=== block 1 ===
**Block 1: clock wires, drivers and flops**

Scale: 8 px per um.
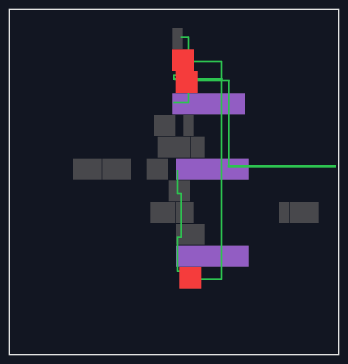
**Block 1: drive-strength map**

Scale: 12 px per um.
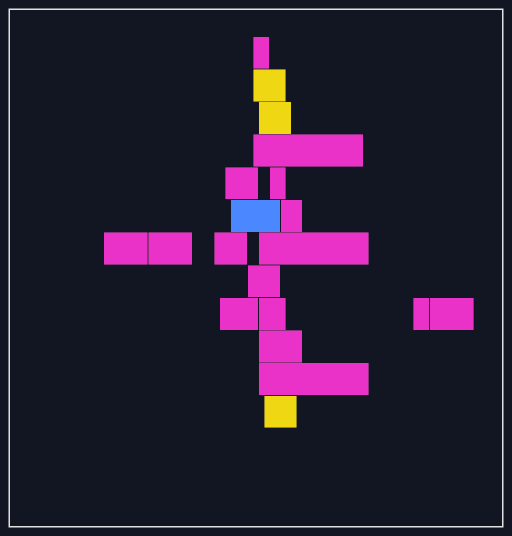
### src/rtl/moore_fsm_pkg.sv
// rtl/moore_fsm_pkg.sv - shared state encoding and pattern constant for the 1011 detector
package moore_fsm_pkg;

  typedef enum logic [2:0] {
    IDLE = 3'd0,
    S1   = 3'd1,
    S10  = 3'd2,
    S101 = 3'd3,
    DET  = 3'd4
  } state_e;

  localparam logic [3:0] PATTERN = 4'b1011;

endpackage

### src/rtl/moore_fsm.sv
// rtl/moore_fsm.sv - Moore serial detector for 1011, valid decoded from the state register
// rst_n is active-high despite its name; it clears the state asynchronously.
module moore_fsm
  import moore_fsm_pkg::*;
#(
  parameter bit OVERLAP = 1'b1
) (
  input  logic clk,
  input  logic rst_n,
  input  logic s_in,
  output logic valid
);

  state_e state_q;
  state_e state_d;

  always_ff @(posedge clk or posedge rst_n) begin
    if (rst_n) begin
      state_q <= IDLE;
    end else begin
      state_q <= state_d;
    end
  end

  // Each partial-match state advances when s_in equals the next pattern bit.
  always_comb begin
    state_d = IDLE;
    case (state_q)
      IDLE:    state_d = (s_in == PATTERN[3]) ? S1   : IDLE;
      S1:      state_d = (s_in == PATTERN[2]) ? S10  : S1;
      S10:     state_d = (s_in == PATTERN[1]) ? S101 : IDLE;
      S101:    state_d = (s_in == PATTERN[0]) ? DET  : S10;
      DET: begin
        if (s_in) begin
          state_d = S1;
        end else begin
          state_d = OVERLAP ? S10 : IDLE;
        end
      end
      default: state_d = IDLE;
    endcase
  end

  assign valid = (state_q == DET);

endmodule

### config.mk
export PLATFORM = sky130hd
export DESIGN_NAME = moore_fsm
export DESIGN_NICKNAME = d
export VERILOG_FILES = /design/src/rtl/moore_fsm_pkg.sv /design/src/rtl/moore_fsm.sv
export SDC_FILE = /design/constraint.sdc
export NUM_CORES = 1
export LEC_CHECK = 0
export CAP_MARGIN = 20
export CORE_AREA = 2 2 39 41
export CTS_CLUSTER_SIZE = 28
export DETAILED_ROUTE_END_ITERATION = 10
export DIE_AREA = 0 0 41 43
export MAX_ROUTING_LAYER = met4
export PLACE_DENSITY = 0.3
export SYNTH_ARGS = -nofsm -noshare
export SYNTH_HDL_FRONTEND = slang
export SYNTH_SLANG_ARGS = --single-unit
### constraint.sdc
create_clock -name clk -period 3.5 [get_ports clk]
set_clock_uncertainty 0.2 [all_clocks]
set_input_delay 0.7 -clock clk [delete_from_list [all_inputs] [get_ports clk]]
set_output_delay 0.7 -clock clk [all_outputs]
set_load 0.03 [all_outputs]
==> results.toml <==
# generated from flow reports
[run_status]
status = "finished clean"

[detailed_routing]
ant_nets = 0
drt_iter0_drc = 1
drc = 0
route.met2.wl_um = 153

[synthesis]
synthesis.area_um2 = 146
synth.area.mux_share_pct = 0
yosysTopAreaCell = "dfrtp_1"

[cells_and_area]
buffers = 3

[final_timing]
final.min_clock_period_ns = 2.48
relSlewSlack_pct = 78.9
period_used_pct = 71.0

[clocking]
tritoncts = "yes"

[global_route]
grt_pass1_wl_um = 572

[worst_setup_path]
critPathCapture = "valid"
worstSetupPathType = "reg -> out"
worstPathCellList = "nor3b_1 > clkdlybuf4s50_1"

[place]
dpl-instance-area_um2 = 196
Notes on 'clock wires, drivers and flops' of block 1 above:
[flip-flops] purple | count: 3
[cells driving clock nets] red | count: 3
[clock wires] green | length: 101 um
routed clock nets	4

Notes on 'drive-strength map' of block 1 above:
size	color	cells
drive 1 or less	magenta	16
drive 3 to 4	yellow	3
drive 2	blue	1


=== block 2 ===
### src/rtl/vending_machine_param.sv
// Parametrised vending controller. Credit is held in an accumulator, vending
// returns overpayment as a train of low-coin change pulses, and cancel refunds
// whatever has been collected so far. All outputs are registered.
module vending_machine_param #(
  parameter int unsigned CREDIT_W = 4,
  parameter int unsigned PRICE    = 3,
  parameter int unsigned COIN_LO  = 1,
  parameter int unsigned COIN_HI  = 2
) (
  input  logic                clk,
  input  logic                rst,
  input  logic [1:0]          coin,
  input  logic                cancel,
  output logic                drink,
  output logic                change,
  output logic                coin_reject,
  output logic                busy,
  output logic [CREDIT_W-1:0] credit
);

  localparam int unsigned CreditMax = (1 << CREDIT_W) - 1;

  localparam logic [CREDIT_W-1:0] PriceC  = CREDIT_W'(PRICE);
  localparam logic [CREDIT_W-1:0] CoinLoC = CREDIT_W'(COIN_LO);
  localparam logic [CREDIT_W-1:0] CoinHiC = CREDIT_W'(COIN_HI);
  localparam logic [CREDIT_W-1:0] OneC    = CREDIT_W'(1);

  localparam logic [1:0] CoinNone = 2'b00;
  localparam logic [1:0] CoinLo   = 2'b01;
  localparam logic [1:0] CoinHi   = 2'b10;
  localparam logic [1:0] CoinBad  = 2'b11;

  typedef enum logic [1:0] {StIdle, StCollect, StVend, StPayout} state_e;

  state_e                state_q, state_d;
  logic [CREDIT_W-1:0]   credit_q, credit_d;
  logic [CREDIT_W-1:0]   remain_q, remain_d;
  logic                  coin_reject_q, coin_reject_d;
  logic [CREDIT_W-1:0]   coin_val;
  logic [CREDIT_W-1:0]   sum;

`ifndef SYNTHESIS
  // Flag parameter sets that would let credit + coin wrap the accumulator.
  initial begin : param_check
    if (PRICE == 0 || PRICE > CreditMax || COIN_LO != 1 || COIN_HI == 0 ||
        (PRICE - 1 + COIN_HI) > CreditMax) begin
      $error("vending_machine_param: illegal parameters PRICE=%0d COIN_LO=%0d COIN_HI=%0d CREDIT_W=%0d",
             PRICE, COIN_LO, COIN_HI, CREDIT_W);
    end
  end
`endif

  // State and datapath registers with synchronous reset.
  always_ff @(posedge clk) begin
    if (rst) begin
      state_q       <= StIdle;
      credit_q      <= '0;
      remain_q      <= '0;
      coin_reject_q <= 1'b0;
    end else begin
      state_q       <= state_d;
      credit_q      <= credit_d;
      remain_q      <= remain_d;
      coin_reject_q <= coin_reject_d;
    end
  end

  // Next-state, credit accumulation, change countdown and coin rejection.
  always_comb begin
    state_d       = state_q;
    credit_d      = credit_q;
    remain_d      = remain_q;
    coin_reject_d = 1'b0;

    case (coin)
      CoinLo:  coin_val = CoinLoC;
      CoinHi:  coin_val = CoinHiC;
      default: coin_val = '0;
    endcase
    sum = credit_q + coin_val;

    case (state_q)
      StIdle, StCollect: begin
        if (cancel) begin
          // A coin arriving with cancel is handed straight back.
          coin_reject_d = (coin != CoinNone);
          if (state_q == StCollect) begin
            state_d  = StPayout;
            remain_d = credit_q;
            credit_d = '0;
          end
        end else begin
          coin_reject_d = (coin == CoinBad);
          if (sum >= PriceC) begin
            state_d  = StVend;
            remain_d = sum - PriceC;
            credit_d = '0;
          end else begin
            state_d  = (sum == '0) ? StIdle : StCollect;
            credit_d = sum;
          end
        end
      end
      StVend: begin
        coin_reject_d = (coin != CoinNone);
        state_d       = (remain_q != '0) ? StPayout : StIdle;
      end
      StPayout: begin
        coin_reject_d = (coin != CoinNone);
        // Guard against zero so a corrupted count cannot wrap into a long payout.
        if (remain_q <= OneC) begin
          state_d  = StIdle;
          remain_d = '0;
        end else begin
          remain_d = remain_q - OneC;
        end
      end
      default: begin
        state_d  = StIdle;
        credit_d = '0;
        remain_d = '0;
      end
    endcase
  end

  // Moore outputs decoded from registered state.
  always_comb begin
    drink       = (state_q == StVend);
    change      = (state_q == StPayout);
    busy        = (state_q == StVend) || (state_q == StPayout);
    coin_reject = coin_reject_q;
    credit      = (state_q == StCollect) ? credit_q : '0;
  end

endmodule

### config.mk
export PLATFORM = sky130hd
export DESIGN_NAME = vending_machine_param
export DESIGN_NICKNAME = d
export VERILOG_FILES = /design/src/rtl/vending_machine_param.sv
export SDC_FILE = /design/constraint.sdc
export NUM_CORES = 1
export LEC_CHECK = 0
export CELL_PAD_IN_SITES_DETAIL_PLACEMENT = 1
export CELL_PAD_IN_SITES_GLOBAL_PLACEMENT = 1
export CORE_MARGIN = 3
export CORE_UTILIZATION = 42
export DETAILED_ROUTE_END_ITERATION = 8
export PLACE_DENSITY_LB_ADDON = 0.1
export RECOVER_POWER = 25
export SLEW_MARGIN = 20
export SYNTH_ARGS = -nofsm -noshare
export SYNTH_HDL_FRONTEND = slang
export SYNTH_SLANG_ARGS = --single-unit
### constraint.sdc
create_clock -name clk -period 6.9 [get_ports clk]
set_clock_uncertainty 0.15 [all_clocks]
set_input_delay 0.69 -clock clk [delete_from_list [all_inputs] [get_ports clk]]
set_output_delay 0.69 -clock clk [all_outputs]
set_load 0.03 [all_outputs]
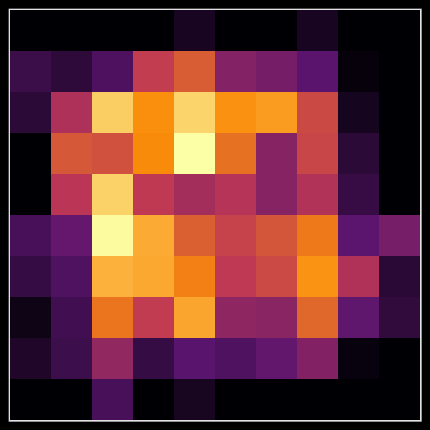
**Above:** block 2 (signal metal coverage by tile).
Scale: 8 px per um. 10 x 10 tiles, from black (low) to pale yellow (high), scaled to the fullest tile. Values are wire area over tile area, all layers added.
fullest tile	0.39
nearly empty tiles	24%
densest ninth of the die	center
mean over tiles	0.13
tiles over half the peak	32%
emptiest ninth of the die	upper right

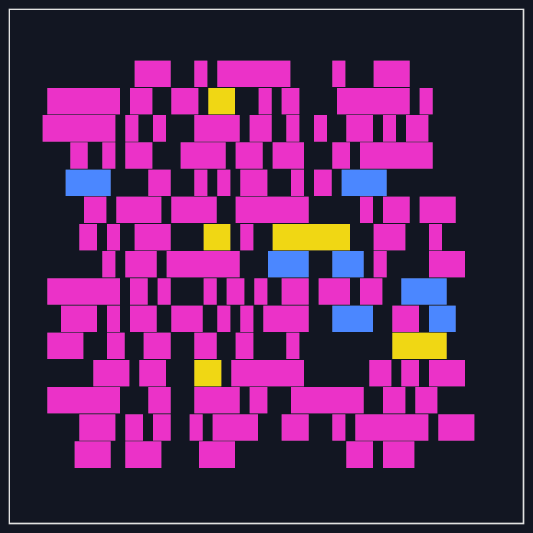
**Above:** block 2 (drive-strength map).
Scale: 10 px per um.
size	color	cells
drive 2	blue	7
drive 3 to 4	yellow	5
drive 1 or less	magenta	104

==> results.toml <==
# generated from flow reports
[run_status]
status = "finished clean"

[worst_setup_path]
worstPathCellList = "clkdlybuf4s50_1 > nor2b_1 > ha_1 > fa_1 > ha_1 > mux2_2 > a31oi_4 > nor2_1 > a211oi_1"
r2r_slack_ns = 4.53
slowest_stage = "clkdlybuf4s50_1"
cp-startpoint = "coin[0]"
arrival_ns = 3.09

[synthesis]
synth.most_common_cell = "nor2_1"
yosysTopAreaCell = "dfxtp_1"
syn-instance-count = 104

[clocking]
cts_resized = 0
numCtsBuffers = 3

[cells_and_area]
clk_share_pct = 2.57
final_area_um2 = 1020
seq_area_share_pct = 21.5

[final_timing]
slew_viol_final = 0
relSlewSlack_pct = 65.1

[die]
die_width_um = 51.3
initCoreUtil_pct = 47.3

[run]
tool_warnings = 29

[power_and_ir_drop]
comb_power_share_pct = 34.8
seqPwrFrac_pct = 40.7

[global_route]
gr-total-overflow = 0
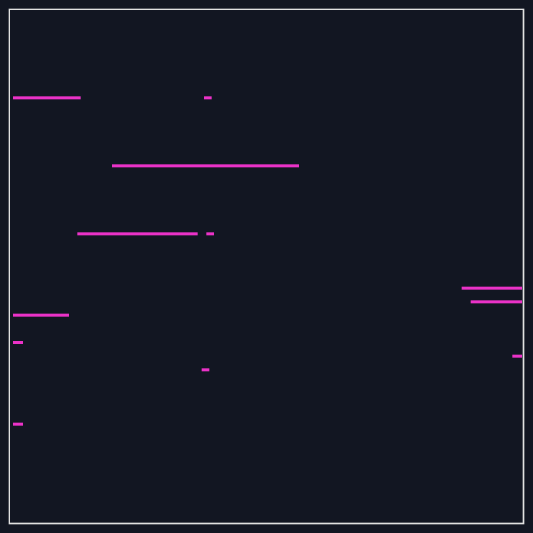
**Above:** block 2 (M3 wires).
Scale: 10 px per um.
main direction	horizontal
nets with wire on the layer	9


=== block 3 ===
**src/rtl/snf_txdat_lcrd_pkg.sv**
```systemverilog
// rtl/snf_txdat_lcrd_pkg.sv - shared link-layer definitions for the SNF TX channels
//
// Purpose: link TX state encodings, DAT credit counter sizing, credit step and
// the LCrdReturn flit fill value shared by the SNF link-layer transmitters.
// Ports: none (package).
package snf_txdat_lcrd_pkg;

  localparam int CHIE_DAT_FLIT_WIDTH      = 392;
  localparam int SNF_LL_DAT_CRD_CNT_WIDTH = 4;
  localparam int SNF_LL_DAT_CRD_RANGE     = 15;
  localparam int SNF_LL_CRD_INCDEC_ONE    = 1;

  // An LCrdReturn flit is all zeros (opcode 0); replicated to the flit width.
  localparam logic SNF_LCRD_RETURN_FLIT = 1'b0;

  typedef enum logic [1:0] {
    SNF_LL_TX_STOP   = 2'd0,
    SNF_LL_TX_RUN    = 2'd1,
    SNF_LL_TX_DRAIN  = 2'd2,
    SNF_LL_TX_RETURN = 2'd3
  } snf_ll_tx_state_e;

endpackage

```
**src/rtl/snf_txdat_lcrd_if.sv**
```systemverilog
// rtl/snf_txdat_lcrd_if.sv - CHI-E DAT link channel (credit / flit) bundle
//
// Purpose: outbound DAT link signals between transmitter and receiver.
// Signals:
//   txdatlcrdv     receiver -> transmitter  one L-credit granted this cycle
//   txdatflitpend  transmitter -> receiver  flit may follow next cycle
//   txdatflitv     transmitter -> receiver  flit valid
//   txdatflit      transmitter -> receiver  flit payload
// Modports: master = transmitter, slave = receiver.
interface snf_txdat_lcrd_if
  import snf_txdat_lcrd_pkg::*;
#(
  parameter int FLIT_W = CHIE_DAT_FLIT_WIDTH
) ();

  logic              txdatlcrdv;
  logic              txdatflitpend;
  logic              txdatflitv;
  logic [FLIT_W-1:0] txdatflit;

  modport master (input txdatlcrdv, output txdatflitpend, output txdatflitv, output txdatflit);
  modport slave  (output txdatlcrdv, input txdatflitpend, input txdatflitv, input txdatflit);

endinterface

```
**src/rtl/snf_txdat_lcrd_fifo.sv**
```systemverilog
// rtl/snf_txdat_lcrd_fifo.sv - small FIFO for outbound link flits
//
// Purpose: DEPTH x W first-in first-out buffer with show-ahead head.
// Ports:
//   clk, rst          clock, asynchronous active-low reset
//   push, push_data   write strobe (caller gates with ~full) and data
//   pop               read strobe (caller gates with ~empty)
//   head              oldest entry, valid while ~empty
//   count             current occupancy
//   full, empty       occupancy flags
module snf_txdat_lcrd_fifo #(
  parameter int W     = 8,
  parameter int DEPTH = 2,
  parameter int AW    = $clog2(DEPTH),
  parameter int CW    = AW + 1
) (
  input  logic          clk,
  input  logic          rst,
  input  logic          push,
  input  logic [W-1:0]  push_data,
  input  logic          pop,
  output logic [W-1:0]  head,
  output logic [CW-1:0] count,
  output logic          full,
  output logic          empty
);

  logic [W-1:0]  mem [DEPTH];
  logic [AW-1:0] wr_ptr;
  logic [AW-1:0] rd_ptr;

  // Payload storage needs no reset; only pointers and occupancy define content.
  always_ff @(posedge clk) begin
    if (push) mem[wr_ptr] <= push_data;
  end

  // DEPTH is a power of two so pointers wrap naturally.
  always_ff @(posedge clk or negedge rst) begin
    if (!rst) begin
      wr_ptr <= '0;
      rd_ptr <= '0;
      count  <= '0;
    end else begin
      if (push) wr_ptr <= wr_ptr + AW'(1);
      if (pop)  rd_ptr <= rd_ptr + AW'(1);
      case ({push, pop})
        2'b10:   count <= count + CW'(1);
        2'b01:   count <= count - CW'(1);
        default: count <= count;
      endcase
    end
  end

  assign head  = mem[rd_ptr];
  assign full  = (count == CW'(DEPTH));
  assign empty = (count == '0);

endmodule

```
**src/rtl/snf_txdat_lcrd.sv**
```systemverilog
// rtl/snf_txdat_lcrd.sv - SNF outbound DAT link transmitter with L-credit consumption
//
// Purpose: buffers DAT flits from the datapath, launches one per held link
// credit, and on deactivation drains the buffer then returns every held credit
// as all-zero LCrdReturn flits.
// Ports:
//   clk, rst            clock, asynchronous active-low reset
//   run_state           STOP -> RUN request
//   deact_req           RUN -> DRAIN request (wins over run_state)
//   txdat_valid_s0/_flit_s0/_ready_s0   datapath flit handshake
//   lnk                 link channel (master): lcrdv in, flitpend/flitv/flit out
//   txdat_crd_cnt       credits currently held
//   txdat_crd_rtn_done  all credits returned, link in STOP
//   txdat_crd_ovf       sticky: credit granted while already at LCRD_MAX
module snf_txdat_lcrd
  import snf_txdat_lcrd_pkg::*;
#(
  parameter int FLIT_W    = CHIE_DAT_FLIT_WIDTH,
  parameter int LCRD_MAX  = SNF_LL_DAT_CRD_RANGE,
  parameter int CNT_W     = SNF_LL_DAT_CRD_CNT_WIDTH,
  parameter int BUF_DEPTH = 2
) (
  input  logic                 clk,
  input  logic                 rst,
  input  logic                 run_state,
  input  logic                 deact_req,
  input  logic                 txdat_valid_s0,
  input  logic [FLIT_W-1:0]    txdat_flit_s0,
  output logic                 txdat_ready_s0,
  snf_txdat_lcrd_if.master     lnk,
  output logic [CNT_W-1:0]     txdat_crd_cnt,
  output logic                 txdat_crd_rtn_done,
  output logic                 txdat_crd_ovf
);

  localparam int FCW = $clog2(BUF_DEPTH) + 1;

  snf_ll_tx_state_e  state_q, state_nxt;
  logic [CNT_W-1:0]  cnt_q, cnt_nxt;
  logic              ovf_q, rtn_done_q, flitv_q, pend_q;
  logic [FLIT_W-1:0] flit_q;

  logic              push, launch, lret, inc, dec, at_max, ovf_set, pend_nxt;
  logic [FLIT_W-1:0] fifo_head;
  logic [FCW-1:0]    fifo_count, fifo_cnt_nxt;
  logic              fifo_full, fifo_empty;

  snf_txdat_lcrd_fifo #(.W(FLIT_W), .DEPTH(BUF_DEPTH)) u_fifo (
    .clk       (clk),
    .rst       (rst),
    .push      (push),
    .push_data (txdat_flit_s0),
    .pop       (launch),
    .head      (fifo_head),
    .count     (fifo_count),
    .full      (fifo_full),
    .empty     (fifo_empty)
  );

  always_comb begin
    txdat_ready_s0 = (state_q == SNF_LL_TX_RUN) && !fifo_full;
    push           = txdat_valid_s0 && txdat_ready_s0;
    // Only data already resident in the buffer can launch, so a flit written
    // this cycle is at the earliest launched next cycle.
    launch  = ((state_q == SNF_LL_TX_RUN) || (state_q == SNF_LL_TX_DRAIN))
              && !fifo_empty && (cnt_q != '0);
    lret    = (state_q == SNF_LL_TX_RETURN) && (cnt_q != '0);
    inc     = lnk.txdatlcrdv;
    dec     = launch || lret;
    at_max  = (cnt_q == CNT_W'(LCRD_MAX));
    ovf_set = inc && !dec && at_max;

    cnt_nxt = cnt_q;
    if (inc && !dec && !at_max)  cnt_nxt = cnt_q + CNT_W'(SNF_LL_CRD_INCDEC_ONE);
    else if (dec && !inc)        cnt_nxt = cnt_q - CNT_W'(SNF_LL_CRD_INCDEC_ONE);

    state_nxt = state_q;
    unique case (state_q)
      SNF_LL_TX_STOP:   if (run_state) state_nxt = SNF_LL_TX_RUN;
      SNF_LL_TX_RUN:    if (deact_req) state_nxt = SNF_LL_TX_DRAIN;
      // An empty buffer means nothing can be launching this cycle; a flit
      // launched earlier already sits in the output register.
      SNF_LL_TX_DRAIN:  if (fifo_empty) state_nxt = SNF_LL_TX_RETURN;
      // A credit arriving now must still be returned, so it holds RETURN.
      SNF_LL_TX_RETURN: if ((cnt_q == '0) && !inc) state_nxt = SNF_LL_TX_STOP;
      default:          state_nxt = SNF_LL_TX_STOP;
    endcase

    // Pending whenever a data flit or an LCrdReturn can go out next cycle.
    fifo_cnt_nxt = fifo_count + FCW'(push) - FCW'(launch);
    pend_nxt     = (fifo_cnt_nxt != '0)
                   || ((state_nxt == SNF_LL_TX_RETURN) && (cnt_nxt != '0));
  end

  always_ff @(posedge clk or negedge rst) begin
    if (!rst) begin
      state_q    <= SNF_LL_TX_STOP;
      cnt_q      <= '0;
      ovf_q      <= 1'b0;
      rtn_done_q <= 1'b0;
      flitv_q    <= 1'b0;
      pend_q     <= 1'b0;
      flit_q     <= '0;
    end else begin
      state_q <= state_nxt;
      cnt_q   <= cnt_nxt;
      pend_q  <= pend_nxt;
      flitv_q <= dec;
      // Idle cycles and LCrdReturn both put the zero flit on the link.
      flit_q  <= launch ? fifo_head : {FLIT_W{SNF_LCRD_RETURN_FLIT}};
      if (ovf_set) ovf_q <= 1'b1;
      if ((state_q == SNF_LL_TX_RETURN) && (state_nxt == SNF_LL_TX_STOP))
        rtn_done_q <= 1'b1;
      else if ((state_q != SNF_LL_TX_RUN) && (state_nxt == SNF_LL_TX_RUN))
        rtn_done_q <= 1'b0;
    end
  end

  assign lnk.txdatflitpend  = pend_q;
  assign lnk.txdatflitv     = flitv_q;
  assign lnk.txdatflit      = flit_q;
  assign txdat_crd_cnt      = cnt_q;
  assign txdat_crd_rtn_done = rtn_done_q;
  assign txdat_crd_ovf      = ovf_q;

endmodule
```
**src/flat_wrapper.sv**
```systemverilog
// flat-port wrapper written by rule: the top's interface ports become plain ports
module snf_txdat_lcrd_flat import snf_txdat_lcrd_pkg::*;
#(
  parameter int FLIT_W    = CHIE_DAT_FLIT_WIDTH,
  parameter int LCRD_MAX  = SNF_LL_DAT_CRD_RANGE,
  parameter int CNT_W     = SNF_LL_DAT_CRD_CNT_WIDTH,
  parameter int BUF_DEPTH = 2
)
  (clk, rst, run_state, deact_req, txdat_valid_s0, txdat_flit_s0, txdat_ready_s0, txdat_crd_cnt, txdat_crd_rtn_done, txdat_crd_ovf, lnk_txdatlcrdv, lnk_txdatflitpend, lnk_txdatflitv, lnk_txdatflit);
  snf_txdat_lcrd_if #(.FLIT_W(FLIT_W)) lnk_i ();
  input  logic clk;
  input  logic rst;
  input  logic run_state;
  input  logic deact_req;
  input  logic txdat_valid_s0;
  input  logic [FLIT_W-1:0] txdat_flit_s0;
  output logic txdat_ready_s0;
  output logic [CNT_W-1:0] txdat_crd_cnt;
  output logic txdat_crd_rtn_done;
  output logic txdat_crd_ovf;
  input wire logic [$bits(lnk_i.txdatlcrdv)-1:0] lnk_txdatlcrdv;
  output wire logic [$bits(lnk_i.txdatflitpend)-1:0] lnk_txdatflitpend;
  output wire logic [$bits(lnk_i.txdatflitv)-1:0] lnk_txdatflitv;
  output wire logic [$bits(lnk_i.txdatflit)-1:0] lnk_txdatflit;
  assign lnk_i.txdatlcrdv = lnk_txdatlcrdv;
  assign lnk_txdatflitpend = lnk_i.txdatflitpend;
  assign lnk_txdatflitv = lnk_i.txdatflitv;
  assign lnk_txdatflit = lnk_i.txdatflit;
  snf_txdat_lcrd #(.FLIT_W(FLIT_W), .LCRD_MAX(LCRD_MAX), .CNT_W(CNT_W), .BUF_DEPTH(BUF_DEPTH)) u_core (.clk(clk), .rst(rst), .run_state(run_state), .deact_req(deact_req), .txdat_valid_s0(txdat_valid_s0), .txdat_flit_s0(txdat_flit_s0), .txdat_ready_s0(txdat_ready_s0), .lnk(lnk_i), .txdat_crd_cnt(txdat_crd_cnt), .txdat_crd_rtn_done(txdat_crd_rtn_done), .txdat_crd_ovf(txdat_crd_ovf));
endmodule
```
**config.mk**
```make
export PLATFORM = sky130hd
export DESIGN_NAME = snf_txdat_lcrd_flat
export DESIGN_NICKNAME = d
export VERILOG_FILES = /design/src/rtl/snf_txdat_lcrd_pkg.sv /design/src/rtl/snf_txdat_lcrd_if.sv /design/src/rtl/snf_txdat_lcrd_fifo.sv /design/src/rtl/snf_txdat_lcrd.sv /design/src/flat_wrapper.sv
export SDC_FILE = /design/constraint.sdc
export NUM_CORES = 1
export LEC_CHECK = 0
export CAP_MARGIN = 20
export CORE_AREA = 3 3 312 314
export CTS_CLUSTER_DIAMETER = 50
export DETAILED_ROUTE_END_ITERATION = 16
export DIE_AREA = 0 0 315 317
export PLACE_DENSITY = 0.76
export SLEW_MARGIN = 10
export SYNTH_ARGS = -nofsm -noshare
export SYNTH_HDL_FRONTEND = slang
export SYNTH_SLANG_ARGS = --single-unit
```
**constraint.sdc**
```tcl
create_clock -name clk -period 29.9 [get_ports clk]
set_clock_uncertainty 0.2 [all_clocks]
set_input_delay 5.98 -clock clk [delete_from_list [all_inputs] [get_ports clk]]
set_output_delay 5.98 -clock clk [all_outputs]
set_load 0.02 [all_outputs]
```
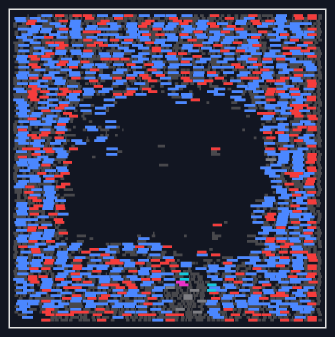
**Above:** block 3 (register map, names as in the netlist).
Scale: 1 px per um. Other sequential cells in the stronger gray, the rest of the logic in the fainter gray.
netlist name	color	sequential cells
`u_core.u_fifo.mem`	blue	784
`u_core.txdat_crd_cnt`	cyan	4
`u_core.u_fifo.count`	magenta	2
`u_core.lnk.txdatflit`	red	392
not colored	8

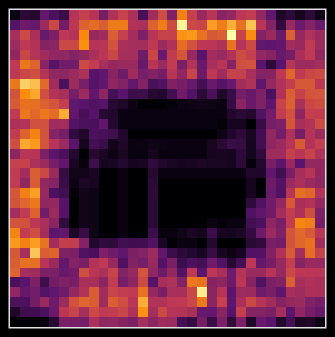
**Above:** block 3 (signal metal coverage by tile).
Scale: 1 px per um. 32 x 32 tiles, from black (low) to pale yellow (high), scaled to the fullest tile. Values are wire area over tile area, all layers added.
tiles over half the peak	21%
nearly empty tiles	9.9%
emptiest ninth of the die	center
mean over tiles	0.15
fullest tile	0.49

==> results.toml <==
# generated from flow reports
[run_status]
status = "finished clean"

[power_and_ir_drop]
seqPwrFrac_pct = 42.3
p_int_w = 0.00364
pg_comb_w = 0.00157

[synthesis]
syn-instance-count = 2155
top_logic_kind = "multiplexers"
ys_sh_adder_pct = 0.280
async_reset_ff_share_pct = 34.1

[worst_setup_path]
path_buffers = 4
worstPathRequired_ns = 30.01
worstPathCellList = "clkdlybuf4s50_1 > and3_4 > buf_4 > buf_4 > buf_4"
cp-startpoint = "txdat_valid_s0"
critPathCapture = "u_core.u_fifo.mem[1][47]$_DFFE_PP_"
r2r-end = "u_core.u_fifo.mem[1][47]$_DFFE_PP_"

[cells_and_area]
final_area_um2 = 53700
utilization_pct = 56.6
syn_to_final_growth_pct = 33.7
combGateArea_um2 = 6030
lay_top_count = "clkdlybuf4s50_1"

[detailed_routing]
route.met2.wl_um = 48100
routed_via_density = 4.86

[global_route]
grt_max_degree = 160

[min_path]
min_path_type = "reg -> reg"

[die]
die_width_um = 315
initCoreUtil_pct = 42.4
ios = 799

[final_timing]
period_used_pct = 32.3
relSlewSlack_pct = 21.2
hold_ws_ns = 0.270

[clocking]
cts_resized = 0

=== block 4 ===
`config.mk`:
```
export PLATFORM = sky130hd
export DESIGN_NAME = mult_sched_flat
export DESIGN_NICKNAME = d
export VERILOG_FILES = /design/src/rtl/mult_sched_pkg.sv /design/src/rtl/mult_sched_if.sv /design/src/rtl/mult_sched_rr_arbiter.sv /design/src/rtl/mult_sched.sv /design/src/flat_wrapper.sv
export SDC_FILE = /design/constraint.sdc
export NUM_CORES = 1
export LEC_CHECK = 0
export ABC_AREA = 1
export CAP_MARGIN = 25
export CORE_MARGIN = 2
export CORE_UTILIZATION = 36
export CTS_CLUSTER_DIAMETER = 200
export CTS_CLUSTER_SIZE = 28
export DETAILED_ROUTE_END_ITERATION = 10
export GPL_TIMING_DRIVEN = 0
export PLACE_DENSITY = 0.79
export SLEW_MARGIN = 25
export SYNTH_ARGS = -nofsm -noshare
export SYNTH_HDL_FRONTEND = slang
export SYNTH_SLANG_ARGS = --single-unit
```
`constraint.sdc`:
```
create_clock -name clk -period 3.2 [get_ports clk]
set_input_delay 0.64 -clock clk [delete_from_list [all_inputs] [get_ports clk]]
set_output_delay 0.64 -clock clk [all_outputs]
set_load 0.1 [all_outputs]
```
`src/rtl/mult_sched_pkg.sv`:
```
// rtl/mult_sched_pkg.sv - shared types and defaults for the multiplier scheduler
package mult_pkg;

   localparam int XLEN_DEFAULT = 16;

   typedef enum logic [1:0] {
      DP_READY   = 2'd0,
      DP_OPERATE = 2'd1,
      DP_DONE    = 2'd2
   } dp_state_t;

   typedef enum logic [2:0] {
      S_IDLE,
      S_LOAD,
      S_OPERATE,
      S_DONE,
      S_RESP
   } sched_state_t;

endpackage

```
`src/rtl/mult_sched_if.sv`:
```
// rtl/mult_sched_if.sv - requester/response bus between clients and the scheduler
interface mult_sched_if
   import mult_pkg::*;
#(
   parameter int XLEN = XLEN_DEFAULT,
   parameter int NREQ = 4
);
   localparam int IDW = $clog2(NREQ);

   logic [NREQ-1:0]      req_valid;
   logic [NREQ-1:0]      req_ready;
   logic [NREQ*XLEN-1:0] req_a;
   logic [NREQ*XLEN-1:0] req_b;
   logic                 resp_valid;
   logic                 resp_ready;
   logic [2*XLEN-1:0]    resp_product;
   logic [IDW-1:0]       resp_id;

   modport master (
      output req_valid, req_a, req_b, resp_ready,
      input  req_ready, resp_valid, resp_product, resp_id
   );

   modport slave (
      input  req_valid, req_a, req_b, resp_ready,
      output req_ready, resp_valid, resp_product, resp_id
   );

endinterface

```
`src/rtl/mult_sched_rr_arbiter.sv`:
```
// rtl/mult_sched_rr_arbiter.sv - round-robin grant starting the search at ptr
module rr_arbiter
   import mult_pkg::*;
#(
   parameter int NREQ = 4,
   parameter int IDW  = $clog2(NREQ)
) (
   input  logic [NREQ-1:0] req,
   input  logic [IDW-1:0]  ptr,
   output logic [NREQ-1:0] gnt,
   output logic [IDW-1:0]  idx,
   output logic            any
);

   logic [IDW-1:0] cand;
   logic           found;

   always_comb begin
      idx   = '0;
      cand  = '0;
      found = 1'b0;
      for (int k = 0; k < NREQ; k++) begin
         cand = IDW'((int'(ptr) + k) % NREQ);
         if (!found && req[cand]) begin
            found = 1'b1;
            idx   = cand;
         end
      end
      any = found;
      gnt = found ? (NREQ'(1) << idx) : '0;
   end

endmodule

```
`src/rtl/mult_sched.sv`:
```
// rtl/mult_sched.sv - schedules requesters onto an external multiply datapath; MULT_SCHED_ZERO_BYPASS_EN short-cuts zero operands
module mult_sched
   import mult_pkg::*;
#(
   parameter int XLEN = XLEN_DEFAULT,
   parameter int NREQ = 4
) (
   input  logic              clk,
   input  logic              reset,
   mult_sched_if.slave       bus,
   output logic              dp_ld_input,
   output logic [1:0]        dp_state,
   output logic              dp_ready,
   output logic              dp_done,
   output logic [XLEN-1:0]   dp_a,
   output logic [XLEN-1:0]   dp_b,
   input  logic              dp_eqz,
   input  logic [2*XLEN-1:0] dp_product,
   output logic              busy
);

   localparam int IDW = $clog2(NREQ);

   sched_state_t      state_q, state_d;
   logic [IDW-1:0]    ptr_q, ptr_d, id_q, id_d;
   logic [XLEN-1:0]   a_q, a_d, b_q, b_d;
   logic [2*XLEN-1:0] prod_q, prod_d;
   logic              busy_q, busy_d, resp_valid_q, resp_valid_d;
   logic              ld_q, ld_d, done_q, done_d;
   dp_state_t         dps_q, dps_d;

   logic [NREQ-1:0]   gnt;
   logic [IDW-1:0]    gidx;
   logic              gany;
   logic [XLEN-1:0]   a_arr [NREQ];
   logic [XLEN-1:0]   b_arr [NREQ];

   for (genvar g = 0; g < NREQ; g++) begin : g_unpack
      assign a_arr[g] = bus.req_a[g*XLEN +: XLEN];
      assign b_arr[g] = bus.req_b[g*XLEN +: XLEN];
   end

   rr_arbiter #(.NREQ(NREQ), .IDW(IDW)) u_arb (
      .req (bus.req_valid),
      .ptr (ptr_q),
      .gnt (gnt),
      .idx (gidx),
      .any (gany)
   );

   // Grant is combinational so a requester can be accepted in its first IDLE cycle.
   assign bus.req_ready = (state_q == S_IDLE && !reset) ? gnt : '0;

   always_comb begin
      state_d = state_q;
      ptr_d   = ptr_q;
      id_d    = id_q;
      a_d     = a_q;
      b_d     = b_q;
      prod_d  = prod_q;
      unique case (state_q)
         S_IDLE: begin
            if (gany) begin
               a_d   = a_arr[gidx];
               b_d   = b_arr[gidx];
               id_d  = gidx;
               ptr_d = (gidx == IDW'(NREQ - 1)) ? '0 : gidx + IDW'(1);
`ifdef MULT_SCHED_ZERO_BYPASS_EN
               if (a_arr[gidx] == '0 || b_arr[gidx] == '0) begin
                  state_d = S_RESP;
                  prod_d  = '0;
               end else begin
                  state_d = S_LOAD;
               end
`else
               state_d = S_LOAD;
`endif
            end
         end
         S_LOAD:    state_d = S_OPERATE;
         S_OPERATE: if (dp_eqz) state_d = S_DONE;
         S_DONE: begin
            prod_d  = dp_product;
            state_d = S_RESP;
         end
         S_RESP:    if (bus.resp_ready) state_d = S_IDLE;
         default:   state_d = S_IDLE;
      endcase

      // Outputs are decoded from the next state so they leave the flops aligned with it.
      busy_d       = (state_d != S_IDLE);
      resp_valid_d = (state_d == S_RESP);
      ld_d         = (state_d == S_LOAD);
      done_d       = (state_d == S_DONE);
      dps_d        = (state_d == S_OPERATE) ? DP_OPERATE :
                     (state_d == S_DONE)    ? DP_DONE    : DP_READY;
   end

   always_ff @(posedge clk or posedge reset) begin
      if (reset) begin
         state_q      <= S_IDLE;
         ptr_q        <= '0;
         id_q         <= '0;
         a_q          <= '0;
         b_q          <= '0;
         prod_q       <= '0;
         busy_q       <= 1'b0;
         resp_valid_q <= 1'b0;
         ld_q         <= 1'b0;
         done_q       <= 1'b0;
         dps_q        <= DP_READY;
      end else begin
         state_q      <= state_d;
         ptr_q        <= ptr_d;
         id_q         <= id_d;
         a_q          <= a_d;
         b_q          <= b_d;
         prod_q       <= prod_d;
         busy_q       <= busy_d;
         resp_valid_q <= resp_valid_d;
         ld_q         <= ld_d;
         done_q       <= done_d;
         dps_q        <= dps_d;
      end
   end

   assign bus.resp_valid   = resp_valid_q;
   assign bus.resp_product = prod_q;
   assign bus.resp_id      = id_q;
   assign busy             = busy_q;
   assign dp_ld_input      = ld_q;
   assign dp_ready         = ld_q;
   assign dp_done          = done_q;
   assign dp_state         = dps_q;
   assign dp_a             = a_q;
   assign dp_b             = b_q;

endmodule

```
`src/flat_wrapper.sv`:
```
// flat-port wrapper written by rule: the top's interface ports become plain ports
module mult_sched_flat import mult_pkg::*;
#(
   parameter int XLEN = XLEN_DEFAULT,
   parameter int NREQ = 4
)
  (clk, reset, dp_ld_input, dp_state, dp_ready, dp_done, dp_a, dp_b, dp_eqz, dp_product, busy, bus_req_valid, bus_req_a, bus_req_b, bus_resp_ready, bus_req_ready, bus_resp_valid, bus_resp_product, bus_resp_id);
  mult_sched_if #(.XLEN(XLEN), .NREQ(NREQ)) bus_i ();
  input  logic clk;
  input  logic reset;
  output logic dp_ld_input;
  output logic [1:0] dp_state;
  output logic dp_ready;
  output logic dp_done;
  output logic [XLEN-1:0] dp_a;
  output logic [XLEN-1:0] dp_b;
  input  logic dp_eqz;
  input  logic [2*XLEN-1:0] dp_product;
  output logic busy;
  input wire logic [$bits(bus_i.req_valid)-1:0] bus_req_valid;
  input wire logic [$bits(bus_i.req_a)-1:0] bus_req_a;
  input wire logic [$bits(bus_i.req_b)-1:0] bus_req_b;
  input wire logic [$bits(bus_i.resp_ready)-1:0] bus_resp_ready;
  output wire logic [$bits(bus_i.req_ready)-1:0] bus_req_ready;
  output wire logic [$bits(bus_i.resp_valid)-1:0] bus_resp_valid;
  output wire logic [$bits(bus_i.resp_product)-1:0] bus_resp_product;
  output wire logic [$bits(bus_i.resp_id)-1:0] bus_resp_id;
  assign bus_i.req_valid = bus_req_valid;
  assign bus_i.req_a = bus_req_a;
  assign bus_i.req_b = bus_req_b;
  assign bus_i.resp_ready = bus_resp_ready;
  assign bus_req_ready = bus_i.req_ready;
  assign bus_resp_valid = bus_i.resp_valid;
  assign bus_resp_product = bus_i.resp_product;
  assign bus_resp_id = bus_i.resp_id;
  mult_sched #(.XLEN(XLEN), .NREQ(NREQ)) u_core (.clk(clk), .reset(reset), .bus(bus_i), .dp_ld_input(dp_ld_input), .dp_state(dp_state), .dp_ready(dp_ready), .dp_done(dp_done), .dp_a(dp_a), .dp_b(dp_b), .dp_eqz(dp_eqz), .dp_product(dp_product), .busy(busy));
endmodule
```
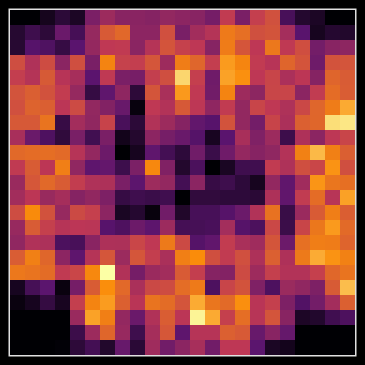
**Above:** block 4 (signal metal coverage by tile).
Scale: 3 px per um. 23 x 23 tiles, from black (low) to pale yellow (high), scaled to the fullest tile. Values are wire area over tile area, all layers added.
emptiest ninth of the die	center
mean over tiles	0.19
fullest tile	0.44

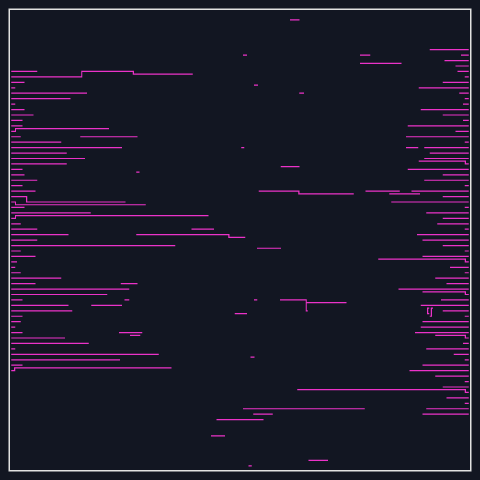
**Above:** block 4 (M3 wires).
Scale: 4 px per um.
wire length on this layer	1,470 um
nets with wire on the layer	145
longest straight run	48.1 um
main direction	horizontal

==> results.toml <==
# generated from flow reports
[run_status]
status = "finished clean"

[final_timing]
finalSetupViolations = 0
fmax_mhz = 338
hold_violations = 0

[synthesis]
yosysTopAreaCell = "dfrtp_1"
ys_sh_adder_pct = 1.13
ys_seq_share_pct = 43.5
synthesis.area_um2 = 4430
synth_flops = 77
synth_nets = 762
edf_count = 0
simple_gate_share_pct = 38.0

[worst_setup_path]
critPathCapture = "bus_req_ready[2]"
slowest_stage = "dfrtp_1"
r2r.worst_path.cells = 14
cp-startpoint = "u_core.ptr_q[0]$_DFFE_PP0P_"
worst_path_largest_cell_delay_ns = 0.39

[place]
placed_cells = 982
port_buffers = 244

[detailed_routing]
routed_wl_um = 14800
firstDrtPassIters = 4
ant_nets = 0
dr_wl_met3_um = 1470
drc = 0

[global_route]
gr-total-overflow = 0
grt.total_usage_pct = 22.4

[cells_and_area]
clk_share_pct = 3.80
logic_gate_count = 436
largest_reg_flops = 32
syn_to_final_growth_pct = 70.8
n_all_inverters = 50
seq_area_share_pct = 25.4
final_area_um2 = 7570
utilization_pct = 63.1

[die]
core_area_um2 = 12000
die_width_um = 115

[clocking]
cts_resized = 49
cts_hold_buf = 0

[min_path]
min_path_type = "reg -> reg"

=== block 5 ===
### config.mk
export PLATFORM = sky130hd
export DESIGN_NAME = dispatch_stage_flat
export DESIGN_NICKNAME = d
export VERILOG_FILES = /design/src/rtl/core_pkg.sv /design/src/rtl/dispatch_stage_if.sv /design/src/rtl/dispatch_stage_operand_resolve.sv /design/src/rtl/dispatch_stage.sv /design/src/flat_wrapper.sv
export SDC_FILE = /design/constraint.sdc
export NUM_CORES = 1
export LEC_CHECK = 0
export CORE_AREA = 2 2 207 209
export CTS_BUF_LIST = sky130_fd_sc_hd__clkbuf_16
export DETAILED_ROUTE_END_ITERATION = 7
export DIE_AREA = 0 0 209 211
export SLEW_MARGIN = 25
export SYNTH_ARGS = -nofsm -noshare
export SYNTH_HDL_FRONTEND = slang
export SYNTH_HIERARCHICAL = 1
export SYNTH_SLANG_ARGS = --single-unit
### constraint.sdc
create_clock -name clk_in -period 2.7 [get_ports clk_in]
set_input_delay 0.27 -clock clk_in [delete_from_list [all_inputs] [get_ports clk_in]]
set_output_delay 0.27 -clock clk_in [all_outputs]
set_load 0.03 [all_outputs]
### src/rtl/core_pkg.sv
// Shared widths, reserved tag and slot state encoding used by the dispatch path.
package core_pkg;
   localparam int DEF_REG_WIDTH  = 5;
   localparam int DEF_ID_WIDTH   = 32;
   localparam int DEF_ROB_WIDTH  = 4;
   localparam int DEF_ADDR_WIDTH = 32;
   localparam int DEF_OP_WIDTH   = 6;
   localparam int DEF_NUM_CDB    = 2;

   localparam logic [DEF_OP_WIDTH-1:0]  OP_NOP    = '0;
   // Tag 0 never names a ROB entry: an operand carrying it is already a value.
   localparam logic [DEF_ROB_WIDTH-1:0] TAG_READY = '0;

   typedef enum logic {ST_EMPTY, ST_HELD} slot_state_e;
endpackage

### src/rtl/dispatch_stage_if.sv
// Decoder-side handshake and issue-side bundle (RS, ROB allocate, rename write).
interface dispatch_stage_if
   import core_pkg::*;
#(
   parameter int REG_WIDTH  = DEF_REG_WIDTH,
   parameter int ID_WIDTH   = DEF_ID_WIDTH,
   parameter int ROB_WIDTH  = DEF_ROB_WIDTH,
   parameter int ADDR_WIDTH = DEF_ADDR_WIDTH,
   parameter int OP_WIDTH   = DEF_OP_WIDTH
);
   logic                  dec_valid_in;
   logic                  dec_ready_out;
   logic [REG_WIDTH-1:0]  dec_rs_in;
   logic [REG_WIDTH-1:0]  dec_rt_in;
   logic [REG_WIDTH-1:0]  dec_rd_in;
   logic [ID_WIDTH-1:0]   dec_imm_in;
   logic [OP_WIDTH-1:0]   dec_op_in;
   logic [ADDR_WIDTH-1:0] dec_pc_in;
   logic                  bp_taken_in;

   logic                  rs_en_out;
   logic [ID_WIDTH-1:0]   rs_vj_out;
   logic [ID_WIDTH-1:0]   rs_vk_out;
   logic [ID_WIDTH-1:0]   rs_a_out;
   logic [ROB_WIDTH-1:0]  rs_qj_out;
   logic [ROB_WIDTH-1:0]  rs_qk_out;
   logic [ROB_WIDTH-1:0]  rs_dest_out;
   logic [OP_WIDTH-1:0]   rs_op_out;
   logic [ADDR_WIDTH-1:0] rs_pc_out;
   logic                  rob_en_out;
   logic [OP_WIDTH-1:0]   rob_op_out;
   logic [REG_WIDTH-1:0]  rob_dest_out;
   logic [ADDR_WIDTH-1:0] rob_pc_out;
   logic                  rob_taken_out;
   logic                  rf_rd_en_out;
   logic [REG_WIDTH-1:0]  rf_rd_out;
   logic [ROB_WIDTH-1:0]  rf_rd_tag_out;

   modport master (
      output dec_valid_in, dec_rs_in, dec_rt_in, dec_rd_in, dec_imm_in, dec_op_in,
             dec_pc_in, bp_taken_in,
      input  dec_ready_out, rs_en_out, rs_vj_out, rs_vk_out, rs_a_out, rs_qj_out,
             rs_qk_out, rs_dest_out, rs_op_out, rs_pc_out, rob_en_out, rob_op_out,
             rob_dest_out, rob_pc_out, rob_taken_out, rf_rd_en_out, rf_rd_out, rf_rd_tag_out
   );

   modport slave (
      input  dec_valid_in, dec_rs_in, dec_rt_in, dec_rd_in, dec_imm_in, dec_op_in,
             dec_pc_in, bp_taken_in,
      output dec_ready_out, rs_en_out, rs_vj_out, rs_vk_out, rs_a_out, rs_qj_out,
             rs_qk_out, rs_dest_out, rs_op_out, rs_pc_out, rob_en_out, rob_op_out,
             rob_dest_out, rob_pc_out, rob_taken_out, rf_rd_en_out, rf_rd_out, rf_rd_tag_out
   );
endinterface

### src/rtl/dispatch_stage_operand_resolve.sv
// One source operand: priority resolve at capture, and CDB merge of the held operand.
module operand_resolve
   import core_pkg::*;
#(
   parameter int REG_WIDTH = DEF_REG_WIDTH,
   parameter int ID_WIDTH  = DEF_ID_WIDTH,
   parameter int ROB_WIDTH = DEF_ROB_WIDTH,
   parameter int NUM_CDB   = DEF_NUM_CDB
)
(
   input  logic [REG_WIDTH-1:0]         src,
   input  logic                         hazard,
   input  logic [ROB_WIDTH-1:0]         hazard_tag,
   input  logic                         rf_busy,
   input  logic [ID_WIDTH-1:0]          rf_val,
   input  logic [ROB_WIDTH-1:0]         rf_tag,
   input  logic                         rob_ready,
   input  logic [ID_WIDTH-1:0]          rob_val,
   input  logic [NUM_CDB-1:0]           cdb_valid,
   input  logic [NUM_CDB*ROB_WIDTH-1:0] cdb_tag,
   input  logic [NUM_CDB*ID_WIDTH-1:0]  cdb_val,
   input  logic [ID_WIDTH-1:0]          held_v,
   input  logic [ROB_WIDTH-1:0]         held_q,
   output logic [ID_WIDTH-1:0]          cap_v,
   output logic [ROB_WIDTH-1:0]         cap_q,
   output logic [ID_WIDTH-1:0]          merged_v,
   output logic [ROB_WIDTH-1:0]         merged_q
);
   logic [ID_WIDTH-1:0] chan_val [NUM_CDB];
   logic [NUM_CDB-1:0]  cap_hit;
   logic [NUM_CDB-1:0]  held_hit;
   logic                cap_cdb_hit;
   logic [ID_WIDTH-1:0] cap_cdb_val;
   logic                held_cdb_hit;
   logic [ID_WIDTH-1:0] held_cdb_val;

   for (genvar gi = 0; gi < NUM_CDB; gi++) begin : g_cdb
      assign chan_val[gi] = cdb_val[gi*ID_WIDTH +: ID_WIDTH];
      assign cap_hit[gi]  = cdb_valid[gi] && (rf_tag != TAG_READY) &&
                            (cdb_tag[gi*ROB_WIDTH +: ROB_WIDTH] == rf_tag);
      assign held_hit[gi] = cdb_valid[gi] && (held_q != TAG_READY) &&
                            (cdb_tag[gi*ROB_WIDTH +: ROB_WIDTH] == held_q);
   end

   // Scan from the top so the lowest matching channel is the last writer.
   always_comb begin
      cap_cdb_hit  = 1'b0;
      cap_cdb_val  = '0;
      held_cdb_hit = 1'b0;
      held_cdb_val = '0;
      for (int i = NUM_CDB - 1; i >= 0; i--) begin
         if (cap_hit[i]) begin
            cap_cdb_hit = 1'b1;
            cap_cdb_val = chan_val[i];
         end
         if (held_hit[i]) begin
            held_cdb_hit = 1'b1;
            held_cdb_val = chan_val[i];
         end
      end
   end

   always_comb begin
      cap_v = '0;
      cap_q = '0;
      if (src == '0) begin
         cap_v = '0;
      end else if (hazard) begin
         cap_q = hazard_tag;
      end else if (!rf_busy) begin
         cap_v = rf_val;
      end else if (rob_ready) begin
         cap_v = rob_val;
      end else if (cap_cdb_hit) begin
         cap_v = cap_cdb_val;
      end else begin
         cap_q = rf_tag;
      end
   end

   assign merged_v = held_cdb_hit ? held_cdb_val : held_v;
   assign merged_q = held_cdb_hit ? '0 : held_q;
endmodule

### src/rtl/dispatch_stage.sv
// Single-slot registered dispatch: capture, resolve/snoop operands, issue to RS and ROB.
module dispatch_stage
   import core_pkg::*;
#(
   parameter int REG_WIDTH  = DEF_REG_WIDTH,
   parameter int ID_WIDTH   = DEF_ID_WIDTH,
   parameter int ROB_WIDTH  = DEF_ROB_WIDTH,
   parameter int ADDR_WIDTH = DEF_ADDR_WIDTH,
   parameter int OP_WIDTH   = DEF_OP_WIDTH,
   parameter int NUM_CDB    = DEF_NUM_CDB
)
(
   input  logic                         clk_in,
   input  logic                         rst_in,
   input  logic                         rdy_in,
   input  logic                         flush_in,
   dispatch_stage_if.slave              dif,
   output logic [REG_WIDTH-1:0]         rf_rs_out,
   output logic [REG_WIDTH-1:0]         rf_rt_out,
   input  logic                         rf_rs_busy_in,
   input  logic                         rf_rt_busy_in,
   input  logic [ID_WIDTH-1:0]          rf_rs_val_in,
   input  logic [ID_WIDTH-1:0]          rf_rt_val_in,
   input  logic [ROB_WIDTH-1:0]         rf_rs_tag_in,
   input  logic [ROB_WIDTH-1:0]         rf_rt_tag_in,
   output logic [ROB_WIDTH-1:0]         rob_rs_h_out,
   output logic [ROB_WIDTH-1:0]         rob_rt_h_out,
   input  logic                         rob_rs_ready_in,
   input  logic                         rob_rt_ready_in,
   input  logic [ID_WIDTH-1:0]          rob_rs_val_in,
   input  logic [ID_WIDTH-1:0]          rob_rt_val_in,
   input  logic [ROB_WIDTH-1:0]         rob_tail_in,
   input  logic                         rob_free_in,
   input  logic                         rs_free_in,
   input  logic [NUM_CDB-1:0]           cdb_valid_in,
   input  logic [NUM_CDB*ROB_WIDTH-1:0] cdb_tag_in,
   input  logic [NUM_CDB*ID_WIDTH-1:0]  cdb_val_in
);
   slot_state_e           state_reg;
   logic [REG_WIDTH-1:0]  rd_reg;
   logic [OP_WIDTH-1:0]   op_reg;
   logic [ADDR_WIDTH-1:0] pc_reg;
   logic [ID_WIDTH-1:0]   imm_reg;
   logic                  taken_reg;
   logic [ROB_WIDTH-1:0]  dest_reg;
   logic [ID_WIDTH-1:0]   vj_reg, vk_reg;
   logic [ROB_WIDTH-1:0]  qj_reg, qk_reg;

   logic                  slot_valid, fire, ready, capture, haz_rs, haz_rt;
   logic [ID_WIDTH-1:0]   cap_vj, cap_vk, merged_vj, merged_vk;
   logic [ROB_WIDTH-1:0]  cap_qj, cap_qk, merged_qj, merged_qk;

   assign slot_valid = (state_reg == ST_HELD);
   assign fire       = slot_valid & rs_free_in & rob_free_in & ~flush_in & rdy_in;
   assign ready      = (~slot_valid | fire) & ~flush_in;
   assign capture    = dif.dec_valid_in & ready & rdy_in;
   // The held rename reaches the regfile only at this edge, so forward it by hand.
   assign haz_rs     = fire && (rd_reg != '0) && (dif.dec_rs_in == rd_reg);
   assign haz_rt     = fire && (rd_reg != '0) && (dif.dec_rt_in == rd_reg);

   operand_resolve #(
      .REG_WIDTH(REG_WIDTH), .ID_WIDTH(ID_WIDTH), .ROB_WIDTH(ROB_WIDTH), .NUM_CDB(NUM_CDB)
   ) u_rs (
      .src(dif.dec_rs_in), .hazard(haz_rs), .hazard_tag(dest_reg),
      .rf_busy(rf_rs_busy_in), .rf_val(rf_rs_val_in), .rf_tag(rf_rs_tag_in),
      .rob_ready(rob_rs_ready_in), .rob_val(rob_rs_val_in),
      .cdb_valid(cdb_valid_in), .cdb_tag(cdb_tag_in), .cdb_val(cdb_val_in),
      .held_v(vj_reg), .held_q(qj_reg),
      .cap_v(cap_vj), .cap_q(cap_qj), .merged_v(merged_vj), .merged_q(merged_qj)
   );

   operand_resolve #(
      .REG_WIDTH(REG_WIDTH), .ID_WIDTH(ID_WIDTH), .ROB_WIDTH(ROB_WIDTH), .NUM_CDB(NUM_CDB)
   ) u_rt (
      .src(dif.dec_rt_in), .hazard(haz_rt), .hazard_tag(dest_reg),
      .rf_busy(rf_rt_busy_in), .rf_val(rf_rt_val_in), .rf_tag(rf_rt_tag_in),
      .rob_ready(rob_rt_ready_in), .rob_val(rob_rt_val_in),
      .cdb_valid(cdb_valid_in), .cdb_tag(cdb_tag_in), .cdb_val(cdb_val_in),
      .held_v(vk_reg), .held_q(qk_reg),
      .cap_v(cap_vk), .cap_q(cap_qk), .merged_v(merged_vk), .merged_q(merged_qk)
   );

   always_ff @(posedge clk_in or negedge rst_in) begin
      if (!rst_in) begin
         state_reg <= ST_EMPTY;
         rd_reg    <= '0;
         op_reg    <= OP_WIDTH'(OP_NOP);
         pc_reg    <= '0;
         imm_reg   <= '0;
         taken_reg <= 1'b0;
         dest_reg  <= '0;
         vj_reg    <= '0;
         vk_reg    <= '0;
         qj_reg    <= '0;
         qk_reg    <= '0;
      end else if (flush_in) begin
         state_reg <= ST_EMPTY;
      end else if (rdy_in) begin
         case (state_reg)
            ST_EMPTY: if (capture) state_reg <= ST_HELD;
            ST_HELD:  if (fire && !capture) state_reg <= ST_EMPTY;
            default:  state_reg <= ST_EMPTY;
         endcase
         if (capture) begin
            rd_reg    <= dif.dec_rd_in;
            op_reg    <= dif.dec_op_in;
            pc_reg    <= dif.dec_pc_in;
            imm_reg   <= dif.dec_imm_in;
            taken_reg <= dif.bp_taken_in;
            dest_reg  <= rob_tail_in;
            vj_reg    <= cap_vj;
            vk_reg    <= cap_vk;
            qj_reg    <= cap_qj;
            qk_reg    <= cap_qk;
         end else if (slot_valid) begin
            vj_reg <= merged_vj;
            vk_reg <= merged_vk;
            qj_reg <= merged_qj;
            qk_reg <= merged_qk;
         end
      end
   end

   assign dif.dec_ready_out = ready;
   assign rf_rs_out         = dif.dec_rs_in;
   assign rf_rt_out         = dif.dec_rt_in;
   assign rob_rs_h_out      = rf_rs_tag_in;
   assign rob_rt_h_out      = rf_rt_tag_in;

   assign dif.rs_en_out     = fire;
   assign dif.rs_vj_out     = merged_vj;
   assign dif.rs_vk_out     = merged_vk;
   assign dif.rs_qj_out     = merged_qj;
   assign dif.rs_qk_out     = merged_qk;
   assign dif.rs_a_out      = imm_reg;
   assign dif.rs_dest_out   = dest_reg;
   assign dif.rs_op_out     = op_reg;
   assign dif.rs_pc_out     = pc_reg;
   assign dif.rob_en_out    = fire;
   assign dif.rob_op_out    = op_reg;
   assign dif.rob_dest_out  = rd_reg;
   assign dif.rob_pc_out    = pc_reg;
   assign dif.rob_taken_out = taken_reg;
   assign dif.rf_rd_en_out  = fire & (rd_reg != '0);
   assign dif.rf_rd_out     = rd_reg;
   assign dif.rf_rd_tag_out = dest_reg;
endmodule

### src/flat_wrapper.sv
// flat-port wrapper written by rule: the top's interface ports become plain ports
module dispatch_stage_flat import core_pkg::*;
#(
   parameter int REG_WIDTH  = DEF_REG_WIDTH,
   parameter int ID_WIDTH   = DEF_ID_WIDTH,
   parameter int ROB_WIDTH  = DEF_ROB_WIDTH,
   parameter int ADDR_WIDTH = DEF_ADDR_WIDTH,
   parameter int OP_WIDTH   = DEF_OP_WIDTH,
   parameter int NUM_CDB    = DEF_NUM_CDB
)
  (clk_in, rst_in, rdy_in, flush_in, rf_rs_out, rf_rt_out, rf_rs_busy_in, rf_rt_busy_in, rf_rs_val_in, rf_rt_val_in, rf_rs_tag_in, rf_rt_tag_in, rob_rs_h_out, rob_rt_h_out, rob_rs_ready_in, rob_rt_ready_in, rob_rs_val_in, rob_rt_val_in, rob_tail_in, rob_free_in, rs_free_in, cdb_valid_in, cdb_tag_in, cdb_val_in, dif_dec_valid_in, dif_dec_rs_in, dif_dec_rt_in, dif_dec_rd_in, dif_dec_imm_in, dif_dec_op_in, dif_dec_pc_in, dif_bp_taken_in, dif_dec_ready_out, dif_rs_en_out, dif_rs_vj_out, dif_rs_vk_out, dif_rs_a_out, dif_rs_qj_out, dif_rs_qk_out, dif_rs_dest_out, dif_rs_op_out, dif_rs_pc_out, dif_rob_en_out, dif_rob_op_out, dif_rob_dest_out, dif_rob_pc_out, dif_rob_taken_out, dif_rf_rd_en_out, dif_rf_rd_out, dif_rf_rd_tag_out);
  dispatch_stage_if #(.REG_WIDTH(REG_WIDTH), .ID_WIDTH(ID_WIDTH), .ROB_WIDTH(ROB_WIDTH), .ADDR_WIDTH(ADDR_WIDTH), .OP_WIDTH(OP_WIDTH)) dif_i ();
  input  logic clk_in;
  input  logic rst_in;
  input  logic rdy_in;
  input  logic flush_in;
  output logic [REG_WIDTH-1:0] rf_rs_out;
  output logic [REG_WIDTH-1:0] rf_rt_out;
  input  logic rf_rs_busy_in;
  input  logic rf_rt_busy_in;
  input  logic [ID_WIDTH-1:0] rf_rs_val_in;
  input  logic [ID_WIDTH-1:0] rf_rt_val_in;
  input  logic [ROB_WIDTH-1:0] rf_rs_tag_in;
  input  logic [ROB_WIDTH-1:0] rf_rt_tag_in;
  output logic [ROB_WIDTH-1:0] rob_rs_h_out;
  output logic [ROB_WIDTH-1:0] rob_rt_h_out;
  input  logic rob_rs_ready_in;
  input  logic rob_rt_ready_in;
  input  logic [ID_WIDTH-1:0] rob_rs_val_in;
  input  logic [ID_WIDTH-1:0] rob_rt_val_in;
  input  logic [ROB_WIDTH-1:0] rob_tail_in;
  input  logic rob_free_in;
  input  logic rs_free_in;
  input  logic [NUM_CDB-1:0] cdb_valid_in;
  input  logic [NUM_CDB*ROB_WIDTH-1:0] cdb_tag_in;
  input  logic [NUM_CDB*ID_WIDTH-1:0] cdb_val_in;
  input wire logic [$bits(dif_i.dec_valid_in)-1:0] dif_dec_valid_in;
  input wire logic [$bits(dif_i.dec_rs_in)-1:0] dif_dec_rs_in;
  input wire logic [$bits(dif_i.dec_rt_in)-1:0] dif_dec_rt_in;
  input wire logic [$bits(dif_i.dec_rd_in)-1:0] dif_dec_rd_in;
  input wire logic [$bits(dif_i.dec_imm_in)-1:0] dif_dec_imm_in;
  input wire logic [$bits(dif_i.dec_op_in)-1:0] dif_dec_op_in;
  input wire logic [$bits(dif_i.dec_pc_in)-1:0] dif_dec_pc_in;
  input wire logic [$bits(dif_i.bp_taken_in)-1:0] dif_bp_taken_in;
  output wire logic [$bits(dif_i.dec_ready_out)-1:0] dif_dec_ready_out;
  output wire logic [$bits(dif_i.rs_en_out)-1:0] dif_rs_en_out;
  output wire logic [$bits(dif_i.rs_vj_out)-1:0] dif_rs_vj_out;
  output wire logic [$bits(dif_i.rs_vk_out)-1:0] dif_rs_vk_out;
  output wire logic [$bits(dif_i.rs_a_out)-1:0] dif_rs_a_out;
  output wire logic [$bits(dif_i.rs_qj_out)-1:0] dif_rs_qj_out;
  output wire logic [$bits(dif_i.rs_qk_out)-1:0] dif_rs_qk_out;
  output wire logic [$bits(dif_i.rs_dest_out)-1:0] dif_rs_dest_out;
  output wire logic [$bits(dif_i.rs_op_out)-1:0] dif_rs_op_out;
  output wire logic [$bits(dif_i.rs_pc_out)-1:0] dif_rs_pc_out;
  output wire logic [$bits(dif_i.rob_en_out)-1:0] dif_rob_en_out;
  output wire logic [$bits(dif_i.rob_op_out)-1:0] dif_rob_op_out;
  output wire logic [$bits(dif_i.rob_dest_out)-1:0] dif_rob_dest_out;
  output wire logic [$bits(dif_i.rob_pc_out)-1:0] dif_rob_pc_out;
  output wire logic [$bits(dif_i.rob_taken_out)-1:0] dif_rob_taken_out;
  output wire logic [$bits(dif_i.rf_rd_en_out)-1:0] dif_rf_rd_en_out;
  output wire logic [$bits(dif_i.rf_rd_out)-1:0] dif_rf_rd_out;
  output wire logic [$bits(dif_i.rf_rd_tag_out)-1:0] dif_rf_rd_tag_out;
  assign dif_i.dec_valid_in = dif_dec_valid_in;
  assign dif_i.dec_rs_in = dif_dec_rs_in;
  assign dif_i.dec_rt_in = dif_dec_rt_in;
  assign dif_i.dec_rd_in = dif_dec_rd_in;
  assign dif_i.dec_imm_in = dif_dec_imm_in;
  assign dif_i.dec_op_in = dif_dec_op_in;
  assign dif_i.dec_pc_in = dif_dec_pc_in;
  assign dif_i.bp_taken_in = dif_bp_taken_in;
  assign dif_dec_ready_out = dif_i.dec_ready_out;
  assign dif_rs_en_out = dif_i.rs_en_out;
  assign dif_rs_vj_out = dif_i.rs_vj_out;
  assign dif_rs_vk_out = dif_i.rs_vk_out;
  assign dif_rs_a_out = dif_i.rs_a_out;
  assign dif_rs_qj_out = dif_i.rs_qj_out;
  assign dif_rs_qk_out = dif_i.rs_qk_out;
  assign dif_rs_dest_out = dif_i.rs_dest_out;
  assign dif_rs_op_out = dif_i.rs_op_out;
  assign dif_rs_pc_out = dif_i.rs_pc_out;
  assign dif_rob_en_out = dif_i.rob_en_out;
  assign dif_rob_op_out = dif_i.rob_op_out;
  assign dif_rob_dest_out = dif_i.rob_dest_out;
  assign dif_rob_pc_out = dif_i.rob_pc_out;
  assign dif_rob_taken_out = dif_i.rob_taken_out;
  assign dif_rf_rd_en_out = dif_i.rf_rd_en_out;
  assign dif_rf_rd_out = dif_i.rf_rd_out;
  assign dif_rf_rd_tag_out = dif_i.rf_rd_tag_out;
  dispatch_stage #(.REG_WIDTH(REG_WIDTH), .ID_WIDTH(ID_WIDTH), .ROB_WIDTH(ROB_WIDTH), .ADDR_WIDTH(ADDR_WIDTH), .OP_WIDTH(OP_WIDTH), .NUM_CDB(NUM_CDB)) u_core (.clk_in(clk_in), .rst_in(rst_in), .rdy_in(rdy_in), .flush_in(flush_in), .dif(dif_i), .rf_rs_out(rf_rs_out), .rf_rt_out(rf_rt_out), .rf_rs_busy_in(rf_rs_busy_in), .rf_rt_busy_in(rf_rt_busy_in), .rf_rs_val_in(rf_rs_val_in), .rf_rt_val_in(rf_rt_val_in), .rf_rs_tag_in(rf_rs_tag_in), .rf_rt_tag_in(rf_rt_tag_in), .rob_rs_h_out(rob_rs_h_out), .rob_rt_h_out(rob_rt_h_out), .rob_rs_ready_in(rob_rs_ready_in), .rob_rt_ready_in(rob_rt_ready_in), .rob_rs_val_in(rob_rs_val_in), .rob_rt_val_in(rob_rt_val_in), .rob_tail_in(rob_tail_in), .rob_free_in(rob_free_in), .rs_free_in(rs_free_in), .cdb_valid_in(cdb_valid_in), .cdb_tag_in(cdb_tag_in), .cdb_val_in(cdb_val_in));
endmodule
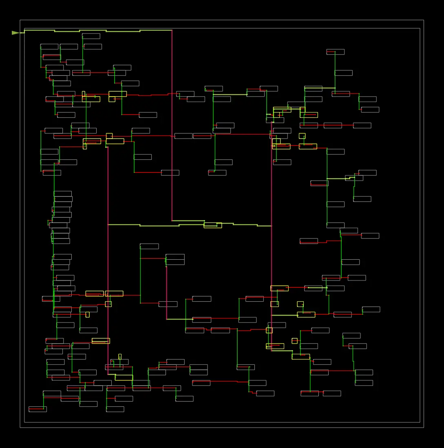
**Above:** block 5 (clock nets).
flip-flops: 153
clock buffer count from CTS: 17
clk latency of the worst-skew pair: 0.45 ns
CLK BUF: 17
Power Clock: 0.00233 W

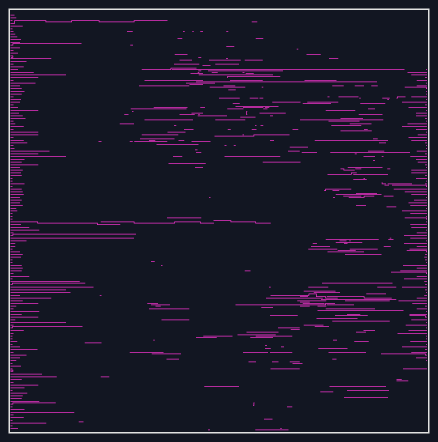
**Above:** block 5 (M3 wires).
Scale: 2 px per um.
wire length on this layer	4,710 um
longest straight run	116 um

==> results.toml <==
# generated from flow reports
[synthesis]
synthFlopType = "dfrtp_1"
ys_sh_adder_pct = 0
yosysTopAreaCell = "dfrtp_1"
yosys.area_share.aoi_pct = 18.3
synthTopCellsByCount = "dfrtp_1, mux2_4, nand2_1"
synth_cell_types = 45
simple_gate_share_pct = 18.3

[clocking]
clock_tree.buffer_depth = 2
htreeDepth = 4
clkTransAtPathRegs_ns = 0.08

[final_timing]
tns_ns = -0.0457
slew_viol_final = 0
finalSetupViolations = 4
fin_ws_ns = -0.0316

[power_and_ir_drop]
power-top-group = "combinational logic"
p_switching_w = 0.00546
seqPwrFrac_pct = 25.8

[cells_and_area]
drive_gt1_share_pct = 30.7
clk_share_pct = 2.59
lay_top_count = "clkdlybuf4s50_1"
final_cells = 2425

[detailed_routing]
drc = 0
drt_iter0_drc = 935

[run]
maxCapViolations = 0

[place]
gp_congestion = 0.889

[worst_setup_path]
critical-path-top-delay-family = "buffers and inverters"
r2r-end = "u_core/vj_reg[13]$_DFFE_PN0P_"
path_buffers = 4
slowest_stage = "dfrtp_2"

[run_status]
status = "complete, but fails checks"
violations = "negative setup slack"

[global_route]
grt_max_degree = 85
grt-busiest-layer = "met2"
grt.total_usage_pct = 24.1

=== block 6 ===
**Block 6: register map, names as in the netlist**

Scale: 1.5 px per um. Other sequential cells in the stronger gray, the rest of the logic in the fainter gray.
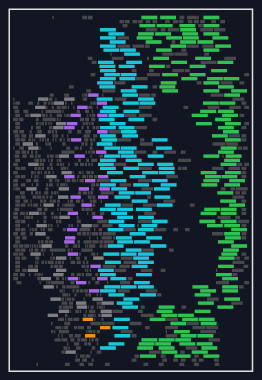
**Block 6: drive-strength map**

Scale: 2 px per um.
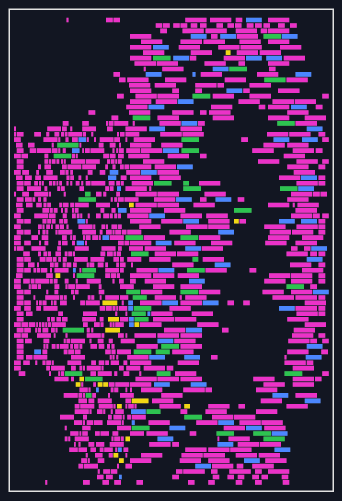
## src/rtl/fetch_queue.sv

```systemverilog
// rtl/fetch_queue.sv - instruction-fetch front end: credit-gated request issue, response FIFO, redirect flush
module fetch_queue #(
  parameter int              XLEN            = 32,
  parameter int              DEPTH           = 4,
  parameter int              MAX_OUTSTANDING = 4,
  parameter logic [XLEN-1:0] RESET_PC        = '0
) (
  input  logic            i_clk,
  input  logic            i_reset,
  output logic            o_mem_req_valid,
  input  logic            i_mem_req_ready,
  output logic [XLEN-1:0] o_mem_req_addr,
  input  logic            i_mem_rsp_valid,
  input  logic [XLEN-1:0] i_mem_rsp_data,
  input  logic            i_redirect_valid,
  input  logic [XLEN-1:0] i_redirect_pc,
  output logic            o_inst_valid,
  input  logic            i_inst_ready,
  output logic [XLEN-1:0] o_inst,
  output logic [XLEN-1:0] o_inst_pc,
  output logic [XLEN-1:0] o_fetch_pc
);

  localparam int CW = $clog2(DEPTH + 1);
  localparam int OW = $clog2(MAX_OUTSTANDING + 1);
  localparam int PW = $clog2(DEPTH);
  localparam int SW = ((CW > OW) ? CW : OW) + 1;

  logic [XLEN-1:0] fetch_pc;
  logic [XLEN-1:0] rsp_pc;
  logic [XLEN-1:0] fifo_pc   [DEPTH];
  logic [XLEN-1:0] fifo_inst [DEPTH];
  logic [PW-1:0]   head;
  logic [PW-1:0]   tail;
  logic [CW-1:0]   count;
  logic [OW-1:0]   live;
  logic [OW-1:0]   drop;

  logic            fifo_credit;
  logic            mem_credit;
  logic            req_fire;
  logic            rsp_keep;
  logic            rsp_drop;
  logic            push;
  logic            pop;
  logic [XLEN-1:0] redirect_pc;
  logic            unused_redirect_low;

  assign unused_redirect_low = ^i_redirect_pc[1:0];

  // Live requests reserve FIFO slots so a returning response always has room.
  always_comb begin
    fifo_credit     = (SW'(count) + SW'(live)) < SW'(DEPTH);
    mem_credit      = (SW'(live) + SW'(drop)) < SW'(MAX_OUTSTANDING);
    redirect_pc     = {i_redirect_pc[XLEN-1:2], 2'b00};
    o_mem_req_valid = !i_reset && !i_redirect_valid && fifo_credit && mem_credit;
    o_mem_req_addr  = fetch_pc;
    o_fetch_pc      = fetch_pc;
    req_fire        = o_mem_req_valid && i_mem_req_ready;
    rsp_drop        = i_mem_rsp_valid && (drop != '0);
    rsp_keep        = i_mem_rsp_valid && (drop == '0);
    o_inst_valid    = !i_reset && (count != '0);
    o_inst          = fifo_inst[head];
    o_inst_pc       = fifo_pc[head];
    push            = rsp_keep && !i_redirect_valid && !i_reset;
    pop             = o_inst_valid && i_inst_ready && !i_redirect_valid;
  end

  always_ff @(posedge i_clk) begin
    if (i_reset) begin
      fetch_pc <= RESET_PC;
      rsp_pc   <= RESET_PC;
      head     <= '0;
      tail     <= '0;
      count    <= '0;
      live     <= '0;
      drop     <= '0;
    end else if (i_redirect_valid) begin
      // Everything in flight becomes garbage; a same-cycle response retires one of them.
      fetch_pc <= redirect_pc;
      rsp_pc   <= redirect_pc;
      head     <= '0;
      tail     <= '0;
      count    <= '0;
      live     <= '0;
      drop     <= drop + live - OW'(i_mem_rsp_valid);
    end else begin
      if (req_fire) fetch_pc <= fetch_pc + XLEN'(4);
      if (push) begin
        rsp_pc <= rsp_pc + XLEN'(4);
        tail   <= tail + PW'(1);
      end
      if (pop) head <= head + PW'(1);
      count <= count + CW'(push) - CW'(pop);
      live  <= live + OW'(req_fire) - OW'(rsp_keep);
      drop  <= drop - OW'(rsp_drop);
    end
  end

  always_ff @(posedge i_clk) begin
    if (push) begin
      fifo_pc[tail]   <= rsp_pc;
      fifo_inst[tail] <= i_mem_rsp_data;
    end
  end

  rsp_has_owner: assert property (@(posedge i_clk) disable iff (i_reset)
    i_mem_rsp_valid |-> (live != '0 || drop != '0));

endmodule

```

## config.mk

```make
export PLATFORM = sky130hd
export DESIGN_NAME = fetch_queue
export DESIGN_NICKNAME = d
export VERILOG_FILES = /design/src/rtl/fetch_queue.sv
export SDC_FILE = /design/constraint.sdc
export NUM_CORES = 1
export LEC_CHECK = 0
export CORE_ASPECT_RATIO = 1.5
export CORE_MARGIN = 1.5
export CORE_UTILIZATION = 36
export CTS_CLUSTER_DIAMETER = 60
export DETAILED_ROUTE_END_ITERATION = 10
export GPL_ROUTABILITY_DRIVEN = 0
export PLACE_DENSITY = 0.67
export SYNTH_ARGS = -nofsm -noshare
export SYNTH_HDL_FRONTEND = slang
export SYNTH_SLANG_ARGS = --single-unit
```

## constraint.sdc

```tcl
create_clock -name i_clk -period 3.63 [get_ports i_clk]
set_input_delay 0.726 -clock i_clk [delete_from_list [all_inputs] [get_ports i_clk]]
set_output_delay 0.726 -clock i_clk [all_outputs]
set_load 0.01 [all_outputs]
```

==> results.toml <==
# generated from flow reports
[clocking]
htreeDepth = 1
post_cts_buffers = 0

[final_timing]
rsz0062_at_grt = "false"
fmax_mhz = 325
worstMarginPinSlew_ns = 0.994

[synthesis]
synthFlopType = "edfxtp_1"
yosys_area_um2 = 13500
synth-xor-area-share_pct = 2.53
syn_area_per_cell_um2 = 15.2

[place]
port_buffers = 191

[die]
ios = 200

[cells_and_area]
logic_gate_count = 467
buffers = 209
reg.largest.list = "fifo_inst (128), fifo_pc (120)"
clk_share_pct = 6.03
top_register = "fifo_inst"

[power_and_ir_drop]
p_seq_w = 0.00421
pg_comb_w = 0.000720

[worst_setup_path]
worstPathRequired_ns = 2.90

[run_status]
status = "finished clean"

[global_route]
gr-total-overflow = 0
## Picture notes: 'register map, names as in the netlist' of block 6
netlist name	color	sequential cells
`fifo_pc`	cyan	120
`rsp_pc`	purple	30
`fifo_inst`	green	128
`count`	orange	3
not colored	42

## Picture notes: 'drive-strength map' of block 6
size	color	cells
drive 2	blue	84
drive 1 or less	magenta	931
drive 3 to 4	yellow	18
drive 6 and up	green	47


=== block 7 ===
**Block 7: drive-strength map**

Scale: 4 px per um.
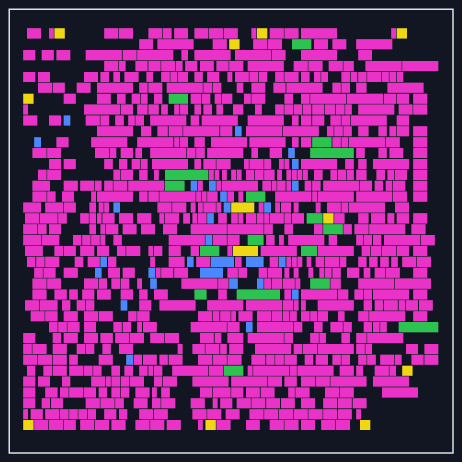
**Block 7: M3 wires**

Scale: 4 px per um.
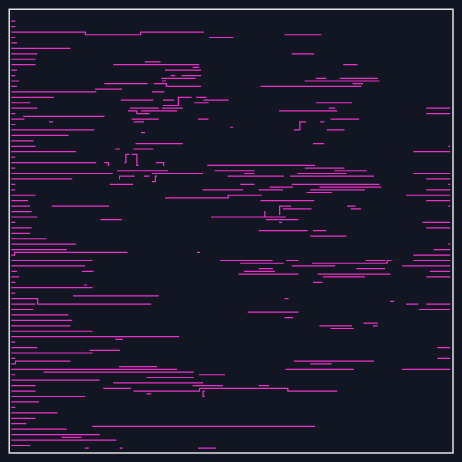
**Block 7: clock nets**

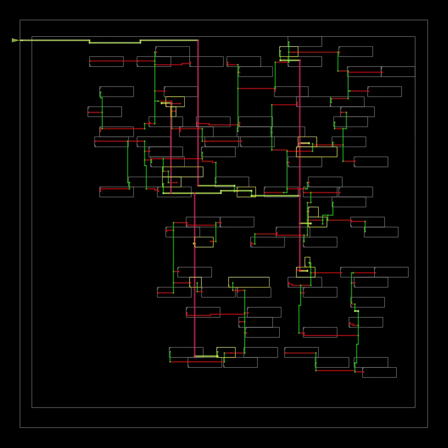
File: src/rtl/ibex_tl_data_adapter.sv
// ---------------------------------------------------------------------------
// ibex_tl_data_adapter
//
// Bridges the Ibex data memory interface (req/gnt/rvalid) onto a TileLink-UL
// client port. Up to N = 2**SOURCE_W requests may be in flight, each tagged
// with a distinct a_source. D responses may arrive in any order; they are
// parked in a circular slot buffer and handed back to the core in issue order.
//
// Ports:
//   clk_i, rst_ni           clock, asynchronous active-low reset
//   data_*                  Ibex core data interface (req/gnt/rvalid)
//   a_*                     TileLink A channel (Get / PutFullData / PutPartialData)
//   d_*                     TileLink D channel (AccessAck / AccessAckData)
//   outstanding_o           number of slots currently in use
//   protocol_err_o          sticky flag for unexpected or mismatched D beats
// ---------------------------------------------------------------------------
module ibex_tl_data_adapter #(
    parameter int unsigned SOURCE_W = 1,
    parameter int unsigned ADDR_W   = 32
) (
    input  logic                clk_i,
    input  logic                rst_ni,

    input  logic                data_req_i,
    output logic                data_gnt_o,
    output logic                data_rvalid_o,
    input  logic                data_we_i,
    input  logic [3:0]          data_be_i,
    input  logic [31:0]         data_addr_i,
    input  logic [31:0]         data_wdata_i,
    output logic [31:0]         data_rdata_o,
    output logic                data_err_o,

    output logic                a_valid_o,
    input  logic                a_ready_i,
    output logic [2:0]          a_opcode_o,
    output logic [2:0]          a_param_o,
    output logic [1:0]          a_size_o,
    output logic [SOURCE_W-1:0] a_source_o,
    output logic [ADDR_W-1:0]   a_address_o,
    output logic [3:0]          a_mask_o,
    output logic [31:0]         a_data_o,

    input  logic                d_valid_i,
    output logic                d_ready_o,
    input  logic [2:0]          d_opcode_i,
    input  logic [SOURCE_W-1:0] d_source_i,
    input  logic [31:0]         d_data_i,
    input  logic                d_denied_i,
    input  logic                d_corrupt_i,

    output logic [SOURCE_W:0]   outstanding_o,
    output logic                protocol_err_o
);

    localparam int unsigned       N   = 1 << SOURCE_W;
    localparam logic [SOURCE_W:0] CAP = (SOURCE_W + 1)'(N);

    localparam logic [2:0] OP_GET           = 3'd4;
    localparam logic [2:0] OP_PUT_FULL      = 3'd0;
    localparam logic [2:0] OP_PUT_PARTIAL   = 3'd1;
    localparam logic [2:0] OP_ACCESS_ACK    = 3'd0;
    localparam logic [2:0] OP_ACCESS_ACK_D  = 3'd1;

    // Slot buffer and pointers
    logic [SOURCE_W-1:0] head_q, head_d;
    logic [SOURCE_W-1:0] tail_q, tail_d;
    logic [SOURCE_W:0]   count_q, count_d;
    logic [N-1:0]        pend_q, pend_d;
    logic [N-1:0]        done_q, done_d;
    logic [N-1:0]        we_q, we_d;
    logic [N-1:0]        err_q, err_d;
    logic [31:0]         rdata_q [N];
    logic [31:0]         rdata_d [N];
    logic                perr_q, perr_d;
    logic                drdy_q;

    logic                grant;
    logic                release_head;
    logic                d_fire;
    logic                slot_ok;
    logic                op_ok;
    logic                d_accept;
    logic                d_bad;
    logic [ADDR_W-1:0]   addr_ext;
    logic [1:0]          unused_addr_lsb;

    assign unused_addr_lsb = data_addr_i[1:0];

    // ------------------------------------------------------------------
    // Issue path
    // ------------------------------------------------------------------
    assign a_valid_o  = data_req_i && (count_q < CAP);
    assign grant      = a_valid_o && a_ready_i;
    assign data_gnt_o = grant;

    assign addr_ext   = ADDR_W'({data_addr_i[31:2], 2'b00});

    // Payload is zeroed while A is idle so nothing stale leaks onto the bus.
    always_comb begin
        a_opcode_o  = 3'd0;
        a_mask_o    = 4'h0;
        a_data_o    = 32'h0;
        a_address_o = '0;
        if (a_valid_o) begin
            a_address_o = addr_ext;
            if (data_we_i) begin
                a_opcode_o = (data_be_i == 4'hF) ? OP_PUT_FULL : OP_PUT_PARTIAL;
                a_mask_o   = data_be_i;
                a_data_o   = data_wdata_i;
            end else begin
                a_opcode_o = OP_GET;
                a_mask_o   = 4'hF;
            end
        end
    end

    assign a_param_o  = 3'd0;
    assign a_size_o   = 2'd2;
    assign a_source_o = tail_q;

    // ------------------------------------------------------------------
    // Response path
    // ------------------------------------------------------------------
    // Every issued request already owns a slot, so D never needs to stall.
    assign d_ready_o = drdy_q;
    assign d_fire    = d_valid_i && drdy_q;
    assign slot_ok   = pend_q[d_source_i] && !done_q[d_source_i];
    assign op_ok     = we_q[d_source_i] ? (d_opcode_i == OP_ACCESS_ACK)
                                        : (d_opcode_i == OP_ACCESS_ACK_D);
    assign d_accept  = d_fire && slot_ok && op_ok;
    assign d_bad     = d_fire && !(slot_ok && op_ok);

    // Release is driven only from registered state, so a D beat for the
    // head slot shows up on rvalid one cycle later.
    assign release_head  = pend_q[head_q] && done_q[head_q];
    assign data_rvalid_o = release_head;
    assign data_rdata_o  = release_head ? rdata_q[head_q] : 32'h0;
    assign data_err_o    = release_head ? err_q[head_q]   : 1'b0;

    assign outstanding_o  = count_q;
    assign protocol_err_o = perr_q;

    // ------------------------------------------------------------------
    // Next-state
    // ------------------------------------------------------------------
    // The three updates never touch the same slot in one cycle: an accepted
    // D beat targets a pending, not-done slot (never the releasing head and
    // never the free tail), and grant/release share a slot only when the
    // buffer is empty (no release) or full (no grant).
    always_comb begin
        head_d  = head_q;
        tail_d  = tail_q;
        count_d = count_q;
        pend_d  = pend_q;
        done_d  = done_q;
        we_d    = we_q;
        err_d   = err_q;
        rdata_d = rdata_q;
        perr_d  = perr_q || d_bad;

        if (d_accept) begin
            done_d[d_source_i]  = 1'b1;
            err_d[d_source_i]   = d_denied_i || d_corrupt_i;
            rdata_d[d_source_i] = we_q[d_source_i] ? 32'h0 : d_data_i;
        end

        if (grant) begin
            pend_d[tail_q]  = 1'b1;
            done_d[tail_q]  = 1'b0;
            we_d[tail_q]    = data_we_i;
            err_d[tail_q]   = 1'b0;
            rdata_d[tail_q] = 32'h0;
            tail_d          = tail_q + SOURCE_W'(1);
        end

        if (release_head) begin
            pend_d[head_q]  = 1'b0;
            done_d[head_q]  = 1'b0;
            we_d[head_q]    = 1'b0;
            err_d[head_q]   = 1'b0;
            rdata_d[head_q] = 32'h0;
            head_d          = head_q + SOURCE_W'(1);
        end

        case ({grant, release_head})
            2'b10:   count_d = count_q + (SOURCE_W + 1)'(1);
            2'b01:   count_d = count_q - (SOURCE_W + 1)'(1);
            default: count_d = count_q;
        endcase
    end

    always_ff @(posedge clk_i or negedge rst_ni) begin
        if (!rst_ni) begin
            head_q  <= '0;
            tail_q  <= '0;
            count_q <= '0;
            pend_q  <= '0;
            done_q  <= '0;
            we_q    <= '0;
            err_q   <= '0;
            perr_q  <= 1'b0;
            drdy_q  <= 1'b0;
            for (int i = 0; i < N; i++) begin
                rdata_q[i] <= 32'h0;
            end
        end else begin
            head_q  <= head_d;
            tail_q  <= tail_d;
            count_q <= count_d;
            pend_q  <= pend_d;
            done_q  <= done_d;
            we_q    <= we_d;
            err_q   <= err_d;
            rdata_q <= rdata_d;
            perr_q  <= perr_d;
            drdy_q  <= 1'b1;
        end
    end

endmodule

File: config.mk
export PLATFORM = sky130hd
export DESIGN_NAME = ibex_tl_data_adapter
export DESIGN_NICKNAME = d
export VERILOG_FILES = /design/src/rtl/ibex_tl_data_adapter.sv
export SDC_FILE = /design/constraint.sdc
export NUM_CORES = 1
export LEC_CHECK = 0
export CAP_MARGIN = 20
export CORE_MARGIN = 3
export CORE_UTILIZATION = 45
export DETAILED_ROUTE_END_ITERATION = 7
export GPL_TIMING_DRIVEN = 0
export PLACE_DENSITY = 0.87
export SLEW_MARGIN = 20
export SYNTH_ARGS = -nofsm -noshare
export SYNTH_HDL_FRONTEND = slang
export SYNTH_SLANG_ARGS = --single-unit
File: constraint.sdc
create_clock -name clk_i -period 3.5 [get_ports clk_i]
set_clock_uncertainty 0.05 [all_clocks]
set_input_delay 0.7 -clock clk_i [delete_from_list [all_inputs] [get_ports clk_i]]
set_output_delay 0.7 -clock clk_i [all_outputs]
set_load 0.03 [all_outputs]
==> results.toml <==
# generated from flow reports
[worst_setup_path]
r2r.worst_path.cells = 5
r2r-end = "rdata_q[60]$_DFF_PN0_"
arrival_ns = 2.67
worstPathCellList = "inv_1 > nor3_4 > clkbuf_1 > a22o_1 > clkdlybuf4s50_1"
critical-path-top-delay-family = "buffers and inverters"
worstSetupPathType = "reg -> out"
worstSetupEndpointType = "output pin"
critPathCapture = "data_rdata_o[6]"
critPathLaunchType = "register"

[synthesis]
synth_cell_types = 39
synth-xor-area-share_pct = 1.73
synth_top_area_share_pct = 39.7
yosysWarnings = 0
yosys.area_share.aoi_pct = 15.8
synthTopCellsByCount = "dfrtp_1, nand4_1, clkbuf_1"

[global_route]
use_met1_pct = 42.1
gr-total-overflow = 0
use_met3_pct = 8.16

[cells_and_area]
n_fill_cell = 817
lay_top_count = "clkdlybuf4s50_1"
seq_area_share_pct = 25.9
n_all_inverters = 9
largest_reg_flops = 64

[place]
pre_cts_ws_ns = -0.241

[die]
fp-row-count = 37
core_area_um2 = 10500

[final_timing]
fin_ws_ns = 0.0810

[clocking]
tritoncts = "yes"
clkSinkCount = 78

[detailed_routing]
routedWlPerCell_um = 23.2

[run]
maxCapViolations = 0

[run_status]
status = "finished clean"
About 'drive-strength map' of block 7:
size	color	cells
drive 6 and up	green	17
drive 3 to 4	yellow	12
drive 1 or less	magenta	723
drive 2	blue	29

About 'M3 wires' of block 7:
main direction	horizontal
share of all routed wire	9.8%
nets with wire on the layer	202

About 'clock nets' of block 7:
Power Clock: 0.000833 W
clk latency of the worst-skew pair: 0.36 ns
flip-flops: 78


=== block 8 ===
**Block 8: signal metal coverage by tile**

Scale: 4 px per um. 15 x 15 tiles, from black (low) to pale yellow (high), scaled to the fullest tile. Values are wire area over tile area, all layers added.
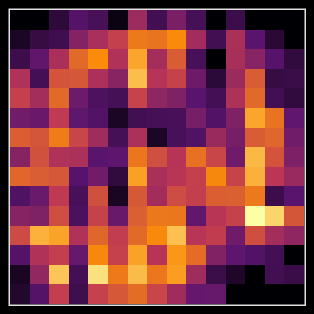
==> config.mk <==
export PLATFORM = sky130hd
export DESIGN_NAME = mult_rom_arbiter
export DESIGN_NICKNAME = d
export VERILOG_FILES = /design/src/rtl/mult_rom_arbiter.sv
export SDC_FILE = /design/constraint.sdc
export NUM_CORES = 1
export LEC_CHECK = 0
export ABC_CLOCK_PERIOD_IN_PS = 2000
export CORE_MARGIN = 2
export CORE_UTILIZATION = 54
export CTS_CLUSTER_DIAMETER = 80
export DETAILED_ROUTE_END_ITERATION = 16
export DONT_BUFFER_PORTS = 1
export PLACE_DENSITY = 0.77
export SLEW_MARGIN = 20
export SYNTH_ARGS = -nofsm -noshare
export SYNTH_HDL_FRONTEND = slang
export SYNTH_SLANG_ARGS = --single-unit
==> constraint.sdc <==
create_clock -name clk -period 2 [get_ports clk]
set_input_delay 0.2 -clock clk [delete_from_list [all_inputs] [get_ports clk]]
set_output_delay 0.2 -clock clk [all_outputs]
set_load 0.02 [all_outputs]
==> src/rtl/mult_rom_arbiter.sv <==
// Two-requester front end for a multiplication-table ROM: one operand pair is granted
// round-robin, looked up as address {a,b}, and the product is returned to its requester.
module mult_rom_arbiter #(
  parameter int N      = 8,
  parameter int RD_LAT = 1
) (
  input  logic           clk,
  input  logic           rst_n,
  input  logic           req0_valid,
  input  logic [N/2-1:0] req0_a,
  input  logic [N/2-1:0] req0_b,
  output logic           req0_ready,
  output logic           rsp0_valid,
  output logic [N-1:0]   rsp0_data,
  input  logic           req1_valid,
  input  logic [N/2-1:0] req1_a,
  input  logic [N/2-1:0] req1_b,
  output logic           req1_ready,
  output logic           rsp1_valid,
  output logic [N-1:0]   rsp1_data,
  output logic [N-1:0]   mem_address,
  output logic           mem_read_en,
  output logic           mem_ce,
  input  logic [N-1:0]   mem_data,
  output logic           busy,
  output logic [15:0]    op_count,
  output logic [1:0]     dbg_state
);

  // Handshake: a request transfers in the cycle where reqX_valid && reqX_ready; ready is
  // only ever offered in IDLE, to one requester. Responses are single-cycle pulses with
  // no backpressure; the requester must take rspX_data while rspX_valid is high.

  typedef enum logic [1:0] {
    S_IDLE = 2'd0,
    S_READ = 2'd1,
    S_RESP = 2'd2
  } state_t;

  localparam logic [1:0] LP_LAST = 2'(RD_LAT - 1);

  state_t           r_state;
  state_t           w_next;
  logic             w_accept;
  logic             w_gnt;
  logic             w_read_done;
  logic [N/2-1:0]   w_sel_a;
  logic [N/2-1:0]   w_sel_b;

  logic [N/2-1:0]   r_a;
  logic [N/2-1:0]   r_b;
  logic             r_gid;
  logic             r_last_grant;
  logic [1:0]       r_rd_cnt;
  logic [N-1:0]     r_result;
  logic [N-1:0]     r_rsp0_data;
  logic [N-1:0]     r_rsp1_data;
  logic [15:0]      r_op_count;
  logic             r_mem_ce;
  logic             r_mem_rd;
  logic [N-1:0]     r_mem_addr;

  // Under contention the requester not served last wins; a lone requester always wins.
  assign w_gnt   = (req0_valid && req1_valid) ? ~r_last_grant : ~req0_valid;
  assign w_sel_a = w_gnt ? req1_a : req0_a;
  assign w_sel_b = w_gnt ? req1_b : req0_b;

  always_comb begin
    w_next      = r_state;
    w_accept    = 1'b0;
    w_read_done = 1'b0;
    case (r_state)
      S_IDLE: begin
        if (req0_valid || req1_valid) begin
          w_accept = 1'b1;
          w_next   = S_READ;
        end
      end
      S_READ: begin
        if (r_rd_cnt == LP_LAST) begin
          w_read_done = 1'b1;
          w_next      = S_RESP;
        end
      end
      S_RESP:  w_next = S_IDLE;
      default: w_next = S_IDLE;
    endcase
  end

  always_ff @(posedge clk or negedge rst_n) begin
    if (!rst_n) r_state <= S_IDLE;
    else        r_state <= w_next;
  end

  always_ff @(posedge clk or negedge rst_n) begin
    if (!rst_n) begin
      r_a          <= '0;
      r_b          <= '0;
      r_gid        <= 1'b0;
      r_last_grant <= 1'b1;
      r_rd_cnt     <= 2'd0;
      r_result     <= '0;
      r_rsp0_data  <= '0;
      r_rsp1_data  <= '0;
      r_op_count   <= 16'd0;
      r_mem_ce     <= 1'b0;
      r_mem_rd     <= 1'b0;
      r_mem_addr   <= '0;
    end else begin
      if (w_accept) begin
        r_a   <= w_sel_a;
        r_b   <= w_sel_b;
        r_gid <= w_gnt;
      end
      r_rd_cnt <= (r_state == S_READ && w_next == S_READ) ? r_rd_cnt + 2'd1 : 2'd0;
      // Memory strobes are registered so they line up exactly with the READ cycles.
      r_mem_ce   <= (w_next == S_READ);
      r_mem_rd   <= (w_next == S_READ);
      if (w_next == S_READ) r_mem_addr <= w_accept ? {w_sel_a, w_sel_b} : {r_a, r_b};
      else                  r_mem_addr <= '0;
      if (w_read_done) r_result <= mem_data;
      if (r_state == S_RESP) begin
        if (r_gid) r_rsp1_data <= r_result;
        else       r_rsp0_data <= r_result;
        r_last_grant <= r_gid;
        r_op_count   <= r_op_count + 16'd1;
      end
    end
  end

  // Ready is gated by rst_n so it stays low while reset is held even with valid high.
  assign req0_ready  = rst_n & w_accept & ~w_gnt;
  assign req1_ready  = rst_n & w_accept &  w_gnt;
  assign rsp0_valid  = (r_state == S_RESP) & ~r_gid;
  assign rsp1_valid  = (r_state == S_RESP) &  r_gid;
  // The hold registers lag by one cycle, so the live result is muxed out during RESP.
  assign rsp0_data   = rsp0_valid ? r_result : r_rsp0_data;
  assign rsp1_data   = rsp1_valid ? r_result : r_rsp1_data;
  assign mem_ce      = r_mem_ce;
  assign mem_read_en = r_mem_rd;
  assign mem_address = r_mem_addr;
  assign busy        = (r_state != S_IDLE);
  assign op_count    = r_op_count;
  assign dbg_state   = r_state;

endmodule

==> results.toml <==
# generated from flow reports
[synthesis]
synth_cell_types = 35
synthTopCellsByArea = "dfrtp_1, mux2_2, nand2_1, xnor2_1, mux2i_1"
syn-instance-count = 213

[cells_and_area]
comb_share_pct = 32.5
antenna_cells = 0
utilization_pct = 63.6
final_cells = 294
lay_top_count = "dfrtp_1"
combGateArea_um2 = 970

[min_path]
min_delay_path_depth = 2

[worst_setup_path]
critPathCapture = "rsp1_data[4]"
r2r-start = "dbg_state[1]$_DFF_PN0_"
cp-startpoint = "dbg_state[1]$_DFF_PN0_"
path_buffers = 1

[detailed_routing]
ant_nets = 0
dr.max_layer_used = "met4"
routed_via_density = 5.53

[power_and_ir_drop]
pg_comb_w = 0.00160
comb_power_share_pct = 34.2
p_seq_w = 0.00219

[die]
die_y_um = 73.6
ios = 77

[global_route]
antenna_found_initial = 0

[place]
dpl-instance-area_um2 = 2680
pre_cts_ws_ns = 0.149

[clocking]
post_cts_buffers = 0
numCtsBuffers = 9

[final_timing]
rsz0062_at_grt = "false"
period_used_pct = 94.9

[run]
maxCapViolations = 0

[run_status]
status = "finished clean"
About 'signal metal coverage by tile' of block 8:
nearly empty tiles	6.2%
emptiest ninth of the die	upper right
fullest tile	0.35
densest ninth of the die	bottom center
mean over tiles	0.14
tiles over half the peak	38%


=== block 9 ===
**Block 9: register map, names as in the netlist**

Scale: 3 px per um. Other sequential cells in the stronger gray, the rest of the logic in the fainter gray.
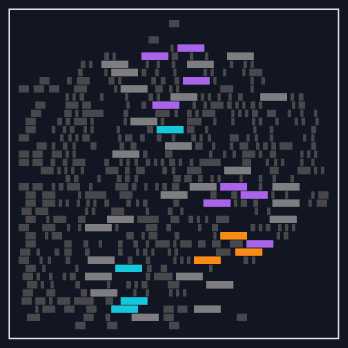
**Block 9: clock nets**

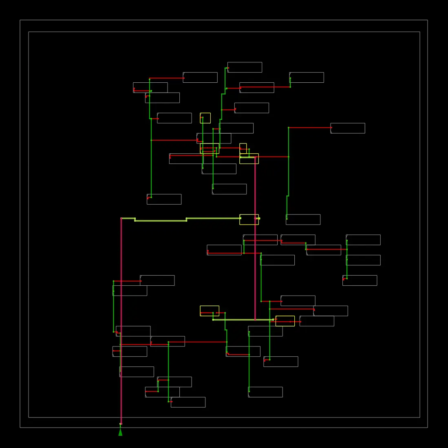
File: config.mk
export PLATFORM = sky130hd
export DESIGN_NAME = du_fsmplusd_param_flat
export DESIGN_NICKNAME = d
export VERILOG_FILES = /design/src/rtl/du_fsmplusd_param_if.sv /design/src/rtl/du_fsmplusd_param.sv /design/src/flat_wrapper.sv
export SDC_FILE = /design/constraint.sdc
export NUM_CORES = 1
export LEC_CHECK = 0
export ABC_AREA = 1
export CAP_MARGIN = 30
export CELL_PAD_IN_SITES_DETAIL_PLACEMENT = 1
export CELL_PAD_IN_SITES_GLOBAL_PLACEMENT = 1
export CORE_MARGIN = 2
export CORE_UTILIZATION = 26
export DETAILED_ROUTE_END_ITERATION = 10
export PLACE_DENSITY = 0.64
export REMOVE_ABC_BUFFERS = 1
export SETUP_SLACK_MARGIN = 0.02
export SLEW_MARGIN = 20
export SYNTH_ARGS = -nofsm -noshare
export SYNTH_HDL_FRONTEND = slang
export SYNTH_SLANG_ARGS = --single-unit
File: constraint.sdc
create_clock -name clock -period 2.6 [get_ports clock]
set_clock_uncertainty 0.2 [all_clocks]
set_input_delay 0.39 -clock clock [delete_from_list [all_inputs] [get_ports clock]]
set_output_delay 0.39 -clock clock [all_outputs]
set_load 0.01 [all_outputs]
File: src/rtl/du_fsmplusd_param_if.sv
// Operand, select, load and status bundle between a control FSM
// and the FSM+D datapath unit.
interface du_fsmplusd_param_if #(
  parameter int WIDTH = 4
);
  logic [WIDTH-1:0] a, b, c, d, e;
  logic [1:0]       sel1, sel2, sel3;
  logic             ldR1, ldR2, ldR3;
  logic             clr_ovf;
  logic [WIDTH-1:0] R1, R2, R3;
  logic             busy, done, ovf, mul_conflict;

  modport master (
    output a, b, c, d, e,
    output sel1, sel2, sel3,
    output ldR1, ldR2, ldR3, clr_ovf,
    input  R1, R2, R3,
    input  busy, done, ovf, mul_conflict
  );

  modport slave (
    input  a, b, c, d, e,
    input  sel1, sel2, sel3,
    input  ldR1, ldR2, ldR3, clr_ovf,
    output R1, R2, R3,
    output busy, done, ovf, mul_conflict
  );
endinterface

File: src/rtl/du_fsmplusd_param.sv
// Three-register FSM+D datapath with iterative shift-add multiply.
// DU_SAT_EN: saturate overflowing results to all-ones instead of wrapping.
module du_fsmplusd_param #(
  parameter int WIDTH = 4
) (
  input logic clock,
  input logic reset,
  du_fsmplusd_param_if.slave bus
);
  localparam logic [0:0] IDLE = 1'b0;
  localparam logic [0:0] MUL  = 1'b1;
  localparam int CW = $clog2(WIDTH + 1);
`ifdef DU_SAT_EN
  localparam bit SAT = 1'b1;
`else
  localparam bit SAT = 1'b0;
`endif

  typedef logic [WIDTH-1:0]   word_t;
  typedef logic [2*WIDTH-1:0] dword_t;

  logic [0:0]    state_q, state_d;
  word_t         r1_q, r1_d, r2_q, r2_d, r3_q, r3_d;
  dword_t        mcand_q, mcand_d, acc_q, acc_d;
  word_t         mplier_q, mplier_d;
  logic [CW-1:0] cnt_q, cnt_d;
  logic          dst_q, dst_d;
  logic          done_q, done_d;
  logic          ovf_q, ovf_d;
  logic          conf_q, conf_d;
  logic          ovf_set, mul1, last;
  logic [WIDTH:0] sum13, sum12, sum23;
  dword_t        acc_nx;

  function automatic word_t fit(input logic ov, input word_t v);
    return (SAT && ov) ? '1 : v;
  endfunction

  assign sum13  = {1'b0, r1_q} + {1'b0, r3_q};
  assign sum12  = {1'b0, r1_q} + {1'b0, r2_q};
  assign sum23  = {1'b0, r2_q} + {1'b0, r3_q};
  assign acc_nx = acc_q + (mplier_q[0] ? mcand_q : '0);
  assign last   = (cnt_q == CW'(WIDTH - 1));
  assign mul1   = bus.ldR1 && (bus.sel1 == 2'd0);

  always_comb begin
    state_d  = state_q;
    r1_d     = r1_q;
    r2_d     = r2_q;
    r3_d     = r3_q;
    mcand_d  = mcand_q;
    mplier_d = mplier_q;
    acc_d    = acc_q;
    cnt_d    = cnt_q;
    dst_d    = dst_q;
    done_d   = 1'b0;
    conf_d   = 1'b0;
    ovf_set  = 1'b0;
    case (state_q)
      IDLE: begin
        if (bus.ldR1) begin
          unique case (bus.sel1)
            2'd0: begin
              state_d  = MUL;
              mcand_d  = {{WIDTH{1'b0}}, r1_q};
              mplier_d = r3_q;
              acc_d    = '0;
              cnt_d    = '0;
              dst_d    = 1'b0;
            end
            2'd1: begin
              r1_d    = fit(sum13[WIDTH], sum13[WIDTH-1:0]);
              ovf_set = sum13[WIDTH];
            end
            2'd2: begin
              r1_d    = fit(sum12[WIDTH], sum12[WIDTH-1:0]);
              ovf_set = sum12[WIDTH];
            end
            2'd3: r1_d = bus.a;
          endcase
        end
        if (bus.ldR2) begin
          unique case (bus.sel2)
            2'd0: begin
              // R1 owns the multiplier when both ask in one cycle
              if (mul1) begin
                conf_d = 1'b1;
              end else begin
                state_d  = MUL;
                mcand_d  = {{WIDTH{1'b0}}, r1_q};
                mplier_d = r2_q;
                acc_d    = '0;
                cnt_d    = '0;
                dst_d    = 1'b1;
              end
            end
            2'd1: begin
              r2_d    = fit(sum23[WIDTH], sum23[WIDTH-1:0]);
              ovf_set = ovf_set | sum23[WIDTH];
            end
            2'd2: r2_d = bus.c;
            2'd3: r2_d = r2_q;
          endcase
        end
        if (bus.ldR3) begin
          unique case (bus.sel3)
            2'd0: r3_d = bus.e;
            2'd1: r3_d = bus.d;
            2'd2: r3_d = bus.b;
            2'd3: r3_d = r3_q;
          endcase
        end
      end
      MUL: begin
        acc_d    = acc_nx;
        mcand_d  = mcand_q << 1;
        mplier_d = mplier_q >> 1;
        cnt_d    = cnt_q + 1'b1;
        if (last) begin
          state_d = IDLE;
          done_d  = 1'b1;
          ovf_set = |acc_nx[2*WIDTH-1:WIDTH];
          if (dst_q) r2_d = fit(ovf_set, acc_nx[WIDTH-1:0]);
          else       r1_d = fit(ovf_set, acc_nx[WIDTH-1:0]);
        end
      end
      default: state_d = IDLE;
    endcase
    ovf_d = ovf_set | (ovf_q & ~bus.clr_ovf);
  end

  always_ff @(posedge clock or negedge reset) begin
    if (!reset) begin
      state_q  <= IDLE;
      r1_q     <= '0;
      r2_q     <= '0;
      r3_q     <= '0;
      mcand_q  <= '0;
      mplier_q <= '0;
      acc_q    <= '0;
      cnt_q    <= '0;
      dst_q    <= 1'b0;
      done_q   <= 1'b0;
      ovf_q    <= 1'b0;
      conf_q   <= 1'b0;
    end else begin
      state_q  <= state_d;
      r1_q     <= r1_d;
      r2_q     <= r2_d;
      r3_q     <= r3_d;
      mcand_q  <= mcand_d;
      mplier_q <= mplier_d;
      acc_q    <= acc_d;
      cnt_q    <= cnt_d;
      dst_q    <= dst_d;
      done_q   <= done_d;
      ovf_q    <= ovf_d;
      conf_q   <= conf_d;
    end
  end

  assign bus.R1           = r1_q;
  assign bus.R2           = r2_q;
  assign bus.R3           = r3_q;
  assign bus.busy         = (state_q == MUL);
  assign bus.done         = done_q;
  assign bus.ovf          = ovf_q;
  assign bus.mul_conflict = conf_q;
endmodule

File: src/flat_wrapper.sv
// flat-port wrapper written by rule: the top's interface ports become plain ports
module du_fsmplusd_param_flat 
#(
  parameter int WIDTH = 4
)
  (clock, reset, bus_a, bus_b, bus_c, bus_d, bus_e, bus_sel1, bus_sel2, bus_sel3, bus_ldR1, bus_ldR2, bus_ldR3, bus_clr_ovf, bus_R1, bus_R2, bus_R3, bus_busy, bus_done, bus_ovf, bus_mul_conflict);
  du_fsmplusd_param_if #(.WIDTH(WIDTH)) bus_i ();
  input logic clock;
  input logic reset;
  input wire logic [$bits(bus_i.a)-1:0] bus_a;
  input wire logic [$bits(bus_i.b)-1:0] bus_b;
  input wire logic [$bits(bus_i.c)-1:0] bus_c;
  input wire logic [$bits(bus_i.d)-1:0] bus_d;
  input wire logic [$bits(bus_i.e)-1:0] bus_e;
  input wire logic [$bits(bus_i.sel1)-1:0] bus_sel1;
  input wire logic [$bits(bus_i.sel2)-1:0] bus_sel2;
  input wire logic [$bits(bus_i.sel3)-1:0] bus_sel3;
  input wire logic [$bits(bus_i.ldR1)-1:0] bus_ldR1;
  input wire logic [$bits(bus_i.ldR2)-1:0] bus_ldR2;
  input wire logic [$bits(bus_i.ldR3)-1:0] bus_ldR3;
  input wire logic [$bits(bus_i.clr_ovf)-1:0] bus_clr_ovf;
  output wire logic [$bits(bus_i.R1)-1:0] bus_R1;
  output wire logic [$bits(bus_i.R2)-1:0] bus_R2;
  output wire logic [$bits(bus_i.R3)-1:0] bus_R3;
  output wire logic [$bits(bus_i.busy)-1:0] bus_busy;
  output wire logic [$bits(bus_i.done)-1:0] bus_done;
  output wire logic [$bits(bus_i.ovf)-1:0] bus_ovf;
  output wire logic [$bits(bus_i.mul_conflict)-1:0] bus_mul_conflict;
  assign bus_i.a = bus_a;
  assign bus_i.b = bus_b;
  assign bus_i.c = bus_c;
  assign bus_i.d = bus_d;
  assign bus_i.e = bus_e;
  assign bus_i.sel1 = bus_sel1;
  assign bus_i.sel2 = bus_sel2;
  assign bus_i.sel3 = bus_sel3;
  assign bus_i.ldR1 = bus_ldR1;
  assign bus_i.ldR2 = bus_ldR2;
  assign bus_i.ldR3 = bus_ldR3;
  assign bus_i.clr_ovf = bus_clr_ovf;
  assign bus_R1 = bus_i.R1;
  assign bus_R2 = bus_i.R2;
  assign bus_R3 = bus_i.R3;
  assign bus_busy = bus_i.busy;
  assign bus_done = bus_i.done;
  assign bus_ovf = bus_i.ovf;
  assign bus_mul_conflict = bus_i.mul_conflict;
  du_fsmplusd_param #(.WIDTH(WIDTH)) u_core (.clock(clock), .reset(reset), .bus(bus_i));
endmodule
==> results.toml <==
# generated from flow reports
[run_status]
status = "finished clean"

[worst_setup_path]
slowest_stage = "dfrtp_1"
worstPathMaxFanout = 5
worstPathRequired_ns = 2.59
r2r-end = "u_core.bus.ovf$_DFF_PN0_"
worstSetupEndpointType = "register"

[cells_and_area]
n_all_inverters = 64
logic_gate_count = 272
buffers = 55
drive_gt1_share_pct = 6.16
seq_area_share_pct = 27.6
final_area_um2 = 3620

[synthesis]
synthTopCellsByArea = "dfrtp_1, nand2_1, ha_1, inv_1, o21ai_0"
synthesis.area_um2 = 2880
yosys_area_um2 = 2880
yosys.area_share.aoi_pct = 14.7
yosysTopAreaCell = "dfrtp_1"
syn_area_per_cell_um2 = 7.54

[global_route]
use_met3_pct = 1.97
grt.total_usage_pct = 15.8

[final_timing]
worstMarginPinSlew_ns = 0.433
fin_ws_ns = 0.457

[power_and_ir_drop]
p_switching_w = 0.00169
leakagePower_nw = 1.83
power-top-group = "combinational logic"
seqPwrFrac_pct = 31.9

[clocking]
htreeDepth = 2
cts_resized = 0

[min_path]
min_path_type = "in -> async"

[run]
tool_warnings = 30

[detailed_routing]
drc = 0
routedWlPerCell_um = 14.9

[die]
nWellTaps = 140
Notes on 'register map, names as in the netlist' of block 9 above:
netlist name	color	sequential cells
`u_core.mplier_q`	cyan	4
`u_core.mcand_q`	purple	8
`u_core.cnt_q`	orange	3
not colored	25

Notes on 'clock nets' of block 9 above:
Power Clock: 0.000415 W
clock buffer count from CTS: 5


=== block 10 ===
`src/rtl/shift_seq_ctrl.sv`:
```
// shift_seq_ctrl: sequences the register shifter for SLL/SRL/SRA/SLLV/SRAV/LUI16.
// The main FSM hands over with start and takes the datapath back on done.
// Build option: define SHIFT_ZERO_BYPASS_EN to let a zero shift amount skip
// S_SHIFT (LUI16 excepted). Without it, S_SHIFT is always visited.
// Outputs are Moore decodes of (state, op_q), registered from the next-state
// values so they change cleanly on the clock edge.
module shift_seq_ctrl #(
  parameter int SHIFT_WAIT = 1,
  parameter int CNT_W      = 4
) (
  input  logic       clk,
  input  logic       reset_n,
  input  logic       start,
  input  logic [2:0] op,
  input  logic [4:0] shamt_field,
  input  logic [4:0] amt_reg,
  output logic       busy,
  output logic       done,
  output logic       illegal,
  output logic [2:0] shift_ctrl,
  output logic [1:0] shamt_sel,
  output logic       src_sel,
  output logic       regwrite
);

  localparam logic [1:0] S_IDLE  = 2'd0;
  localparam logic [1:0] S_LOAD  = 2'd1;
  localparam logic [1:0] S_SHIFT = 2'd2;
  localparam logic [1:0] S_WB    = 2'd3;

  localparam logic [2:0] OP_SLL  = 3'b000;
  localparam logic [2:0] OP_SRL  = 3'b001;
  localparam logic [2:0] OP_SRA  = 3'b010;
  localparam logic [2:0] OP_SLLV = 3'b011;
  localparam logic [2:0] OP_SRAV = 3'b100;
  localparam logic [2:0] OP_LUI  = 3'b101;

  localparam logic [2:0] SC_NOP   = 3'b000;
  localparam logic [2:0] SC_LOAD  = 3'b001;
  localparam logic [2:0] SC_LEFT  = 3'b010;
  localparam logic [2:0] SC_RLOG  = 3'b011;
  localparam logic [2:0] SC_RARI  = 3'b100;

  localparam logic [CNT_W-1:0] CNT_LOAD = CNT_W'(SHIFT_WAIT - 1);
  localparam logic [CNT_W-1:0] CNT_ONE  = CNT_W'(1);
  localparam logic [CNT_W-1:0] CNT_ZERO = {CNT_W{1'b0}};

  logic [1:0]       state_q, state_d;
  logic [2:0]       op_q, op_d;
  logic [CNT_W-1:0] cnt_q, cnt_d;
  logic             illegal_d;

  logic             busy_q, done_q, illegal_q, src_sel_q, regwrite_q;
  logic [2:0]       shift_ctrl_q;
  logic [1:0]       shamt_sel_q;

  // Amount-mux select: variable shifts take register B, LUI takes constant 16.
  function automatic logic [1:0] amt_sel(input logic [2:0] o);
    logic [1:0] s;
    case (o)
      OP_SLLV, OP_SRAV: s = 2'b10;
      OP_LUI:           s = 2'b01;
      default:          s = 2'b00;
    endcase
    return s;
  endfunction

  // Shift direction command used while in S_SHIFT.
  function automatic logic [2:0] shift_dir(input logic [2:0] o);
    logic [2:0] d;
    case (o)
      OP_SRL:          d = SC_RLOG;
      OP_SRA, OP_SRAV: d = SC_RARI;
      default:         d = SC_LEFT;
    endcase
    return d;
  endfunction

  // Output decode: {busy, done, shift_ctrl, shamt_sel, src_sel, regwrite}.
  function automatic logic [8:0] decode(input logic [1:0] st, input logic [2:0] o);
    logic       bsy;
    logic       dn;
    logic [2:0] sc;
    logic [1:0] ss;
    logic       src;
    bsy = 1'b0;
    dn  = 1'b0;
    sc  = SC_NOP;
    ss  = 2'b00;
    src = 1'b0;
    case (st)
      S_LOAD: begin
        bsy = 1'b1;
        sc  = SC_LOAD;
        ss  = amt_sel(o);
        src = (o == OP_LUI);
      end
      S_SHIFT: begin
        bsy = 1'b1;
        sc  = shift_dir(o);
        ss  = amt_sel(o);
      end
      S_WB: begin
        bsy = 1'b1;
        dn  = 1'b1;
      end
      default: begin
        bsy = 1'b0;
      end
    endcase
    return {bsy, dn, sc, ss, src, dn};
  endfunction

`ifdef SHIFT_ZERO_BYPASS_EN
  // Effective amount is zero: immediate field for fixed shifts, register B
  // for variable shifts; LUI16 always shifts by 16 so never qualifies.
  function automatic logic amt_is_zero(input logic [2:0] o, input logic [4:0] sh,
                                       input logic [4:0] ar);
    logic z;
    case (o)
      OP_SLL, OP_SRL, OP_SRA: z = (sh == 5'd0);
      OP_SLLV, OP_SRAV:       z = (ar == 5'd0);
      default:                z = 1'b0;
    endcase
    return z;
  endfunction
`else
  // Amount inputs only feed the shifter datapath in this build.
  logic amt_unused_s;
  assign amt_unused_s = ^{shamt_field, amt_reg};
`endif

  // Next-state, op latch and dwell counter logic.
  always_comb begin
    state_d   = state_q;
    op_d      = op_q;
    cnt_d     = cnt_q;
    illegal_d = 1'b0;
    case (state_q)
      S_IDLE: begin
        if (start) begin
          if (op <= OP_LUI) begin
            op_d    = op;
            state_d = S_LOAD;
          end else begin
            illegal_d = 1'b1;
          end
        end else begin
          state_d = S_IDLE;
        end
      end
      S_LOAD: begin
        cnt_d = CNT_LOAD;
`ifdef SHIFT_ZERO_BYPASS_EN
        if (amt_is_zero(op_q, shamt_field, amt_reg)) begin
          state_d = S_WB;
        end else begin
          state_d = S_SHIFT;
        end
`else
        state_d = S_SHIFT;
`endif
      end
      S_SHIFT: begin
        if (cnt_q == CNT_ZERO) begin
          state_d = S_WB;
        end else begin
          cnt_d = cnt_q - CNT_ONE;
        end
      end
      S_WB: begin
        state_d = S_IDLE;
      end
      default: begin
        state_d = S_IDLE;
      end
    endcase
  end

  // State, latched op and counter registers.
  always_ff @(posedge clk or negedge reset_n) begin
    if (!reset_n) begin
      state_q <= S_IDLE;
      op_q    <= 3'b000;
      cnt_q   <= CNT_ZERO;
    end else begin
      state_q <= state_d;
      op_q    <= op_d;
      cnt_q   <= cnt_d;
    end
  end

  // Registered Moore outputs, decoded from the state being entered.
  always_ff @(posedge clk or negedge reset_n) begin
    if (!reset_n) begin
      {busy_q, done_q, shift_ctrl_q, shamt_sel_q, src_sel_q, regwrite_q} <= 9'd0;
      illegal_q <= 1'b0;
    end else begin
      {busy_q, done_q, shift_ctrl_q, shamt_sel_q, src_sel_q, regwrite_q} <= decode(state_d, op_d);
      illegal_q <= illegal_d;
    end
  end

  assign busy       = busy_q;
  assign done       = done_q;
  assign illegal    = illegal_q;
  assign shift_ctrl = shift_ctrl_q;
  assign shamt_sel  = shamt_sel_q;
  assign src_sel    = src_sel_q;
  assign regwrite   = regwrite_q;

endmodule

```
`config.mk`:
```
export PLATFORM = sky130hd
export DESIGN_NAME = shift_seq_ctrl
export DESIGN_NICKNAME = d
export VERILOG_FILES = /design/src/rtl/shift_seq_ctrl.sv
export SDC_FILE = /design/constraint.sdc
export NUM_CORES = 1
export LEC_CHECK = 0
export ABC_CLOCK_PERIOD_IN_PS = 2900
export CORE_MARGIN = 3
export CORE_UTILIZATION = 50
export DETAILED_ROUTE_END_ITERATION = 8
export GPL_TIMING_DRIVEN = 1
export PLACE_DENSITY = 0.83
export RECOVER_POWER = 100
export SLEW_MARGIN = 20
export SYNTH_ARGS = -nofsm -noshare
export SYNTH_HDL_FRONTEND = slang
export SYNTH_SLANG_ARGS = --single-unit
```
`constraint.sdc`:
```
create_clock -name clk -period 2.9 [get_ports clk]
set_input_delay 0.435 -clock clk [delete_from_list [all_inputs] [get_ports clk]]
set_output_delay 0.435 -clock clk [all_outputs]
set_load 0.005 [all_outputs]
```
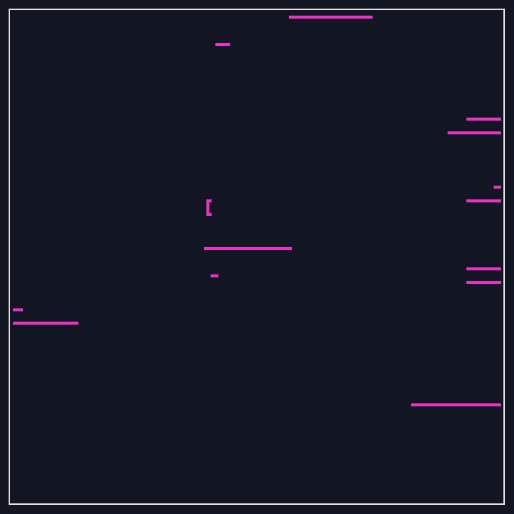
**Above:** block 10 (M3 wires).
Scale: 10 px per um.
main direction	horizontal
share of all routed wire	3.4%
longest straight run	8.70 um
nets with wire on the layer	12
wire length on this layer	53.5 um

==> results.toml <==
# generated from flow reports
[place]
gp_congestion = 0.830
post-dp-hpwl_um = 1260
pre_cts_ws_ns = 0.644

[final_timing]
hold_ws_ns = 0.537
finalSetupViolations = 0
period_used_pct = 76.0
fmax_mhz = 454

[power_and_ir_drop]
power-top-group = "combinational logic"

[cells_and_area]
largest_cell_class = "flip-flops and latches"
mostFrequentLayoutCells = "dfrtp_1, inv_1, dlygate4sd3_1, ha_1, nand2_1"
top_register = "cnt_q"
flop_area_um2 = 450
seq_cells = 18
seq_area_share_pct = 40.3
buffers = 15
area_share_nonclk_buffers_pct = 13.4
final_cells = 130

[synthesis]
yosysWarnings = 0
synthFlopType = "dfrtp_1"

[run_status]
status = "finished clean"

[min_path]
min_delay_path_depth = 1
hold_end = "cnt_q[2]$_DFFE_PN0P_"

[run]
maxCapViolations = 0

[worst_setup_path]
worstPathCellList = "inv_1 > ha_1 > nor3b_2 > o21ai_0 > o21a_1 > ha_1 > nand2_1 > nor2_1 > a32o_1"
worstPathRequired_ns = 3.08
critPathCapture = "shift_ctrl[0]$_DFF_PN0_"
r2r.worst_path.cells = 9

[die]
core_area_um2 = 1750

[clocking]
numCtsBuffers = 3
cts_root_buf = "clkbuf_4"
htreeDepth = 1

[detailed_routing]
dr.max_layer_used = "met4"
vias = 675
drt_iter0_drc = 13

=== block 11 ===
**Block 11: register map, names as in the netlist**

Scale: 3 px per um. Other sequential cells in the stronger gray, the rest of the logic in the fainter gray.
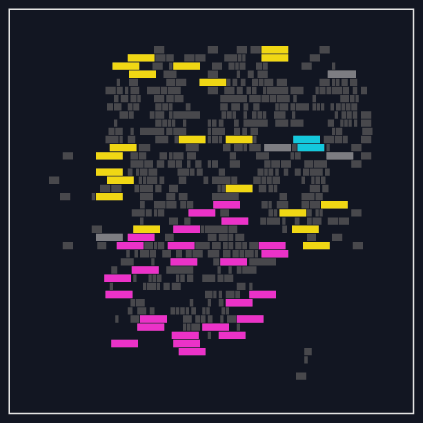
`src/rtl/pet_stats_engine.sv`:
```
// Virtual pet stat engine: NUM_STATS saturating need counters, tick-driven growth, ASCII care commands, AWAKE/SLEEPING/DEAD FSM.
// Latency: command and tick effects are registered and visible one cycle after the sampling edge; death and auto-wake follow one cycle later.
// Backpressure: none; a non-zero command byte is evaluated once, and 0x00 must be seen before another command is accepted.
module pet_stats_engine #(
   parameter int NUM_STATS = 4,
   parameter int STAT_W    = 5,
   parameter int STAT_MAX  = 15,
   parameter int TICK_DIV  = 27000000,
   parameter int DEATH_EN  = 1
) (
   input  logic                          clk,
   input  logic                          reset,
   input  logic [7:0]                    inputs,
   input  logic [7:0]                    random,
   output logic                          second,
   output logic [NUM_STATS*STAT_W-1:0]   stats,
   output logic [1:0]                    pet_state,
   output logic                          cmd_ack
);

   localparam int                CNT_W     = (TICK_DIV > 1) ? $clog2(TICK_DIV) : 1;
   localparam int                ENERGY    = NUM_STATS - 1;
   localparam logic [CNT_W-1:0]  CNT_LAST  = CNT_W'(TICK_DIV - 1);
   localparam logic [STAT_W-1:0] MAX_V     = STAT_W'(STAT_MAX);
   localparam logic [7:0]        DIGIT_END = 8'(48 + NUM_STATS);

   localparam logic [7:0] CMD_EAT   = 8'h65;
   localparam logic [7:0] CMD_PLAY  = 8'h70;
   localparam logic [7:0] CMD_BATH  = 8'h62;
   localparam logic [7:0] CMD_SLEEP = 8'h73;
   localparam logic [7:0] CMD_WAKE  = 8'h77;
   localparam logic [7:0] CMD_DIG0  = 8'h30;

   typedef enum logic [1:0] {
      ST_AWAKE    = 2'd0,
      ST_SLEEPING = 2'd1,
      ST_DEAD     = 2'd2
   } state_t;

   state_t            state_q;
   state_t            state_d;
   logic [CNT_W-1:0]  tick_cnt_q;
   logic              tick;
   logic [STAT_W-1:0] stat_q [NUM_STATS];
   logic [STAT_W-1:0] stat_d [NUM_STATS];
   logic              armed_q;
   logic              wake_pend_q;
   logic              wake_pend_d;

   logic              cmd_eval;
   logic              dec_en;
   logic [2:0]        dec_idx;
   logic              go_sleep;
   logic              go_wake;
   logic              cmd_acc;
   logic              live;
   logic              any_max;

   // Only the low three random bits select a stat; the rest are don't-care.
   logic unused_random;
   assign unused_random = ^random[7:3];

   // Apply one cycle of events to a stat: the increment saturates at
   // STAT_MAX on its own, then the net decrements are applied and the
   // result is clamped at zero. A stat sitting at the ceiling with +1/-1
   // therefore lands one below the ceiling rather than staying there.
   function automatic logic [STAT_W-1:0] step_stat(
      input logic [STAT_W-1:0] cur,
      input logic              up,
      input logic [1:0]        down
   );
      int v;
      v = int'(cur);
      if (up && (cur < MAX_V)) v = v + 1;
      v = v - int'(down);
      if (v < 0) v = 0;
      if (v > STAT_MAX) v = STAT_MAX;
      return STAT_W'(v);
   endfunction

   assign tick = (tick_cnt_q == CNT_LAST);
   assign live = (state_q != ST_DEAD);

   // Free-running tick divider: counts 0..TICK_DIV-1 and wraps.
   always_ff @(posedge clk or posedge reset) begin
      if (reset) begin
         tick_cnt_q <= '0;
      end else if (tick) begin
         tick_cnt_q <= '0;
      end else begin
         tick_cnt_q <= tick_cnt_q + 1'b1;
      end
   end

   // Decode the command byte against the current (pre-transition) state.
   always_comb begin
      cmd_eval = armed_q && (inputs != 8'h00);
      dec_en   = 1'b0;
      dec_idx  = 3'd0;
      go_sleep = 1'b0;
      go_wake  = 1'b0;
      if (cmd_eval) begin
         case (state_q)
            ST_AWAKE: begin
               if (inputs == CMD_SLEEP) begin
                  go_sleep = 1'b1;
               end else if (inputs == CMD_EAT) begin
                  dec_en  = 1'b1;
                  dec_idx = 3'd0;
               end else if (inputs == CMD_PLAY) begin
                  dec_en  = 1'b1;
                  dec_idx = 3'd1;
               end else if ((inputs == CMD_BATH) && (NUM_STATS > 2)) begin
                  dec_en  = 1'b1;
                  dec_idx = 3'd2;
               end else if ((inputs >= CMD_DIG0) && (inputs < DIGIT_END)) begin
                  // '0'..'7' carry the stat index in their low three bits.
                  dec_en  = 1'b1;
                  dec_idx = inputs[2:0];
               end
            end
            ST_SLEEPING: begin
               if (inputs == CMD_WAKE) go_wake = 1'b1;
            end
            default: begin
            end
         endcase
      end
      cmd_acc = dec_en | go_sleep | go_wake;
   end

   // Next value of every stat: tick growth, sleep drain on energy, command decrement.
   always_comb begin
      stat_d = stat_q;
      for (int i = 0; i < NUM_STATS; i++) begin
         stat_d[i] = step_stat(
            stat_q[i],
            live && tick && (random[2:0] == 3'(i)),
            {1'b0, (state_q == ST_SLEEPING) && tick && (i == ENERGY)} +
            {1'b0, dec_en && (dec_idx == 3'(i))});
      end
   end

   // Death watches the registered stats, so it lands one cycle after a stat hits the ceiling.
   always_comb begin
      any_max = 1'b0;
      for (int i = 0; i < NUM_STATS; i++) begin
         if (stat_q[i] == MAX_V) any_max = 1'b1;
      end
   end

   // Energy drained to zero by a sleeping tick schedules a wake for the next cycle.
   assign wake_pend_d = (state_q == ST_SLEEPING) && tick && (stat_d[ENERGY] == '0);

   // FSM next state; priority is death, then auto-wake, then the sleep/wake commands.
   always_comb begin
      state_d = state_q;
      case (state_q)
         ST_AWAKE: begin
            if ((DEATH_EN != 0) && any_max) state_d = ST_DEAD;
            else if (go_sleep)              state_d = ST_SLEEPING;
         end
         ST_SLEEPING: begin
            if ((DEATH_EN != 0) && any_max) state_d = ST_DEAD;
            else if (wake_pend_q)           state_d = ST_AWAKE;
            else if (go_wake)               state_d = ST_AWAKE;
         end
         ST_DEAD: begin
            state_d = ST_DEAD;
         end
         default: begin
            state_d = ST_AWAKE;
         end
      endcase
   end

   // FSM state register; DEAD is left only through reset.
   always_ff @(posedge clk or posedge reset) begin
      if (reset) begin
         state_q <= ST_AWAKE;
      end else begin
         state_q <= state_d;
      end
   end

   // Stats, animation phase, command arming and the ack pulse.
   always_ff @(posedge clk or posedge reset) begin
      if (reset) begin
         for (int i = 0; i < NUM_STATS; i++) stat_q[i] <= '0;
         second      <= 1'b0;
         armed_q     <= 1'b1;
         wake_pend_q <= 1'b0;
         cmd_ack     <= 1'b0;
      end else begin
         stat_q      <= stat_d;
         second      <= tick ? ~second : second;
         // Any non-zero byte disarms (accepted or not); idle re-arms.
         armed_q     <= (inputs == 8'h00);
         wake_pend_q <= wake_pend_d;
         cmd_ack     <= cmd_acc;
      end
   end

   // Flatten the stat array onto the display bus.
   always_comb begin
      stats = '0;
      for (int i = 0; i < NUM_STATS; i++) begin
         stats[i*STAT_W +: STAT_W] = stat_q[i];
      end
   end

   assign pet_state = state_q;

endmodule

```
`config.mk`:
```
export PLATFORM = sky130hd
export DESIGN_NAME = pet_stats_engine
export DESIGN_NICKNAME = d
export VERILOG_FILES = /design/src/rtl/pet_stats_engine.sv
export SDC_FILE = /design/constraint.sdc
export NUM_CORES = 1
export LEC_CHECK = 0
export ABC_CLOCK_PERIOD_IN_PS = 11800
export CORE_MARGIN = 10
export CORE_UTILIZATION = 28
export DETAILED_ROUTE_END_ITERATION = 7
export SLEW_MARGIN = 5
export SYNTH_ARGS = -nofsm -noshare
export SYNTH_HDL_FRONTEND = slang
export SYNTH_SLANG_ARGS = --single-unit
```
`constraint.sdc`:
```
create_clock -name clk -period 11.8 [get_ports clk]
set_clock_uncertainty 0.1 [all_clocks]
set_input_delay 1.18 -clock clk [delete_from_list [all_inputs] [get_ports clk]]
set_output_delay 1.18 -clock clk [all_outputs]
set_load 0.01 [all_outputs]
```
==> results.toml <==
# generated from flow reports
[run_status]
status = "finished clean"

[synthesis]
synth.area.mux_share_pct = 3.42
yosysWarnings = 0
syn-instance-count = 411
ys_cells = 411

[clocking]
cts_hold_buf = 0

[die]
die_y_um = 134
initCoreUtil_pct = 28.7

[worst_setup_path]
worstSetupPathType = "in -> reg"
slowest_stage = "or3b_2"
r2r.worst_path.cells = 15
r2r-end = "stats[13]$_DFF_PP0_"
arrival_ns = 5.16

[run]
tool_warnings = 32

[cells_and_area]
utilization_pct = 34.5
largest_reg_flops = 25
buffers = 37
drive_gt1_share_pct = 6.17

[power_and_ir_drop]
seqPwrFrac_pct = 50.2
swShare_pct = 23.4
p_int_w = 0.000270

[place]
dpl-instance-area_um2 = 4230
Notes on 'register map, names as in the netlist' of block 11 above:
netlist name	color	sequential cells
`stats`	yellow	20
`pet_state`	cyan	2
`tick_cnt_q`	magenta	25
not colored	4


=== block 12 ===
**Block 12: M3 wires**

Scale: 3 px per um.
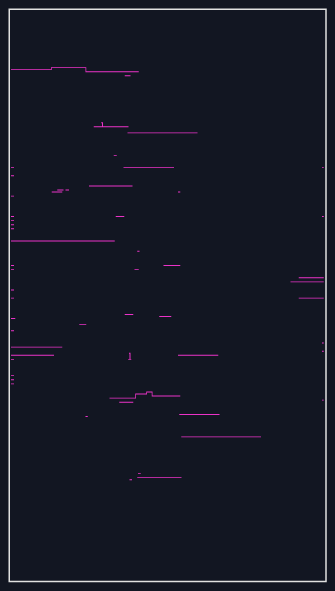
**Block 12: drive-strength map**

Scale: 3 px per um.
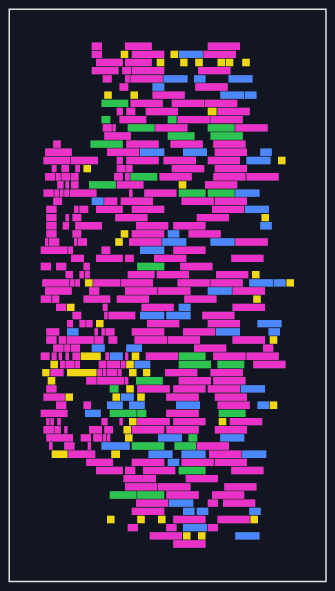
--- src/rtl/tt_um_jleugeri_ttt_event_fifo.sv ---
// Event FIFO: timestamps start/stop token events from the sequencer and queues
// them for a host reader; drops on overflow are flagged and counted.
module tt_um_jleugeri_ttt_event_fifo #(
  parameter int unsigned NUM_PROCESSORS = 10,
  parameter int unsigned FIFO_DEPTH     = 8,
  parameter int unsigned TIME_BITS      = 8,
  localparam int unsigned PID_W = $clog2(NUM_PROCESSORS),
  localparam int unsigned CNT_W = $clog2(FIFO_DEPTH + 1),
  localparam int unsigned W     = TIME_BITS + PID_W + 2
) (
  input  logic                 clock_fast,
  input  logic                 reset,
  input  logic [1:0]           stage,
  input  logic                 evt_valid,
  input  logic [PID_W-1:0]     evt_processor_id,
  input  logic [1:0]           evt_startstop,
  input  logic                 clear,
  output logic [W-1:0]         out_data,
  output logic                 out_valid,
  input  logic                 out_ready,
  output logic [TIME_BITS-1:0] timestep,
  output logic [CNT_W-1:0]     fill_level,
  output logic                 overflow,
  output logic [7:0]           drop_count
);

  localparam int unsigned AW = $clog2(FIFO_DEPTH);
  localparam logic [1:0] STAGE_INPUT = 2'b00;
  localparam logic [1:0] STAGE_SCAN  = 2'b10;

  logic [1:0]           stage_prev_q, stage_prev_d;
  logic [TIME_BITS-1:0] ts_q, ts_d;
  logic [AW-1:0]        wr_ptr_q, wr_ptr_d;
  logic [AW-1:0]        rd_ptr_q, rd_ptr_d;
  logic [CNT_W-1:0]     fill_q, fill_d;
  logic                 ovf_q, ovf_d;
  logic [7:0]           drop_q, drop_d;
  logic [W-1:0]         mem_q [FIFO_DEPTH];

  logic         accept_c, full_c, pop_c, push_c, drop_c;
  logic [W-1:0] entry_c;

  // A full FIFO still takes a push when the head leaves in the same cycle.
  always_comb begin
    accept_c = evt_valid && (evt_startstop == 2'b01 || evt_startstop == 2'b10) && !clear;
    full_c   = (fill_q == CNT_W'(FIFO_DEPTH));
    pop_c    = (fill_q != '0) && out_ready && !clear;
    push_c   = accept_c && (!full_c || pop_c);
    drop_c   = accept_c && full_c && !pop_c;
    entry_c  = {ts_q, evt_processor_id, evt_startstop};
  end

  always_comb begin
    stage_prev_d = stage;
    ts_d         = ts_q;
    wr_ptr_d     = wr_ptr_q;
    rd_ptr_d     = rd_ptr_q;
    fill_d       = fill_q;
    ovf_d        = ovf_q;
    drop_d       = drop_q;
    if (stage_prev_q == STAGE_SCAN && stage == STAGE_INPUT) ts_d = ts_q + TIME_BITS'(1);
    if (clear) begin
      wr_ptr_d = '0;
      rd_ptr_d = '0;
      fill_d   = '0;
      ovf_d    = 1'b0;
      drop_d   = '0;
    end else begin
      if (pop_c)  rd_ptr_d = rd_ptr_q + AW'(1);
      if (push_c) wr_ptr_d = wr_ptr_q + AW'(1);
      if (push_c && !pop_c) fill_d = fill_q + CNT_W'(1);
      if (pop_c && !push_c) fill_d = fill_q - CNT_W'(1);
      if (drop_c) begin
        ovf_d = 1'b1;
        if (drop_q != 8'hFF) drop_d = drop_q + 8'd1;
      end
    end
  end

  always_ff @(posedge clock_fast or posedge reset) begin
    if (reset) begin
      stage_prev_q <= STAGE_INPUT;
      ts_q         <= '0;
      wr_ptr_q     <= '0;
      rd_ptr_q     <= '0;
      fill_q       <= '0;
      ovf_q        <= 1'b0;
      drop_q       <= '0;
    end else begin
      stage_prev_q <= stage_prev_d;
      ts_q         <= ts_d;
      wr_ptr_q     <= wr_ptr_d;
      rd_ptr_q     <= rd_ptr_d;
      fill_q       <= fill_d;
      ovf_q        <= ovf_d;
      drop_q       <= drop_d;
    end
  end

  // Storage carries no reset; occupancy alone decides what is valid.
  always_ff @(posedge clock_fast) begin
    if (push_c && !reset) mem_q[wr_ptr_q] <= entry_c;
  end

  assign out_data   = mem_q[rd_ptr_q];
  assign out_valid  = (fill_q != '0);
  assign timestep   = ts_q;
  assign fill_level = fill_q;
  assign overflow   = ovf_q;
  assign drop_count = drop_q;

endmodule

--- config.mk ---
export PLATFORM = sky130hd
export DESIGN_NAME = tt_um_jleugeri_ttt_event_fifo
export DESIGN_NICKNAME = d
export VERILOG_FILES = /design/src/rtl/tt_um_jleugeri_ttt_event_fifo.sv
export SDC_FILE = /design/constraint.sdc
export NUM_CORES = 1
export LEC_CHECK = 0
export CAP_MARGIN = 20
export CORE_ASPECT_RATIO = 2
export CORE_MARGIN = 10
export CORE_UTILIZATION = 40
export DETAILED_ROUTE_END_ITERATION = 8
export MAX_ROUTING_LAYER = met4
export SLEW_MARGIN = 20
export SYNTH_ARGS = -nofsm -noshare
export SYNTH_HDL_FRONTEND = slang
export SYNTH_SLANG_ARGS = --single-unit
--- constraint.sdc ---
create_clock -name clock_fast -period 3.7 [get_ports clock_fast]
set_input_delay 0.74 -clock clock_fast [delete_from_list [all_inputs] [get_ports clock_fast]]
set_output_delay 0.74 -clock clock_fast [all_outputs]
set_load 0.1 [all_outputs]
==> results.toml <==
# generated from flow reports
[synthesis]
yosys_area_um2 = 5800
synth-xor-area-share_pct = 1.66
top_logic_kind = "multiplexers"
synth_nets = 333
edf_count = 112
ys_seq_share_pct = 70.6
synth_cell_types = 42

[global_route]
grt_pass1_wl_um = 19300
use_met1_pct = 13.3
use_met3_pct = 3.15

[final_timing]
rsz0062_at_grt = "false"
tns_ns = 0
relSlewSlack_pct = 34.3
hold_ws_ns = 0.486

[power_and_ir_drop]
p_per_area_nw_per_um2 = 730
powerClk_w = 0.00180
comb_power_share_pct = 29.0

[cells_and_area]
seq_area_share_pct = 56.7
largest_reg_flops = 112
n_fill_cell = 1214
buffers = 66
top_register = "mem_q"

[min_path]
hold_end = "overflow$_DFFE_PP0P_"
hp-start = "overflow$_DFFE_PP0P_"

[worst_setup_path]
worst_path_largest_cell_delay_ns = 0.54
worstSetupPathType = "reg -> out"
worstPathMaxFanout = 23
slowest_stage = "dfrtp_2"
worstSetupPathDepth = 4

[run]
tool_warnings = 27

[die]
die_width_um = 105

[place]
pre_cts_ws_ns = 0.342
port_buffers = 48

[run_status]
status = "finished clean"

[detailed_routing]
m1WireLength_um = 4630
dr_wl_met3_um = 343

[clocking]
clock_tree.buffer_depth = 2
About 'M3 wires' of block 12:
share of all routed wire	2.8%
wire length on this layer	343 um
main direction	horizontal
longest straight run	34.3 um
nets with wire on the layer	40

About 'drive-strength map' of block 12:
size	color	cells
drive 2	blue	53
drive 1 or less	magenta	267
drive 6 and up	green	27
drive 3 to 4	yellow	50


=== block 13 ===
**Block 13: register map, names as in the netlist**

Scale: 2 px per um. Other sequential cells in the stronger gray, the rest of the logic in the fainter gray.
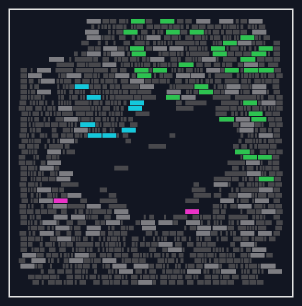
**Block 13: clock nets**

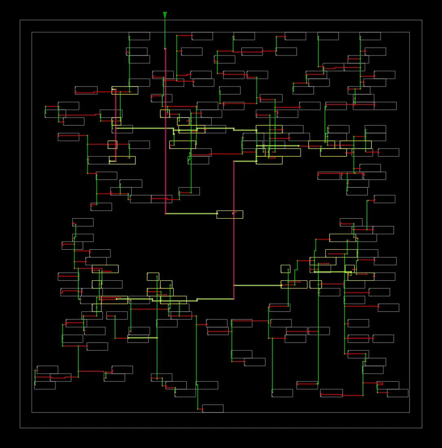
**Block 13: drive-strength map**

Scale: 3 px per um.
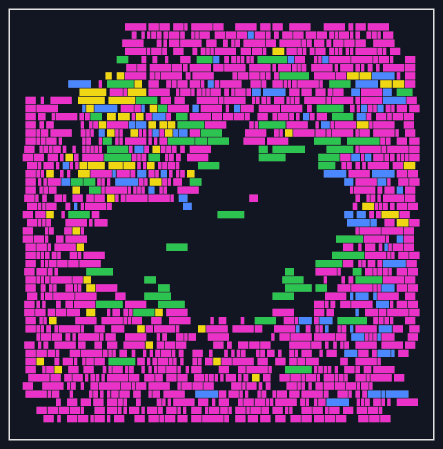
[config.mk]
export PLATFORM = sky130hd
export DESIGN_NAME = mem_arbiter
export DESIGN_NICKNAME = d
export VERILOG_FILES = /design/src/rtl/mem_arbiter.sv
export SDC_FILE = /design/constraint.sdc
export NUM_CORES = 1
export LEC_CHECK = 0
export ABC_AREA = 1
export CAP_MARGIN = 0
export CORE_AREA = 4 4 137 139
export CTS_CLUSTER_DIAMETER = 50
export DETAILED_ROUTE_END_ITERATION = 10
export DIE_AREA = 0 0 141 143
export PLACE_DENSITY = 0.86
export SYNTH_ARGS = -nofsm -noshare
export SYNTH_HDL_FRONTEND = slang
export SYNTH_SLANG_ARGS = --single-unit
[constraint.sdc]
create_clock -name clk -period 1.5 [get_ports clk]
set_input_delay 0.15 -clock clk [delete_from_list [all_inputs] [get_ports clk]]
set_output_delay 0.15 -clock clk [all_outputs]
set_load 0.005 [all_outputs]
[src/rtl/mem_arbiter.sv]
// Two-port memory arbiter: a CPU port and a DMA/loader port share one memory
// port through a round-robin FSM with registered outputs and a granted-cycle timeout.
module mem_arbiter #(
    parameter int unsigned TIMEOUT = 255
) (
    input  logic        clk,
    input  logic        rst,
    input  logic [31:0] c_addr,
    input  logic [31:0] c_wdata,
    input  logic [1:0]  c_width,
    input  logic        c_read,
    input  logic        c_write,
    output logic [31:0] c_rdata,
    output logic        c_ok,
    output logic        c_err,
    input  logic [31:0] d_addr,
    input  logic [31:0] d_wdata,
    input  logic [1:0]  d_width,
    input  logic        d_read,
    input  logic        d_write,
    output logic [31:0] d_rdata,
    output logic        d_ok,
    output logic        d_err,
    output logic [31:0] m_addr,
    output logic [31:0] m_wdata,
    output logic [1:0]  m_width,
    output logic        m_read,
    output logic        m_write,
    input  logic [31:0] m_rdata,
    input  logic        m_ok
);

    localparam logic [1:0] S_IDLE  = 2'd0;
    localparam logic [1:0] S_GNT_C = 2'd1;
    localparam logic [1:0] S_GNT_D = 2'd2;
    localparam logic [1:0] S_DONE  = 2'd3;

    localparam logic GRANT_C = 1'b0;
    localparam logic GRANT_D = 1'b1;

    // Abort fires on the edge where the counter would step onto TIMEOUT.
    localparam logic [7:0] TIMEOUT_LAST = 8'(TIMEOUT - 32'd1);

    logic [1:0]  state_q, state_d;
    logic        last_grant_q, last_grant_d;
    logic [7:0]  cnt_q, cnt_d;

    logic [31:0] m_addr_q, m_addr_d;
    logic [31:0] m_wdata_q, m_wdata_d;
    logic [1:0]  m_width_q, m_width_d;
    logic        m_read_q, m_read_d;
    logic        m_write_q, m_write_d;

    logic [31:0] c_rdata_q, c_rdata_d;
    logic        c_ok_q, c_ok_d;
    logic        c_err_q, c_err_d;
    logic [31:0] d_rdata_q, d_rdata_d;
    logic        d_ok_q, d_ok_d;
    logic        d_err_q, d_err_d;

    logic        c_pend_s;
    logic        d_pend_s;
    logic        pick_d_s;
    logic        gnt_is_d_s;

    assign c_pend_s   = c_read | c_write;
    assign d_pend_s   = d_read | d_write;
    // DMA wins only when alone or when the CPU held the previous grant.
    assign pick_d_s   = d_pend_s & (~c_pend_s | (last_grant_q == GRANT_C));
    assign gnt_is_d_s = (state_q == S_GNT_D);

    // Next-state and output-register logic for the arbitration FSM.
    always_comb begin
        state_d      = state_q;
        last_grant_d = last_grant_q;
        cnt_d        = cnt_q;
        m_addr_d     = m_addr_q;
        m_wdata_d    = m_wdata_q;
        m_width_d    = m_width_q;
        m_read_d     = m_read_q;
        m_write_d    = m_write_q;
        c_rdata_d    = c_rdata_q;
        d_rdata_d    = d_rdata_q;
        c_ok_d       = 1'b0;
        c_err_d      = 1'b0;
        d_ok_d       = 1'b0;
        d_err_d      = 1'b0;

        case (state_q)
            S_IDLE: begin
                if (c_pend_s || d_pend_s) begin
                    cnt_d = 8'd0;
                    if (pick_d_s) begin
                        m_addr_d     = d_addr;
                        m_wdata_d    = d_wdata;
                        m_width_d    = d_width;
                        m_read_d     = d_read & ~d_write;
                        m_write_d    = d_write;
                        last_grant_d = GRANT_D;
                        state_d      = S_GNT_D;
                    end else begin
                        m_addr_d     = c_addr;
                        m_wdata_d    = c_wdata;
                        m_width_d    = c_width;
                        m_read_d     = c_read & ~c_write;
                        m_write_d    = c_write;
                        last_grant_d = GRANT_C;
                        state_d      = S_GNT_C;
                    end
                end else begin
                    state_d = S_IDLE;
                end
            end

            S_GNT_C, S_GNT_D: begin
                if (m_ok) begin
                    // Completion takes priority over a coincident timeout.
                    if (gnt_is_d_s) begin
                        d_ok_d = 1'b1;
                        if (m_read_q) begin
                            d_rdata_d = m_rdata;
                        end else begin
                            d_rdata_d = d_rdata_q;
                        end
                    end else begin
                        c_ok_d = 1'b1;
                        if (m_read_q) begin
                            c_rdata_d = m_rdata;
                        end else begin
                            c_rdata_d = c_rdata_q;
                        end
                    end
                    m_read_d  = 1'b0;
                    m_write_d = 1'b0;
                    state_d   = S_DONE;
                end else if (cnt_q == TIMEOUT_LAST) begin
                    if (gnt_is_d_s) begin
                        d_ok_d  = 1'b1;
                        d_err_d = 1'b1;
                    end else begin
                        c_ok_d  = 1'b1;
                        c_err_d = 1'b1;
                    end
                    m_read_d  = 1'b0;
                    m_write_d = 1'b0;
                    state_d   = S_DONE;
                end else begin
                    cnt_d = cnt_q + 8'd1;
                end
            end

            S_DONE: begin
                state_d = S_IDLE;
            end

            default: begin
                m_read_d  = 1'b0;
                m_write_d = 1'b0;
                state_d   = S_IDLE;
            end
        endcase
    end

    // State and output registers with synchronous reset.
    always_ff @(posedge clk) begin
        if (rst) begin
            state_q      <= S_IDLE;
            last_grant_q <= GRANT_D;
            cnt_q        <= 8'd0;
            m_addr_q     <= 32'd0;
            m_wdata_q    <= 32'd0;
            m_width_q    <= 2'd0;
            m_read_q     <= 1'b0;
            m_write_q    <= 1'b0;
            c_rdata_q    <= 32'd0;
            c_ok_q       <= 1'b0;
            c_err_q      <= 1'b0;
            d_rdata_q    <= 32'd0;
            d_ok_q       <= 1'b0;
            d_err_q      <= 1'b0;
        end else begin
            state_q      <= state_d;
            last_grant_q <= last_grant_d;
            cnt_q        <= cnt_d;
            m_addr_q     <= m_addr_d;
            m_wdata_q    <= m_wdata_d;
            m_width_q    <= m_width_d;
            m_read_q     <= m_read_d;
            m_write_q    <= m_write_d;
            c_rdata_q    <= c_rdata_d;
            c_ok_q       <= c_ok_d;
            c_err_q      <= c_err_d;
            d_rdata_q    <= d_rdata_d;
            d_ok_q       <= d_ok_d;
            d_err_q      <= d_err_d;
        end
    end

    assign m_addr  = m_addr_q;
    assign m_wdata = m_wdata_q;
    assign m_width = m_width_q;
    assign m_read  = m_read_q;
    assign m_write = m_write_q;
    assign c_rdata = c_rdata_q;
    assign c_ok    = c_ok_q;
    assign c_err   = c_err_q;
    assign d_rdata = d_rdata_q;
    assign d_ok    = d_ok_q;
    assign d_err   = d_err_q;

endmodule

==> results.toml <==
# generated from flow reports
[run_status]
status = "complete, but fails checks"
violations = "negative setup slack"

[synthesis]
synthFlopType = "dfxtp_1"
synthTopCellsByArea = "dfxtp_1, nand2_1, o211ai_1, inv_1, nand3_1"
synth.most_common_cell = "nand2_1"
synthesis.area_um2 = 6360

[detailed_routing]
routedWlPerCell_um = 15.6
routed_wl_um = 22200
drc = 0
dr.max_layer_used = "met4"

[die]
die_area_um2 = 20200
nWellTaps = 229
die_y_um = 143

[power_and_ir_drop]
p_clk_share_pct = 24.3
p_int_w = 0.0122
p_seq_w = 0.00558
power.total_w = 0.0188
p_per_area_nw_per_um2 = 1680

[place]
port_buffers = 306
pre_cts_ws_ns = -0.194
placed_cells = 1376

[worst_setup_path]
worst_path_largest_cell_delay_ns = 0.35
r2r.worst_path.cells = 8
worstPathCellList = "inv_4 > ha_4 > nand4_1 > buf_6 > clkinv_8 > buf_12 > nor2_1 > nor2_1"
r2r-start = "state_q[0]$_SDFFE_PP0P_"
cp-startpoint = "state_q[0]$_SDFFE_PP0P_"

[clocking]
clock_tree.buffer_depth = 2
tritoncts = "yes"

[final_timing]
tns_ns = -0.371
fin_worst_skew_ns = 0.00779
hold_violations = 0
fin_ws_ns = -0.0306
finalSetupViolations = 28
hold_ws_ns = 0.369

[cells_and_area]
antenna_cells = 0
final_cells = 1421
buffers = 369
final_area_um2 = 11100
syn_to_final_growth_pct = 75.0
lay_top_count = "clkdlybuf4s50_1"

[min_path]
hold_end = "c_rdata[18]$_SDFFE_PP0P_"

[global_route]
gr-total-overflow = 0
use_met1_pct = 22.8
grt_use_met2_pct = 35.6
grt.total_usage_pct = 20.2
About 'register map, names as in the netlist' of block 13:
netlist name	color	sequential cells
`c_rdata`	green	32
`cnt_q`	cyan	8
`m_width`	magenta	2
not colored	105

About 'clock nets' of block 13:
Num Clock Sinks: 147
clock buffer count from CTS: 17
clk latency of the worst-skew pair: 0.42 ns
Power Clock: 0.00456 W

About 'drive-strength map' of block 13:
size	color	cells
drive 3 to 4	yellow	58
drive 6 and up	green	60
drive 2	blue	77
drive 1 or less	magenta	997


=== block 14 ===
===== src/rtl/cam_pkg.sv =====
`default_nettype none
// ============================================================================
// Module   : cam_pkg
// Brief    : Shared types and helpers for the OV7670 capture front end:
//            output-format encodings, capture state enum, RGB565 converter.
// Revision : 1.0 - initial release
// ============================================================================
package cam_pkg;

  localparam logic [1:0] FMT_RGB332 = 2'd0;
  localparam logic [1:0] FMT_RGB444 = 2'd1;
  localparam logic [1:0] FMT_RGB565 = 2'd2;

  typedef enum logic [1:0] {
    IDLE       = 2'd0,
    WAIT_FRAME = 2'd1,
    ACTIVE     = 2'd2
  } state_t;

  // Result is right-justified; the caller keeps the low OUT_W bits.
  function automatic logic [15:0] rgb565_convert(input logic [1:0] fmt,
                                                 input logic [15:0] p);
    logic [15:0] r;
    case (fmt)
      FMT_RGB332: r = {8'h00, p[15:13], p[10:8], p[4:3]};
      FMT_RGB444: r = {4'h0, p[15:12], p[10:7], p[4:1]};
      default:    r = p;
    endcase
    return r;
  endfunction

endpackage
`default_nettype wire


===== src/rtl/cam_sync_edge.sv =====
`default_nettype none
// ============================================================================
// Module   : cam_sync_edge
// Brief    : W-bit two-flop synchroniser with optional third stage and
//            registered rise/fall pulses (EDGE=1). With EDGE=0 only the
//            synchronised level is produced.
// Revision : 1.0 - initial release
// ============================================================================
module cam_sync_edge #(
  parameter int W    = 1,
  parameter bit EDGE = 1'b1
) (
  input  logic         clk,
  input  logic         rst,
  input  logic [W-1:0] i_d,
  output logic [W-1:0] o_q,
  output logic [W-1:0] o_rise,
  output logic [W-1:0] o_fall
);

  logic [W-1:0] r_s1;
  logic [W-1:0] r_s2;

  // Synchroniser flops are left unreset so a reset never fabricates an edge.
  always_ff @(posedge clk) begin
    r_s1 <= i_d;
    r_s2 <= r_s1;
  end

  generate
    if (EDGE) begin : g_edge
      logic [W-1:0] r_s3;
      logic [W-1:0] r_rise;
      logic [W-1:0] r_fall;

      // Third stage plus registered edge pulses; o_q aligns with the pulses.
      always_ff @(posedge clk) begin
        r_s3 <= r_s2;
        if (rst) begin
          r_rise <= '0;
          r_fall <= '0;
        end else begin
          r_rise <= r_s2 & ~r_s3;
          r_fall <= ~r_s2 & r_s3;
        end
      end

      assign o_q    = r_s3;
      assign o_rise = r_rise;
      assign o_fall = r_fall;
    end else begin : g_level
      logic w_unused_rst;
      assign w_unused_rst = rst;
      assign o_q    = r_s2;
      assign o_rise = '0;
      assign o_fall = '0;
    end
  endgenerate

endmodule
`default_nettype wire


===== src/rtl/ov7670_capture.sv =====
`default_nettype none
// ============================================================================
// Module   : ov7670_capture
// Brief    : OV7670 capture front end in the system clock domain. Samples the
//            camera pins, assembles RGB565 pixels, decimates, converts and
//            emits frame-buffer writes with frame tracking and error flag.
// Revision : 1.0 - initial release
// ============================================================================
module ov7670_capture
  import cam_pkg::*;
#(
  parameter int WIDTH     = 176,
  parameter int HEIGHT    = 144,
  parameter int ADDR_W    = 15,
  parameter int OUT_FMT   = 0,
  parameter int OUT_W     = 8,
  parameter int DECIM     = 1,
  parameter int BYTE_SWAP = 0
) (
  input  logic              CLK,
  input  logic              RESET,
  input  logic              PCLK,
  input  logic              HREF,
  input  logic              VSYNC,
  input  logic [7:0]        CAM_DATA,
  input  logic              ENABLE,
  input  logic              SINGLE_SHOT,
  output logic [ADDR_W-1:0] W_ADDR,
  output logic [OUT_W-1:0]  W_DATA,
  output logic              W_EN,
  output logic              FRAME_DONE,
  output logic              FRAME_ERR,
  output logic              BUSY
);

  localparam logic [11:0]       c_WIDTH   = 12'(WIDTH);
  localparam logic [11:0]       c_HEIGHT  = 12'(HEIGHT);
  localparam logic [11:0]       c_DMASK   = 12'(DECIM - 1);
  localparam logic [ADDR_W-1:0] c_WIDTH_A = ADDR_W'(WIDTH);

  generate
    if (!((OUT_FMT == 0 && OUT_W == 8) || (OUT_FMT == 1 && OUT_W == 12) ||
          (OUT_FMT == 2 && OUT_W == 16))) begin : g_bad_fmt
      $error("ov7670_capture: OUT_W does not match OUT_FMT");
    end
    if (!(DECIM == 1 || DECIM == 2 || DECIM == 4)) begin : g_bad_decim
      $error("ov7670_capture: DECIM must be 1, 2 or 4");
    end
    if (WIDTH * HEIGHT > (2 ** ADDR_W)) begin : g_bad_addr
      $error("ov7670_capture: ADDR_W too small for WIDTH*HEIGHT");
    end
  endgenerate

  // Control pins: bit 2 = PCLK, bit 1 = HREF, bit 0 = VSYNC.
  logic [2:0] w_ctrl_q, w_ctrl_rise, w_ctrl_fall;
  logic [7:0] w_data_q, w_data_rise, w_data_fall;

  cam_sync_edge #(.W(3), .EDGE(1'b1)) u_ctrl_sync (
    .clk   (CLK),
    .rst   (RESET),
    .i_d   ({PCLK, HREF, VSYNC}),
    .o_q   (w_ctrl_q),
    .o_rise(w_ctrl_rise),
    .o_fall(w_ctrl_fall)
  );

  cam_sync_edge #(.W(8), .EDGE(1'b0)) u_data_sync (
    .clk   (CLK),
    .rst   (RESET),
    .i_d   (CAM_DATA),
    .o_q   (w_data_q),
    .o_rise(w_data_rise),
    .o_fall(w_data_fall)
  );

  logic w_pclk_rise, w_href_q, w_href_fall, w_vs_rise, w_vs_fall;
  assign w_pclk_rise = w_ctrl_rise[2];
  assign w_href_q    = w_ctrl_q[1];
  assign w_href_fall = w_ctrl_fall[1];
  assign w_vs_rise   = w_ctrl_rise[0];
  assign w_vs_fall   = w_ctrl_fall[0];

  state_t            r_state, w_state_nxt;
  logic              w_frame_start, w_frame_end;
  logic              r_phase, r_line_kept, r_err, r_wen, r_done, r_busy;
  logic [7:0]        r_byte0;
  logic [11:0]       r_src_x, r_src_line, r_x, r_y;
  logic [ADDR_W-1:0] r_addr, r_line_base, r_waddr;
  logic [OUT_W-1:0]  r_wdata;
  logic [15:0]       w_pixel, w_conv;
  logic              w_keep;

  assign w_pixel = (BYTE_SWAP != 0) ? {w_data_q, r_byte0} : {r_byte0, w_data_q};
  assign w_conv  = rgb565_convert(2'(OUT_FMT), w_pixel);
  assign w_keep  = ((r_src_x & c_DMASK) == 12'd0) && ((r_src_line & c_DMASK) == 12'd0);

  logic w_unused;
  assign w_unused = &{1'b0, w_ctrl_q, w_ctrl_rise, w_ctrl_fall,
                      w_data_rise, w_data_fall, w_conv};

  // Capture state register.
  always_ff @(posedge CLK) begin
    if (RESET) r_state <= IDLE;
    else       r_state <= w_state_nxt;
  end

  // Next state plus frame start/end strobes for the datapath.
  always_comb begin
    w_state_nxt   = r_state;
    w_frame_start = 1'b0;
    w_frame_end   = 1'b0;
    case (r_state)
      IDLE: begin
        if (w_vs_rise && ENABLE) w_state_nxt = WAIT_FRAME;
      end
      WAIT_FRAME: begin
        if (w_vs_fall) begin
          w_state_nxt   = ACTIVE;
          w_frame_start = 1'b1;
        end
      end
      ACTIVE: begin
        if (w_vs_rise) begin
          w_frame_end = 1'b1;
          w_state_nxt = (SINGLE_SHOT || !ENABLE) ? IDLE : WAIT_FRAME;
        end
      end
      default: w_state_nxt = IDLE;
    endcase
  end

  // Byte assembly, decimation, bounds checking and write generation.
  always_ff @(posedge CLK) begin
    if (RESET) begin
      r_phase     <= 1'b0;
      r_line_kept <= 1'b0;
      r_err       <= 1'b0;
      r_wen       <= 1'b0;
      r_done      <= 1'b0;
      r_busy      <= 1'b0;
      r_byte0     <= '0;
      r_src_x     <= '0;
      r_src_line  <= '0;
      r_x         <= '0;
      r_y         <= '0;
      r_addr      <= '0;
      r_line_base <= '0;
      r_waddr     <= '0;
      r_wdata     <= '0;
    end else begin
      r_wen  <= 1'b0;
      r_done <= w_frame_end;
      r_busy <= (w_state_nxt != IDLE);
      if (w_frame_start) begin
        r_phase     <= 1'b0;
        r_line_kept <= 1'b0;
        r_err       <= 1'b0;
        r_src_x     <= '0;
        r_src_line  <= '0;
        r_x         <= '0;
        r_y         <= '0;
        r_addr      <= '0;
        r_line_base <= '0;
      end else if (w_frame_end) begin
        // A frame cut mid-line or with the wrong line count is flagged.
        r_phase <= 1'b0;
        if (r_phase || w_href_q || (r_y != c_HEIGHT)) r_err <= 1'b1;
      end else if (r_state == ACTIVE) begin
        if (w_href_fall) begin
          // Odd trailing byte is dropped by clearing the phase.
          r_phase     <= 1'b0;
          r_src_x     <= '0;
          r_src_line  <= r_src_line + 12'd1;
          r_x         <= '0;
          r_line_kept <= 1'b0;
          if (r_line_kept) begin
            r_y         <= r_y + 12'd1;
            r_line_base <= r_line_base + c_WIDTH_A;
            r_addr      <= r_line_base + c_WIDTH_A;
            if (r_x != c_WIDTH) r_err <= 1'b1;
          end
        end else if (w_pclk_rise && w_href_q) begin
          if (!r_phase) begin
            r_byte0 <= w_data_q;
            r_phase <= 1'b1;
          end else begin
            r_phase <= 1'b0;
            r_src_x <= r_src_x + 12'd1;
            if (w_keep) begin
              r_x         <= r_x + 12'd1;
              r_line_kept <= 1'b1;
              if ((r_x < c_WIDTH) && (r_y < c_HEIGHT)) begin
                r_wen   <= 1'b1;
                r_waddr <= r_addr;
                r_wdata <= w_conv[OUT_W-1:0];
                r_addr  <= r_addr + ADDR_W'(1);
              end else begin
                r_err <= 1'b1;
              end
            end
          end
        end
      end
    end
  end

  assign W_ADDR     = r_waddr;
  assign W_DATA     = r_wdata;
  assign W_EN       = r_wen;
  assign FRAME_DONE = r_done;
  assign FRAME_ERR  = r_err;
  assign BUSY       = r_busy;

endmodule
`default_nettype wire


===== config.mk =====
export PLATFORM = sky130hd
export DESIGN_NAME = ov7670_capture
export DESIGN_NICKNAME = d
export VERILOG_FILES = /design/src/rtl/cam_pkg.sv /design/src/rtl/cam_sync_edge.sv /design/src/rtl/ov7670_capture.sv
export SDC_FILE = /design/constraint.sdc
export NUM_CORES = 1
export LEC_CHECK = 0
export ABC_CLOCK_PERIOD_IN_PS = 3800
export CAP_MARGIN = 0
export CORE_MARGIN = 8
export CORE_UTILIZATION = 32
export CTS_CLUSTER_SIZE = 30
export DETAILED_ROUTE_END_ITERATION = 8
export SKIP_LAST_GASP = 1
export SYNTH_ARGS = -nofsm -noshare
export SYNTH_HDL_FRONTEND = slang
export SYNTH_SLANG_ARGS = --single-unit

===== constraint.sdc =====
create_clock -name CLK -period 3.8 [get_ports CLK]
set_input_delay 0.95 -clock CLK [delete_from_list [all_inputs] [get_ports CLK]]
set_output_delay 0.95 -clock CLK [all_outputs]
set_load 0.01 [all_outputs]

==> results.toml <==
# generated from flow reports
[run_status]
status = "finished clean"

[detailed_routing]
drt_iter0_drc = 346
ant_nets = 0

[global_route]
grt_pass1_vias = 3705
use_met3_pct = 3.87

[clocking]
tritoncts = "yes"

[min_path]
hp-start = "u_ctrl_sync.r_s1[2]$_DFF_P_"

[cells_and_area]
largest_cell_class = "flip-flops and latches"
clk_share_pct = 10.1
n_fill_cell = 1443

[die]
ios = 42

[power_and_ir_drop]
swShare_pct = 21.4

[worst_setup_path]
worstSetupEndpointType = "register"
r2r_slack_ns = 1.02

[final_timing]
hold_ws_ns = 0.326

[synthesis]
synthTopCellsByArea = "dfxtp_1, nand2_1, a21oi_1, nor2_1, xnor2_1"
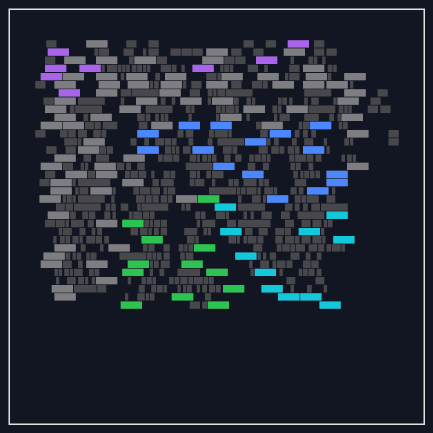
**Above:** block 14 (register map, names as in the netlist).
Scale: 3 px per um. Other sequential cells in the stronger gray, the rest of the logic in the fainter gray.
netlist name	color	sequential cells
`r_x`	green	12
`r_line_base`	cyan	11
`r_addr`	blue	15
`u_data_sync.r_s1`	purple	8
not colored	70

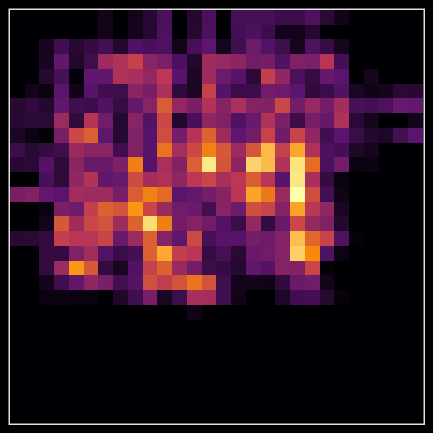
**Above:** block 14 (signal metal coverage by tile).
Scale: 3 px per um. 28 x 28 tiles, from black (low) to pale yellow (high), scaled to the fullest tile. Values are wire area over tile area, all layers added.
nearly empty tiles	45%
mean over tiles	0.092
densest ninth of the die	center
fullest tile	0.53
tiles over half the peak	9.7%


=== block 15 ===
**Block 15: M3 wires**

Scale: 4 px per um.
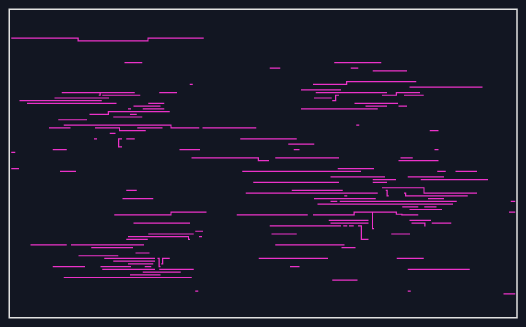
**Block 15: clock nets**

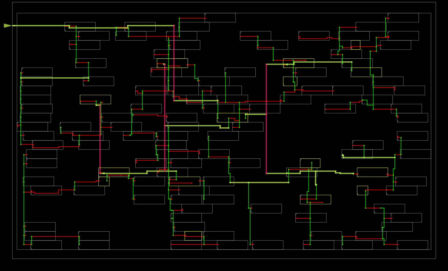
`src/rtl/ms_tick_gen.sv`:
```
// ms_tick_gen: stopwatch front end. Conditions the raw start/stop/clear
// buttons (2-FF sync, debounce, rising-edge event), runs the IDLE/RUN/PAUSED
// control FSM and divides clk down to a one-cycle millisecond strobe.
//
// Ports:
//   clk        system clock, all state on rising edge
//   rst        asynchronous active-low reset
//   btn_start  raw start button (async, active-high)
//   btn_stop   raw stop button (async, active-high)
//   btn_clear  raw clear button (async, active-high)
//   ms         one-cycle strobe every DIV cycles while running
//   clr        one-cycle strobe on an accepted clear event
//   running    1 while in RUN
//   paused     1 while in PAUSED
module ms_tick_gen #(
    parameter int unsigned CLK_FREQ_HZ = 50_000_000,
    parameter int unsigned TICK_HZ     = 1000,
    parameter int unsigned DIV_W       = 32,
    parameter int unsigned DEB_CYCLES  = 500_000
) (
    input  logic clk,
    input  logic rst,
    input  logic btn_start,
    input  logic btn_stop,
    input  logic btn_clear,
    output logic ms,
    output logic clr,
    output logic running,
    output logic paused
);

    localparam int unsigned DIV   = CLK_FREQ_HZ / TICK_HZ;
    localparam int unsigned DEB_W = (DEB_CYCLES > 1) ? $clog2(DEB_CYCLES) : 1;
    localparam int unsigned NBTN  = 3;

    localparam logic [DIV_W-1:0] DIV_LAST = DIV_W'(DIV - 1);
    localparam logic [DEB_W-1:0] DEB_LAST = DEB_W'(DEB_CYCLES - 1);

    typedef enum logic [1:0] {
        S_IDLE   = 2'd0,
        S_RUN    = 2'd1,
        S_PAUSED = 2'd2
    } state_t;

    // Button index: 0 = start, 1 = stop, 2 = clear
    logic [NBTN-1:0]  btn_raw;
    logic [NBTN-1:0]  sync1;
    logic [NBTN-1:0]  sync2;
    logic [NBTN-1:0]  deb;
    logic [NBTN-1:0]  armed;
    logic [NBTN-1:0]  ev;
    logic [DEB_W-1:0] deb_cnt [NBTN];
    logic [1:0]       prime_cnt;

    logic ev_start;
    logic ev_stop;
    logic ev_clear;

    state_t           state;
    logic [DIV_W-1:0] div;

    assign btn_raw  = {btn_clear, btn_stop, btn_start};
    assign ev_start = ev[0];
    assign ev_stop  = ev[1];
    assign ev_clear = ev[2];

    // Input conditioning. prime_cnt marks when sync2 first reflects the real
    // pin after reset; a button is armed only once it has been seen released,
    // so a button held through reset cannot fire until it is pressed again.
    always_ff @(posedge clk or negedge rst) begin
        if (!rst) begin
            sync1     <= '0;
            sync2     <= '0;
            deb       <= '0;
            armed     <= '0;
            ev        <= '0;
            prime_cnt <= '0;
            for (int i = 0; i < int'(NBTN); i++) begin
                deb_cnt[i] <= '0;
            end
        end else begin
            sync1 <= btn_raw;
            sync2 <= sync1;
            if (prime_cnt != 2'd2) begin
                prime_cnt <= prime_cnt + 2'd1;
            end
            for (int i = 0; i < int'(NBTN); i++) begin
                ev[i] <= 1'b0;
                if (prime_cnt == 2'd2 && !sync2[i]) begin
                    armed[i] <= 1'b1;
                end
                if (sync2[i] == deb[i]) begin
                    deb_cnt[i] <= '0;
                end else if (deb_cnt[i] == DEB_LAST) begin
                    // Level accepted; only a 0->1 acceptance is an event
                    deb_cnt[i] <= '0;
                    deb[i]     <= sync2[i];
                    ev[i]      <= sync2[i] & armed[i];
                end else begin
                    deb_cnt[i] <= deb_cnt[i] + DEB_W'(1);
                end
            end
        end
    end

    // Control FSM and tick divider. Clear beats stop beats start; running and
    // paused are registered alongside state so they always agree with it.
    always_ff @(posedge clk or negedge rst) begin
        if (!rst) begin
            state   <= S_IDLE;
            div     <= '0;
            ms      <= 1'b0;
            clr     <= 1'b0;
            running <= 1'b0;
            paused  <= 1'b0;
        end else begin
            ms  <= 1'b0;
            clr <= 1'b0;
            if (ev_clear) begin
                state   <= S_IDLE;
                div     <= '0;
                clr     <= 1'b1;
                running <= 1'b0;
                paused  <= 1'b0;
            end else begin
                case (state)
                    S_IDLE: begin
                        div <= '0;
                        if (ev_start && !ev_stop) begin
                            state   <= S_RUN;
                            running <= 1'b1;
                        end
                    end
                    S_RUN: begin
                        if (ev_stop) begin
                            state   <= S_PAUSED;
                            running <= 1'b0;
                            paused  <= 1'b1;
                        end else if (div == DIV_LAST) begin
                            div <= '0;
                            ms  <= 1'b1;
                        end else begin
                            div <= div + DIV_W'(1);
                        end
                    end
                    S_PAUSED: begin
                        // div holds the partial count across the pause
                        if (ev_start && !ev_stop) begin
                            state   <= S_RUN;
                            running <= 1'b1;
                            paused  <= 1'b0;
                        end
                    end
                    default: begin
                        state   <= S_IDLE;
                        div     <= '0;
                        running <= 1'b0;
                        paused  <= 1'b0;
                    end
                endcase
            end
        end
    end

endmodule

```
`config.mk`:
```
export PLATFORM = sky130hd
export DESIGN_NAME = ms_tick_gen
export DESIGN_NICKNAME = d
export VERILOG_FILES = /design/src/rtl/ms_tick_gen.sv
export SDC_FILE = /design/constraint.sdc
export NUM_CORES = 1
export LEC_CHECK = 0
export ABC_AREA = 1
export CAP_MARGIN = 25
export CORE_ASPECT_RATIO = 0.6
export CORE_UTILIZATION = 65
export DETAILED_ROUTE_END_ITERATION = 12
export GPL_TIMING_DRIVEN = 1
export PLACE_DENSITY = 0.91
export RECOVER_POWER = 25
export SYNTH_ARGS = -nofsm -noshare
export SYNTH_HDL_FRONTEND = slang
export SYNTH_SLANG_ARGS = --single-unit
```
`constraint.sdc`:
```
create_clock -name clk -period 3.5 [get_ports clk]
set_input_delay 0.525 -clock clk [delete_from_list [all_inputs] [get_ports clk]]
set_output_delay 0.525 -clock clk [all_outputs]
set_load 0.005 [all_outputs]
```
==> results.toml <==
# generated from flow reports
[run_status]
violations = "max-capacitance violations, max-slew violations"
status = "complete, but fails checks"

[synthesis]
synthTopCellsByArea = "dfrtp_1, nand2_1, nor2_1, inv_1, nand3_1"
synth.most_common_cell = "nand2_1"
synth-xor-area-share_pct = 3.91
synthesis.area_um2 = 6050

[min_path]
hp-start = "sync1[0]$_DFF_PN0_"

[cells_and_area]
nClkBuffers = 10
buffers = 11
final_nets = 841
utilization_pct = 74.9
drive_gt1_share_pct = 7.90
syn_to_final_growth_pct = 8.35
seq_area_share_pct = 42.4
n_fill_cell = 658

[final_timing]
fin_worst_skew_ns = 0.00690
final.min_clock_period_ns = 1.90
relSlewSlack_pct = -13.0
slew_viol_final = 29

[clocking]
cts_resized = 0
cts_root_buf = "clkbuf_16"

[detailed_routing]
dr_wl_met3_um = 1250
ant_nets = 0

[die]
die_y_um = 76.7
die_area_um2 = 9710

[power_and_ir_drop]
p_switching_w = 0.000556
power-top-group = "sequential cells"
comb_power_share_pct = 3.0
leakagePower_nw = 2.94

[worst_setup_path]
slowest_stage = "clkbuf_1"
r2r.worst_path.cells = 6
path_buffers = 3

[place]
dpl-instance-area_um2 = 6240

[global_route]
grt_pass1_vias = 5217
grt_use_met2_pct = 49.6

[run]
maxCapViolations = 1
Notes on 'M3 wires' of block 15 above:
main direction	horizontal
longest straight run	33.6 um

Notes on 'clock nets' of block 15 above:
clock buffer count from CTS: 9
Power Clock: 0.00101 W


=== block 16 ===
===== src/rtl/dmem_arb_pkg.sv =====
// Shared types and constants for the data-memory arbiter.
package dmem_arb_pkg;

  typedef enum logic [1:0] {
    IDLE  = 2'd0,
    ISSUE = 2'd1,
    WAIT  = 2'd2,
    RESP  = 2'd3
  } arb_state_t;

  typedef enum logic {
    OWN_CORE = 1'b0,
    OWN_IO   = 1'b1
  } owner_t;

  // Supported RAM read latency range, in cycles.
  localparam int RD_LAT_MIN = 1;
  localparam int RD_LAT_MAX = 3;

  // Wide enough to hold RD_LAT_MAX-2 wait cycles.
  localparam int LAT_CNT_W = 2;

endpackage


===== src/rtl/dmem_arb_lat_cnt.sv =====
// Read-latency down counter: loaded on ISSUE, counts WAIT cycles down to zero.
module dmem_arb_lat_cnt
  import dmem_arb_pkg::*;
(
  input  logic                 clk,
  input  logic                 rst,
  input  logic                 load,
  input  logic [LAT_CNT_W-1:0] load_val,
  input  logic                 dec,
  output logic                 done
);

  logic [LAT_CNT_W-1:0] cnt;

  // Load has priority; decrement stops at zero.
  always_ff @(posedge clk or posedge rst) begin
    if (rst) begin
      cnt <= '0;
    end else if (load) begin
      cnt <= load_val;
    end else if (dec && (cnt != '0)) begin
      cnt <= cnt - LAT_CNT_W'(1);
    end
  end

  assign done = (cnt == '0);

endmodule


===== src/rtl/dmem_arbiter.sv =====
// Data-memory arbiter: shares one single-port RAM between the core MEM stage
// and the loader (IO) port, with one access in flight at a time.
// Optional feature: define DMEM_ARB_SHARED_EN to let IO compete inside the
// core run window, with round-robin arbitration on simultaneous requests.
module dmem_arbiter
  import dmem_arb_pkg::*;
#(
  parameter int ADDR_W = 12,
  parameter int RD_LAT = 1
) (
  input  logic              clk,
  input  logic              rst,
  input  logic              core_start,
  input  logic              core_end,
  input  logic              memread_mem,
  input  logic              memwrite_mem,
  input  logic [31:0]       alu_result_mem,
  input  logic [31:0]       write_data_memory_mem,
  output logic [31:0]       data_from_memory_mem,
  output logic              data_ready_mem,
  input  logic              memread_io,
  input  logic              memwrite_io,
  input  logic [31:0]       addr_io,
  input  logic [31:0]       write_data_io,
  output logic [31:0]       data_from_memory_io,
  output logic              data_ready_io,
  output logic              ram_en,
  output logic              ram_we,
  output logic [ADDR_W-1:0] ram_addr,
  output logic [31:0]       ram_wdata,
  input  logic [31:0]       ram_rdata
);

  if (RD_LAT < RD_LAT_MIN || RD_LAT > RD_LAT_MAX) begin : g_bad_rd_lat
    $error("dmem_arbiter: RD_LAT out of range");
  end

  // WAIT lasts RD_LAT-1 cycles; the counter reaches zero on the last one.
  localparam logic [LAT_CNT_W-1:0] LAT_LOAD =
    (RD_LAT >= 2) ? LAT_CNT_W'(RD_LAT - 2) : '0;

  arb_state_t  state, state_nxt;
  owner_t      owner, grant_owner;
  logic        op_we;
  logic        core_req, io_req, run_win, core_elig, io_elig, grant;
  logic        cnt_load, cnt_dec, cnt_done;
  logic        resp_core, resp_io, resp_rd, core_busy;
  logic [31:0] rdata_core, rdata_io;

  // Word index only: byte offset and bits above the RAM size wrap away.
  logic unused_addr_bits;
  assign unused_addr_bits = ^{alu_result_mem[1:0], alu_result_mem[31:ADDR_W+2],
                              addr_io[1:0], addr_io[31:ADDR_W+2]};

  assign core_req  = memread_mem | memwrite_mem;
  assign io_req    = memread_io | memwrite_io;
  assign run_win   = core_start & ~core_end;
  assign core_elig = core_req & run_win;
`ifdef DMEM_ARB_SHARED_EN
  assign io_elig   = io_req;
`else
  assign io_elig   = io_req & ~run_win;
`endif
  assign grant     = core_elig | io_elig;

`ifdef DMEM_ARB_SHARED_EN
  owner_t rr_next;

  // Round-robin pointer: the owner not granted last goes first on contention.
  always_ff @(posedge clk or posedge rst) begin
    if (rst) begin
      rr_next <= OWN_CORE;
    end else if (state == IDLE && grant) begin
      rr_next <= (grant_owner == OWN_CORE) ? OWN_IO : OWN_CORE;
    end
  end
`endif

  // Choose which requester owns the next access.
  always_comb begin
    grant_owner = OWN_CORE;
`ifdef DMEM_ARB_SHARED_EN
    if (core_elig && io_elig) begin
      grant_owner = rr_next;
    end else if (io_elig) begin
      grant_owner = OWN_IO;
    end
`else
    if (!core_elig && io_elig) begin
      grant_owner = OWN_IO;
    end
`endif
  end

  // FSM state register.
  always_ff @(posedge clk or posedge rst) begin
    if (rst) begin
      state <= IDLE;
    end else begin
      state <= state_nxt;
    end
  end

  // FSM next state and RAM/response strobes.
  always_comb begin
    state_nxt = state;
    cnt_load  = 1'b0;
    cnt_dec   = 1'b0;
    ram_en    = 1'b0;
    ram_we    = 1'b0;
    resp_core = 1'b0;
    resp_io   = 1'b0;
    unique case (state)
      IDLE: begin
        if (grant) state_nxt = ISSUE;
      end
      ISSUE: begin
        ram_en = 1'b1;
        ram_we = op_we;
        if (op_we || RD_LAT == 1) begin
          state_nxt = RESP;
        end else begin
          state_nxt = WAIT;
          cnt_load  = 1'b1;
        end
      end
      WAIT: begin
        cnt_dec = 1'b1;
        if (cnt_done) state_nxt = RESP;
      end
      RESP: begin
        resp_core = (owner == OWN_CORE);
        resp_io   = (owner == OWN_IO);
        state_nxt = IDLE;
      end
      default: state_nxt = IDLE;
    endcase
  end

  dmem_arb_lat_cnt u_lat_cnt (
    .clk      (clk),
    .rst      (rst),
    .load     (cnt_load),
    .load_val (LAT_LOAD),
    .dec      (cnt_dec),
    .done     (cnt_done)
  );

  // Latch owner, operation, word address and write data on grant.
  always_ff @(posedge clk or posedge rst) begin
    if (rst) begin
      owner     <= OWN_CORE;
      op_we     <= 1'b0;
      ram_addr  <= '0;
      ram_wdata <= '0;
    end else if (state == IDLE && grant) begin
      owner <= grant_owner;
      if (grant_owner == OWN_CORE) begin
        op_we     <= memwrite_mem;
        ram_addr  <= alu_result_mem[ADDR_W+1:2];
        ram_wdata <= write_data_memory_mem;
      end else begin
        op_we     <= memwrite_io;
        ram_addr  <= addr_io[ADDR_W+1:2];
        ram_wdata <= write_data_io;
      end
    end
  end

  // Read data arrives in RESP; keep it per owner until that owner's next read.
  always_ff @(posedge clk or posedge rst) begin
    if (rst) begin
      rdata_core <= '0;
      rdata_io   <= '0;
    end else if (resp_rd) begin
      if (owner == OWN_CORE) rdata_core <= ram_rdata;
      else                   rdata_io   <= ram_rdata;
    end
  end

  assign resp_rd   = (state == RESP) && !op_we;
  assign core_busy = (state != IDLE) && (owner == OWN_CORE);

  // During RESP the fresh RAM word is forwarded so it is valid with data_ready.
  assign data_from_memory_mem = (resp_rd && owner == OWN_CORE) ? ram_rdata : rdata_core;
  assign data_from_memory_io  = (resp_rd && owner == OWN_IO)   ? ram_rdata : rdata_io;

  // An idle core (no request, nothing in flight) must never see a stall.
  assign data_ready_mem = ~rst & (resp_core | (~core_req & ~core_busy));
  assign data_ready_io  = resp_io;

endmodule


===== config.mk =====
export PLATFORM = sky130hd
export DESIGN_NAME = dmem_arbiter
export DESIGN_NICKNAME = d
export VERILOG_FILES = /design/src/rtl/dmem_arb_pkg.sv /design/src/rtl/dmem_arb_lat_cnt.sv /design/src/rtl/dmem_arbiter.sv
export SDC_FILE = /design/constraint.sdc
export NUM_CORES = 1
export LEC_CHECK = 0
export CORE_MARGIN = 5
export CORE_UTILIZATION = 39
export CTS_CLUSTER_DIAMETER = 60
export DETAILED_ROUTE_END_ITERATION = 10
export GPL_ROUTABILITY_DRIVEN = 0
export PLACE_DENSITY = 0.87
export SLEW_MARGIN = 20
export SYNTH_ARGS = -nofsm -noshare
export SYNTH_HDL_FRONTEND = slang
export SYNTH_HIERARCHICAL = 1
export SYNTH_SLANG_ARGS = --single-unit

===== constraint.sdc =====
create_clock -name clk -period 4.3 [get_ports clk]
set_input_delay 0.43 -clock clk [delete_from_list [all_inputs] [get_ports clk]]
set_output_delay 0.43 -clock clk [all_outputs]
set_load 0.02 [all_outputs]

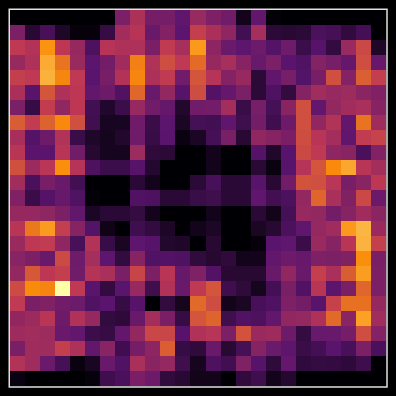
**Above:** block 16 (signal metal coverage by tile).
Scale: 3 px per um. 25 x 25 tiles, from black (low) to pale yellow (high), scaled to the fullest tile. Values are wire area over tile area, all layers added.
tiles over half the peak	15%
densest ninth of the die	middle right
emptiest ninth of the die	center

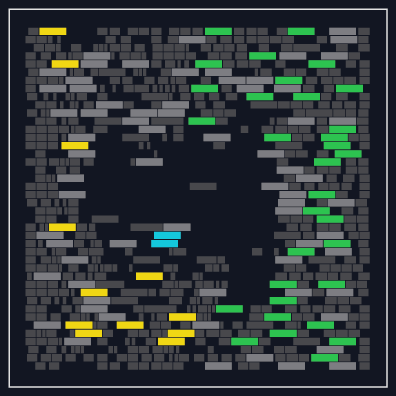
**Above:** block 16 (register map, names as in the netlist).
Scale: 3 px per um. Other sequential cells in the stronger gray, the rest of the logic in the fainter gray.
netlist name	color	sequential cells
`state`	cyan	2
`ram_addr`	yellow	12
`rdata_core`	green	32
not colored	68

==> results.toml <==
# generated from flow reports
[run_status]
status = "finished clean"

[synthesis]
synth_top_area_share_pct = 54.9
async_reset_ff_share_pct = 100
edf_count = 0
synth-xor-area-share_pct = 0
synth.most_common_cell = "dfrtp_1"
yosys_area_um2 = 5200
synthTopCellsByArea = "dfrtp_1, mux2_2, mux2i_1, o21ai_0, nand2_1"
synthesis.area_um2 = 5200

[worst_setup_path]
slowest_stage = "buf_4"
worstPathRequired_ns = 3.87
critPathCapture = "data_from_memory_io[7]"
r2r-start = "state[0]$_DFFE_PP0P_"
worstSetupPathType = "reg -> out"
worstPathCellList = "ha_1 > nand3b_1 > buf_4 > mux2_2 > clkdlybuf4s50_1"

[detailed_routing]
firstDrtPassIters = 4
m1WireLength_um = 5700
vias = 4055

[global_route]
grt_pass1_wl_um = 23500
grt-busiest-layer = "met2"
antenna_found_initial = 0

[final_timing]
slew_viol_final = 0
tns_ns = 0
fmax_mhz = 310

[cells_and_area]
n_all_inverters = 6
syn_to_final_growth_pct = 60.9
buffers = 245
final_nets = 828
final_cells = 841
flop_area_um2 = 2850
seq_area_share_pct = 34.1
lay_top_count = "clkdlybuf4s50_1"

[die]
fp-row-count = 42
die_y_um = 125
core_area_um2 = 13100

[power_and_ir_drop]
seqPwrFrac_pct = 27.6
powerClk_w = 0.00140
p_switching_w = 0.00242
pg_comb_w = 0.00350

[clocking]
clock_tree.buffer_depth = 2
tritoncts = "yes"

[place]
pre_cts_ws_ns = 1.47
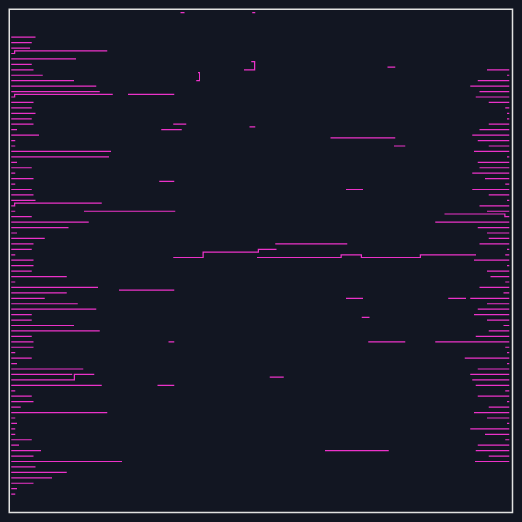
**Above:** block 16 (M3 wires).
Scale: 4 px per um.
nets with wire on the layer	166
wire length on this layer	1,380 um


=== block 17 ===
**Block 17: clock nets**

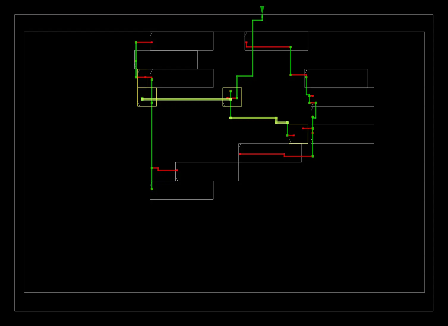
**Block 17: signal metal coverage by tile**

Scale: 6 px per um. 12 x 9 tiles, from black (low) to pale yellow (high), scaled to the fullest tile. Values are wire area over tile area, all layers added.
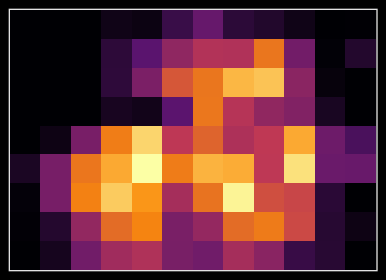
**Block 17: drive-strength map**

Scale: 8 px per um.
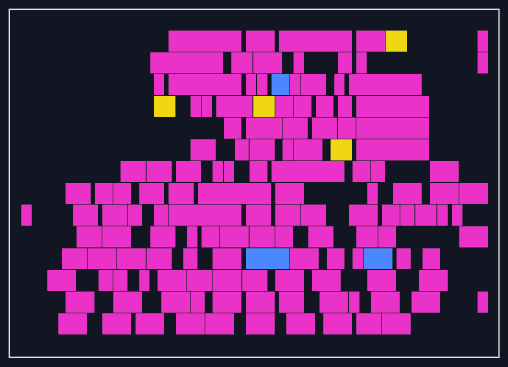
$ cat config.mk
export PLATFORM = sky130hd
export DESIGN_NAME = hazard_sched
export DESIGN_NICKNAME = d
export VERILOG_FILES = /design/src/rtl/hazard_pkg.sv /design/src/rtl/hazard_fwd.sv /design/src/rtl/hazard_sched.sv
export SDC_FILE = /design/constraint.sdc
export NUM_CORES = 1
export LEC_CHECK = 0
export CAP_MARGIN = 40
export CORE_ASPECT_RATIO = 0.7
export CORE_UTILIZATION = 36
export CTS_CLUSTER_DIAMETER = 200
export CTS_CLUSTER_SIZE = 24
export DETAILED_ROUTE_END_ITERATION = 8
export PLACE_DENSITY = 0.85
export SETUP_SLACK_MARGIN = 0.2
export SLEW_MARGIN = 20
export SYNTH_ARGS = -nofsm -noshare
export SYNTH_HDL_FRONTEND = slang
export SYNTH_HIERARCHICAL = 1
export SYNTH_SLANG_ARGS = --single-unit
$ cat constraint.sdc
create_clock -name clk -period 6.5 [get_ports clk]
set_input_delay 1.95 -clock clk [delete_from_list [all_inputs] [get_ports clk]]
set_output_delay 1.95 -clock clk [all_outputs]
set_load 0.02 [all_outputs]
$ cat src/rtl/hazard_pkg.sv
// Shared encodings for the hazard scheduler: FSM states, forwarding selects,
// jump codes and control-field bit positions (decoder polarity, active-low).
package hazard_pkg;

    typedef enum logic [1:0] {
        RUN      = 2'b00,
        MEM_WAIT = 2'b01,
        MEM_DONE = 2'b10
    } sched_state_e;

    localparam logic [1:0] FWD_BANK  = 2'b00;
    localparam logic [1:0] FWD_EXMEM = 2'b01;
    localparam logic [1:0] FWD_MEMWB = 2'b10;

    localparam logic [1:0] SEL_SEQ = 2'b00;
    localparam logic [1:0] SEL_J   = 2'b01;
    localparam logic [1:0] SEL_JR  = 2'b10;

    // ctrl_MEM = {MEM_RD, MEM_WR, w_h}, ctrl_WB = {DIR_WB, REG_WR}
    localparam int MEM_RD_BIT = 2;
    localparam int MEM_WR_BIT = 1;
    localparam int WH_BIT     = 0;
    localparam int DIR_WB_BIT = 1;
    localparam int REG_WR_BIT = 0;

    localparam logic ACTIVO = 1'b0;

    // A stage really writes the bank only when REG_WR is active and dst is not $0.
    function automatic logic valid_writer(input logic reg_wr, input logic [4:0] dst);
        return (reg_wr == ACTIVO) && (dst != 5'd0);
    endfunction

endpackage

$ cat src/rtl/hazard_fwd.sv
// Forwarding select for one ALU operand: EX/MEM result wins over MEM/WB,
// otherwise the operand comes from the register bank.
module hazard_fwd
    import hazard_pkg::*;
(
    input  logic [4:0] src,
    input  logic [4:0] mem_dst,
    input  logic       mem_fwd_ok,
    input  logic [4:0] wb_dst,
    input  logic       wb_fwd_ok,
    output logic [1:0] fwd
);

    // Priority compare against the two younger-to-older producers.
    always_comb begin
        fwd = FWD_BANK;
        if (mem_fwd_ok && (mem_dst == src)) begin
            fwd = FWD_EXMEM;
        end else if (wb_fwd_ok && (wb_dst == src)) begin
            fwd = FWD_MEMWB;
        end else begin
            fwd = FWD_BANK;
        end
    end

endmodule

$ cat src/rtl/hazard_sched.sv
// Pipeline scheduler: pipe enables/flush, ID hazards, EXE forwarding and the
// data-memory handshake. Define HAZARD_FWD_EN to enable EXE forwarding.
module hazard_sched
    import hazard_pkg::*;
#(
    parameter int MEM_TIMEOUT = 15,
    parameter int CNT_W       = 8
) (
    input  logic       clk,
    input  logic       rst_n,
    input  logic [4:0] id_rs,
    input  logic [4:0] id_rt,
    input  logic       id_reg_rd,
    input  logic       id_use_rt,
    input  logic [1:0] id_sel_dir,
    input  logic [4:0] ex_dst,
    input  logic [2:0] ex_ctrl_mem,
    input  logic [1:0] ex_ctrl_wb,
    input  logic [4:0] mem_dst,
    input  logic [2:0] mem_ctrl_mem,
    input  logic [1:0] mem_ctrl_wb,
    input  logic [4:0] wb_dst,
    input  logic [1:0] wb_ctrl_wb,
    input  logic [4:0] ex_src_a,
    input  logic [4:0] ex_src_b,
    input  logic       dmem_ack,
    output logic       dmem_req,
    output logic       pc_en,
    output logic       ifid_en,
    output logic       ifid_flush,
    output logic       idex_bubble,
    output logic       exmem_en,
    output logic       memwb_en,
    output logic [1:0] fwd_a,
    output logic [1:0] fwd_b,
    output logic       mem_err
);

    sched_state_e     state_r;
    sched_state_e     state_nxt_s;
    logic [CNT_W-1:0] cnt_r;
    logic             mem_err_r;

    logic ex_wr_s, mem_wr_s, wb_wr_s;
    logic ex_load_s, mem_acc_s, mem_fwd_ok_s;
    logic rs_ex_s, rt_ex_s, rs_mem_s, rt_mem_s;
    logic load_use_s, jr_haz_s, src_haz_s, id_stall_s, id_flush_s;
    logic timeout_s;
    logic [1:0] fwd_a_s, fwd_b_s;

    assign ex_wr_s   = valid_writer(ex_ctrl_wb[REG_WR_BIT], ex_dst);
    assign mem_wr_s  = valid_writer(mem_ctrl_wb[REG_WR_BIT], mem_dst);
    assign wb_wr_s   = valid_writer(wb_ctrl_wb[REG_WR_BIT], wb_dst);
    assign ex_load_s = (ex_ctrl_mem[MEM_RD_BIT] == ACTIVO);
    assign mem_acc_s = (mem_ctrl_mem[MEM_RD_BIT] == ACTIVO) || (mem_ctrl_mem[MEM_WR_BIT] == ACTIVO);
    // A load in EX/MEM has no data yet, so it may only be forwarded from MEM/WB.
    assign mem_fwd_ok_s = mem_wr_s && (mem_ctrl_mem[MEM_RD_BIT] != ACTIVO);

    assign rs_ex_s  = ex_wr_s  && (id_reg_rd == ACTIVO) && (ex_dst == id_rs);
    assign rt_ex_s  = ex_wr_s  && id_use_rt && (ex_dst == id_rt);
    assign rs_mem_s = mem_wr_s && (id_reg_rd == ACTIVO) && (mem_dst == id_rs);
    assign rt_mem_s = mem_wr_s && id_use_rt && (mem_dst == id_rt);

    assign load_use_s = ex_load_s && (rs_ex_s || rt_ex_s);
    assign jr_haz_s   = (id_sel_dir == SEL_JR) &&
                        ((ex_wr_s && (ex_dst == id_rs)) || (mem_wr_s && (mem_dst == id_rs)));
`ifdef HAZARD_FWD_EN
    assign src_haz_s = 1'b0;
`else
    assign src_haz_s = rs_ex_s || rt_ex_s || rs_mem_s || rt_mem_s;
`endif
    assign id_stall_s = load_use_s || jr_haz_s || src_haz_s;
    assign id_flush_s = !id_stall_s && (id_sel_dir != SEL_SEQ);
    assign timeout_s  = (cnt_r == CNT_W'(MEM_TIMEOUT - 1));

    hazard_fwd u_fwd_a (
        .src        (ex_src_a),
        .mem_dst    (mem_dst),
        .mem_fwd_ok (mem_fwd_ok_s),
        .wb_dst     (wb_dst),
        .wb_fwd_ok  (wb_wr_s),
        .fwd        (fwd_a_s)
    );

    hazard_fwd u_fwd_b (
        .src        (ex_src_b),
        .mem_dst    (mem_dst),
        .mem_fwd_ok (mem_fwd_ok_s),
        .wb_dst     (wb_dst),
        .wb_fwd_ok  (wb_wr_s),
        .fwd        (fwd_b_s)
    );

    // State, wait counter and sticky timeout flag.
    always_ff @(posedge clk or negedge rst_n) begin
        if (!rst_n) begin
            state_r   <= RUN;
            cnt_r     <= '0;
            mem_err_r <= 1'b0;
        end else begin
            state_r <= state_nxt_s;
            if (state_r == MEM_WAIT) begin
                cnt_r <= cnt_r + CNT_W'(1);
            end else begin
                cnt_r <= '0;
            end
            if ((state_r == MEM_WAIT) && !dmem_ack && timeout_s) begin
                mem_err_r <= 1'b1;
            end else begin
                mem_err_r <= mem_err_r;
            end
        end
    end

    // Next state and Mealy pipe controls; rst_n low forces the idle controls at once.
    always_comb begin
        state_nxt_s = state_r;
        dmem_req    = 1'b0;
        pc_en       = 1'b1;
        ifid_en     = 1'b1;
        ifid_flush  = 1'b0;
        idex_bubble = 1'b0;
        exmem_en    = 1'b1;
        memwb_en    = 1'b1;
        fwd_a       = FWD_BANK;
        fwd_b       = FWD_BANK;
        if (rst_n) begin
`ifdef HAZARD_FWD_EN
            fwd_a = fwd_a_s;
            fwd_b = fwd_b_s;
`endif
            case (state_r)
                RUN: begin
                    if (mem_acc_s) begin
                        state_nxt_s = MEM_WAIT;
                        dmem_req    = 1'b1;
                        pc_en       = 1'b0;
                        ifid_en     = 1'b0;
                        exmem_en    = 1'b0;
                        memwb_en    = 1'b0;
                    end else begin
                        state_nxt_s = RUN;
                        pc_en       = !id_stall_s;
                        ifid_en     = !id_stall_s;
                        idex_bubble = id_stall_s;
                        ifid_flush  = id_flush_s;
                    end
                end
                MEM_WAIT: begin
                    dmem_req = 1'b1;
                    pc_en    = 1'b0;
                    ifid_en  = 1'b0;
                    exmem_en = 1'b0;
                    memwb_en = 1'b0;
                    if (dmem_ack || timeout_s) begin
                        state_nxt_s = MEM_DONE;
                    end else begin
                        state_nxt_s = MEM_WAIT;
                    end
                end
                MEM_DONE: begin
                    // The whole pipe advances here, so ID hazards still have to hold IF/ID.
                    state_nxt_s = RUN;
                    pc_en       = !id_stall_s;
                    ifid_en     = !id_stall_s;
                    idex_bubble = id_stall_s;
                    ifid_flush  = id_flush_s;
                end
                default: begin
                    state_nxt_s = RUN;
                end
            endcase
        end else begin
            state_nxt_s = RUN;
        end
    end

    assign mem_err = mem_err_r;

    logic unused_ctrl_s;
    assign unused_ctrl_s = ^{ex_ctrl_mem[MEM_WR_BIT], ex_ctrl_mem[WH_BIT], mem_ctrl_mem[WH_BIT],
                             ex_ctrl_wb[DIR_WB_BIT], mem_ctrl_wb[DIR_WB_BIT], wb_ctrl_wb[DIR_WB_BIT]};
`ifndef HAZARD_FWD_EN
    logic unused_fwd_s;
    assign unused_fwd_s = ^{fwd_a_s, fwd_b_s};
`endif

endmodule
==> results.toml <==
# generated from flow reports
[run_status]
status = "finished clean"

[final_timing]
slew_viol_final = 0
final.min_clock_period_ns = 6.20
fmax_mhz = 161

[global_route]
use_met1_pct = 26.0
antenna_found_initial = 0
grt_pass1_wl_um = 3780

[cells_and_area]
final_cells = 172
syn_to_final_growth_pct = 48.3
logic_gate_count = 83
largest_cell_class = "logic gates"
largest_reg_flops = 8
final_nets = 197
buffers = 39
top_register = "cnt_r"

[power_and_ir_drop]
power.total_w = 0.000179
p_int_w = 0.000127
p_per_area_nw_per_um2 = 138
seqPwrFrac_pct = 40.7

[synthesis]
syn_area_per_cell_um2 = 8.70
synth.most_common_cell = "xor2_1"
synth_flops = 11
edf_count = 0
synthFlopType = "dfrtp_1"
yosys_area_um2 = 878
yosys.area_share.aoi_pct = 10.7

[die]
die_width_um = 61.0

[worst_setup_path]
cp-startpoint = "mem_dst[4]"
critPathLaunchType = "input pin"
r2r-start = "cnt_r[0]$_DFF_PN0_"
worstSetupEndpointType = "output pin"
critPathCapture = "idex_bubble"
critical-path-top-delay-family = "buffers and inverters"
worst_path_largest_cell_delay_ns = 0.63

[detailed_routing]
firstDrtPassIters = 4
drt_iter0_drc = 52

[min_path]
min_delay_path_depth = 1
hp-start = "mem_err$_DFFE_PN0P_"

[run]
maxCapViolations = 0

[clocking]
cts_root_buf = "clkbuf_4"
post_cts_buffers = 0
clkLatencyLatePin_ns = 0.26
## Picture notes: 'clock nets' of block 17
flip-flops: 11
Power Clock: 0.0000444 W
Num Clock Sinks: 11
CLK BUF: 4

## Picture notes: 'signal metal coverage by tile' of block 17
fullest tile	0.42
emptiest ninth of the die	upper left
densest ninth of the die	center
tiles over half the peak	30%
nearly empty tiles	22%

## Picture notes: 'drive-strength map' of block 17
size	color	cells
drive 2	blue	3
drive 3 to 4	yellow	4
drive 1 or less	magenta	133


=== block 18 ===
**Block 18: drive-strength map**

Scale: 2 px per um.
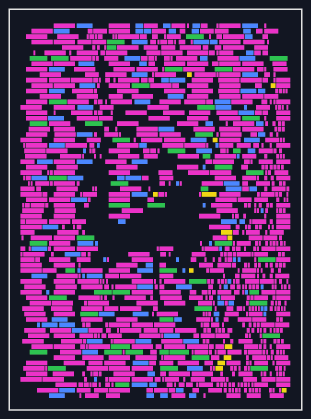
**Block 18: M3 wires**

Scale: 2 px per um.
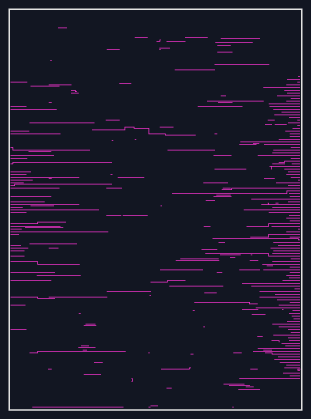
===== src/rtl/mem_arbiter.sv =====
//------------------------------------------------------------------------------
// mem_arbiter
//
// Merges the core's instruction-fetch miss port, data-read miss port and
// posted data-write stream onto a single request/acknowledge memory bus.
// Writes are posted into a small FIFO write buffer. Reads are returned to the
// core as one-cycle fill pulses. The core is stalled while it tries to write
// into a full buffer.
//
// Arbitration in IDLE: buffered write > data read > instruction fetch.
// A data read is only issued once the write buffer has drained. This keeps
// read-after-write ordering without any address comparison.
//
// Optional feature (macro MEM_ARB_TIMEOUT_EN):
//   Enables a bus watchdog. A transaction that sees no ack for TIMEOUT BUS
//   cycles is completed as if acked with read data 0. When that happens,
//   o_bus_err is set and stays set until rst. Without the macro, BUS waits
//   indefinitely and o_bus_err is tied low.
//
// Parameters:
//   WBUF_DEPTH  write-buffer entries (power of 2, >= 2)
//   TIMEOUT     watchdog limit in BUS cycles (watchdog build only)
//
// Ports:
//   clk, rst                      clock, synchronous active-high reset
//   i_iaddr, i_iread_en           fetch miss address / request (held to fill)
//   o_inst, o_iread_vd            fetch fill data / fill pulse
//   i_memaddr, i_read_en          data address / read miss request
//   o_read_data, o_read_vd        data fill / fill pulse
//   i_write_en, i_write_data      data write strobe / word
//   o_exstall                     core stall (write while buffer full)
//   o_bus_req, o_bus_we           external request / write qualifier
//   o_bus_addr, o_bus_wdata       external address / write data
//   i_bus_ack, i_bus_rdata        external completion / read data
//   o_bus_err                     sticky watchdog timeout flag
//------------------------------------------------------------------------------
module mem_arbiter #(
    parameter int WBUF_DEPTH = 4,
    parameter int TIMEOUT    = 255
) (
    input  logic        clk,
    input  logic        rst,
    input  logic [31:0] i_iaddr,
    input  logic        i_iread_en,
    output logic [31:0] o_inst,
    output logic        o_iread_vd,
    input  logic [31:0] i_memaddr,
    input  logic        i_read_en,
    output logic [31:0] o_read_data,
    output logic        o_read_vd,
    input  logic        i_write_en,
    input  logic [31:0] i_write_data,
    output logic        o_exstall,
    output logic        o_bus_req,
    output logic        o_bus_we,
    output logic [31:0] o_bus_addr,
    output logic [31:0] o_bus_wdata,
    input  logic        i_bus_ack,
    input  logic [31:0] i_bus_rdata,
    output logic        o_bus_err
);

    localparam int PTR_W = $clog2(WBUF_DEPTH);
    localparam logic [PTR_W:0] FULL_CNT = (PTR_W + 1)'(WBUF_DEPTH);

    localparam logic [1:0] ST_IDLE = 2'd0;
    localparam logic [1:0] ST_BUS  = 2'd1;
    localparam logic [1:0] ST_RESP = 2'd2;

    localparam logic [1:0] SRC_WR = 2'd0;
    localparam logic [1:0] SRC_DR = 2'd1;
    localparam logic [1:0] SRC_IF = 2'd2;

    logic [31:0]      wbuf_addr [WBUF_DEPTH];
    logic [31:0]      wbuf_data [WBUF_DEPTH];
    logic [PTR_W-1:0] wr_ptr;
    logic [PTR_W-1:0] rd_ptr;
    logic [PTR_W:0]   wbuf_count;
    logic             wbuf_full;
    logic             wbuf_empty;
    logic             push;
    logic             pop;

    logic [1:0]       state;
    logic [1:0]       src;
    logic             bus_done;
    logic             tmo_hit;
    logic [31:0]      fill_data;

    assign wbuf_full  = (wbuf_count == FULL_CNT);
    assign wbuf_empty = (wbuf_count == '0);
    assign push       = i_write_en && !wbuf_full;
    assign o_exstall  = i_write_en && wbuf_full;

    // A transaction finishes on ack or on watchdog expiry. A write finishing
    // frees its buffer slot at that same edge, so a stalled write is taken
    // in the very next cycle.
    assign bus_done = (state == ST_BUS) && (i_bus_ack || tmo_hit);
    assign pop      = bus_done && (src == SRC_WR);

`ifdef MEM_ARB_TIMEOUT_EN
    localparam int TMO_W = $clog2(TIMEOUT + 1);

    logic [TMO_W-1:0] tmo_cnt;
    logic             bus_err_q;

    // The counter holds the number of ack-less BUS cycles already elapsed.
    // It is cleared outside BUS, so it is always zero on entry.
    assign tmo_hit   = (state == ST_BUS) && !i_bus_ack && (tmo_cnt == TMO_W'(TIMEOUT - 1));
    assign fill_data = i_bus_ack ? i_bus_rdata : 32'h0;
    assign o_bus_err = bus_err_q;

    always_ff @(posedge clk) begin
        if (rst) begin
            tmo_cnt   <= '0;
            bus_err_q <= 1'b0;
        end else begin
            if (state != ST_BUS) begin
                tmo_cnt <= '0;
            end else if (!i_bus_ack) begin
                tmo_cnt <= tmo_cnt + 1'b1;
            end
            if (tmo_hit) begin
                bus_err_q <= 1'b1;
            end
        end
    end
`else
    assign tmo_hit   = 1'b0;
    assign fill_data = i_bus_rdata;
    // TIMEOUT has no effect in this build. The comparison is false for every
    // legal value, so the flag is tied low, and the parameter list stays the
    // same in both builds.
    assign o_bus_err = (TIMEOUT < 0);
`endif

    // Write-buffer storage. It has no reset because only entries between the
    // pointers are ever read.
    always_ff @(posedge clk) begin
        if (push) begin
            wbuf_addr[wr_ptr] <= i_memaddr;
            wbuf_data[wr_ptr] <= i_write_data;
        end
    end

    // Buffer pointers and occupancy. Because the depth is a power of two,
    // the pointers wrap naturally.
    always_ff @(posedge clk) begin
        if (rst) begin
            wr_ptr     <= '0;
            rd_ptr     <= '0;
            wbuf_count <= '0;
        end else begin
            if (push) begin
                wr_ptr <= wr_ptr + 1'b1;
            end
            if (pop) begin
                rd_ptr <= rd_ptr + 1'b1;
            end
            case ({push, pop})
                2'b10:   wbuf_count <= wbuf_count + 1'b1;
                2'b01:   wbuf_count <= wbuf_count - 1'b1;
                default: wbuf_count <= wbuf_count;
            endcase
        end
    end

    // Arbitration and bus sequencing. Bus outputs are registered on grant and
    // held through BUS. RESP is a single cycle that carries the fill pulse.
    // That cycle gives the core's cache an edge to install the line before
    // IDLE samples the requests again.
    always_ff @(posedge clk) begin
        if (rst) begin
            state       <= ST_IDLE;
            src         <= SRC_WR;
            o_bus_req   <= 1'b0;
            o_bus_we    <= 1'b0;
            o_bus_addr  <= '0;
            o_bus_wdata <= '0;
            o_read_vd   <= 1'b0;
            o_iread_vd  <= 1'b0;
            o_read_data <= '0;
            o_inst      <= '0;
        end else begin
            o_read_vd  <= 1'b0;
            o_iread_vd <= 1'b0;
            case (state)
                ST_IDLE: begin
                    if (!wbuf_empty) begin
                        src         <= SRC_WR;
                        state       <= ST_BUS;
                        o_bus_req   <= 1'b1;
                        o_bus_we    <= 1'b1;
                        o_bus_addr  <= wbuf_addr[rd_ptr];
                        o_bus_wdata <= wbuf_data[rd_ptr];
                    end else if (i_read_en) begin
                        src         <= SRC_DR;
                        state       <= ST_BUS;
                        o_bus_req   <= 1'b1;
                        o_bus_we    <= 1'b0;
                        o_bus_addr  <= i_memaddr;
                        o_bus_wdata <= '0;
                    end else if (i_iread_en) begin
                        src         <= SRC_IF;
                        state       <= ST_BUS;
                        o_bus_req   <= 1'b1;
                        o_bus_we    <= 1'b0;
                        o_bus_addr  <= i_iaddr;
                        o_bus_wdata <= '0;
                    end
                end
                ST_BUS: begin
                    if (bus_done) begin
                        o_bus_req <= 1'b0;
                        if (src == SRC_WR) begin
                            state <= ST_IDLE;
                        end else begin
                            state <= ST_RESP;
                            if (src == SRC_DR) begin
                                o_read_data <= fill_data;
                                o_read_vd   <= 1'b1;
                            end else begin
                                o_inst     <= fill_data;
                                o_iread_vd <= 1'b1;
                            end
                        end
                    end
                end
                ST_RESP: begin
                    state <= ST_IDLE;
                end
                default: begin
                    state <= ST_IDLE;
                end
            endcase
        end
    end

endmodule

===== config.mk =====
export PLATFORM = sky130hd
export DESIGN_NAME = mem_arbiter
export DESIGN_NICKNAME = d
export VERILOG_FILES = /design/src/rtl/mem_arbiter.sv
export SDC_FILE = /design/constraint.sdc
export NUM_CORES = 1
export LEC_CHECK = 0
export CAP_MARGIN = 5
export CORE_ASPECT_RATIO = 1.4
export CORE_MARGIN = 5
export CORE_UTILIZATION = 60
export DETAILED_ROUTE_END_ITERATION = 10
export DONT_BUFFER_PORTS = 1
export GPL_TIMING_DRIVEN = 0
export PLACE_DENSITY = 0.76
export SLEW_MARGIN = 30
export SYNTH_ARGS = -nofsm -noshare
export SYNTH_HDL_FRONTEND = slang
export SYNTH_SLANG_ARGS = --single-unit

===== constraint.sdc =====
create_clock -name clk -period 5.2 [get_ports clk]
set_input_delay 1.56 -clock clk [delete_from_list [all_inputs] [get_ports clk]]
set_output_delay 1.56 -clock clk [all_outputs]
set_load 0.05 [all_outputs]

==> results.toml <==
# generated from flow reports
[run_status]
status = "finished clean"

[final_timing]
fmax_mhz = 237

[global_route]
use_met3_pct = 7.67
antenna_found_initial = 3
grt.total_usage_pct = 23.4

[power_and_ir_drop]
p_clk_share_pct = 34.4
p_switching_w = 0.00215

[worst_setup_path]
r2r.worst_path.cells = 10
worstPathRequired_ns = 3.64
cp-startpoint = "i_write_en"

[cells_and_area]
final_nets = 1224
final_area_um2 = 17100
buffers = 84
comb_share_pct = 24.5

[synthesis]
yosys.area_share.aoi_pct = 7.53
synthesis.area_um2 = 15400

[detailed_routing]
dr.max_layer_used = "met5"
route.met2.wl_um = 18600
routed_via_density = 6.08
## Picture notes: 'drive-strength map' of block 18
size	color	cells
drive 6 and up	green	53
drive 2	blue	130
drive 3 to 4	yellow	13
drive 1 or less	magenta	917

## Picture notes: 'M3 wires' of block 18
main direction	horizontal
longest straight run	57.3 um
nets with wire on the layer	206


=== block 19 ===
**Block 19: drive-strength map**

Scale: 2 px per um.
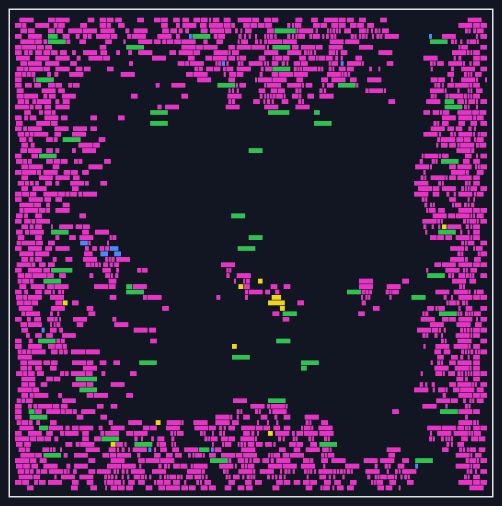
**Block 19: clock nets**

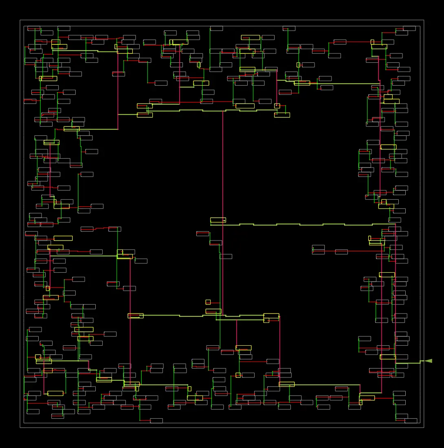
===== src/rtl/mig_app_ctrl.sv =====
// Request sequencer between user logic and the MIG 7-series DDR3 app interface.
// Optional watchdog enabled by defining MIG_APP_CTRL_TIMEOUT_EN.
module mig_app_ctrl #(
  parameter int MAX_RD_OUTSTANDING = 8,
  parameter int TIMEOUT_CYCLES     = 4096
) (
  input  logic         ui_clk,
  input  logic         ui_clk_sync_rst,
  input  logic         init_calib_complete,
  input  logic         req_valid,
  output logic         req_ready,
  input  logic         req_we,
  input  logic [27:0]  req_addr,
  input  logic [127:0] req_wdata,
  input  logic [15:0]  req_wmask,
  output logic         rsp_valid,
  output logic [127:0] rsp_rdata,
  output logic [27:0]  app_addr,
  output logic [2:0]   app_cmd,
  output logic         app_en,
  output logic [127:0] app_wdf_data,
  output logic [15:0]  app_wdf_mask,
  output logic         app_wdf_wren,
  output logic         app_wdf_end,
  input  logic         app_rdy,
  input  logic         app_wdf_rdy,
  input  logic [127:0] app_rd_data,
  input  logic         app_rd_data_valid,
  input  logic         app_rd_data_end,
  output logic [3:0]   rd_pending,
  output logic         timeout_err,
  output logic [1:0]   state_dbg
);

  // Handshake: a request transfers on the rising edge where req_valid and
  // req_ready are both high; app_en/app_wdf_wren hold until app_rdy/app_wdf_rdy.
  typedef enum logic [1:0] {CALIB = 2'd0, IDLE = 2'd1, WR = 2'd2, RD = 2'd3} state_t;

  localparam logic [3:0] RD_MAX = 4'(MAX_RD_OUTSTANDING);

  state_t         state_q, state_d;
  logic           req_ready_q, req_ready_d;
  logic           app_en_q, app_en_d;
  logic           wren_q, wren_d;
  logic           wend_q, wend_d;
  logic [2:0]     cmd_q, cmd_d;
  logic [27:0]    addr_q, addr_d;
  logic [127:0]   wdata_q, wdata_d;
  logic [15:0]    wmask_q, wmask_d;
  logic [3:0]     rd_pending_q, rd_pending_d;
  logic           rsp_valid_q;
  logic [127:0]   rsp_rdata_q;
  logic           accept;
  logic           rd_inc;
  logic           rd_dec;
  logic           unused_addr_lsb;

  assign unused_addr_lsb = ^req_addr[2:0];

  if (MAX_RD_OUTSTANDING < 1 || MAX_RD_OUTSTANDING > 15 ||
      TIMEOUT_CYCLES < 1 || TIMEOUT_CYCLES > 8191) begin : g_params_out_of_range
  end

  always_comb begin
    state_d      = state_q;
    app_en_d     = app_en_q;
    wren_d       = wren_q;
    wend_d       = wend_q;
    cmd_d        = cmd_q;
    addr_d       = addr_q;
    wdata_d      = wdata_q;
    wmask_d      = wmask_q;
    accept       = (state_q == IDLE) && req_valid && req_ready_q;
    rd_inc       = (state_q == RD) && app_en_q && app_rdy;
    rd_dec       = app_rd_data_valid && app_rd_data_end;
    rd_pending_d = rd_pending_q;
    req_ready_d  = 1'b0;

    case (state_q)
      CALIB: begin
        if (init_calib_complete) state_d = IDLE;
      end
      IDLE: begin
        // An advertised req_ready is honoured even if calibration drops that cycle.
        if (accept) begin
          addr_d   = {req_addr[27:3], 3'b000};
          wdata_d  = req_wdata;
          wmask_d  = req_wmask;
          app_en_d = 1'b1;
          if (req_we) begin
            state_d = WR;
            cmd_d   = 3'b000;
            wren_d  = 1'b1;
            wend_d  = 1'b1;
          end else begin
            state_d = RD;
            cmd_d   = 3'b001;
          end
        end else if (!init_calib_complete) begin
          state_d = CALIB;
        end
      end
      WR: begin
        if (app_en_q && app_rdy) app_en_d = 1'b0;
        if (wren_q && app_wdf_rdy) begin
          wren_d = 1'b0;
          wend_d = 1'b0;
        end
        if (!app_en_d && !wren_d) state_d = IDLE;
      end
      RD: begin
        if (app_en_q && app_rdy) begin
          app_en_d = 1'b0;
          state_d  = IDLE;
        end
      end
      default: state_d = CALIB;
    endcase

    if (rd_inc && !rd_dec) begin
      rd_pending_d = rd_pending_q + 4'd1;
    end else if (rd_dec && !rd_inc && (rd_pending_q != 4'd0)) begin
      rd_pending_d = rd_pending_q - 4'd1;
    end

    req_ready_d = (state_d == IDLE) && init_calib_complete && (rd_pending_d < RD_MAX);
  end

  always_ff @(posedge ui_clk) begin
    if (ui_clk_sync_rst) begin
      state_q      <= CALIB;
      req_ready_q  <= 1'b0;
      app_en_q     <= 1'b0;
      wren_q       <= 1'b0;
      wend_q       <= 1'b0;
      cmd_q        <= 3'b000;
      addr_q       <= '0;
      wdata_q      <= '0;
      wmask_q      <= '0;
      rd_pending_q <= '0;
      rsp_valid_q  <= 1'b0;
      rsp_rdata_q  <= '0;
    end else begin
      state_q      <= state_d;
      req_ready_q  <= req_ready_d;
      app_en_q     <= app_en_d;
      wren_q       <= wren_d;
      wend_q       <= wend_d;
      cmd_q        <= cmd_d;
      addr_q       <= addr_d;
      wdata_q      <= wdata_d;
      wmask_q      <= wmask_d;
      rd_pending_q <= rd_pending_d;
      rsp_valid_q  <= app_rd_data_valid;
      rsp_rdata_q  <= app_rd_data;
    end
  end

`ifdef MIG_APP_CTRL_TIMEOUT_EN
  localparam logic [12:0] TO_LIMIT = 13'(TIMEOUT_CYCLES);

  logic [12:0] to_cnt_q, to_cnt_d;
  logic        timeout_err_q, timeout_err_d;

  // Counter saturates at the limit; the flag stays set until reset.
  always_comb begin
    to_cnt_d      = '0;
    timeout_err_d = timeout_err_q;
    if ((state_q == WR) || (state_q == RD)) begin
      to_cnt_d = (to_cnt_q != TO_LIMIT) ? to_cnt_q + 13'd1 : to_cnt_q;
      if (to_cnt_d == TO_LIMIT) timeout_err_d = 1'b1;
    end
  end

  always_ff @(posedge ui_clk) begin
    if (ui_clk_sync_rst) begin
      to_cnt_q      <= '0;
      timeout_err_q <= 1'b0;
    end else begin
      to_cnt_q      <= to_cnt_d;
      timeout_err_q <= timeout_err_d;
    end
  end

  assign timeout_err = timeout_err_q;
`else
  assign timeout_err = 1'b0;
`endif

  assign req_ready    = req_ready_q;
  assign app_en       = app_en_q;
  assign app_wdf_wren = wren_q;
  assign app_wdf_end  = wend_q;
  assign app_cmd      = cmd_q;
  assign app_addr     = addr_q;
  assign app_wdf_data = wdata_q;
  assign app_wdf_mask = wmask_q;
  assign rd_pending   = rd_pending_q;
  assign rsp_valid    = rsp_valid_q;
  assign rsp_rdata    = rsp_rdata_q;
  assign state_dbg    = state_q;

endmodule


===== config.mk =====
export PLATFORM = sky130hd
export DESIGN_NAME = mig_app_ctrl
export DESIGN_NICKNAME = d
export VERILOG_FILES = /design/src/rtl/mig_app_ctrl.sv
export SDC_FILE = /design/constraint.sdc
export NUM_CORES = 1
export LEC_CHECK = 0
export ABC_CLOCK_PERIOD_IN_PS = 2300
export CORE_AREA = 2 2 239 241
export DETAILED_ROUTE_END_ITERATION = 7
export DIE_AREA = 0 0 241 243
export SLEW_MARGIN = 20
export SYNTH_ARGS = -nofsm -noshare
export SYNTH_HDL_FRONTEND = slang
export SYNTH_SLANG_ARGS = --single-unit

===== constraint.sdc =====
create_clock -name ui_clk -period 2.3 [get_ports ui_clk]
set_input_delay 0.23 -clock ui_clk [delete_from_list [all_inputs] [get_ports ui_clk]]
set_output_delay 0.23 -clock ui_clk [all_outputs]
set_load 0.01 [all_outputs]

==> results.toml <==
# generated from flow reports
[run_status]
status = "finished clean"

[final_timing]
tns_ns = 0
fin_worst_skew_ns = 0.0149

[detailed_routing]
ant_nets = 0
routedWlPerCell_um = 15.5
dr.max_layer_used = "met5"
drc = 0

[power_and_ir_drop]
leakagePower_nw = 6.28
comb_power_share_pct = 10.5
ir_drop_mv = 0.475
power-top-group = "the clock network"
p_switching_w = 0.00288

[die]
die_y_um = 243
fp-row-count = 87

[synthesis]
synth-xor-area-share_pct = 0
syn-instance-count = 1078
synth.most_common_cell = "nand2_1"
yosysWarnings = 0

[worst_setup_path]
worstPathCellList = "clkdlybuf4s50_1"
arrival_ns = 1.81
worstSetupPathType = "reg -> out"

[place]
port_buffers = 614

[cells_and_area]
lay_top_count = "clkdlybuf4s50_1"
combGateArea_um2 = 3290
mostFrequentLayoutCells = "clkdlybuf4s50_1, nand2_1, dfxtp_1, a21oi_1, nor2b_1"
seq_area_share_pct = 34.4

[global_route]
grt_pass1_wl_um = 54700
grt_max_degree = 94
About 'drive-strength map' of block 19:
size	color	cells
drive 3 to 4	yellow	11
drive 2	blue	12
drive 6 and up	green	56
drive 1 or less	magenta	1,617

About 'clock nets' of block 19:
Power Clock: 0.00583 W
clock buffer count from CTS: 36


=== block 20 ===
**Block 20: drive-strength map**

Scale: 12 px per um.
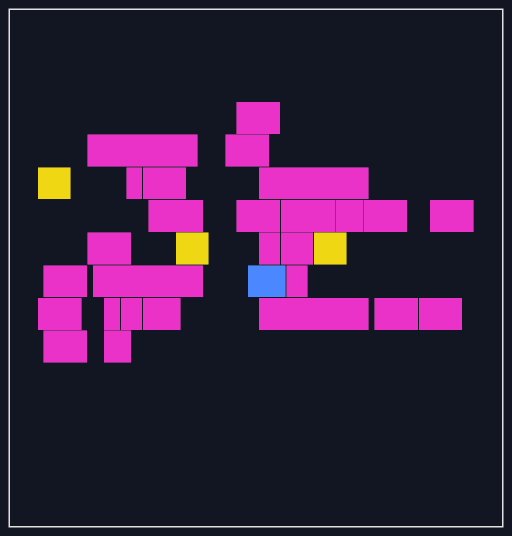
**Block 20: clock wires, drivers and flops**

Scale: 8 px per um.
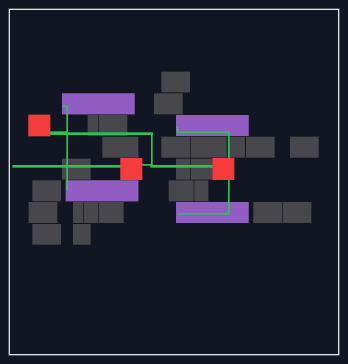
File: src/rtl/block_pixel_counter.sv
// Raster position (cx, cy) of the next expected pixel inside a block;
// same walk as the draw-side pixel counter.
module block_pixel_counter #(
    parameter int BLOCK_SIZE = 4,
    localparam int CNT_W = $clog2(BLOCK_SIZE)
) (
    input  logic             clk,
    input  logic             resetn,
    input  logic             clear,
    input  logic             load,
    input  logic             enable,
    output logic [CNT_W-1:0] cx,
    output logic [CNT_W-1:0] cy,
    output logic             last
);

    // BLOCK_SIZE is a power of two, so natural wrap gives the modulo.
    always_ff @(posedge clk or negedge resetn) begin
        if (!resetn) begin
            cx <= '0;
            cy <= '0;
        end else if (clear) begin
            cx <= '0;
            cy <= '0;
        end else if (load) begin
            cx <= CNT_W'(1);
            cy <= '0;
        end else if (enable) begin
            cx <= cx + 1'b1;
            if (&cx) cy <= cy + 1'b1;
        end
    end

    assign last = (&cx) && (&cy);

endmodule

File: config.mk
export PLATFORM = sky130hd
export DESIGN_NAME = block_pixel_counter
export DESIGN_NICKNAME = d
export VERILOG_FILES = /design/src/rtl/block_pixel_counter.sv
export SDC_FILE = /design/constraint.sdc
export NUM_CORES = 1
export LEC_CHECK = 0
export CAP_MARGIN = 20
export CORE_AREA = 2 2 39 41
export CTS_CLUSTER_DIAMETER = 50
export DETAILED_ROUTE_END_ITERATION = 10
export DIE_AREA = 0 0 41 43
export GPL_ROUTABILITY_DRIVEN = 0
export HOLD_SLACK_MARGIN = 0.06
export MAX_ROUTING_LAYER = met4
export PLACE_DENSITY_LB_ADDON = 0.2
export SYNTH_ARGS = -nofsm -noshare
export SYNTH_HDL_FRONTEND = slang
export SYNTH_SLANG_ARGS = --single-unit
File: constraint.sdc
create_clock -name clk -period 2.5 [get_ports clk]
set_clock_uncertainty 0.15 [all_clocks]
set_input_delay 0.5 -clock clk [delete_from_list [all_inputs] [get_ports clk]]
set_output_delay 0.5 -clock clk [all_outputs]
set_load 0.01 [all_outputs]
==> results.toml <==
# generated from flow reports
[run_status]
status = "finished clean"

[worst_setup_path]
worstPathMaxFanout = 5
r2r_slack_ns = 1.27

[synthesis]
synth.most_common_cell = "dfrtp_1"
synth.area.mux_share_pct = 4.42
ys_sh_adder_pct = 11.0
simple_gate_share_pct = 12.7
synthTopCellsByArea = "dfrtp_1, ha_1, a21bo_1, buf_6, a21oi_1"

[global_route]
grt_pass1_vias = 170
grt_max_degree = 7
gr-total-overflow = 0
grt_use_met2_pct = 8.44

[place]
post-dp-hpwl_um = 343

[die]
nWellTaps = 16
initCoreUtil_pct = 16.4

[cells_and_area]
final_cells = 47
combGateArea_um2 = 111
area_share_nonclk_buffers_pct = 25.9
syn_to_final_growth_pct = 53.6
nClkBuffers = 3
largest_cell_class = "logic gates"

[final_timing]
finalSetupViolations = 0
final.min_clock_period_ns = 2.19

[clocking]
post_cts_buffers = 0

[detailed_routing]
routedWlPerCell_um = 9.47
drt_iter0_drc = 2

[power_and_ir_drop]
p_switching_w = 0.0000379
swShare_pct = 22.1
p_per_area_nw_per_um2 = 493
About 'drive-strength map' of block 20:
size	color	cells
drive 3 to 4	yellow	3
drive 1 or less	magenta	27
drive 2	blue	1

About 'clock wires, drivers and flops' of block 20:
[flip-flops] purple | count: 4
[clock wires] green | length: 81.5 um
[cells driving clock nets] red | count: 3
routed clock nets	4


=== block 21 ===
**Block 21: drive-strength map**

Scale: 4 px per um.
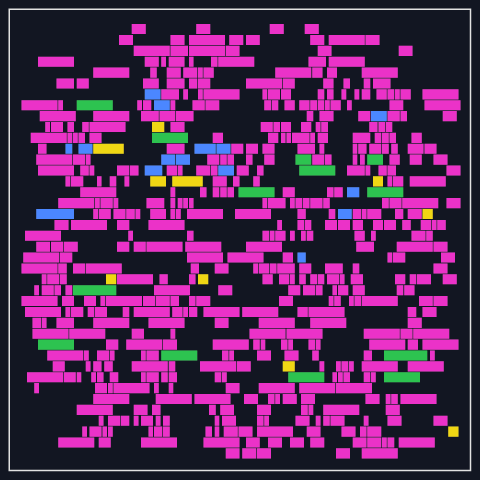
**Block 21: signal metal coverage by tile**

Scale: 3 px per um. 23 x 23 tiles, from black (low) to pale yellow (high), scaled to the fullest tile. Values are wire area over tile area, all layers added.
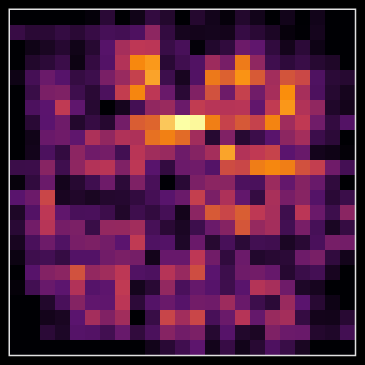
**Block 21: register map, names as in the netlist**

Scale: 3 px per um. Other sequential cells in the stronger gray, the rest of the logic in the fainter gray.
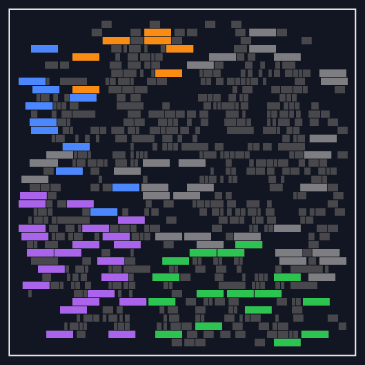
<file path="config.mk">
export PLATFORM = sky130hd
export DESIGN_NAME = seg_scan_counter
export DESIGN_NICKNAME = d
export VERILOG_FILES = /design/src/rtl/seg_pkg.sv /design/src/rtl/updown_digit.sv /design/src/rtl/seg_scan_counter.sv
export SDC_FILE = /design/constraint.sdc
export NUM_CORES = 1
export LEC_CHECK = 0
export ABC_CLOCK_PERIOD_IN_PS = 3750
export CORE_MARGIN = 2
export CORE_UTILIZATION = 40
export DETAILED_ROUTE_END_ITERATION = 6
export HOLD_SLACK_MARGIN = 0.05
export PLACE_DENSITY_LB_ADDON = 0.05
export SLEW_MARGIN = 25
export SYNTH_ARGS = -nofsm -noshare
export SYNTH_HDL_FRONTEND = slang
export SYNTH_SLANG_ARGS = --single-unit
export TNS_END_PERCENT = 5
</file>
<file path="constraint.sdc">
create_clock -name clk_i -period 3.75 [get_ports clk_i]
set_input_delay 0.375 -clock clk_i [delete_from_list [all_inputs] [get_ports clk_i]]
set_output_delay 0.375 -clock clk_i [all_outputs]
set_load 0.005 [all_outputs]
</file>
<file path="src/rtl/seg_pkg.sv">
// Shared types and the seven-segment encoder for the counter/scanner slice.
package seg_pkg;

    typedef logic [6:0] seg7_t;
    typedef logic [3:0] digit_t;

    localparam seg7_t  SEG_BLANK = 7'h00;
    localparam digit_t DEC_MAX   = 4'd9;
    localparam digit_t HEX_MAX   = 4'd15;

    // Segment order {a,b,c,d,e,f,g}, bit 6 = a, active high.
    function automatic seg7_t hex7(input digit_t d);
        seg7_t s;
        case (d)
            4'h0: s = 7'h7E;
            4'h1: s = 7'h30;
            4'h2: s = 7'h6D;
            4'h3: s = 7'h79;
            4'h4: s = 7'h33;
            4'h5: s = 7'h5B;
            4'h6: s = 7'h5F;
            4'h7: s = 7'h70;
            4'h8: s = 7'h7F;
            4'h9: s = 7'h7B;
            4'hA: s = 7'h77;
            4'hB: s = 7'h1F;
            4'hC: s = 7'h4E;
            4'hD: s = 7'h3D;
            4'hE: s = 7'h4F;
            default: s = 7'h47;
        endcase
        return s;
    endfunction

endpackage

</file>
<file path="src/rtl/updown_digit.sv">
// One up/down counter digit; chained through cin_i/cout_o to form a multi-digit counter.
module updown_digit
    import seg_pkg::*;
(
    input  logic   clk_i,
    input  logic   rst_ni,
    input  logic   clear_i,
    input  logic   en_i,
    input  logic   up_i,
    input  digit_t max_i,
    input  logic   cin_i,
    output digit_t digit_o,
    output logic   cout_o
);

    digit_t r_digit;
    logic   w_at_limit;

    assign w_at_limit = up_i ? (r_digit == max_i) : (r_digit == 4'd0);
    assign cout_o     = cin_i & w_at_limit;
    assign digit_o    = r_digit;

    always_ff @(posedge clk_i or negedge rst_ni) begin
        if (!rst_ni) begin
            r_digit <= 4'd0;
        end else if (clear_i) begin
            r_digit <= 4'd0;
        end else if (en_i && cin_i) begin
            if (up_i) begin
                r_digit <= w_at_limit ? 4'd0 : r_digit + 4'd1;
            end else begin
                r_digit <= w_at_limit ? max_i : r_digit - 4'd1;
            end
        end
    end

endmodule

</file>
<file path="src/rtl/seg_scan_counter.sv">
// Hex/decimal up/down counter with a multiplexed seven-segment scanner and a rotating LED bar.
module seg_scan_counter
    import seg_pkg::*;
#(
    parameter int DIGITS   = 4,
    parameter int LEDS     = 16,
    parameter int TICK_DIV = 4_000_000,
    parameter int SCAN_DIV = 2048
) (
    input  logic                  clk_i,
    input  logic                  rst_ni,
    input  logic                  run_i,
    input  logic                  up_i,
    input  logic                  dec_mode_i,
    input  logic                  blank_lz_i,
    input  logic                  led_dir_i,
    input  logic                  btn_i,
    input  logic                  clear_i,
    output logic [4*DIGITS-1:0]   count_o,
    output logic [LEDS-1:0]       leds_o,
    output logic [6:0]            seg_o,
    output logic                  dp_o,
    output logic [DIGITS-1:0]     dig_sel_o
);

    localparam int TICK_W = $clog2(TICK_DIV);
    localparam int SCAN_W = $clog2(SCAN_DIV);
    localparam int IDX_W  = $clog2(DIGITS);

    logic [TICK_W-1:0] r_tick_cnt;
    logic [SCAN_W-1:0] r_scan_cnt;
    logic              w_tick;
    logic              w_scan_tick;
    logic              w_step;

    logic r_btn_meta, r_btn_sync, r_btn_sync_d;
    logic r_dec_meta, r_dec_sync, r_dec_sync_d;
    logic w_btn_edge;
    logic w_mode_change;
    logic w_clear;

    digit_t            w_max;
    digit_t            w_digits [DIGITS];
    logic [DIGITS:0]   w_carry;
    logic [DIGITS-1:0] w_upper_zero;

    logic [LEDS-1:0]   r_leds;
    logic              r_pending;
    logic              w_inject;

    logic [IDX_W-1:0]  r_scan_idx;
    logic [IDX_W-1:0]  w_idx_next;
    digit_t            w_sel_digit;
    seg7_t             w_sel_seg;
    seg7_t             r_seg;
    logic              r_dp;
    logic [DIGITS-1:0] r_dig_sel;

    assign w_tick      = (r_tick_cnt == TICK_W'(TICK_DIV - 1));
    assign w_scan_tick = (r_scan_cnt == SCAN_W'(SCAN_DIV - 1));
    assign w_step      = w_tick & run_i;

    always_ff @(posedge clk_i or negedge rst_ni) begin
        if (!rst_ni) begin
            r_tick_cnt <= '0;
            r_scan_cnt <= '0;
        end else begin
            r_tick_cnt <= w_tick ? '0 : r_tick_cnt + 1'b1;
            r_scan_cnt <= w_scan_tick ? '0 : r_scan_cnt + 1'b1;
        end
    end

    always_ff @(posedge clk_i or negedge rst_ni) begin
        if (!rst_ni) begin
            r_btn_meta   <= 1'b0;
            r_btn_sync   <= 1'b0;
            r_btn_sync_d <= 1'b0;
            r_dec_meta   <= 1'b0;
            r_dec_sync   <= 1'b0;
            r_dec_sync_d <= 1'b0;
        end else begin
            r_btn_meta   <= btn_i;
            r_btn_sync   <= r_btn_meta;
            r_btn_sync_d <= r_btn_sync;
            r_dec_meta   <= dec_mode_i;
            r_dec_sync   <= r_dec_meta;
            r_dec_sync_d <= r_dec_sync;
        end
    end

    assign w_btn_edge    = r_btn_sync & ~r_btn_sync_d;
    assign w_mode_change = r_dec_sync ^ r_dec_sync_d;
    // A mode change wipes the count so no digit is ever left above the new maximum.
    assign w_clear       = clear_i | w_mode_change;
    assign w_max         = r_dec_sync ? DEC_MAX : HEX_MAX;
    assign w_carry[0]    = 1'b1;

    for (genvar i = 0; i < DIGITS; i++) begin : g_digit
        updown_digit u_digit (
            .clk_i   (clk_i),
            .rst_ni  (rst_ni),
            .clear_i (w_clear),
            .en_i    (w_step),
            .up_i    (up_i),
            .max_i   (w_max),
            .cin_i   (w_carry[i]),
            .digit_o (w_digits[i]),
            .cout_o  (w_carry[i+1])
        );
        assign count_o[4*i +: 4] = w_digits[i];
        assign w_upper_zero[i]   = (count_o[4*DIGITS-1:4*i] == '0);
    end

    // A press coinciding with a step goes straight into the bar instead of pending.
    assign w_inject = r_pending | w_btn_edge;

    always_ff @(posedge clk_i or negedge rst_ni) begin
        if (!rst_ni) begin
            r_leds    <= '0;
            r_pending <= 1'b0;
        end else if (w_step) begin
            r_pending <= 1'b0;
            if (led_dir_i) begin
                r_leds <= {r_leds[LEDS-2:0], r_leds[LEDS-1] | w_inject};
            end else begin
                r_leds <= {r_leds[0] | w_inject, r_leds[LEDS-1:1]};
            end
        end else if (w_btn_edge) begin
            r_pending <= 1'b1;
        end
    end

    assign w_idx_next  = !w_scan_tick ? r_scan_idx :
                         (r_scan_idx == IDX_W'(DIGITS - 1)) ? '0 : r_scan_idx + 1'b1;
    assign w_sel_digit = w_digits[w_idx_next];
    assign w_sel_seg   = (blank_lz_i && (w_idx_next != '0) && w_upper_zero[w_idx_next])
                         ? SEG_BLANK : hex7(w_sel_digit);

    // Pins are driven from the upcoming index so they move on the same edge as the index.
    always_ff @(posedge clk_i or negedge rst_ni) begin
        if (!rst_ni) begin
            r_scan_idx <= '0;
            r_seg      <= SEG_BLANK;
            r_dp       <= 1'b0;
            r_dig_sel  <= {{(DIGITS-1){1'b0}}, 1'b1};
        end else begin
            r_scan_idx <= w_idx_next;
            r_seg      <= w_sel_seg;
            r_dp       <= (w_idx_next == '0) & ~run_i;
            r_dig_sel  <= {{(DIGITS-1){1'b0}}, 1'b1} << w_idx_next;
        end
    end

    assign leds_o    = r_leds;
    assign seg_o     = r_seg;
    assign dp_o      = r_dp;
    assign dig_sel_o = r_dig_sel;

endmodule
</file>
==> results.toml <==
# generated from flow reports
[run_status]
status = "finished clean"

[synthesis]
synth.area.mux_share_pct = 4.73
synthTopCellsByCount = "dfrtp_1, nand2_1, nor2_1"
synthesis.area_um2 = 4920
synth.most_common_cell = "dfrtp_1"
synth_top_area_share_pct = 43.2
top_logic_kind = "simple AND/OR/NAND/NOR gates"

[cells_and_area]
lay_top_count = "dfrtp_1"
clk_share_pct = 5.63
logic_gate_count = 376
final_cells = 702
drive_gt1_share_pct = 6.85

[die]
ios = 53

[worst_setup_path]
worstPathMaxFanout = 8
worstSetupEndpointType = "register"

[global_route]
grt-busiest-layer = "met2"

[power_and_ir_drop]
leakagePower_nw = 2.49
seqPwrFrac_pct = 44.6

[place]
port_buffers = 52

[detailed_routing]
routed_via_density = 5.49

[final_timing]
slew_viol_final = 0
Notes on 'drive-strength map' of block 21 above:
size	color	cells
drive 1 or less	magenta	517
drive 6 and up	green	13
drive 3 to 4	yellow	10
drive 2	blue	15

Notes on 'signal metal coverage by tile' of block 21 above:
tiles over half the peak	11%
mean over tiles	0.13
nearly empty tiles	11%
fullest tile	0.52

Notes on 'register map, names as in the netlist' of block 21 above:
netlist name	color	sequential cells
`leds_o`	green	16
`seg_o`	orange	7
`r_tick_cnt`	purple	22
`r_scan_cnt`	blue	11


=== block 22 ===
**Block 22: clock nets**

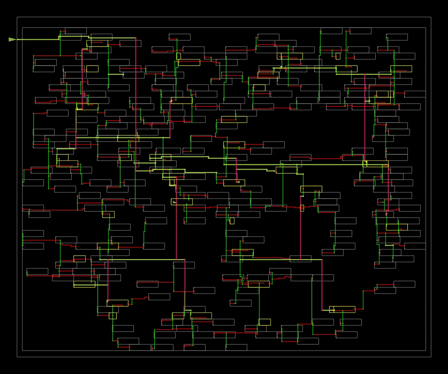
**Block 22: register map, names as in the netlist**

Scale: 2 px per um. Other sequential cells in the stronger gray, the rest of the logic in the fainter gray.
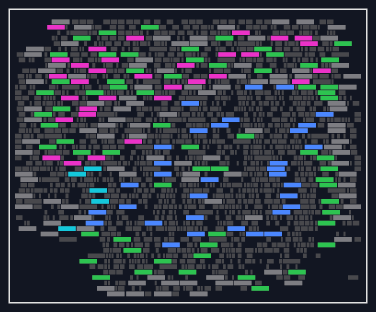
$ cat src/rtl/muldiv_unit_if.sv
// Handshake and result bundle between the control path and the multiply/divide unit.
// The control path is the master and the unit is the slave.
interface muldiv_unit_if #(
  parameter int WIDTH = 32
);
  logic             start;
  logic             op_div;
  logic [WIDTH-1:0] src_a;
  logic [WIDTH-1:0] src_b;
  logic             busy;
  logic             done;
  logic [WIDTH-1:0] hi;
  logic [WIDTH-1:0] lo;

  modport master (
    output start, op_div, src_a, src_b,
    input  busy, done, hi, lo
  );

  modport slave (
    input  start, op_div, src_a, src_b,
    output busy, done, hi, lo
  );
endinterface

$ cat src/rtl/muldiv_unit.sv
// Iterative unsigned MULTU/DIVU unit: shift-add multiply and restoring divide, one bit per cycle.
// The HI/LO result registers are updated only when an operation finishes.
module muldiv_unit #(
  parameter int WIDTH = 32
) (
  input  logic         clock,
  input  logic         reset_n,
  muldiv_unit_if.slave bus
);

  localparam int CNT_W = (WIDTH > 1) ? $clog2(WIDTH) : 1;

  typedef enum logic [1:0] {
    IDLE   = 2'd0,
    RUN    = 2'd1,
    FINISH = 2'd2
  } state_t;

  state_t             state_reg;
  logic               busy_reg;
  logic               done_reg;
  logic               div_reg;
  logic [CNT_W-1:0]   cnt_reg;
  logic [WIDTH-1:0]   hi_reg;
  logic [WIDTH-1:0]   lo_reg;
  // Multiplicand for MULTU, divisor for DIVU.
  logic [WIDTH-1:0]   opnd_reg;
  logic [2*WIDTH-1:0] prod_reg;
  logic [WIDTH:0]     rem_reg;
  logic [WIDTH-1:0]   quot_reg;

  logic [WIDTH:0]     sum_next;
  logic [2*WIDTH-1:0] prod_next;
  logic [WIDTH+1:0]   rem_shift;
  logic [WIDTH+1:0]   diff;
  logic [WIDTH:0]     rem_next;
  logic [WIDTH-1:0]   quot_next;

  always_comb begin
    sum_next  = {1'b0, prod_reg[2*WIDTH-1:WIDTH]}
              + (prod_reg[0] ? {1'b0, opnd_reg} : {(WIDTH+1){1'b0}});
    prod_next = {sum_next, prod_reg[WIDTH-1:1]};

    // Extra top bit makes the trial subtraction's sign visible.
    rem_shift = {rem_reg, quot_reg[WIDTH-1]};
    diff      = rem_shift - {2'b00, opnd_reg};
    if (!diff[WIDTH+1]) begin
      rem_next  = diff[WIDTH:0];
      quot_next = {quot_reg[WIDTH-2:0], 1'b1};
    end else begin
      rem_next  = rem_shift[WIDTH:0];
      quot_next = {quot_reg[WIDTH-2:0], 1'b0};
    end
  end

  always_ff @(posedge clock or negedge reset_n) begin
    if (!reset_n) begin
      state_reg <= IDLE;
      busy_reg  <= 1'b0;
      done_reg  <= 1'b0;
      div_reg   <= 1'b0;
      cnt_reg   <= '0;
      hi_reg    <= '0;
      lo_reg    <= '0;
      opnd_reg  <= '0;
      prod_reg  <= '0;
      rem_reg   <= '0;
      quot_reg  <= '0;
    end else begin
      done_reg <= 1'b0;
      case (state_reg)
        IDLE: begin
          // busy_reg still high here means FINISH just retired; hold off one cycle.
          busy_reg <= 1'b0;
          if (bus.start && !busy_reg) begin
            div_reg   <= bus.op_div;
            opnd_reg  <= bus.op_div ? bus.src_b : bus.src_a;
            prod_reg  <= {{WIDTH{1'b0}}, bus.src_b};
            rem_reg   <= '0;
            quot_reg  <= bus.src_a;
            cnt_reg   <= CNT_W'(WIDTH - 1);
            busy_reg  <= 1'b1;
            state_reg <= RUN;
          end
        end
        RUN: begin
          busy_reg <= 1'b1;
          if (div_reg) begin
            rem_reg  <= rem_next;
            quot_reg <= quot_next;
          end else begin
            prod_reg <= prod_next;
          end
          if (cnt_reg == '0) begin
            state_reg <= FINISH;
          end else begin
            cnt_reg <= cnt_reg - 1'b1;
          end
        end
        FINISH: begin
          busy_reg <= 1'b1;
          done_reg <= 1'b1;
          if (div_reg) begin
            hi_reg <= rem_reg[WIDTH-1:0];
            lo_reg <= quot_reg;
          end else begin
            hi_reg <= prod_reg[2*WIDTH-1:WIDTH];
            lo_reg <= prod_reg[WIDTH-1:0];
          end
          state_reg <= IDLE;
        end
        default: begin
          busy_reg  <= 1'b0;
          state_reg <= IDLE;
        end
      endcase
    end
  end

  assign bus.busy = busy_reg;
  assign bus.done = done_reg;
  assign bus.hi   = hi_reg;
  assign bus.lo   = lo_reg;

endmodule

$ cat src/flat_wrapper.sv
// flat-port wrapper written by rule: the top's interface ports become plain ports
module muldiv_unit_flat 
#(
  parameter int WIDTH = 32
)
  (clock, reset_n, bus_start, bus_op_div, bus_src_a, bus_src_b, bus_busy, bus_done, bus_hi, bus_lo);
  muldiv_unit_if #(.WIDTH(WIDTH)) bus_i ();
  input  logic clock;
  input  logic reset_n;
  input wire logic [$bits(bus_i.start)-1:0] bus_start;
  input wire logic [$bits(bus_i.op_div)-1:0] bus_op_div;
  input wire logic [$bits(bus_i.src_a)-1:0] bus_src_a;
  input wire logic [$bits(bus_i.src_b)-1:0] bus_src_b;
  output wire logic [$bits(bus_i.busy)-1:0] bus_busy;
  output wire logic [$bits(bus_i.done)-1:0] bus_done;
  output wire logic [$bits(bus_i.hi)-1:0] bus_hi;
  output wire logic [$bits(bus_i.lo)-1:0] bus_lo;
  assign bus_i.start = bus_start;
  assign bus_i.op_div = bus_op_div;
  assign bus_i.src_a = bus_src_a;
  assign bus_i.src_b = bus_src_b;
  assign bus_busy = bus_i.busy;
  assign bus_done = bus_i.done;
  assign bus_hi = bus_i.hi;
  assign bus_lo = bus_i.lo;
  muldiv_unit #(.WIDTH(WIDTH)) u_core (.clock(clock), .reset_n(reset_n), .bus(bus_i));
endmodule
$ cat config.mk
export PLATFORM = sky130hd
export DESIGN_NAME = muldiv_unit_flat
export DESIGN_NICKNAME = d
export VERILOG_FILES = /design/src/rtl/muldiv_unit_if.sv /design/src/rtl/muldiv_unit.sv /design/src/flat_wrapper.sv
export SDC_FILE = /design/constraint.sdc
export NUM_CORES = 1
export LEC_CHECK = 0
export CORE_AREA = 2 2 176 144
export DETAILED_ROUTE_END_ITERATION = 6
export DIE_AREA = 0 0 178 146
export PLACE_DENSITY = 0.8
export SYNTH_ARGS = -nofsm -noshare
export SYNTH_HDL_FRONTEND = slang
export SYNTH_SLANG_ARGS = --single-unit
$ cat constraint.sdc
create_clock -name clock -period 4.4 [get_ports clock]
set_input_delay 0.44 -clock clock [delete_from_list [all_inputs] [get_ports clock]]
set_output_delay 0.44 -clock clock [all_outputs]
set_load 0.05 [all_outputs]
==> results.toml <==
# generated from flow reports
[global_route]
use_met3_pct = 4.91
antenna_found_initial = 1
grt_pass1_wl_um = 60400
grt_max_degree = 111
gr-total-overflow = 0

[power_and_ir_drop]
ir_drop_mv = 0.588
comb_power_share_pct = 53.0
seqPwrFrac_pct = 29.7

[detailed_routing]
dr_wl_met3_um = 2210
firstDrtPassIters = 5
drc = 0

[clocking]
cts_root_buf = "clkbuf_16"
cts_hold_buf = 0
clkTransAtPathRegs_ns = 0.06
cts_resized = 0

[final_timing]
hold_ws_ns = -0.0775
hold_violations = 28
rsz0062_at_grt = "false"
fin_ws_ns = 0.734
slew_viol_final = 0

[worst_setup_path]
slowest_stage = "a2111oi_2"
worstPathMaxFanout = 15
cp-startpoint = "u_core.rem_reg[11]$_DFFE_PN0P_"
r2r.worst_path.cells = 11

[run]
maxCapViolations = 0

[cells_and_area]
lay_top_count = "dfrtp_1"
clk_share_pct = 5.40
combGateArea_um2 = 7450
flop_area_um2 = 5880
largest_cell_class = "logic gates"
syn_to_final_growth_pct = 17.7
logic_gate_count = 1135

[run_status]
status = "complete, but fails checks"
violations = "negative hold slack"

[place]
placed_cells = 1896

[die]
core_area_um2 = 24100

[synthesis]
syn-instance-count = 1513
synth-xor-area-share_pct = 3.67
synth_flops = 235
synthFlopType = "dfrtp_1"
synth.most_common_cell = "dfrtp_1"
Notes on 'clock nets' of block 22 above:
clock buffer count from CTS: 26
Final Skew: 0.0144 ns
flip-flops: 235
Num Clock Sinks: 235

Notes on 'register map, names as in the netlist' of block 22 above:
netlist name	color	sequential cells
`u_core.quot_reg`	magenta	32
`u_core.rem_reg`	blue	33
`u_core.prod_reg`	green	64
`u_core.cnt_reg`	cyan	5


=== block 23 ===
**src/rtl/box_plotter.sv**
```systemverilog
// box_plotter: steps a BOX_W x BOX_H rectangle in raster order as a stream of registered plot pixels.
// Define BOX_PLOTTER_CLIP_EN to suppress plot for pixels beyond SCREEN_W/SCREEN_H.
module box_plotter #(
  parameter int X_W       = 8,
  parameter int Y_W       = 7,
  parameter int C_W       = 3,
  parameter int BOX_W     = 4,
  parameter int BOX_H     = 4,
  parameter int BG_COLOUR = 0,
  parameter int SCREEN_W  = 160,
  parameter int SCREEN_H  = 120
) (
  input  logic           clock,
  input  logic           reset_n,
  input  logic           start,
  input  logic           erase,
  input  logic [X_W-1:0] x_in,
  input  logic [Y_W-1:0] y_in,
  input  logic [C_W-1:0] colour_in,
  input  logic           pix_ready,
  output logic           busy,
  output logic           done,
  output logic           plot,
  output logic [X_W-1:0] x_out,
  output logic [Y_W-1:0] y_out,
  output logic [C_W-1:0] colour_out
);
  localparam int CW = BOX_W > 1 ? $clog2(BOX_W) : 1;
  localparam int RW = BOX_H > 1 ? $clog2(BOX_H) : 1;
`ifdef BOX_PLOTTER_CLIP_EN
  localparam bit CLIP = 1'b1;
`else
  localparam bit CLIP = 1'b0;
`endif
  typedef enum logic [1:0] {IDLE, PLOT, DONE} state_t;
  state_t state_q, state_d;
  logic [X_W-1:0] bx_q, bx_d, x_q, x_d;
  logic [Y_W-1:0] by_q, by_d, y_q, y_d;
  logic [C_W-1:0] colour_q, colour_d;
  logic [CW-1:0]  col_q, col_d;
  logic [RW-1:0]  row_q, row_d;
  logic           busy_q, busy_d, done_q, done_d, plot_q, plot_d;
  logic [X_W:0]   sx;
  logic [Y_W:0]   sy;
  logic           col_end, last;
  always_comb begin
    state_d  = state_q;
    bx_d     = bx_q;
    by_d     = by_q;
    colour_d = colour_q;
    col_d    = col_q;
    row_d    = row_q;
    col_end  = col_q == CW'(BOX_W - 1);
    last     = col_end && row_q == RW'(BOX_H - 1);
    case (state_q)
      IDLE: if (start) begin
        state_d  = PLOT;
        bx_d     = x_in;
        by_d     = y_in;
        colour_d = erase ? C_W'(BG_COLOUR) : colour_in;
        col_d    = '0;
        row_d    = '0;
      end
      PLOT: if (pix_ready) begin
        state_d = last ? DONE : PLOT;
        col_d   = col_end ? '0 : col_q + 1'b1;
        row_d   = last ? '0 : col_end ? row_q + 1'b1 : row_q;
      end
      default: state_d = IDLE;
    endcase
    // one extra bit keeps the unwrapped sum so off-screen pixels can be recognised
    sx     = {1'b0, bx_d} + (X_W+1)'(col_d);
    sy     = {1'b0, by_d} + (Y_W+1)'(row_d);
    x_d    = sx[X_W-1:0];
    y_d    = sy[Y_W-1:0];
    busy_d = state_d == PLOT;
    done_d = state_d == DONE;
    plot_d = busy_d && (!CLIP || (sx < (X_W+1)'(SCREEN_W) && sy < (Y_W+1)'(SCREEN_H)));
  end
  always_ff @(posedge clock or negedge reset_n) begin
    if (!reset_n) begin
      state_q  <= IDLE;
      bx_q     <= '0;
      by_q     <= '0;
      colour_q <= '0;
      col_q    <= '0;
      row_q    <= '0;
      x_q      <= '0;
      y_q      <= '0;
      busy_q   <= 1'b0;
      done_q   <= 1'b0;
      plot_q   <= 1'b0;
    end else begin
      state_q  <= state_d;
      bx_q     <= bx_d;
      by_q     <= by_d;
      colour_q <= colour_d;
      col_q    <= col_d;
      row_q    <= row_d;
      x_q      <= x_d;
      y_q      <= y_d;
      busy_q   <= busy_d;
      done_q   <= done_d;
      plot_q   <= plot_d;
    end
  end
  assign busy       = busy_q;
  assign done       = done_q;
  assign plot       = plot_q;
  assign x_out      = x_q;
  assign y_out      = y_q;
  assign colour_out = colour_q;
endmodule
```
**config.mk**
```make
export PLATFORM = sky130hd
export DESIGN_NAME = box_plotter
export DESIGN_NICKNAME = d
export VERILOG_FILES = /design/src/rtl/box_plotter.sv
export SDC_FILE = /design/constraint.sdc
export NUM_CORES = 1
export LEC_CHECK = 0
export ABC_AREA = 1
export ABC_CLOCK_PERIOD_IN_PS = 2140
export CAP_MARGIN = 15
export CORE_ASPECT_RATIO = 0.75
export CORE_MARGIN = 10
export CORE_UTILIZATION = 40
export CTS_CLUSTER_SIZE = 10
export DETAILED_ROUTE_END_ITERATION = 6
export PLACE_DENSITY = 0.69
export SETUP_SLACK_MARGIN = 0.2
export SLEW_MARGIN = 20
export SYNTH_ARGS = -nofsm -noshare
export SYNTH_HDL_FRONTEND = slang
export SYNTH_SLANG_ARGS = --single-unit
```
**constraint.sdc**
```tcl
create_clock -name clock -period 2.14 [get_ports clock]
set_input_delay 0.428 -clock clock [delete_from_list [all_inputs] [get_ports clock]]
set_output_delay 0.428 -clock clock [all_outputs]
set_load 0.01 [all_outputs]
```
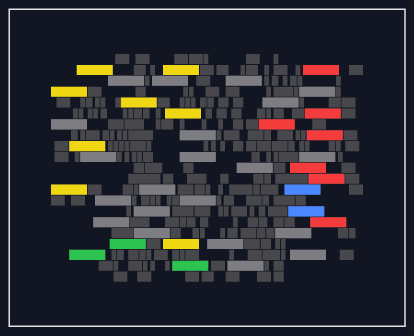
**Above:** block 23 (register map, names as in the netlist).
Scale: 4 px per um. Other sequential cells in the stronger gray, the rest of the logic in the fainter gray.
netlist name	color	sequential cells
`colour_out`	green	3
`x_out`	yellow	8
`row_q`	blue	2
`y_out`	red	7
not colored	21

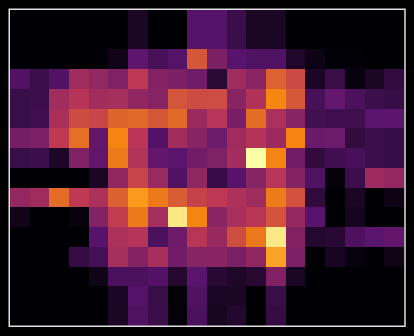
**Above:** block 23 (signal metal coverage by tile).
Scale: 4 px per um. 20 x 16 tiles, from black (low) to pale yellow (high), scaled to the fullest tile. Values are wire area over tile area, all layers added.
mean over tiles	0.084
tiles over half the peak	13%
nearly empty tiles	29%
emptiest ninth of the die	lower left
fullest tile	0.36

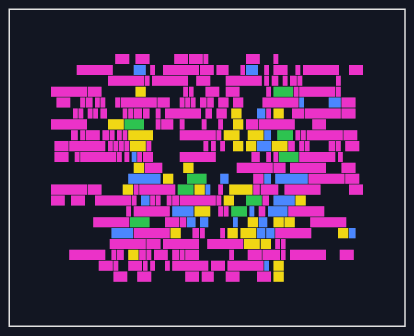
**Above:** block 23 (drive-strength map).
Scale: 4 px per um.
size	color	cells
drive 1 or less	magenta	203
drive 6 and up	green	9
drive 2	blue	27
drive 3 to 4	yellow	33

==> results.toml <==
# generated from flow reports
[synthesis]
yosysWarnings = 0
yosys_area_um2 = 1850
synthFlopType = "dfrtp_1"
synthesis.area_um2 = 1850
synth_flops = 41

[run_status]
status = "finished clean"

[final_timing]
fin_ws_ns = 0.143
fin_worst_skew_ns = 0.00689

[cells_and_area]
largest_cell_class = "flip-flops and latches"
buffers = 70
antenna_cells = 0

[global_route]
grt_use_met2_pct = 16.5
grt_max_degree = 42

[min_path]
min_path_type = "in -> async"

[worst_setup_path]
arrival_ns = 2.19
worstSetupEndpointType = "register"

[detailed_routing]
drt_iter0_drc = 27

[power_and_ir_drop]
leakagePower_nw = 1.33

=== block 24 ===
[src/rtl/ro_adc_edge_counter_if.sv]
// Conversion control and result handshake between the ring-oscillator edge
// counter and its consumer. The counter side uses the slave modport.
interface ro_adc_edge_counter_if #(
  parameter int CNT_W  = 12,
  parameter int GATE_W = 16
);
  logic              start;
  logic              continuous;
  logic [GATE_W-1:0] gate_len;
  logic [CNT_W-1:0]  count;
  logic              overflow;
  logic              valid;
  logic              ready;
  logic              busy;

  modport master (
    output start, continuous, gate_len, ready,
    input  count, overflow, valid, busy
  );

  modport slave (
    input  start, continuous, gate_len, ready,
    output count, overflow, valid, busy
  );
endinterface

[src/rtl/ro_adc_edge_counter.sv]
// Counts synchronized rising edges of the asynchronous comparator output over
// a programmable gate window and returns a saturating count on valid/ready.
module ro_adc_edge_counter #(
  parameter int CNT_W       = 12,
  parameter int GATE_W      = 16,
  parameter int SYNC_STAGES = 2
) (
  input  logic                 clk,
  input  logic                 rst_n,
  input  logic                 adc_in,
  ro_adc_edge_counter_if.slave bus
);

  // A synchronizer shorter than two flops is not metastability-safe.
  localparam int SS = (SYNC_STAGES < 2) ? 2 : SYNC_STAGES;
  localparam logic [CNT_W-1:0] CNT_MAX = '1;

  typedef enum logic [1:0] {
    IDLE = 2'd0,
    GATE = 2'd1,
    HOLD = 2'd2
  } state_e;

  state_e            state_q, state_d;
  logic [SS-1:0]     sync_q;
  logic              hist_q;
  logic              rise;
  logic [CNT_W-1:0]  acc_q, acc_d;
  logic              ovf_q, ovf_d;
  logic [GATE_W-1:0] timer_q, timer_d;
  logic [CNT_W-1:0]  count_q, count_d;
  logic              overflow_q, overflow_d;
  logic [CNT_W-1:0]  acc_inc;
  logic              inc_sat;
  logic              arm;

  // Returns {saturated, sum}; the sum sticks at all-ones instead of wrapping.
  function automatic logic [CNT_W:0] sat_add(input logic [CNT_W-1:0] a,
                                             input logic             inc);
    if (inc && (a == CNT_MAX)) begin
      return {1'b1, CNT_MAX};
    end
    return {1'b0, a + CNT_W'(inc)};
  endfunction

  always_ff @(posedge clk or negedge rst_n) begin
    if (!rst_n) begin
      sync_q <= '0;
      hist_q <= 1'b0;
    end else begin
      sync_q <= {sync_q[SS-2:0], adc_in};
      hist_q <= sync_q[SS-1];
    end
  end

  assign rise = sync_q[SS-1] & ~hist_q;

  always_ff @(posedge clk or negedge rst_n) begin
    if (!rst_n) begin
      state_q    <= IDLE;
      acc_q      <= '0;
      ovf_q      <= 1'b0;
      timer_q    <= '0;
      count_q    <= '0;
      overflow_q <= 1'b0;
    end else begin
      state_q    <= state_d;
      acc_q      <= acc_d;
      ovf_q      <= ovf_d;
      timer_q    <= timer_d;
      count_q    <= count_d;
      overflow_q <= overflow_d;
    end
  end

  always_comb begin
    state_d            = state_q;
    acc_d              = acc_q;
    ovf_d              = ovf_q;
    timer_d            = timer_q;
    count_d            = count_q;
    overflow_d         = overflow_q;
    {inc_sat, acc_inc} = sat_add(acc_q, rise);
    arm                = 1'b0;

    case (state_q)
      IDLE: begin
        arm = bus.start && (bus.gate_len != '0);
      end
      GATE: begin
        acc_d   = acc_inc;
        ovf_d   = ovf_q | inc_sat;
        timer_d = timer_q - GATE_W'(1);
        // Last window cycle: its own edge is folded straight into the result.
        if (timer_q == GATE_W'(1)) begin
          count_d    = acc_inc;
          overflow_d = ovf_q | inc_sat;
          state_d    = HOLD;
        end
      end
      HOLD: begin
        if (bus.ready) begin
          state_d = IDLE;
          arm     = bus.continuous && (bus.gate_len != '0);
        end
      end
      default: begin
        state_d = IDLE;
      end
    endcase

    if (arm) begin
      state_d = GATE;
      acc_d   = '0;
      ovf_d   = 1'b0;
      timer_d = bus.gate_len;
    end
  end

  assign bus.count    = count_q;
  assign bus.overflow = overflow_q;
  assign bus.valid    = (state_q == HOLD);
  assign bus.busy     = (state_q != IDLE);

endmodule

[src/flat_wrapper.sv]
// flat-port wrapper written by rule: the top's interface ports become plain ports
module ro_adc_edge_counter_flat 
#(
  parameter int CNT_W       = 12,
  parameter int GATE_W      = 16,
  parameter int SYNC_STAGES = 2
)
  (clk, rst_n, adc_in, bus_start, bus_continuous, bus_gate_len, bus_ready, bus_count, bus_overflow, bus_valid, bus_busy);
  ro_adc_edge_counter_if #(.CNT_W(CNT_W), .GATE_W(GATE_W)) bus_i ();
  input  logic clk;
  input  logic rst_n;
  input  logic adc_in;
  input wire logic [$bits(bus_i.start)-1:0] bus_start;
  input wire logic [$bits(bus_i.continuous)-1:0] bus_continuous;
  input wire logic [$bits(bus_i.gate_len)-1:0] bus_gate_len;
  input wire logic [$bits(bus_i.ready)-1:0] bus_ready;
  output wire logic [$bits(bus_i.count)-1:0] bus_count;
  output wire logic [$bits(bus_i.overflow)-1:0] bus_overflow;
  output wire logic [$bits(bus_i.valid)-1:0] bus_valid;
  output wire logic [$bits(bus_i.busy)-1:0] bus_busy;
  assign bus_i.start = bus_start;
  assign bus_i.continuous = bus_continuous;
  assign bus_i.gate_len = bus_gate_len;
  assign bus_i.ready = bus_ready;
  assign bus_count = bus_i.count;
  assign bus_overflow = bus_i.overflow;
  assign bus_valid = bus_i.valid;
  assign bus_busy = bus_i.busy;
  ro_adc_edge_counter #(.CNT_W(CNT_W), .GATE_W(GATE_W), .SYNC_STAGES(SYNC_STAGES)) u_core (.clk(clk), .rst_n(rst_n), .adc_in(adc_in), .bus(bus_i));
endmodule
[config.mk]
export PLATFORM = sky130hd
export DESIGN_NAME = ro_adc_edge_counter_flat
export DESIGN_NICKNAME = d
export VERILOG_FILES = /design/src/rtl/ro_adc_edge_counter_if.sv /design/src/rtl/ro_adc_edge_counter.sv /design/src/flat_wrapper.sv
export SDC_FILE = /design/constraint.sdc
export NUM_CORES = 1
export LEC_CHECK = 0
export ABC_AREA = 1
export ABC_CLOCK_PERIOD_IN_PS = 1900
export CAP_MARGIN = 20
export CELL_PAD_IN_SITES_DETAIL_PLACEMENT = 0
export CELL_PAD_IN_SITES_GLOBAL_PLACEMENT = 1
export CORE_UTILIZATION = 40
export DETAILED_ROUTE_END_ITERATION = 10
export PLACE_DENSITY = 0.79
export SYNTH_ARGS = -nofsm -noshare
export SYNTH_HDL_FRONTEND = slang
export SYNTH_SLANG_ARGS = --single-unit
[constraint.sdc]
create_clock -name clk -period 1.9 [get_ports clk]
set_clock_uncertainty 0.15 [all_clocks]
set_input_delay 0.475 -clock clk [delete_from_list [all_inputs] [get_ports clk]]
set_output_delay 0.475 -clock clk [all_outputs]
set_load 0.01 [all_outputs]
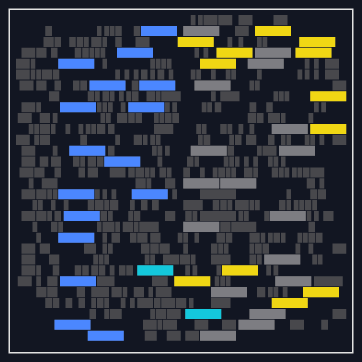
**Above:** block 24 (register map, names as in the netlist).
Scale: 4 px per um. Other sequential cells in the stronger gray, the rest of the logic in the fainter gray.
netlist name	color	sequential cells
`u_core.timer_q`	blue	16
`u_core.bus.count`	yellow	12
`u_core.state_q`	cyan	2
not colored	17

==> results.toml <==
# generated from flow reports
[run_status]
status = "finished clean"

[final_timing]
finalSetupViolations = 0
slew_viol_final = 0

[worst_setup_path]
slowest_stage = "dfrtp_1"
worstSetupPathType = "reg -> out"
critPathLaunchType = "register"
worstSetupEndpointType = "output pin"

[detailed_routing]
route.met2.wl_um = 3580
firstDrtPassIters = 4
drt_iter0_drc = 114

[global_route]
grt.total_usage_pct = 20.3
antenna_found_initial = 0

[power_and_ir_drop]
comb_power_share_pct = 35.4
power-top-group = "sequential cells"
p_switching_w = 0.00146
ir_drop_mv = 0.399
leakagePower_nw = 1.76

[synthesis]
synthFlopType = "dfrtp_1"
yosys_area_um2 = 2790
synth_nets = 417
synth.area.mux_share_pct = 0

[cells_and_area]
area_share_nonclk_buffers_pct = 17.4
comb_share_pct = 40.2
n_all_inverters = 38
syn_to_final_growth_pct = 28.7
largest_cell_class = "logic gates"
final_area_um2 = 3590
final_cells = 539

[clocking]
numCtsBuffers = 5
cts_root_buf = "clkbuf_8"
clkTransAtPathRegs_ns = 0.09

[run]
tool_warnings = 28

[min_path]
min_delay_path_depth = 0

[place]
gp_congestion = 0.797
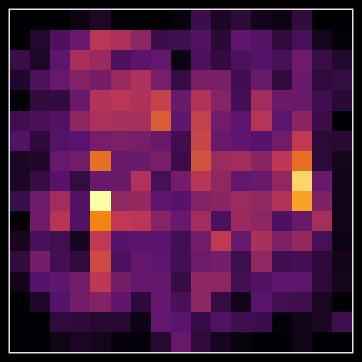
**Above:** block 24 (signal metal coverage by tile).
Scale: 4 px per um. 17 x 17 tiles, from black (low) to pale yellow (high), scaled to the fullest tile. Values are wire area over tile area, all layers added.
nearly empty tiles	9.0%
tiles over half the peak	5.5%
mean over tiles	0.14
emptiest ninth of the die	lower right
fullest tile	0.58



==> gallery <==
Drive-strength map.
Plate I
Scale: 4 px per um.
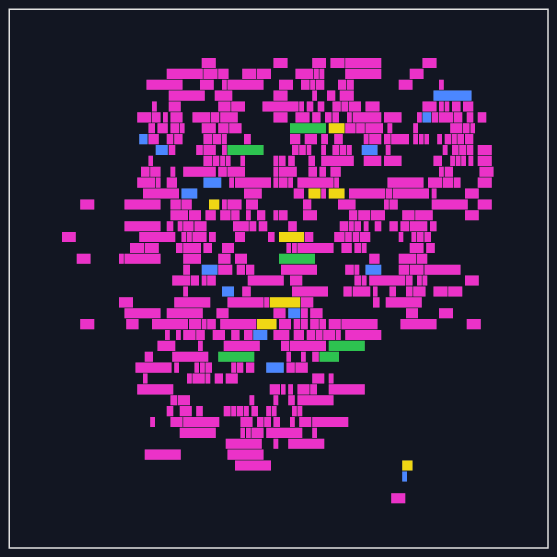
Plate II
Scale: 4 px per um.
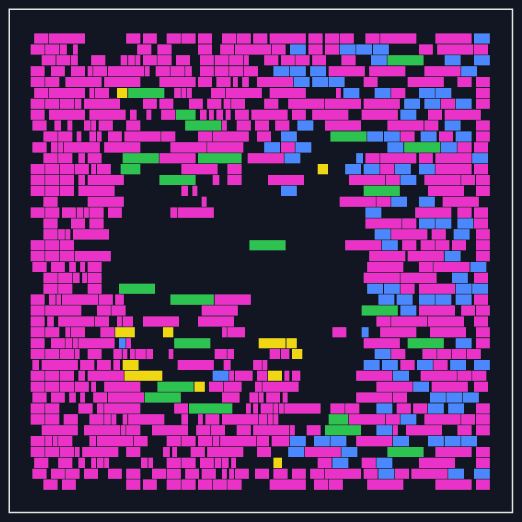
Plate III
Scale: 10 px per um.
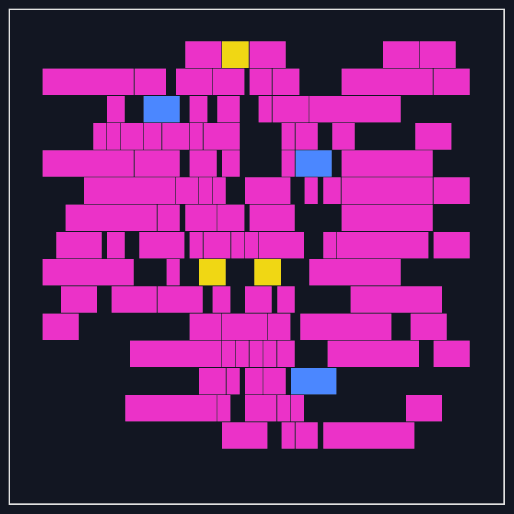
Plate IV
Scale: 3 px per um.
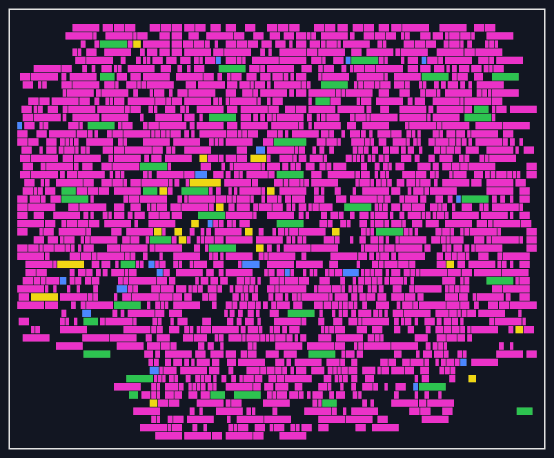
Plate V
Scale: 6 px per um.
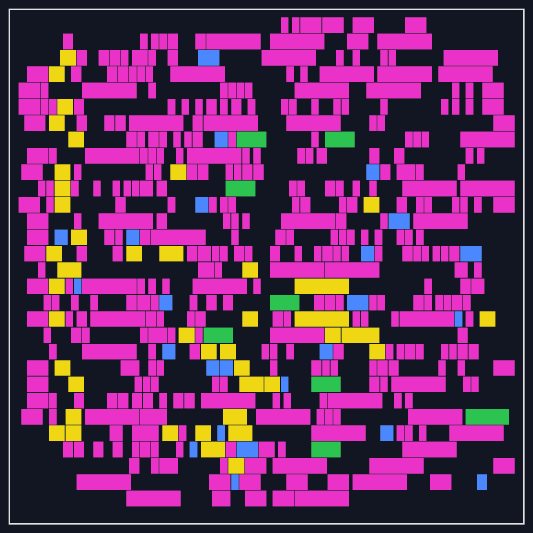
Plate VI
Scale: 4 px per um.
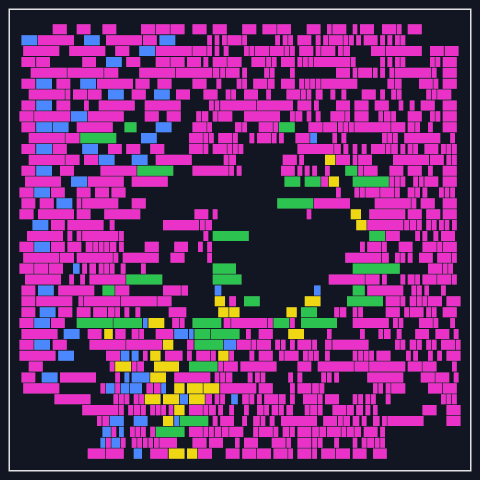
Block 16 is Plate II.
Block 11 is Plate I.
Block 10 is Plate III.
Block 4 is Plate VI.
Block 24 is Plate V.
Block 22 is Plate IV.
Of these, fewest cells: Plate III
Of these, most cells: Plate IV

Key to Plate V:
size	color	cells
drive 6 and up	green	8
drive 3 to 4	yellow	42
drive 1 or less	magenta	385
drive 2	blue	24


==> screenshots <==
Drive-strength map.
(a)
Scale: 4 px per um.
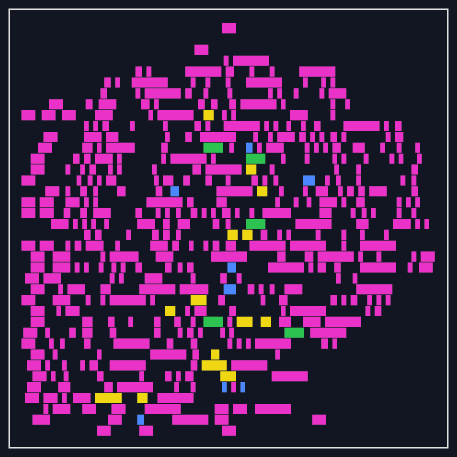
(b)
Scale: 1.5 px per um.
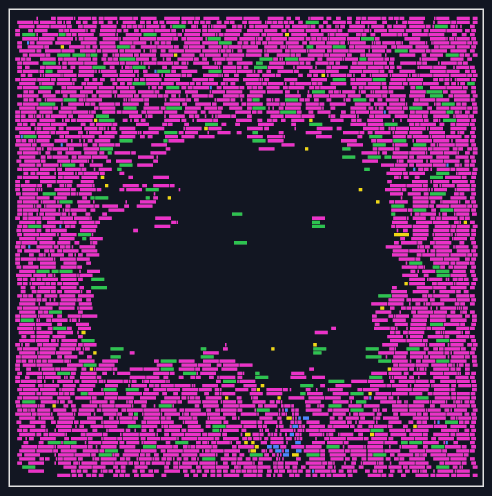
(c)
Scale: 6 px per um.
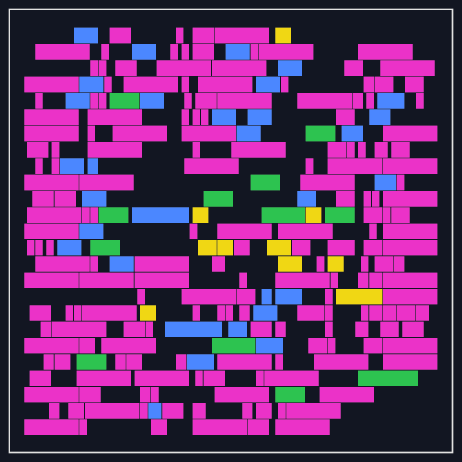
(d)
Scale: 2 px per um.
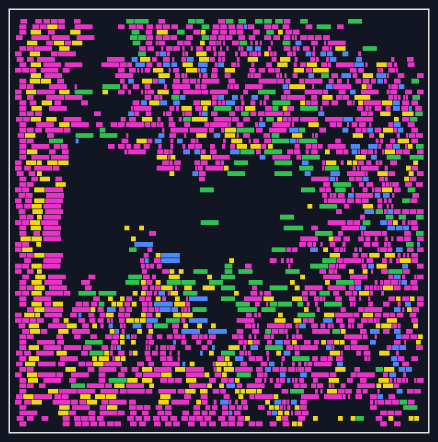
(e)
Scale: 4 px per um.
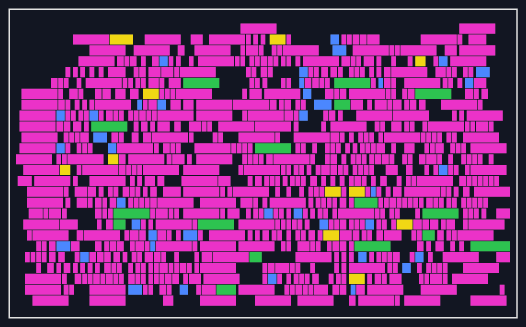
| picture | from |
|---|---|
| (d) | block 5 |
| (a) | block 9 |
| (b) | block 3 |
| (c) | block 8 |
| (e) | block 15 |

No activity file was given, so power comes from the tool's default toggle rates.
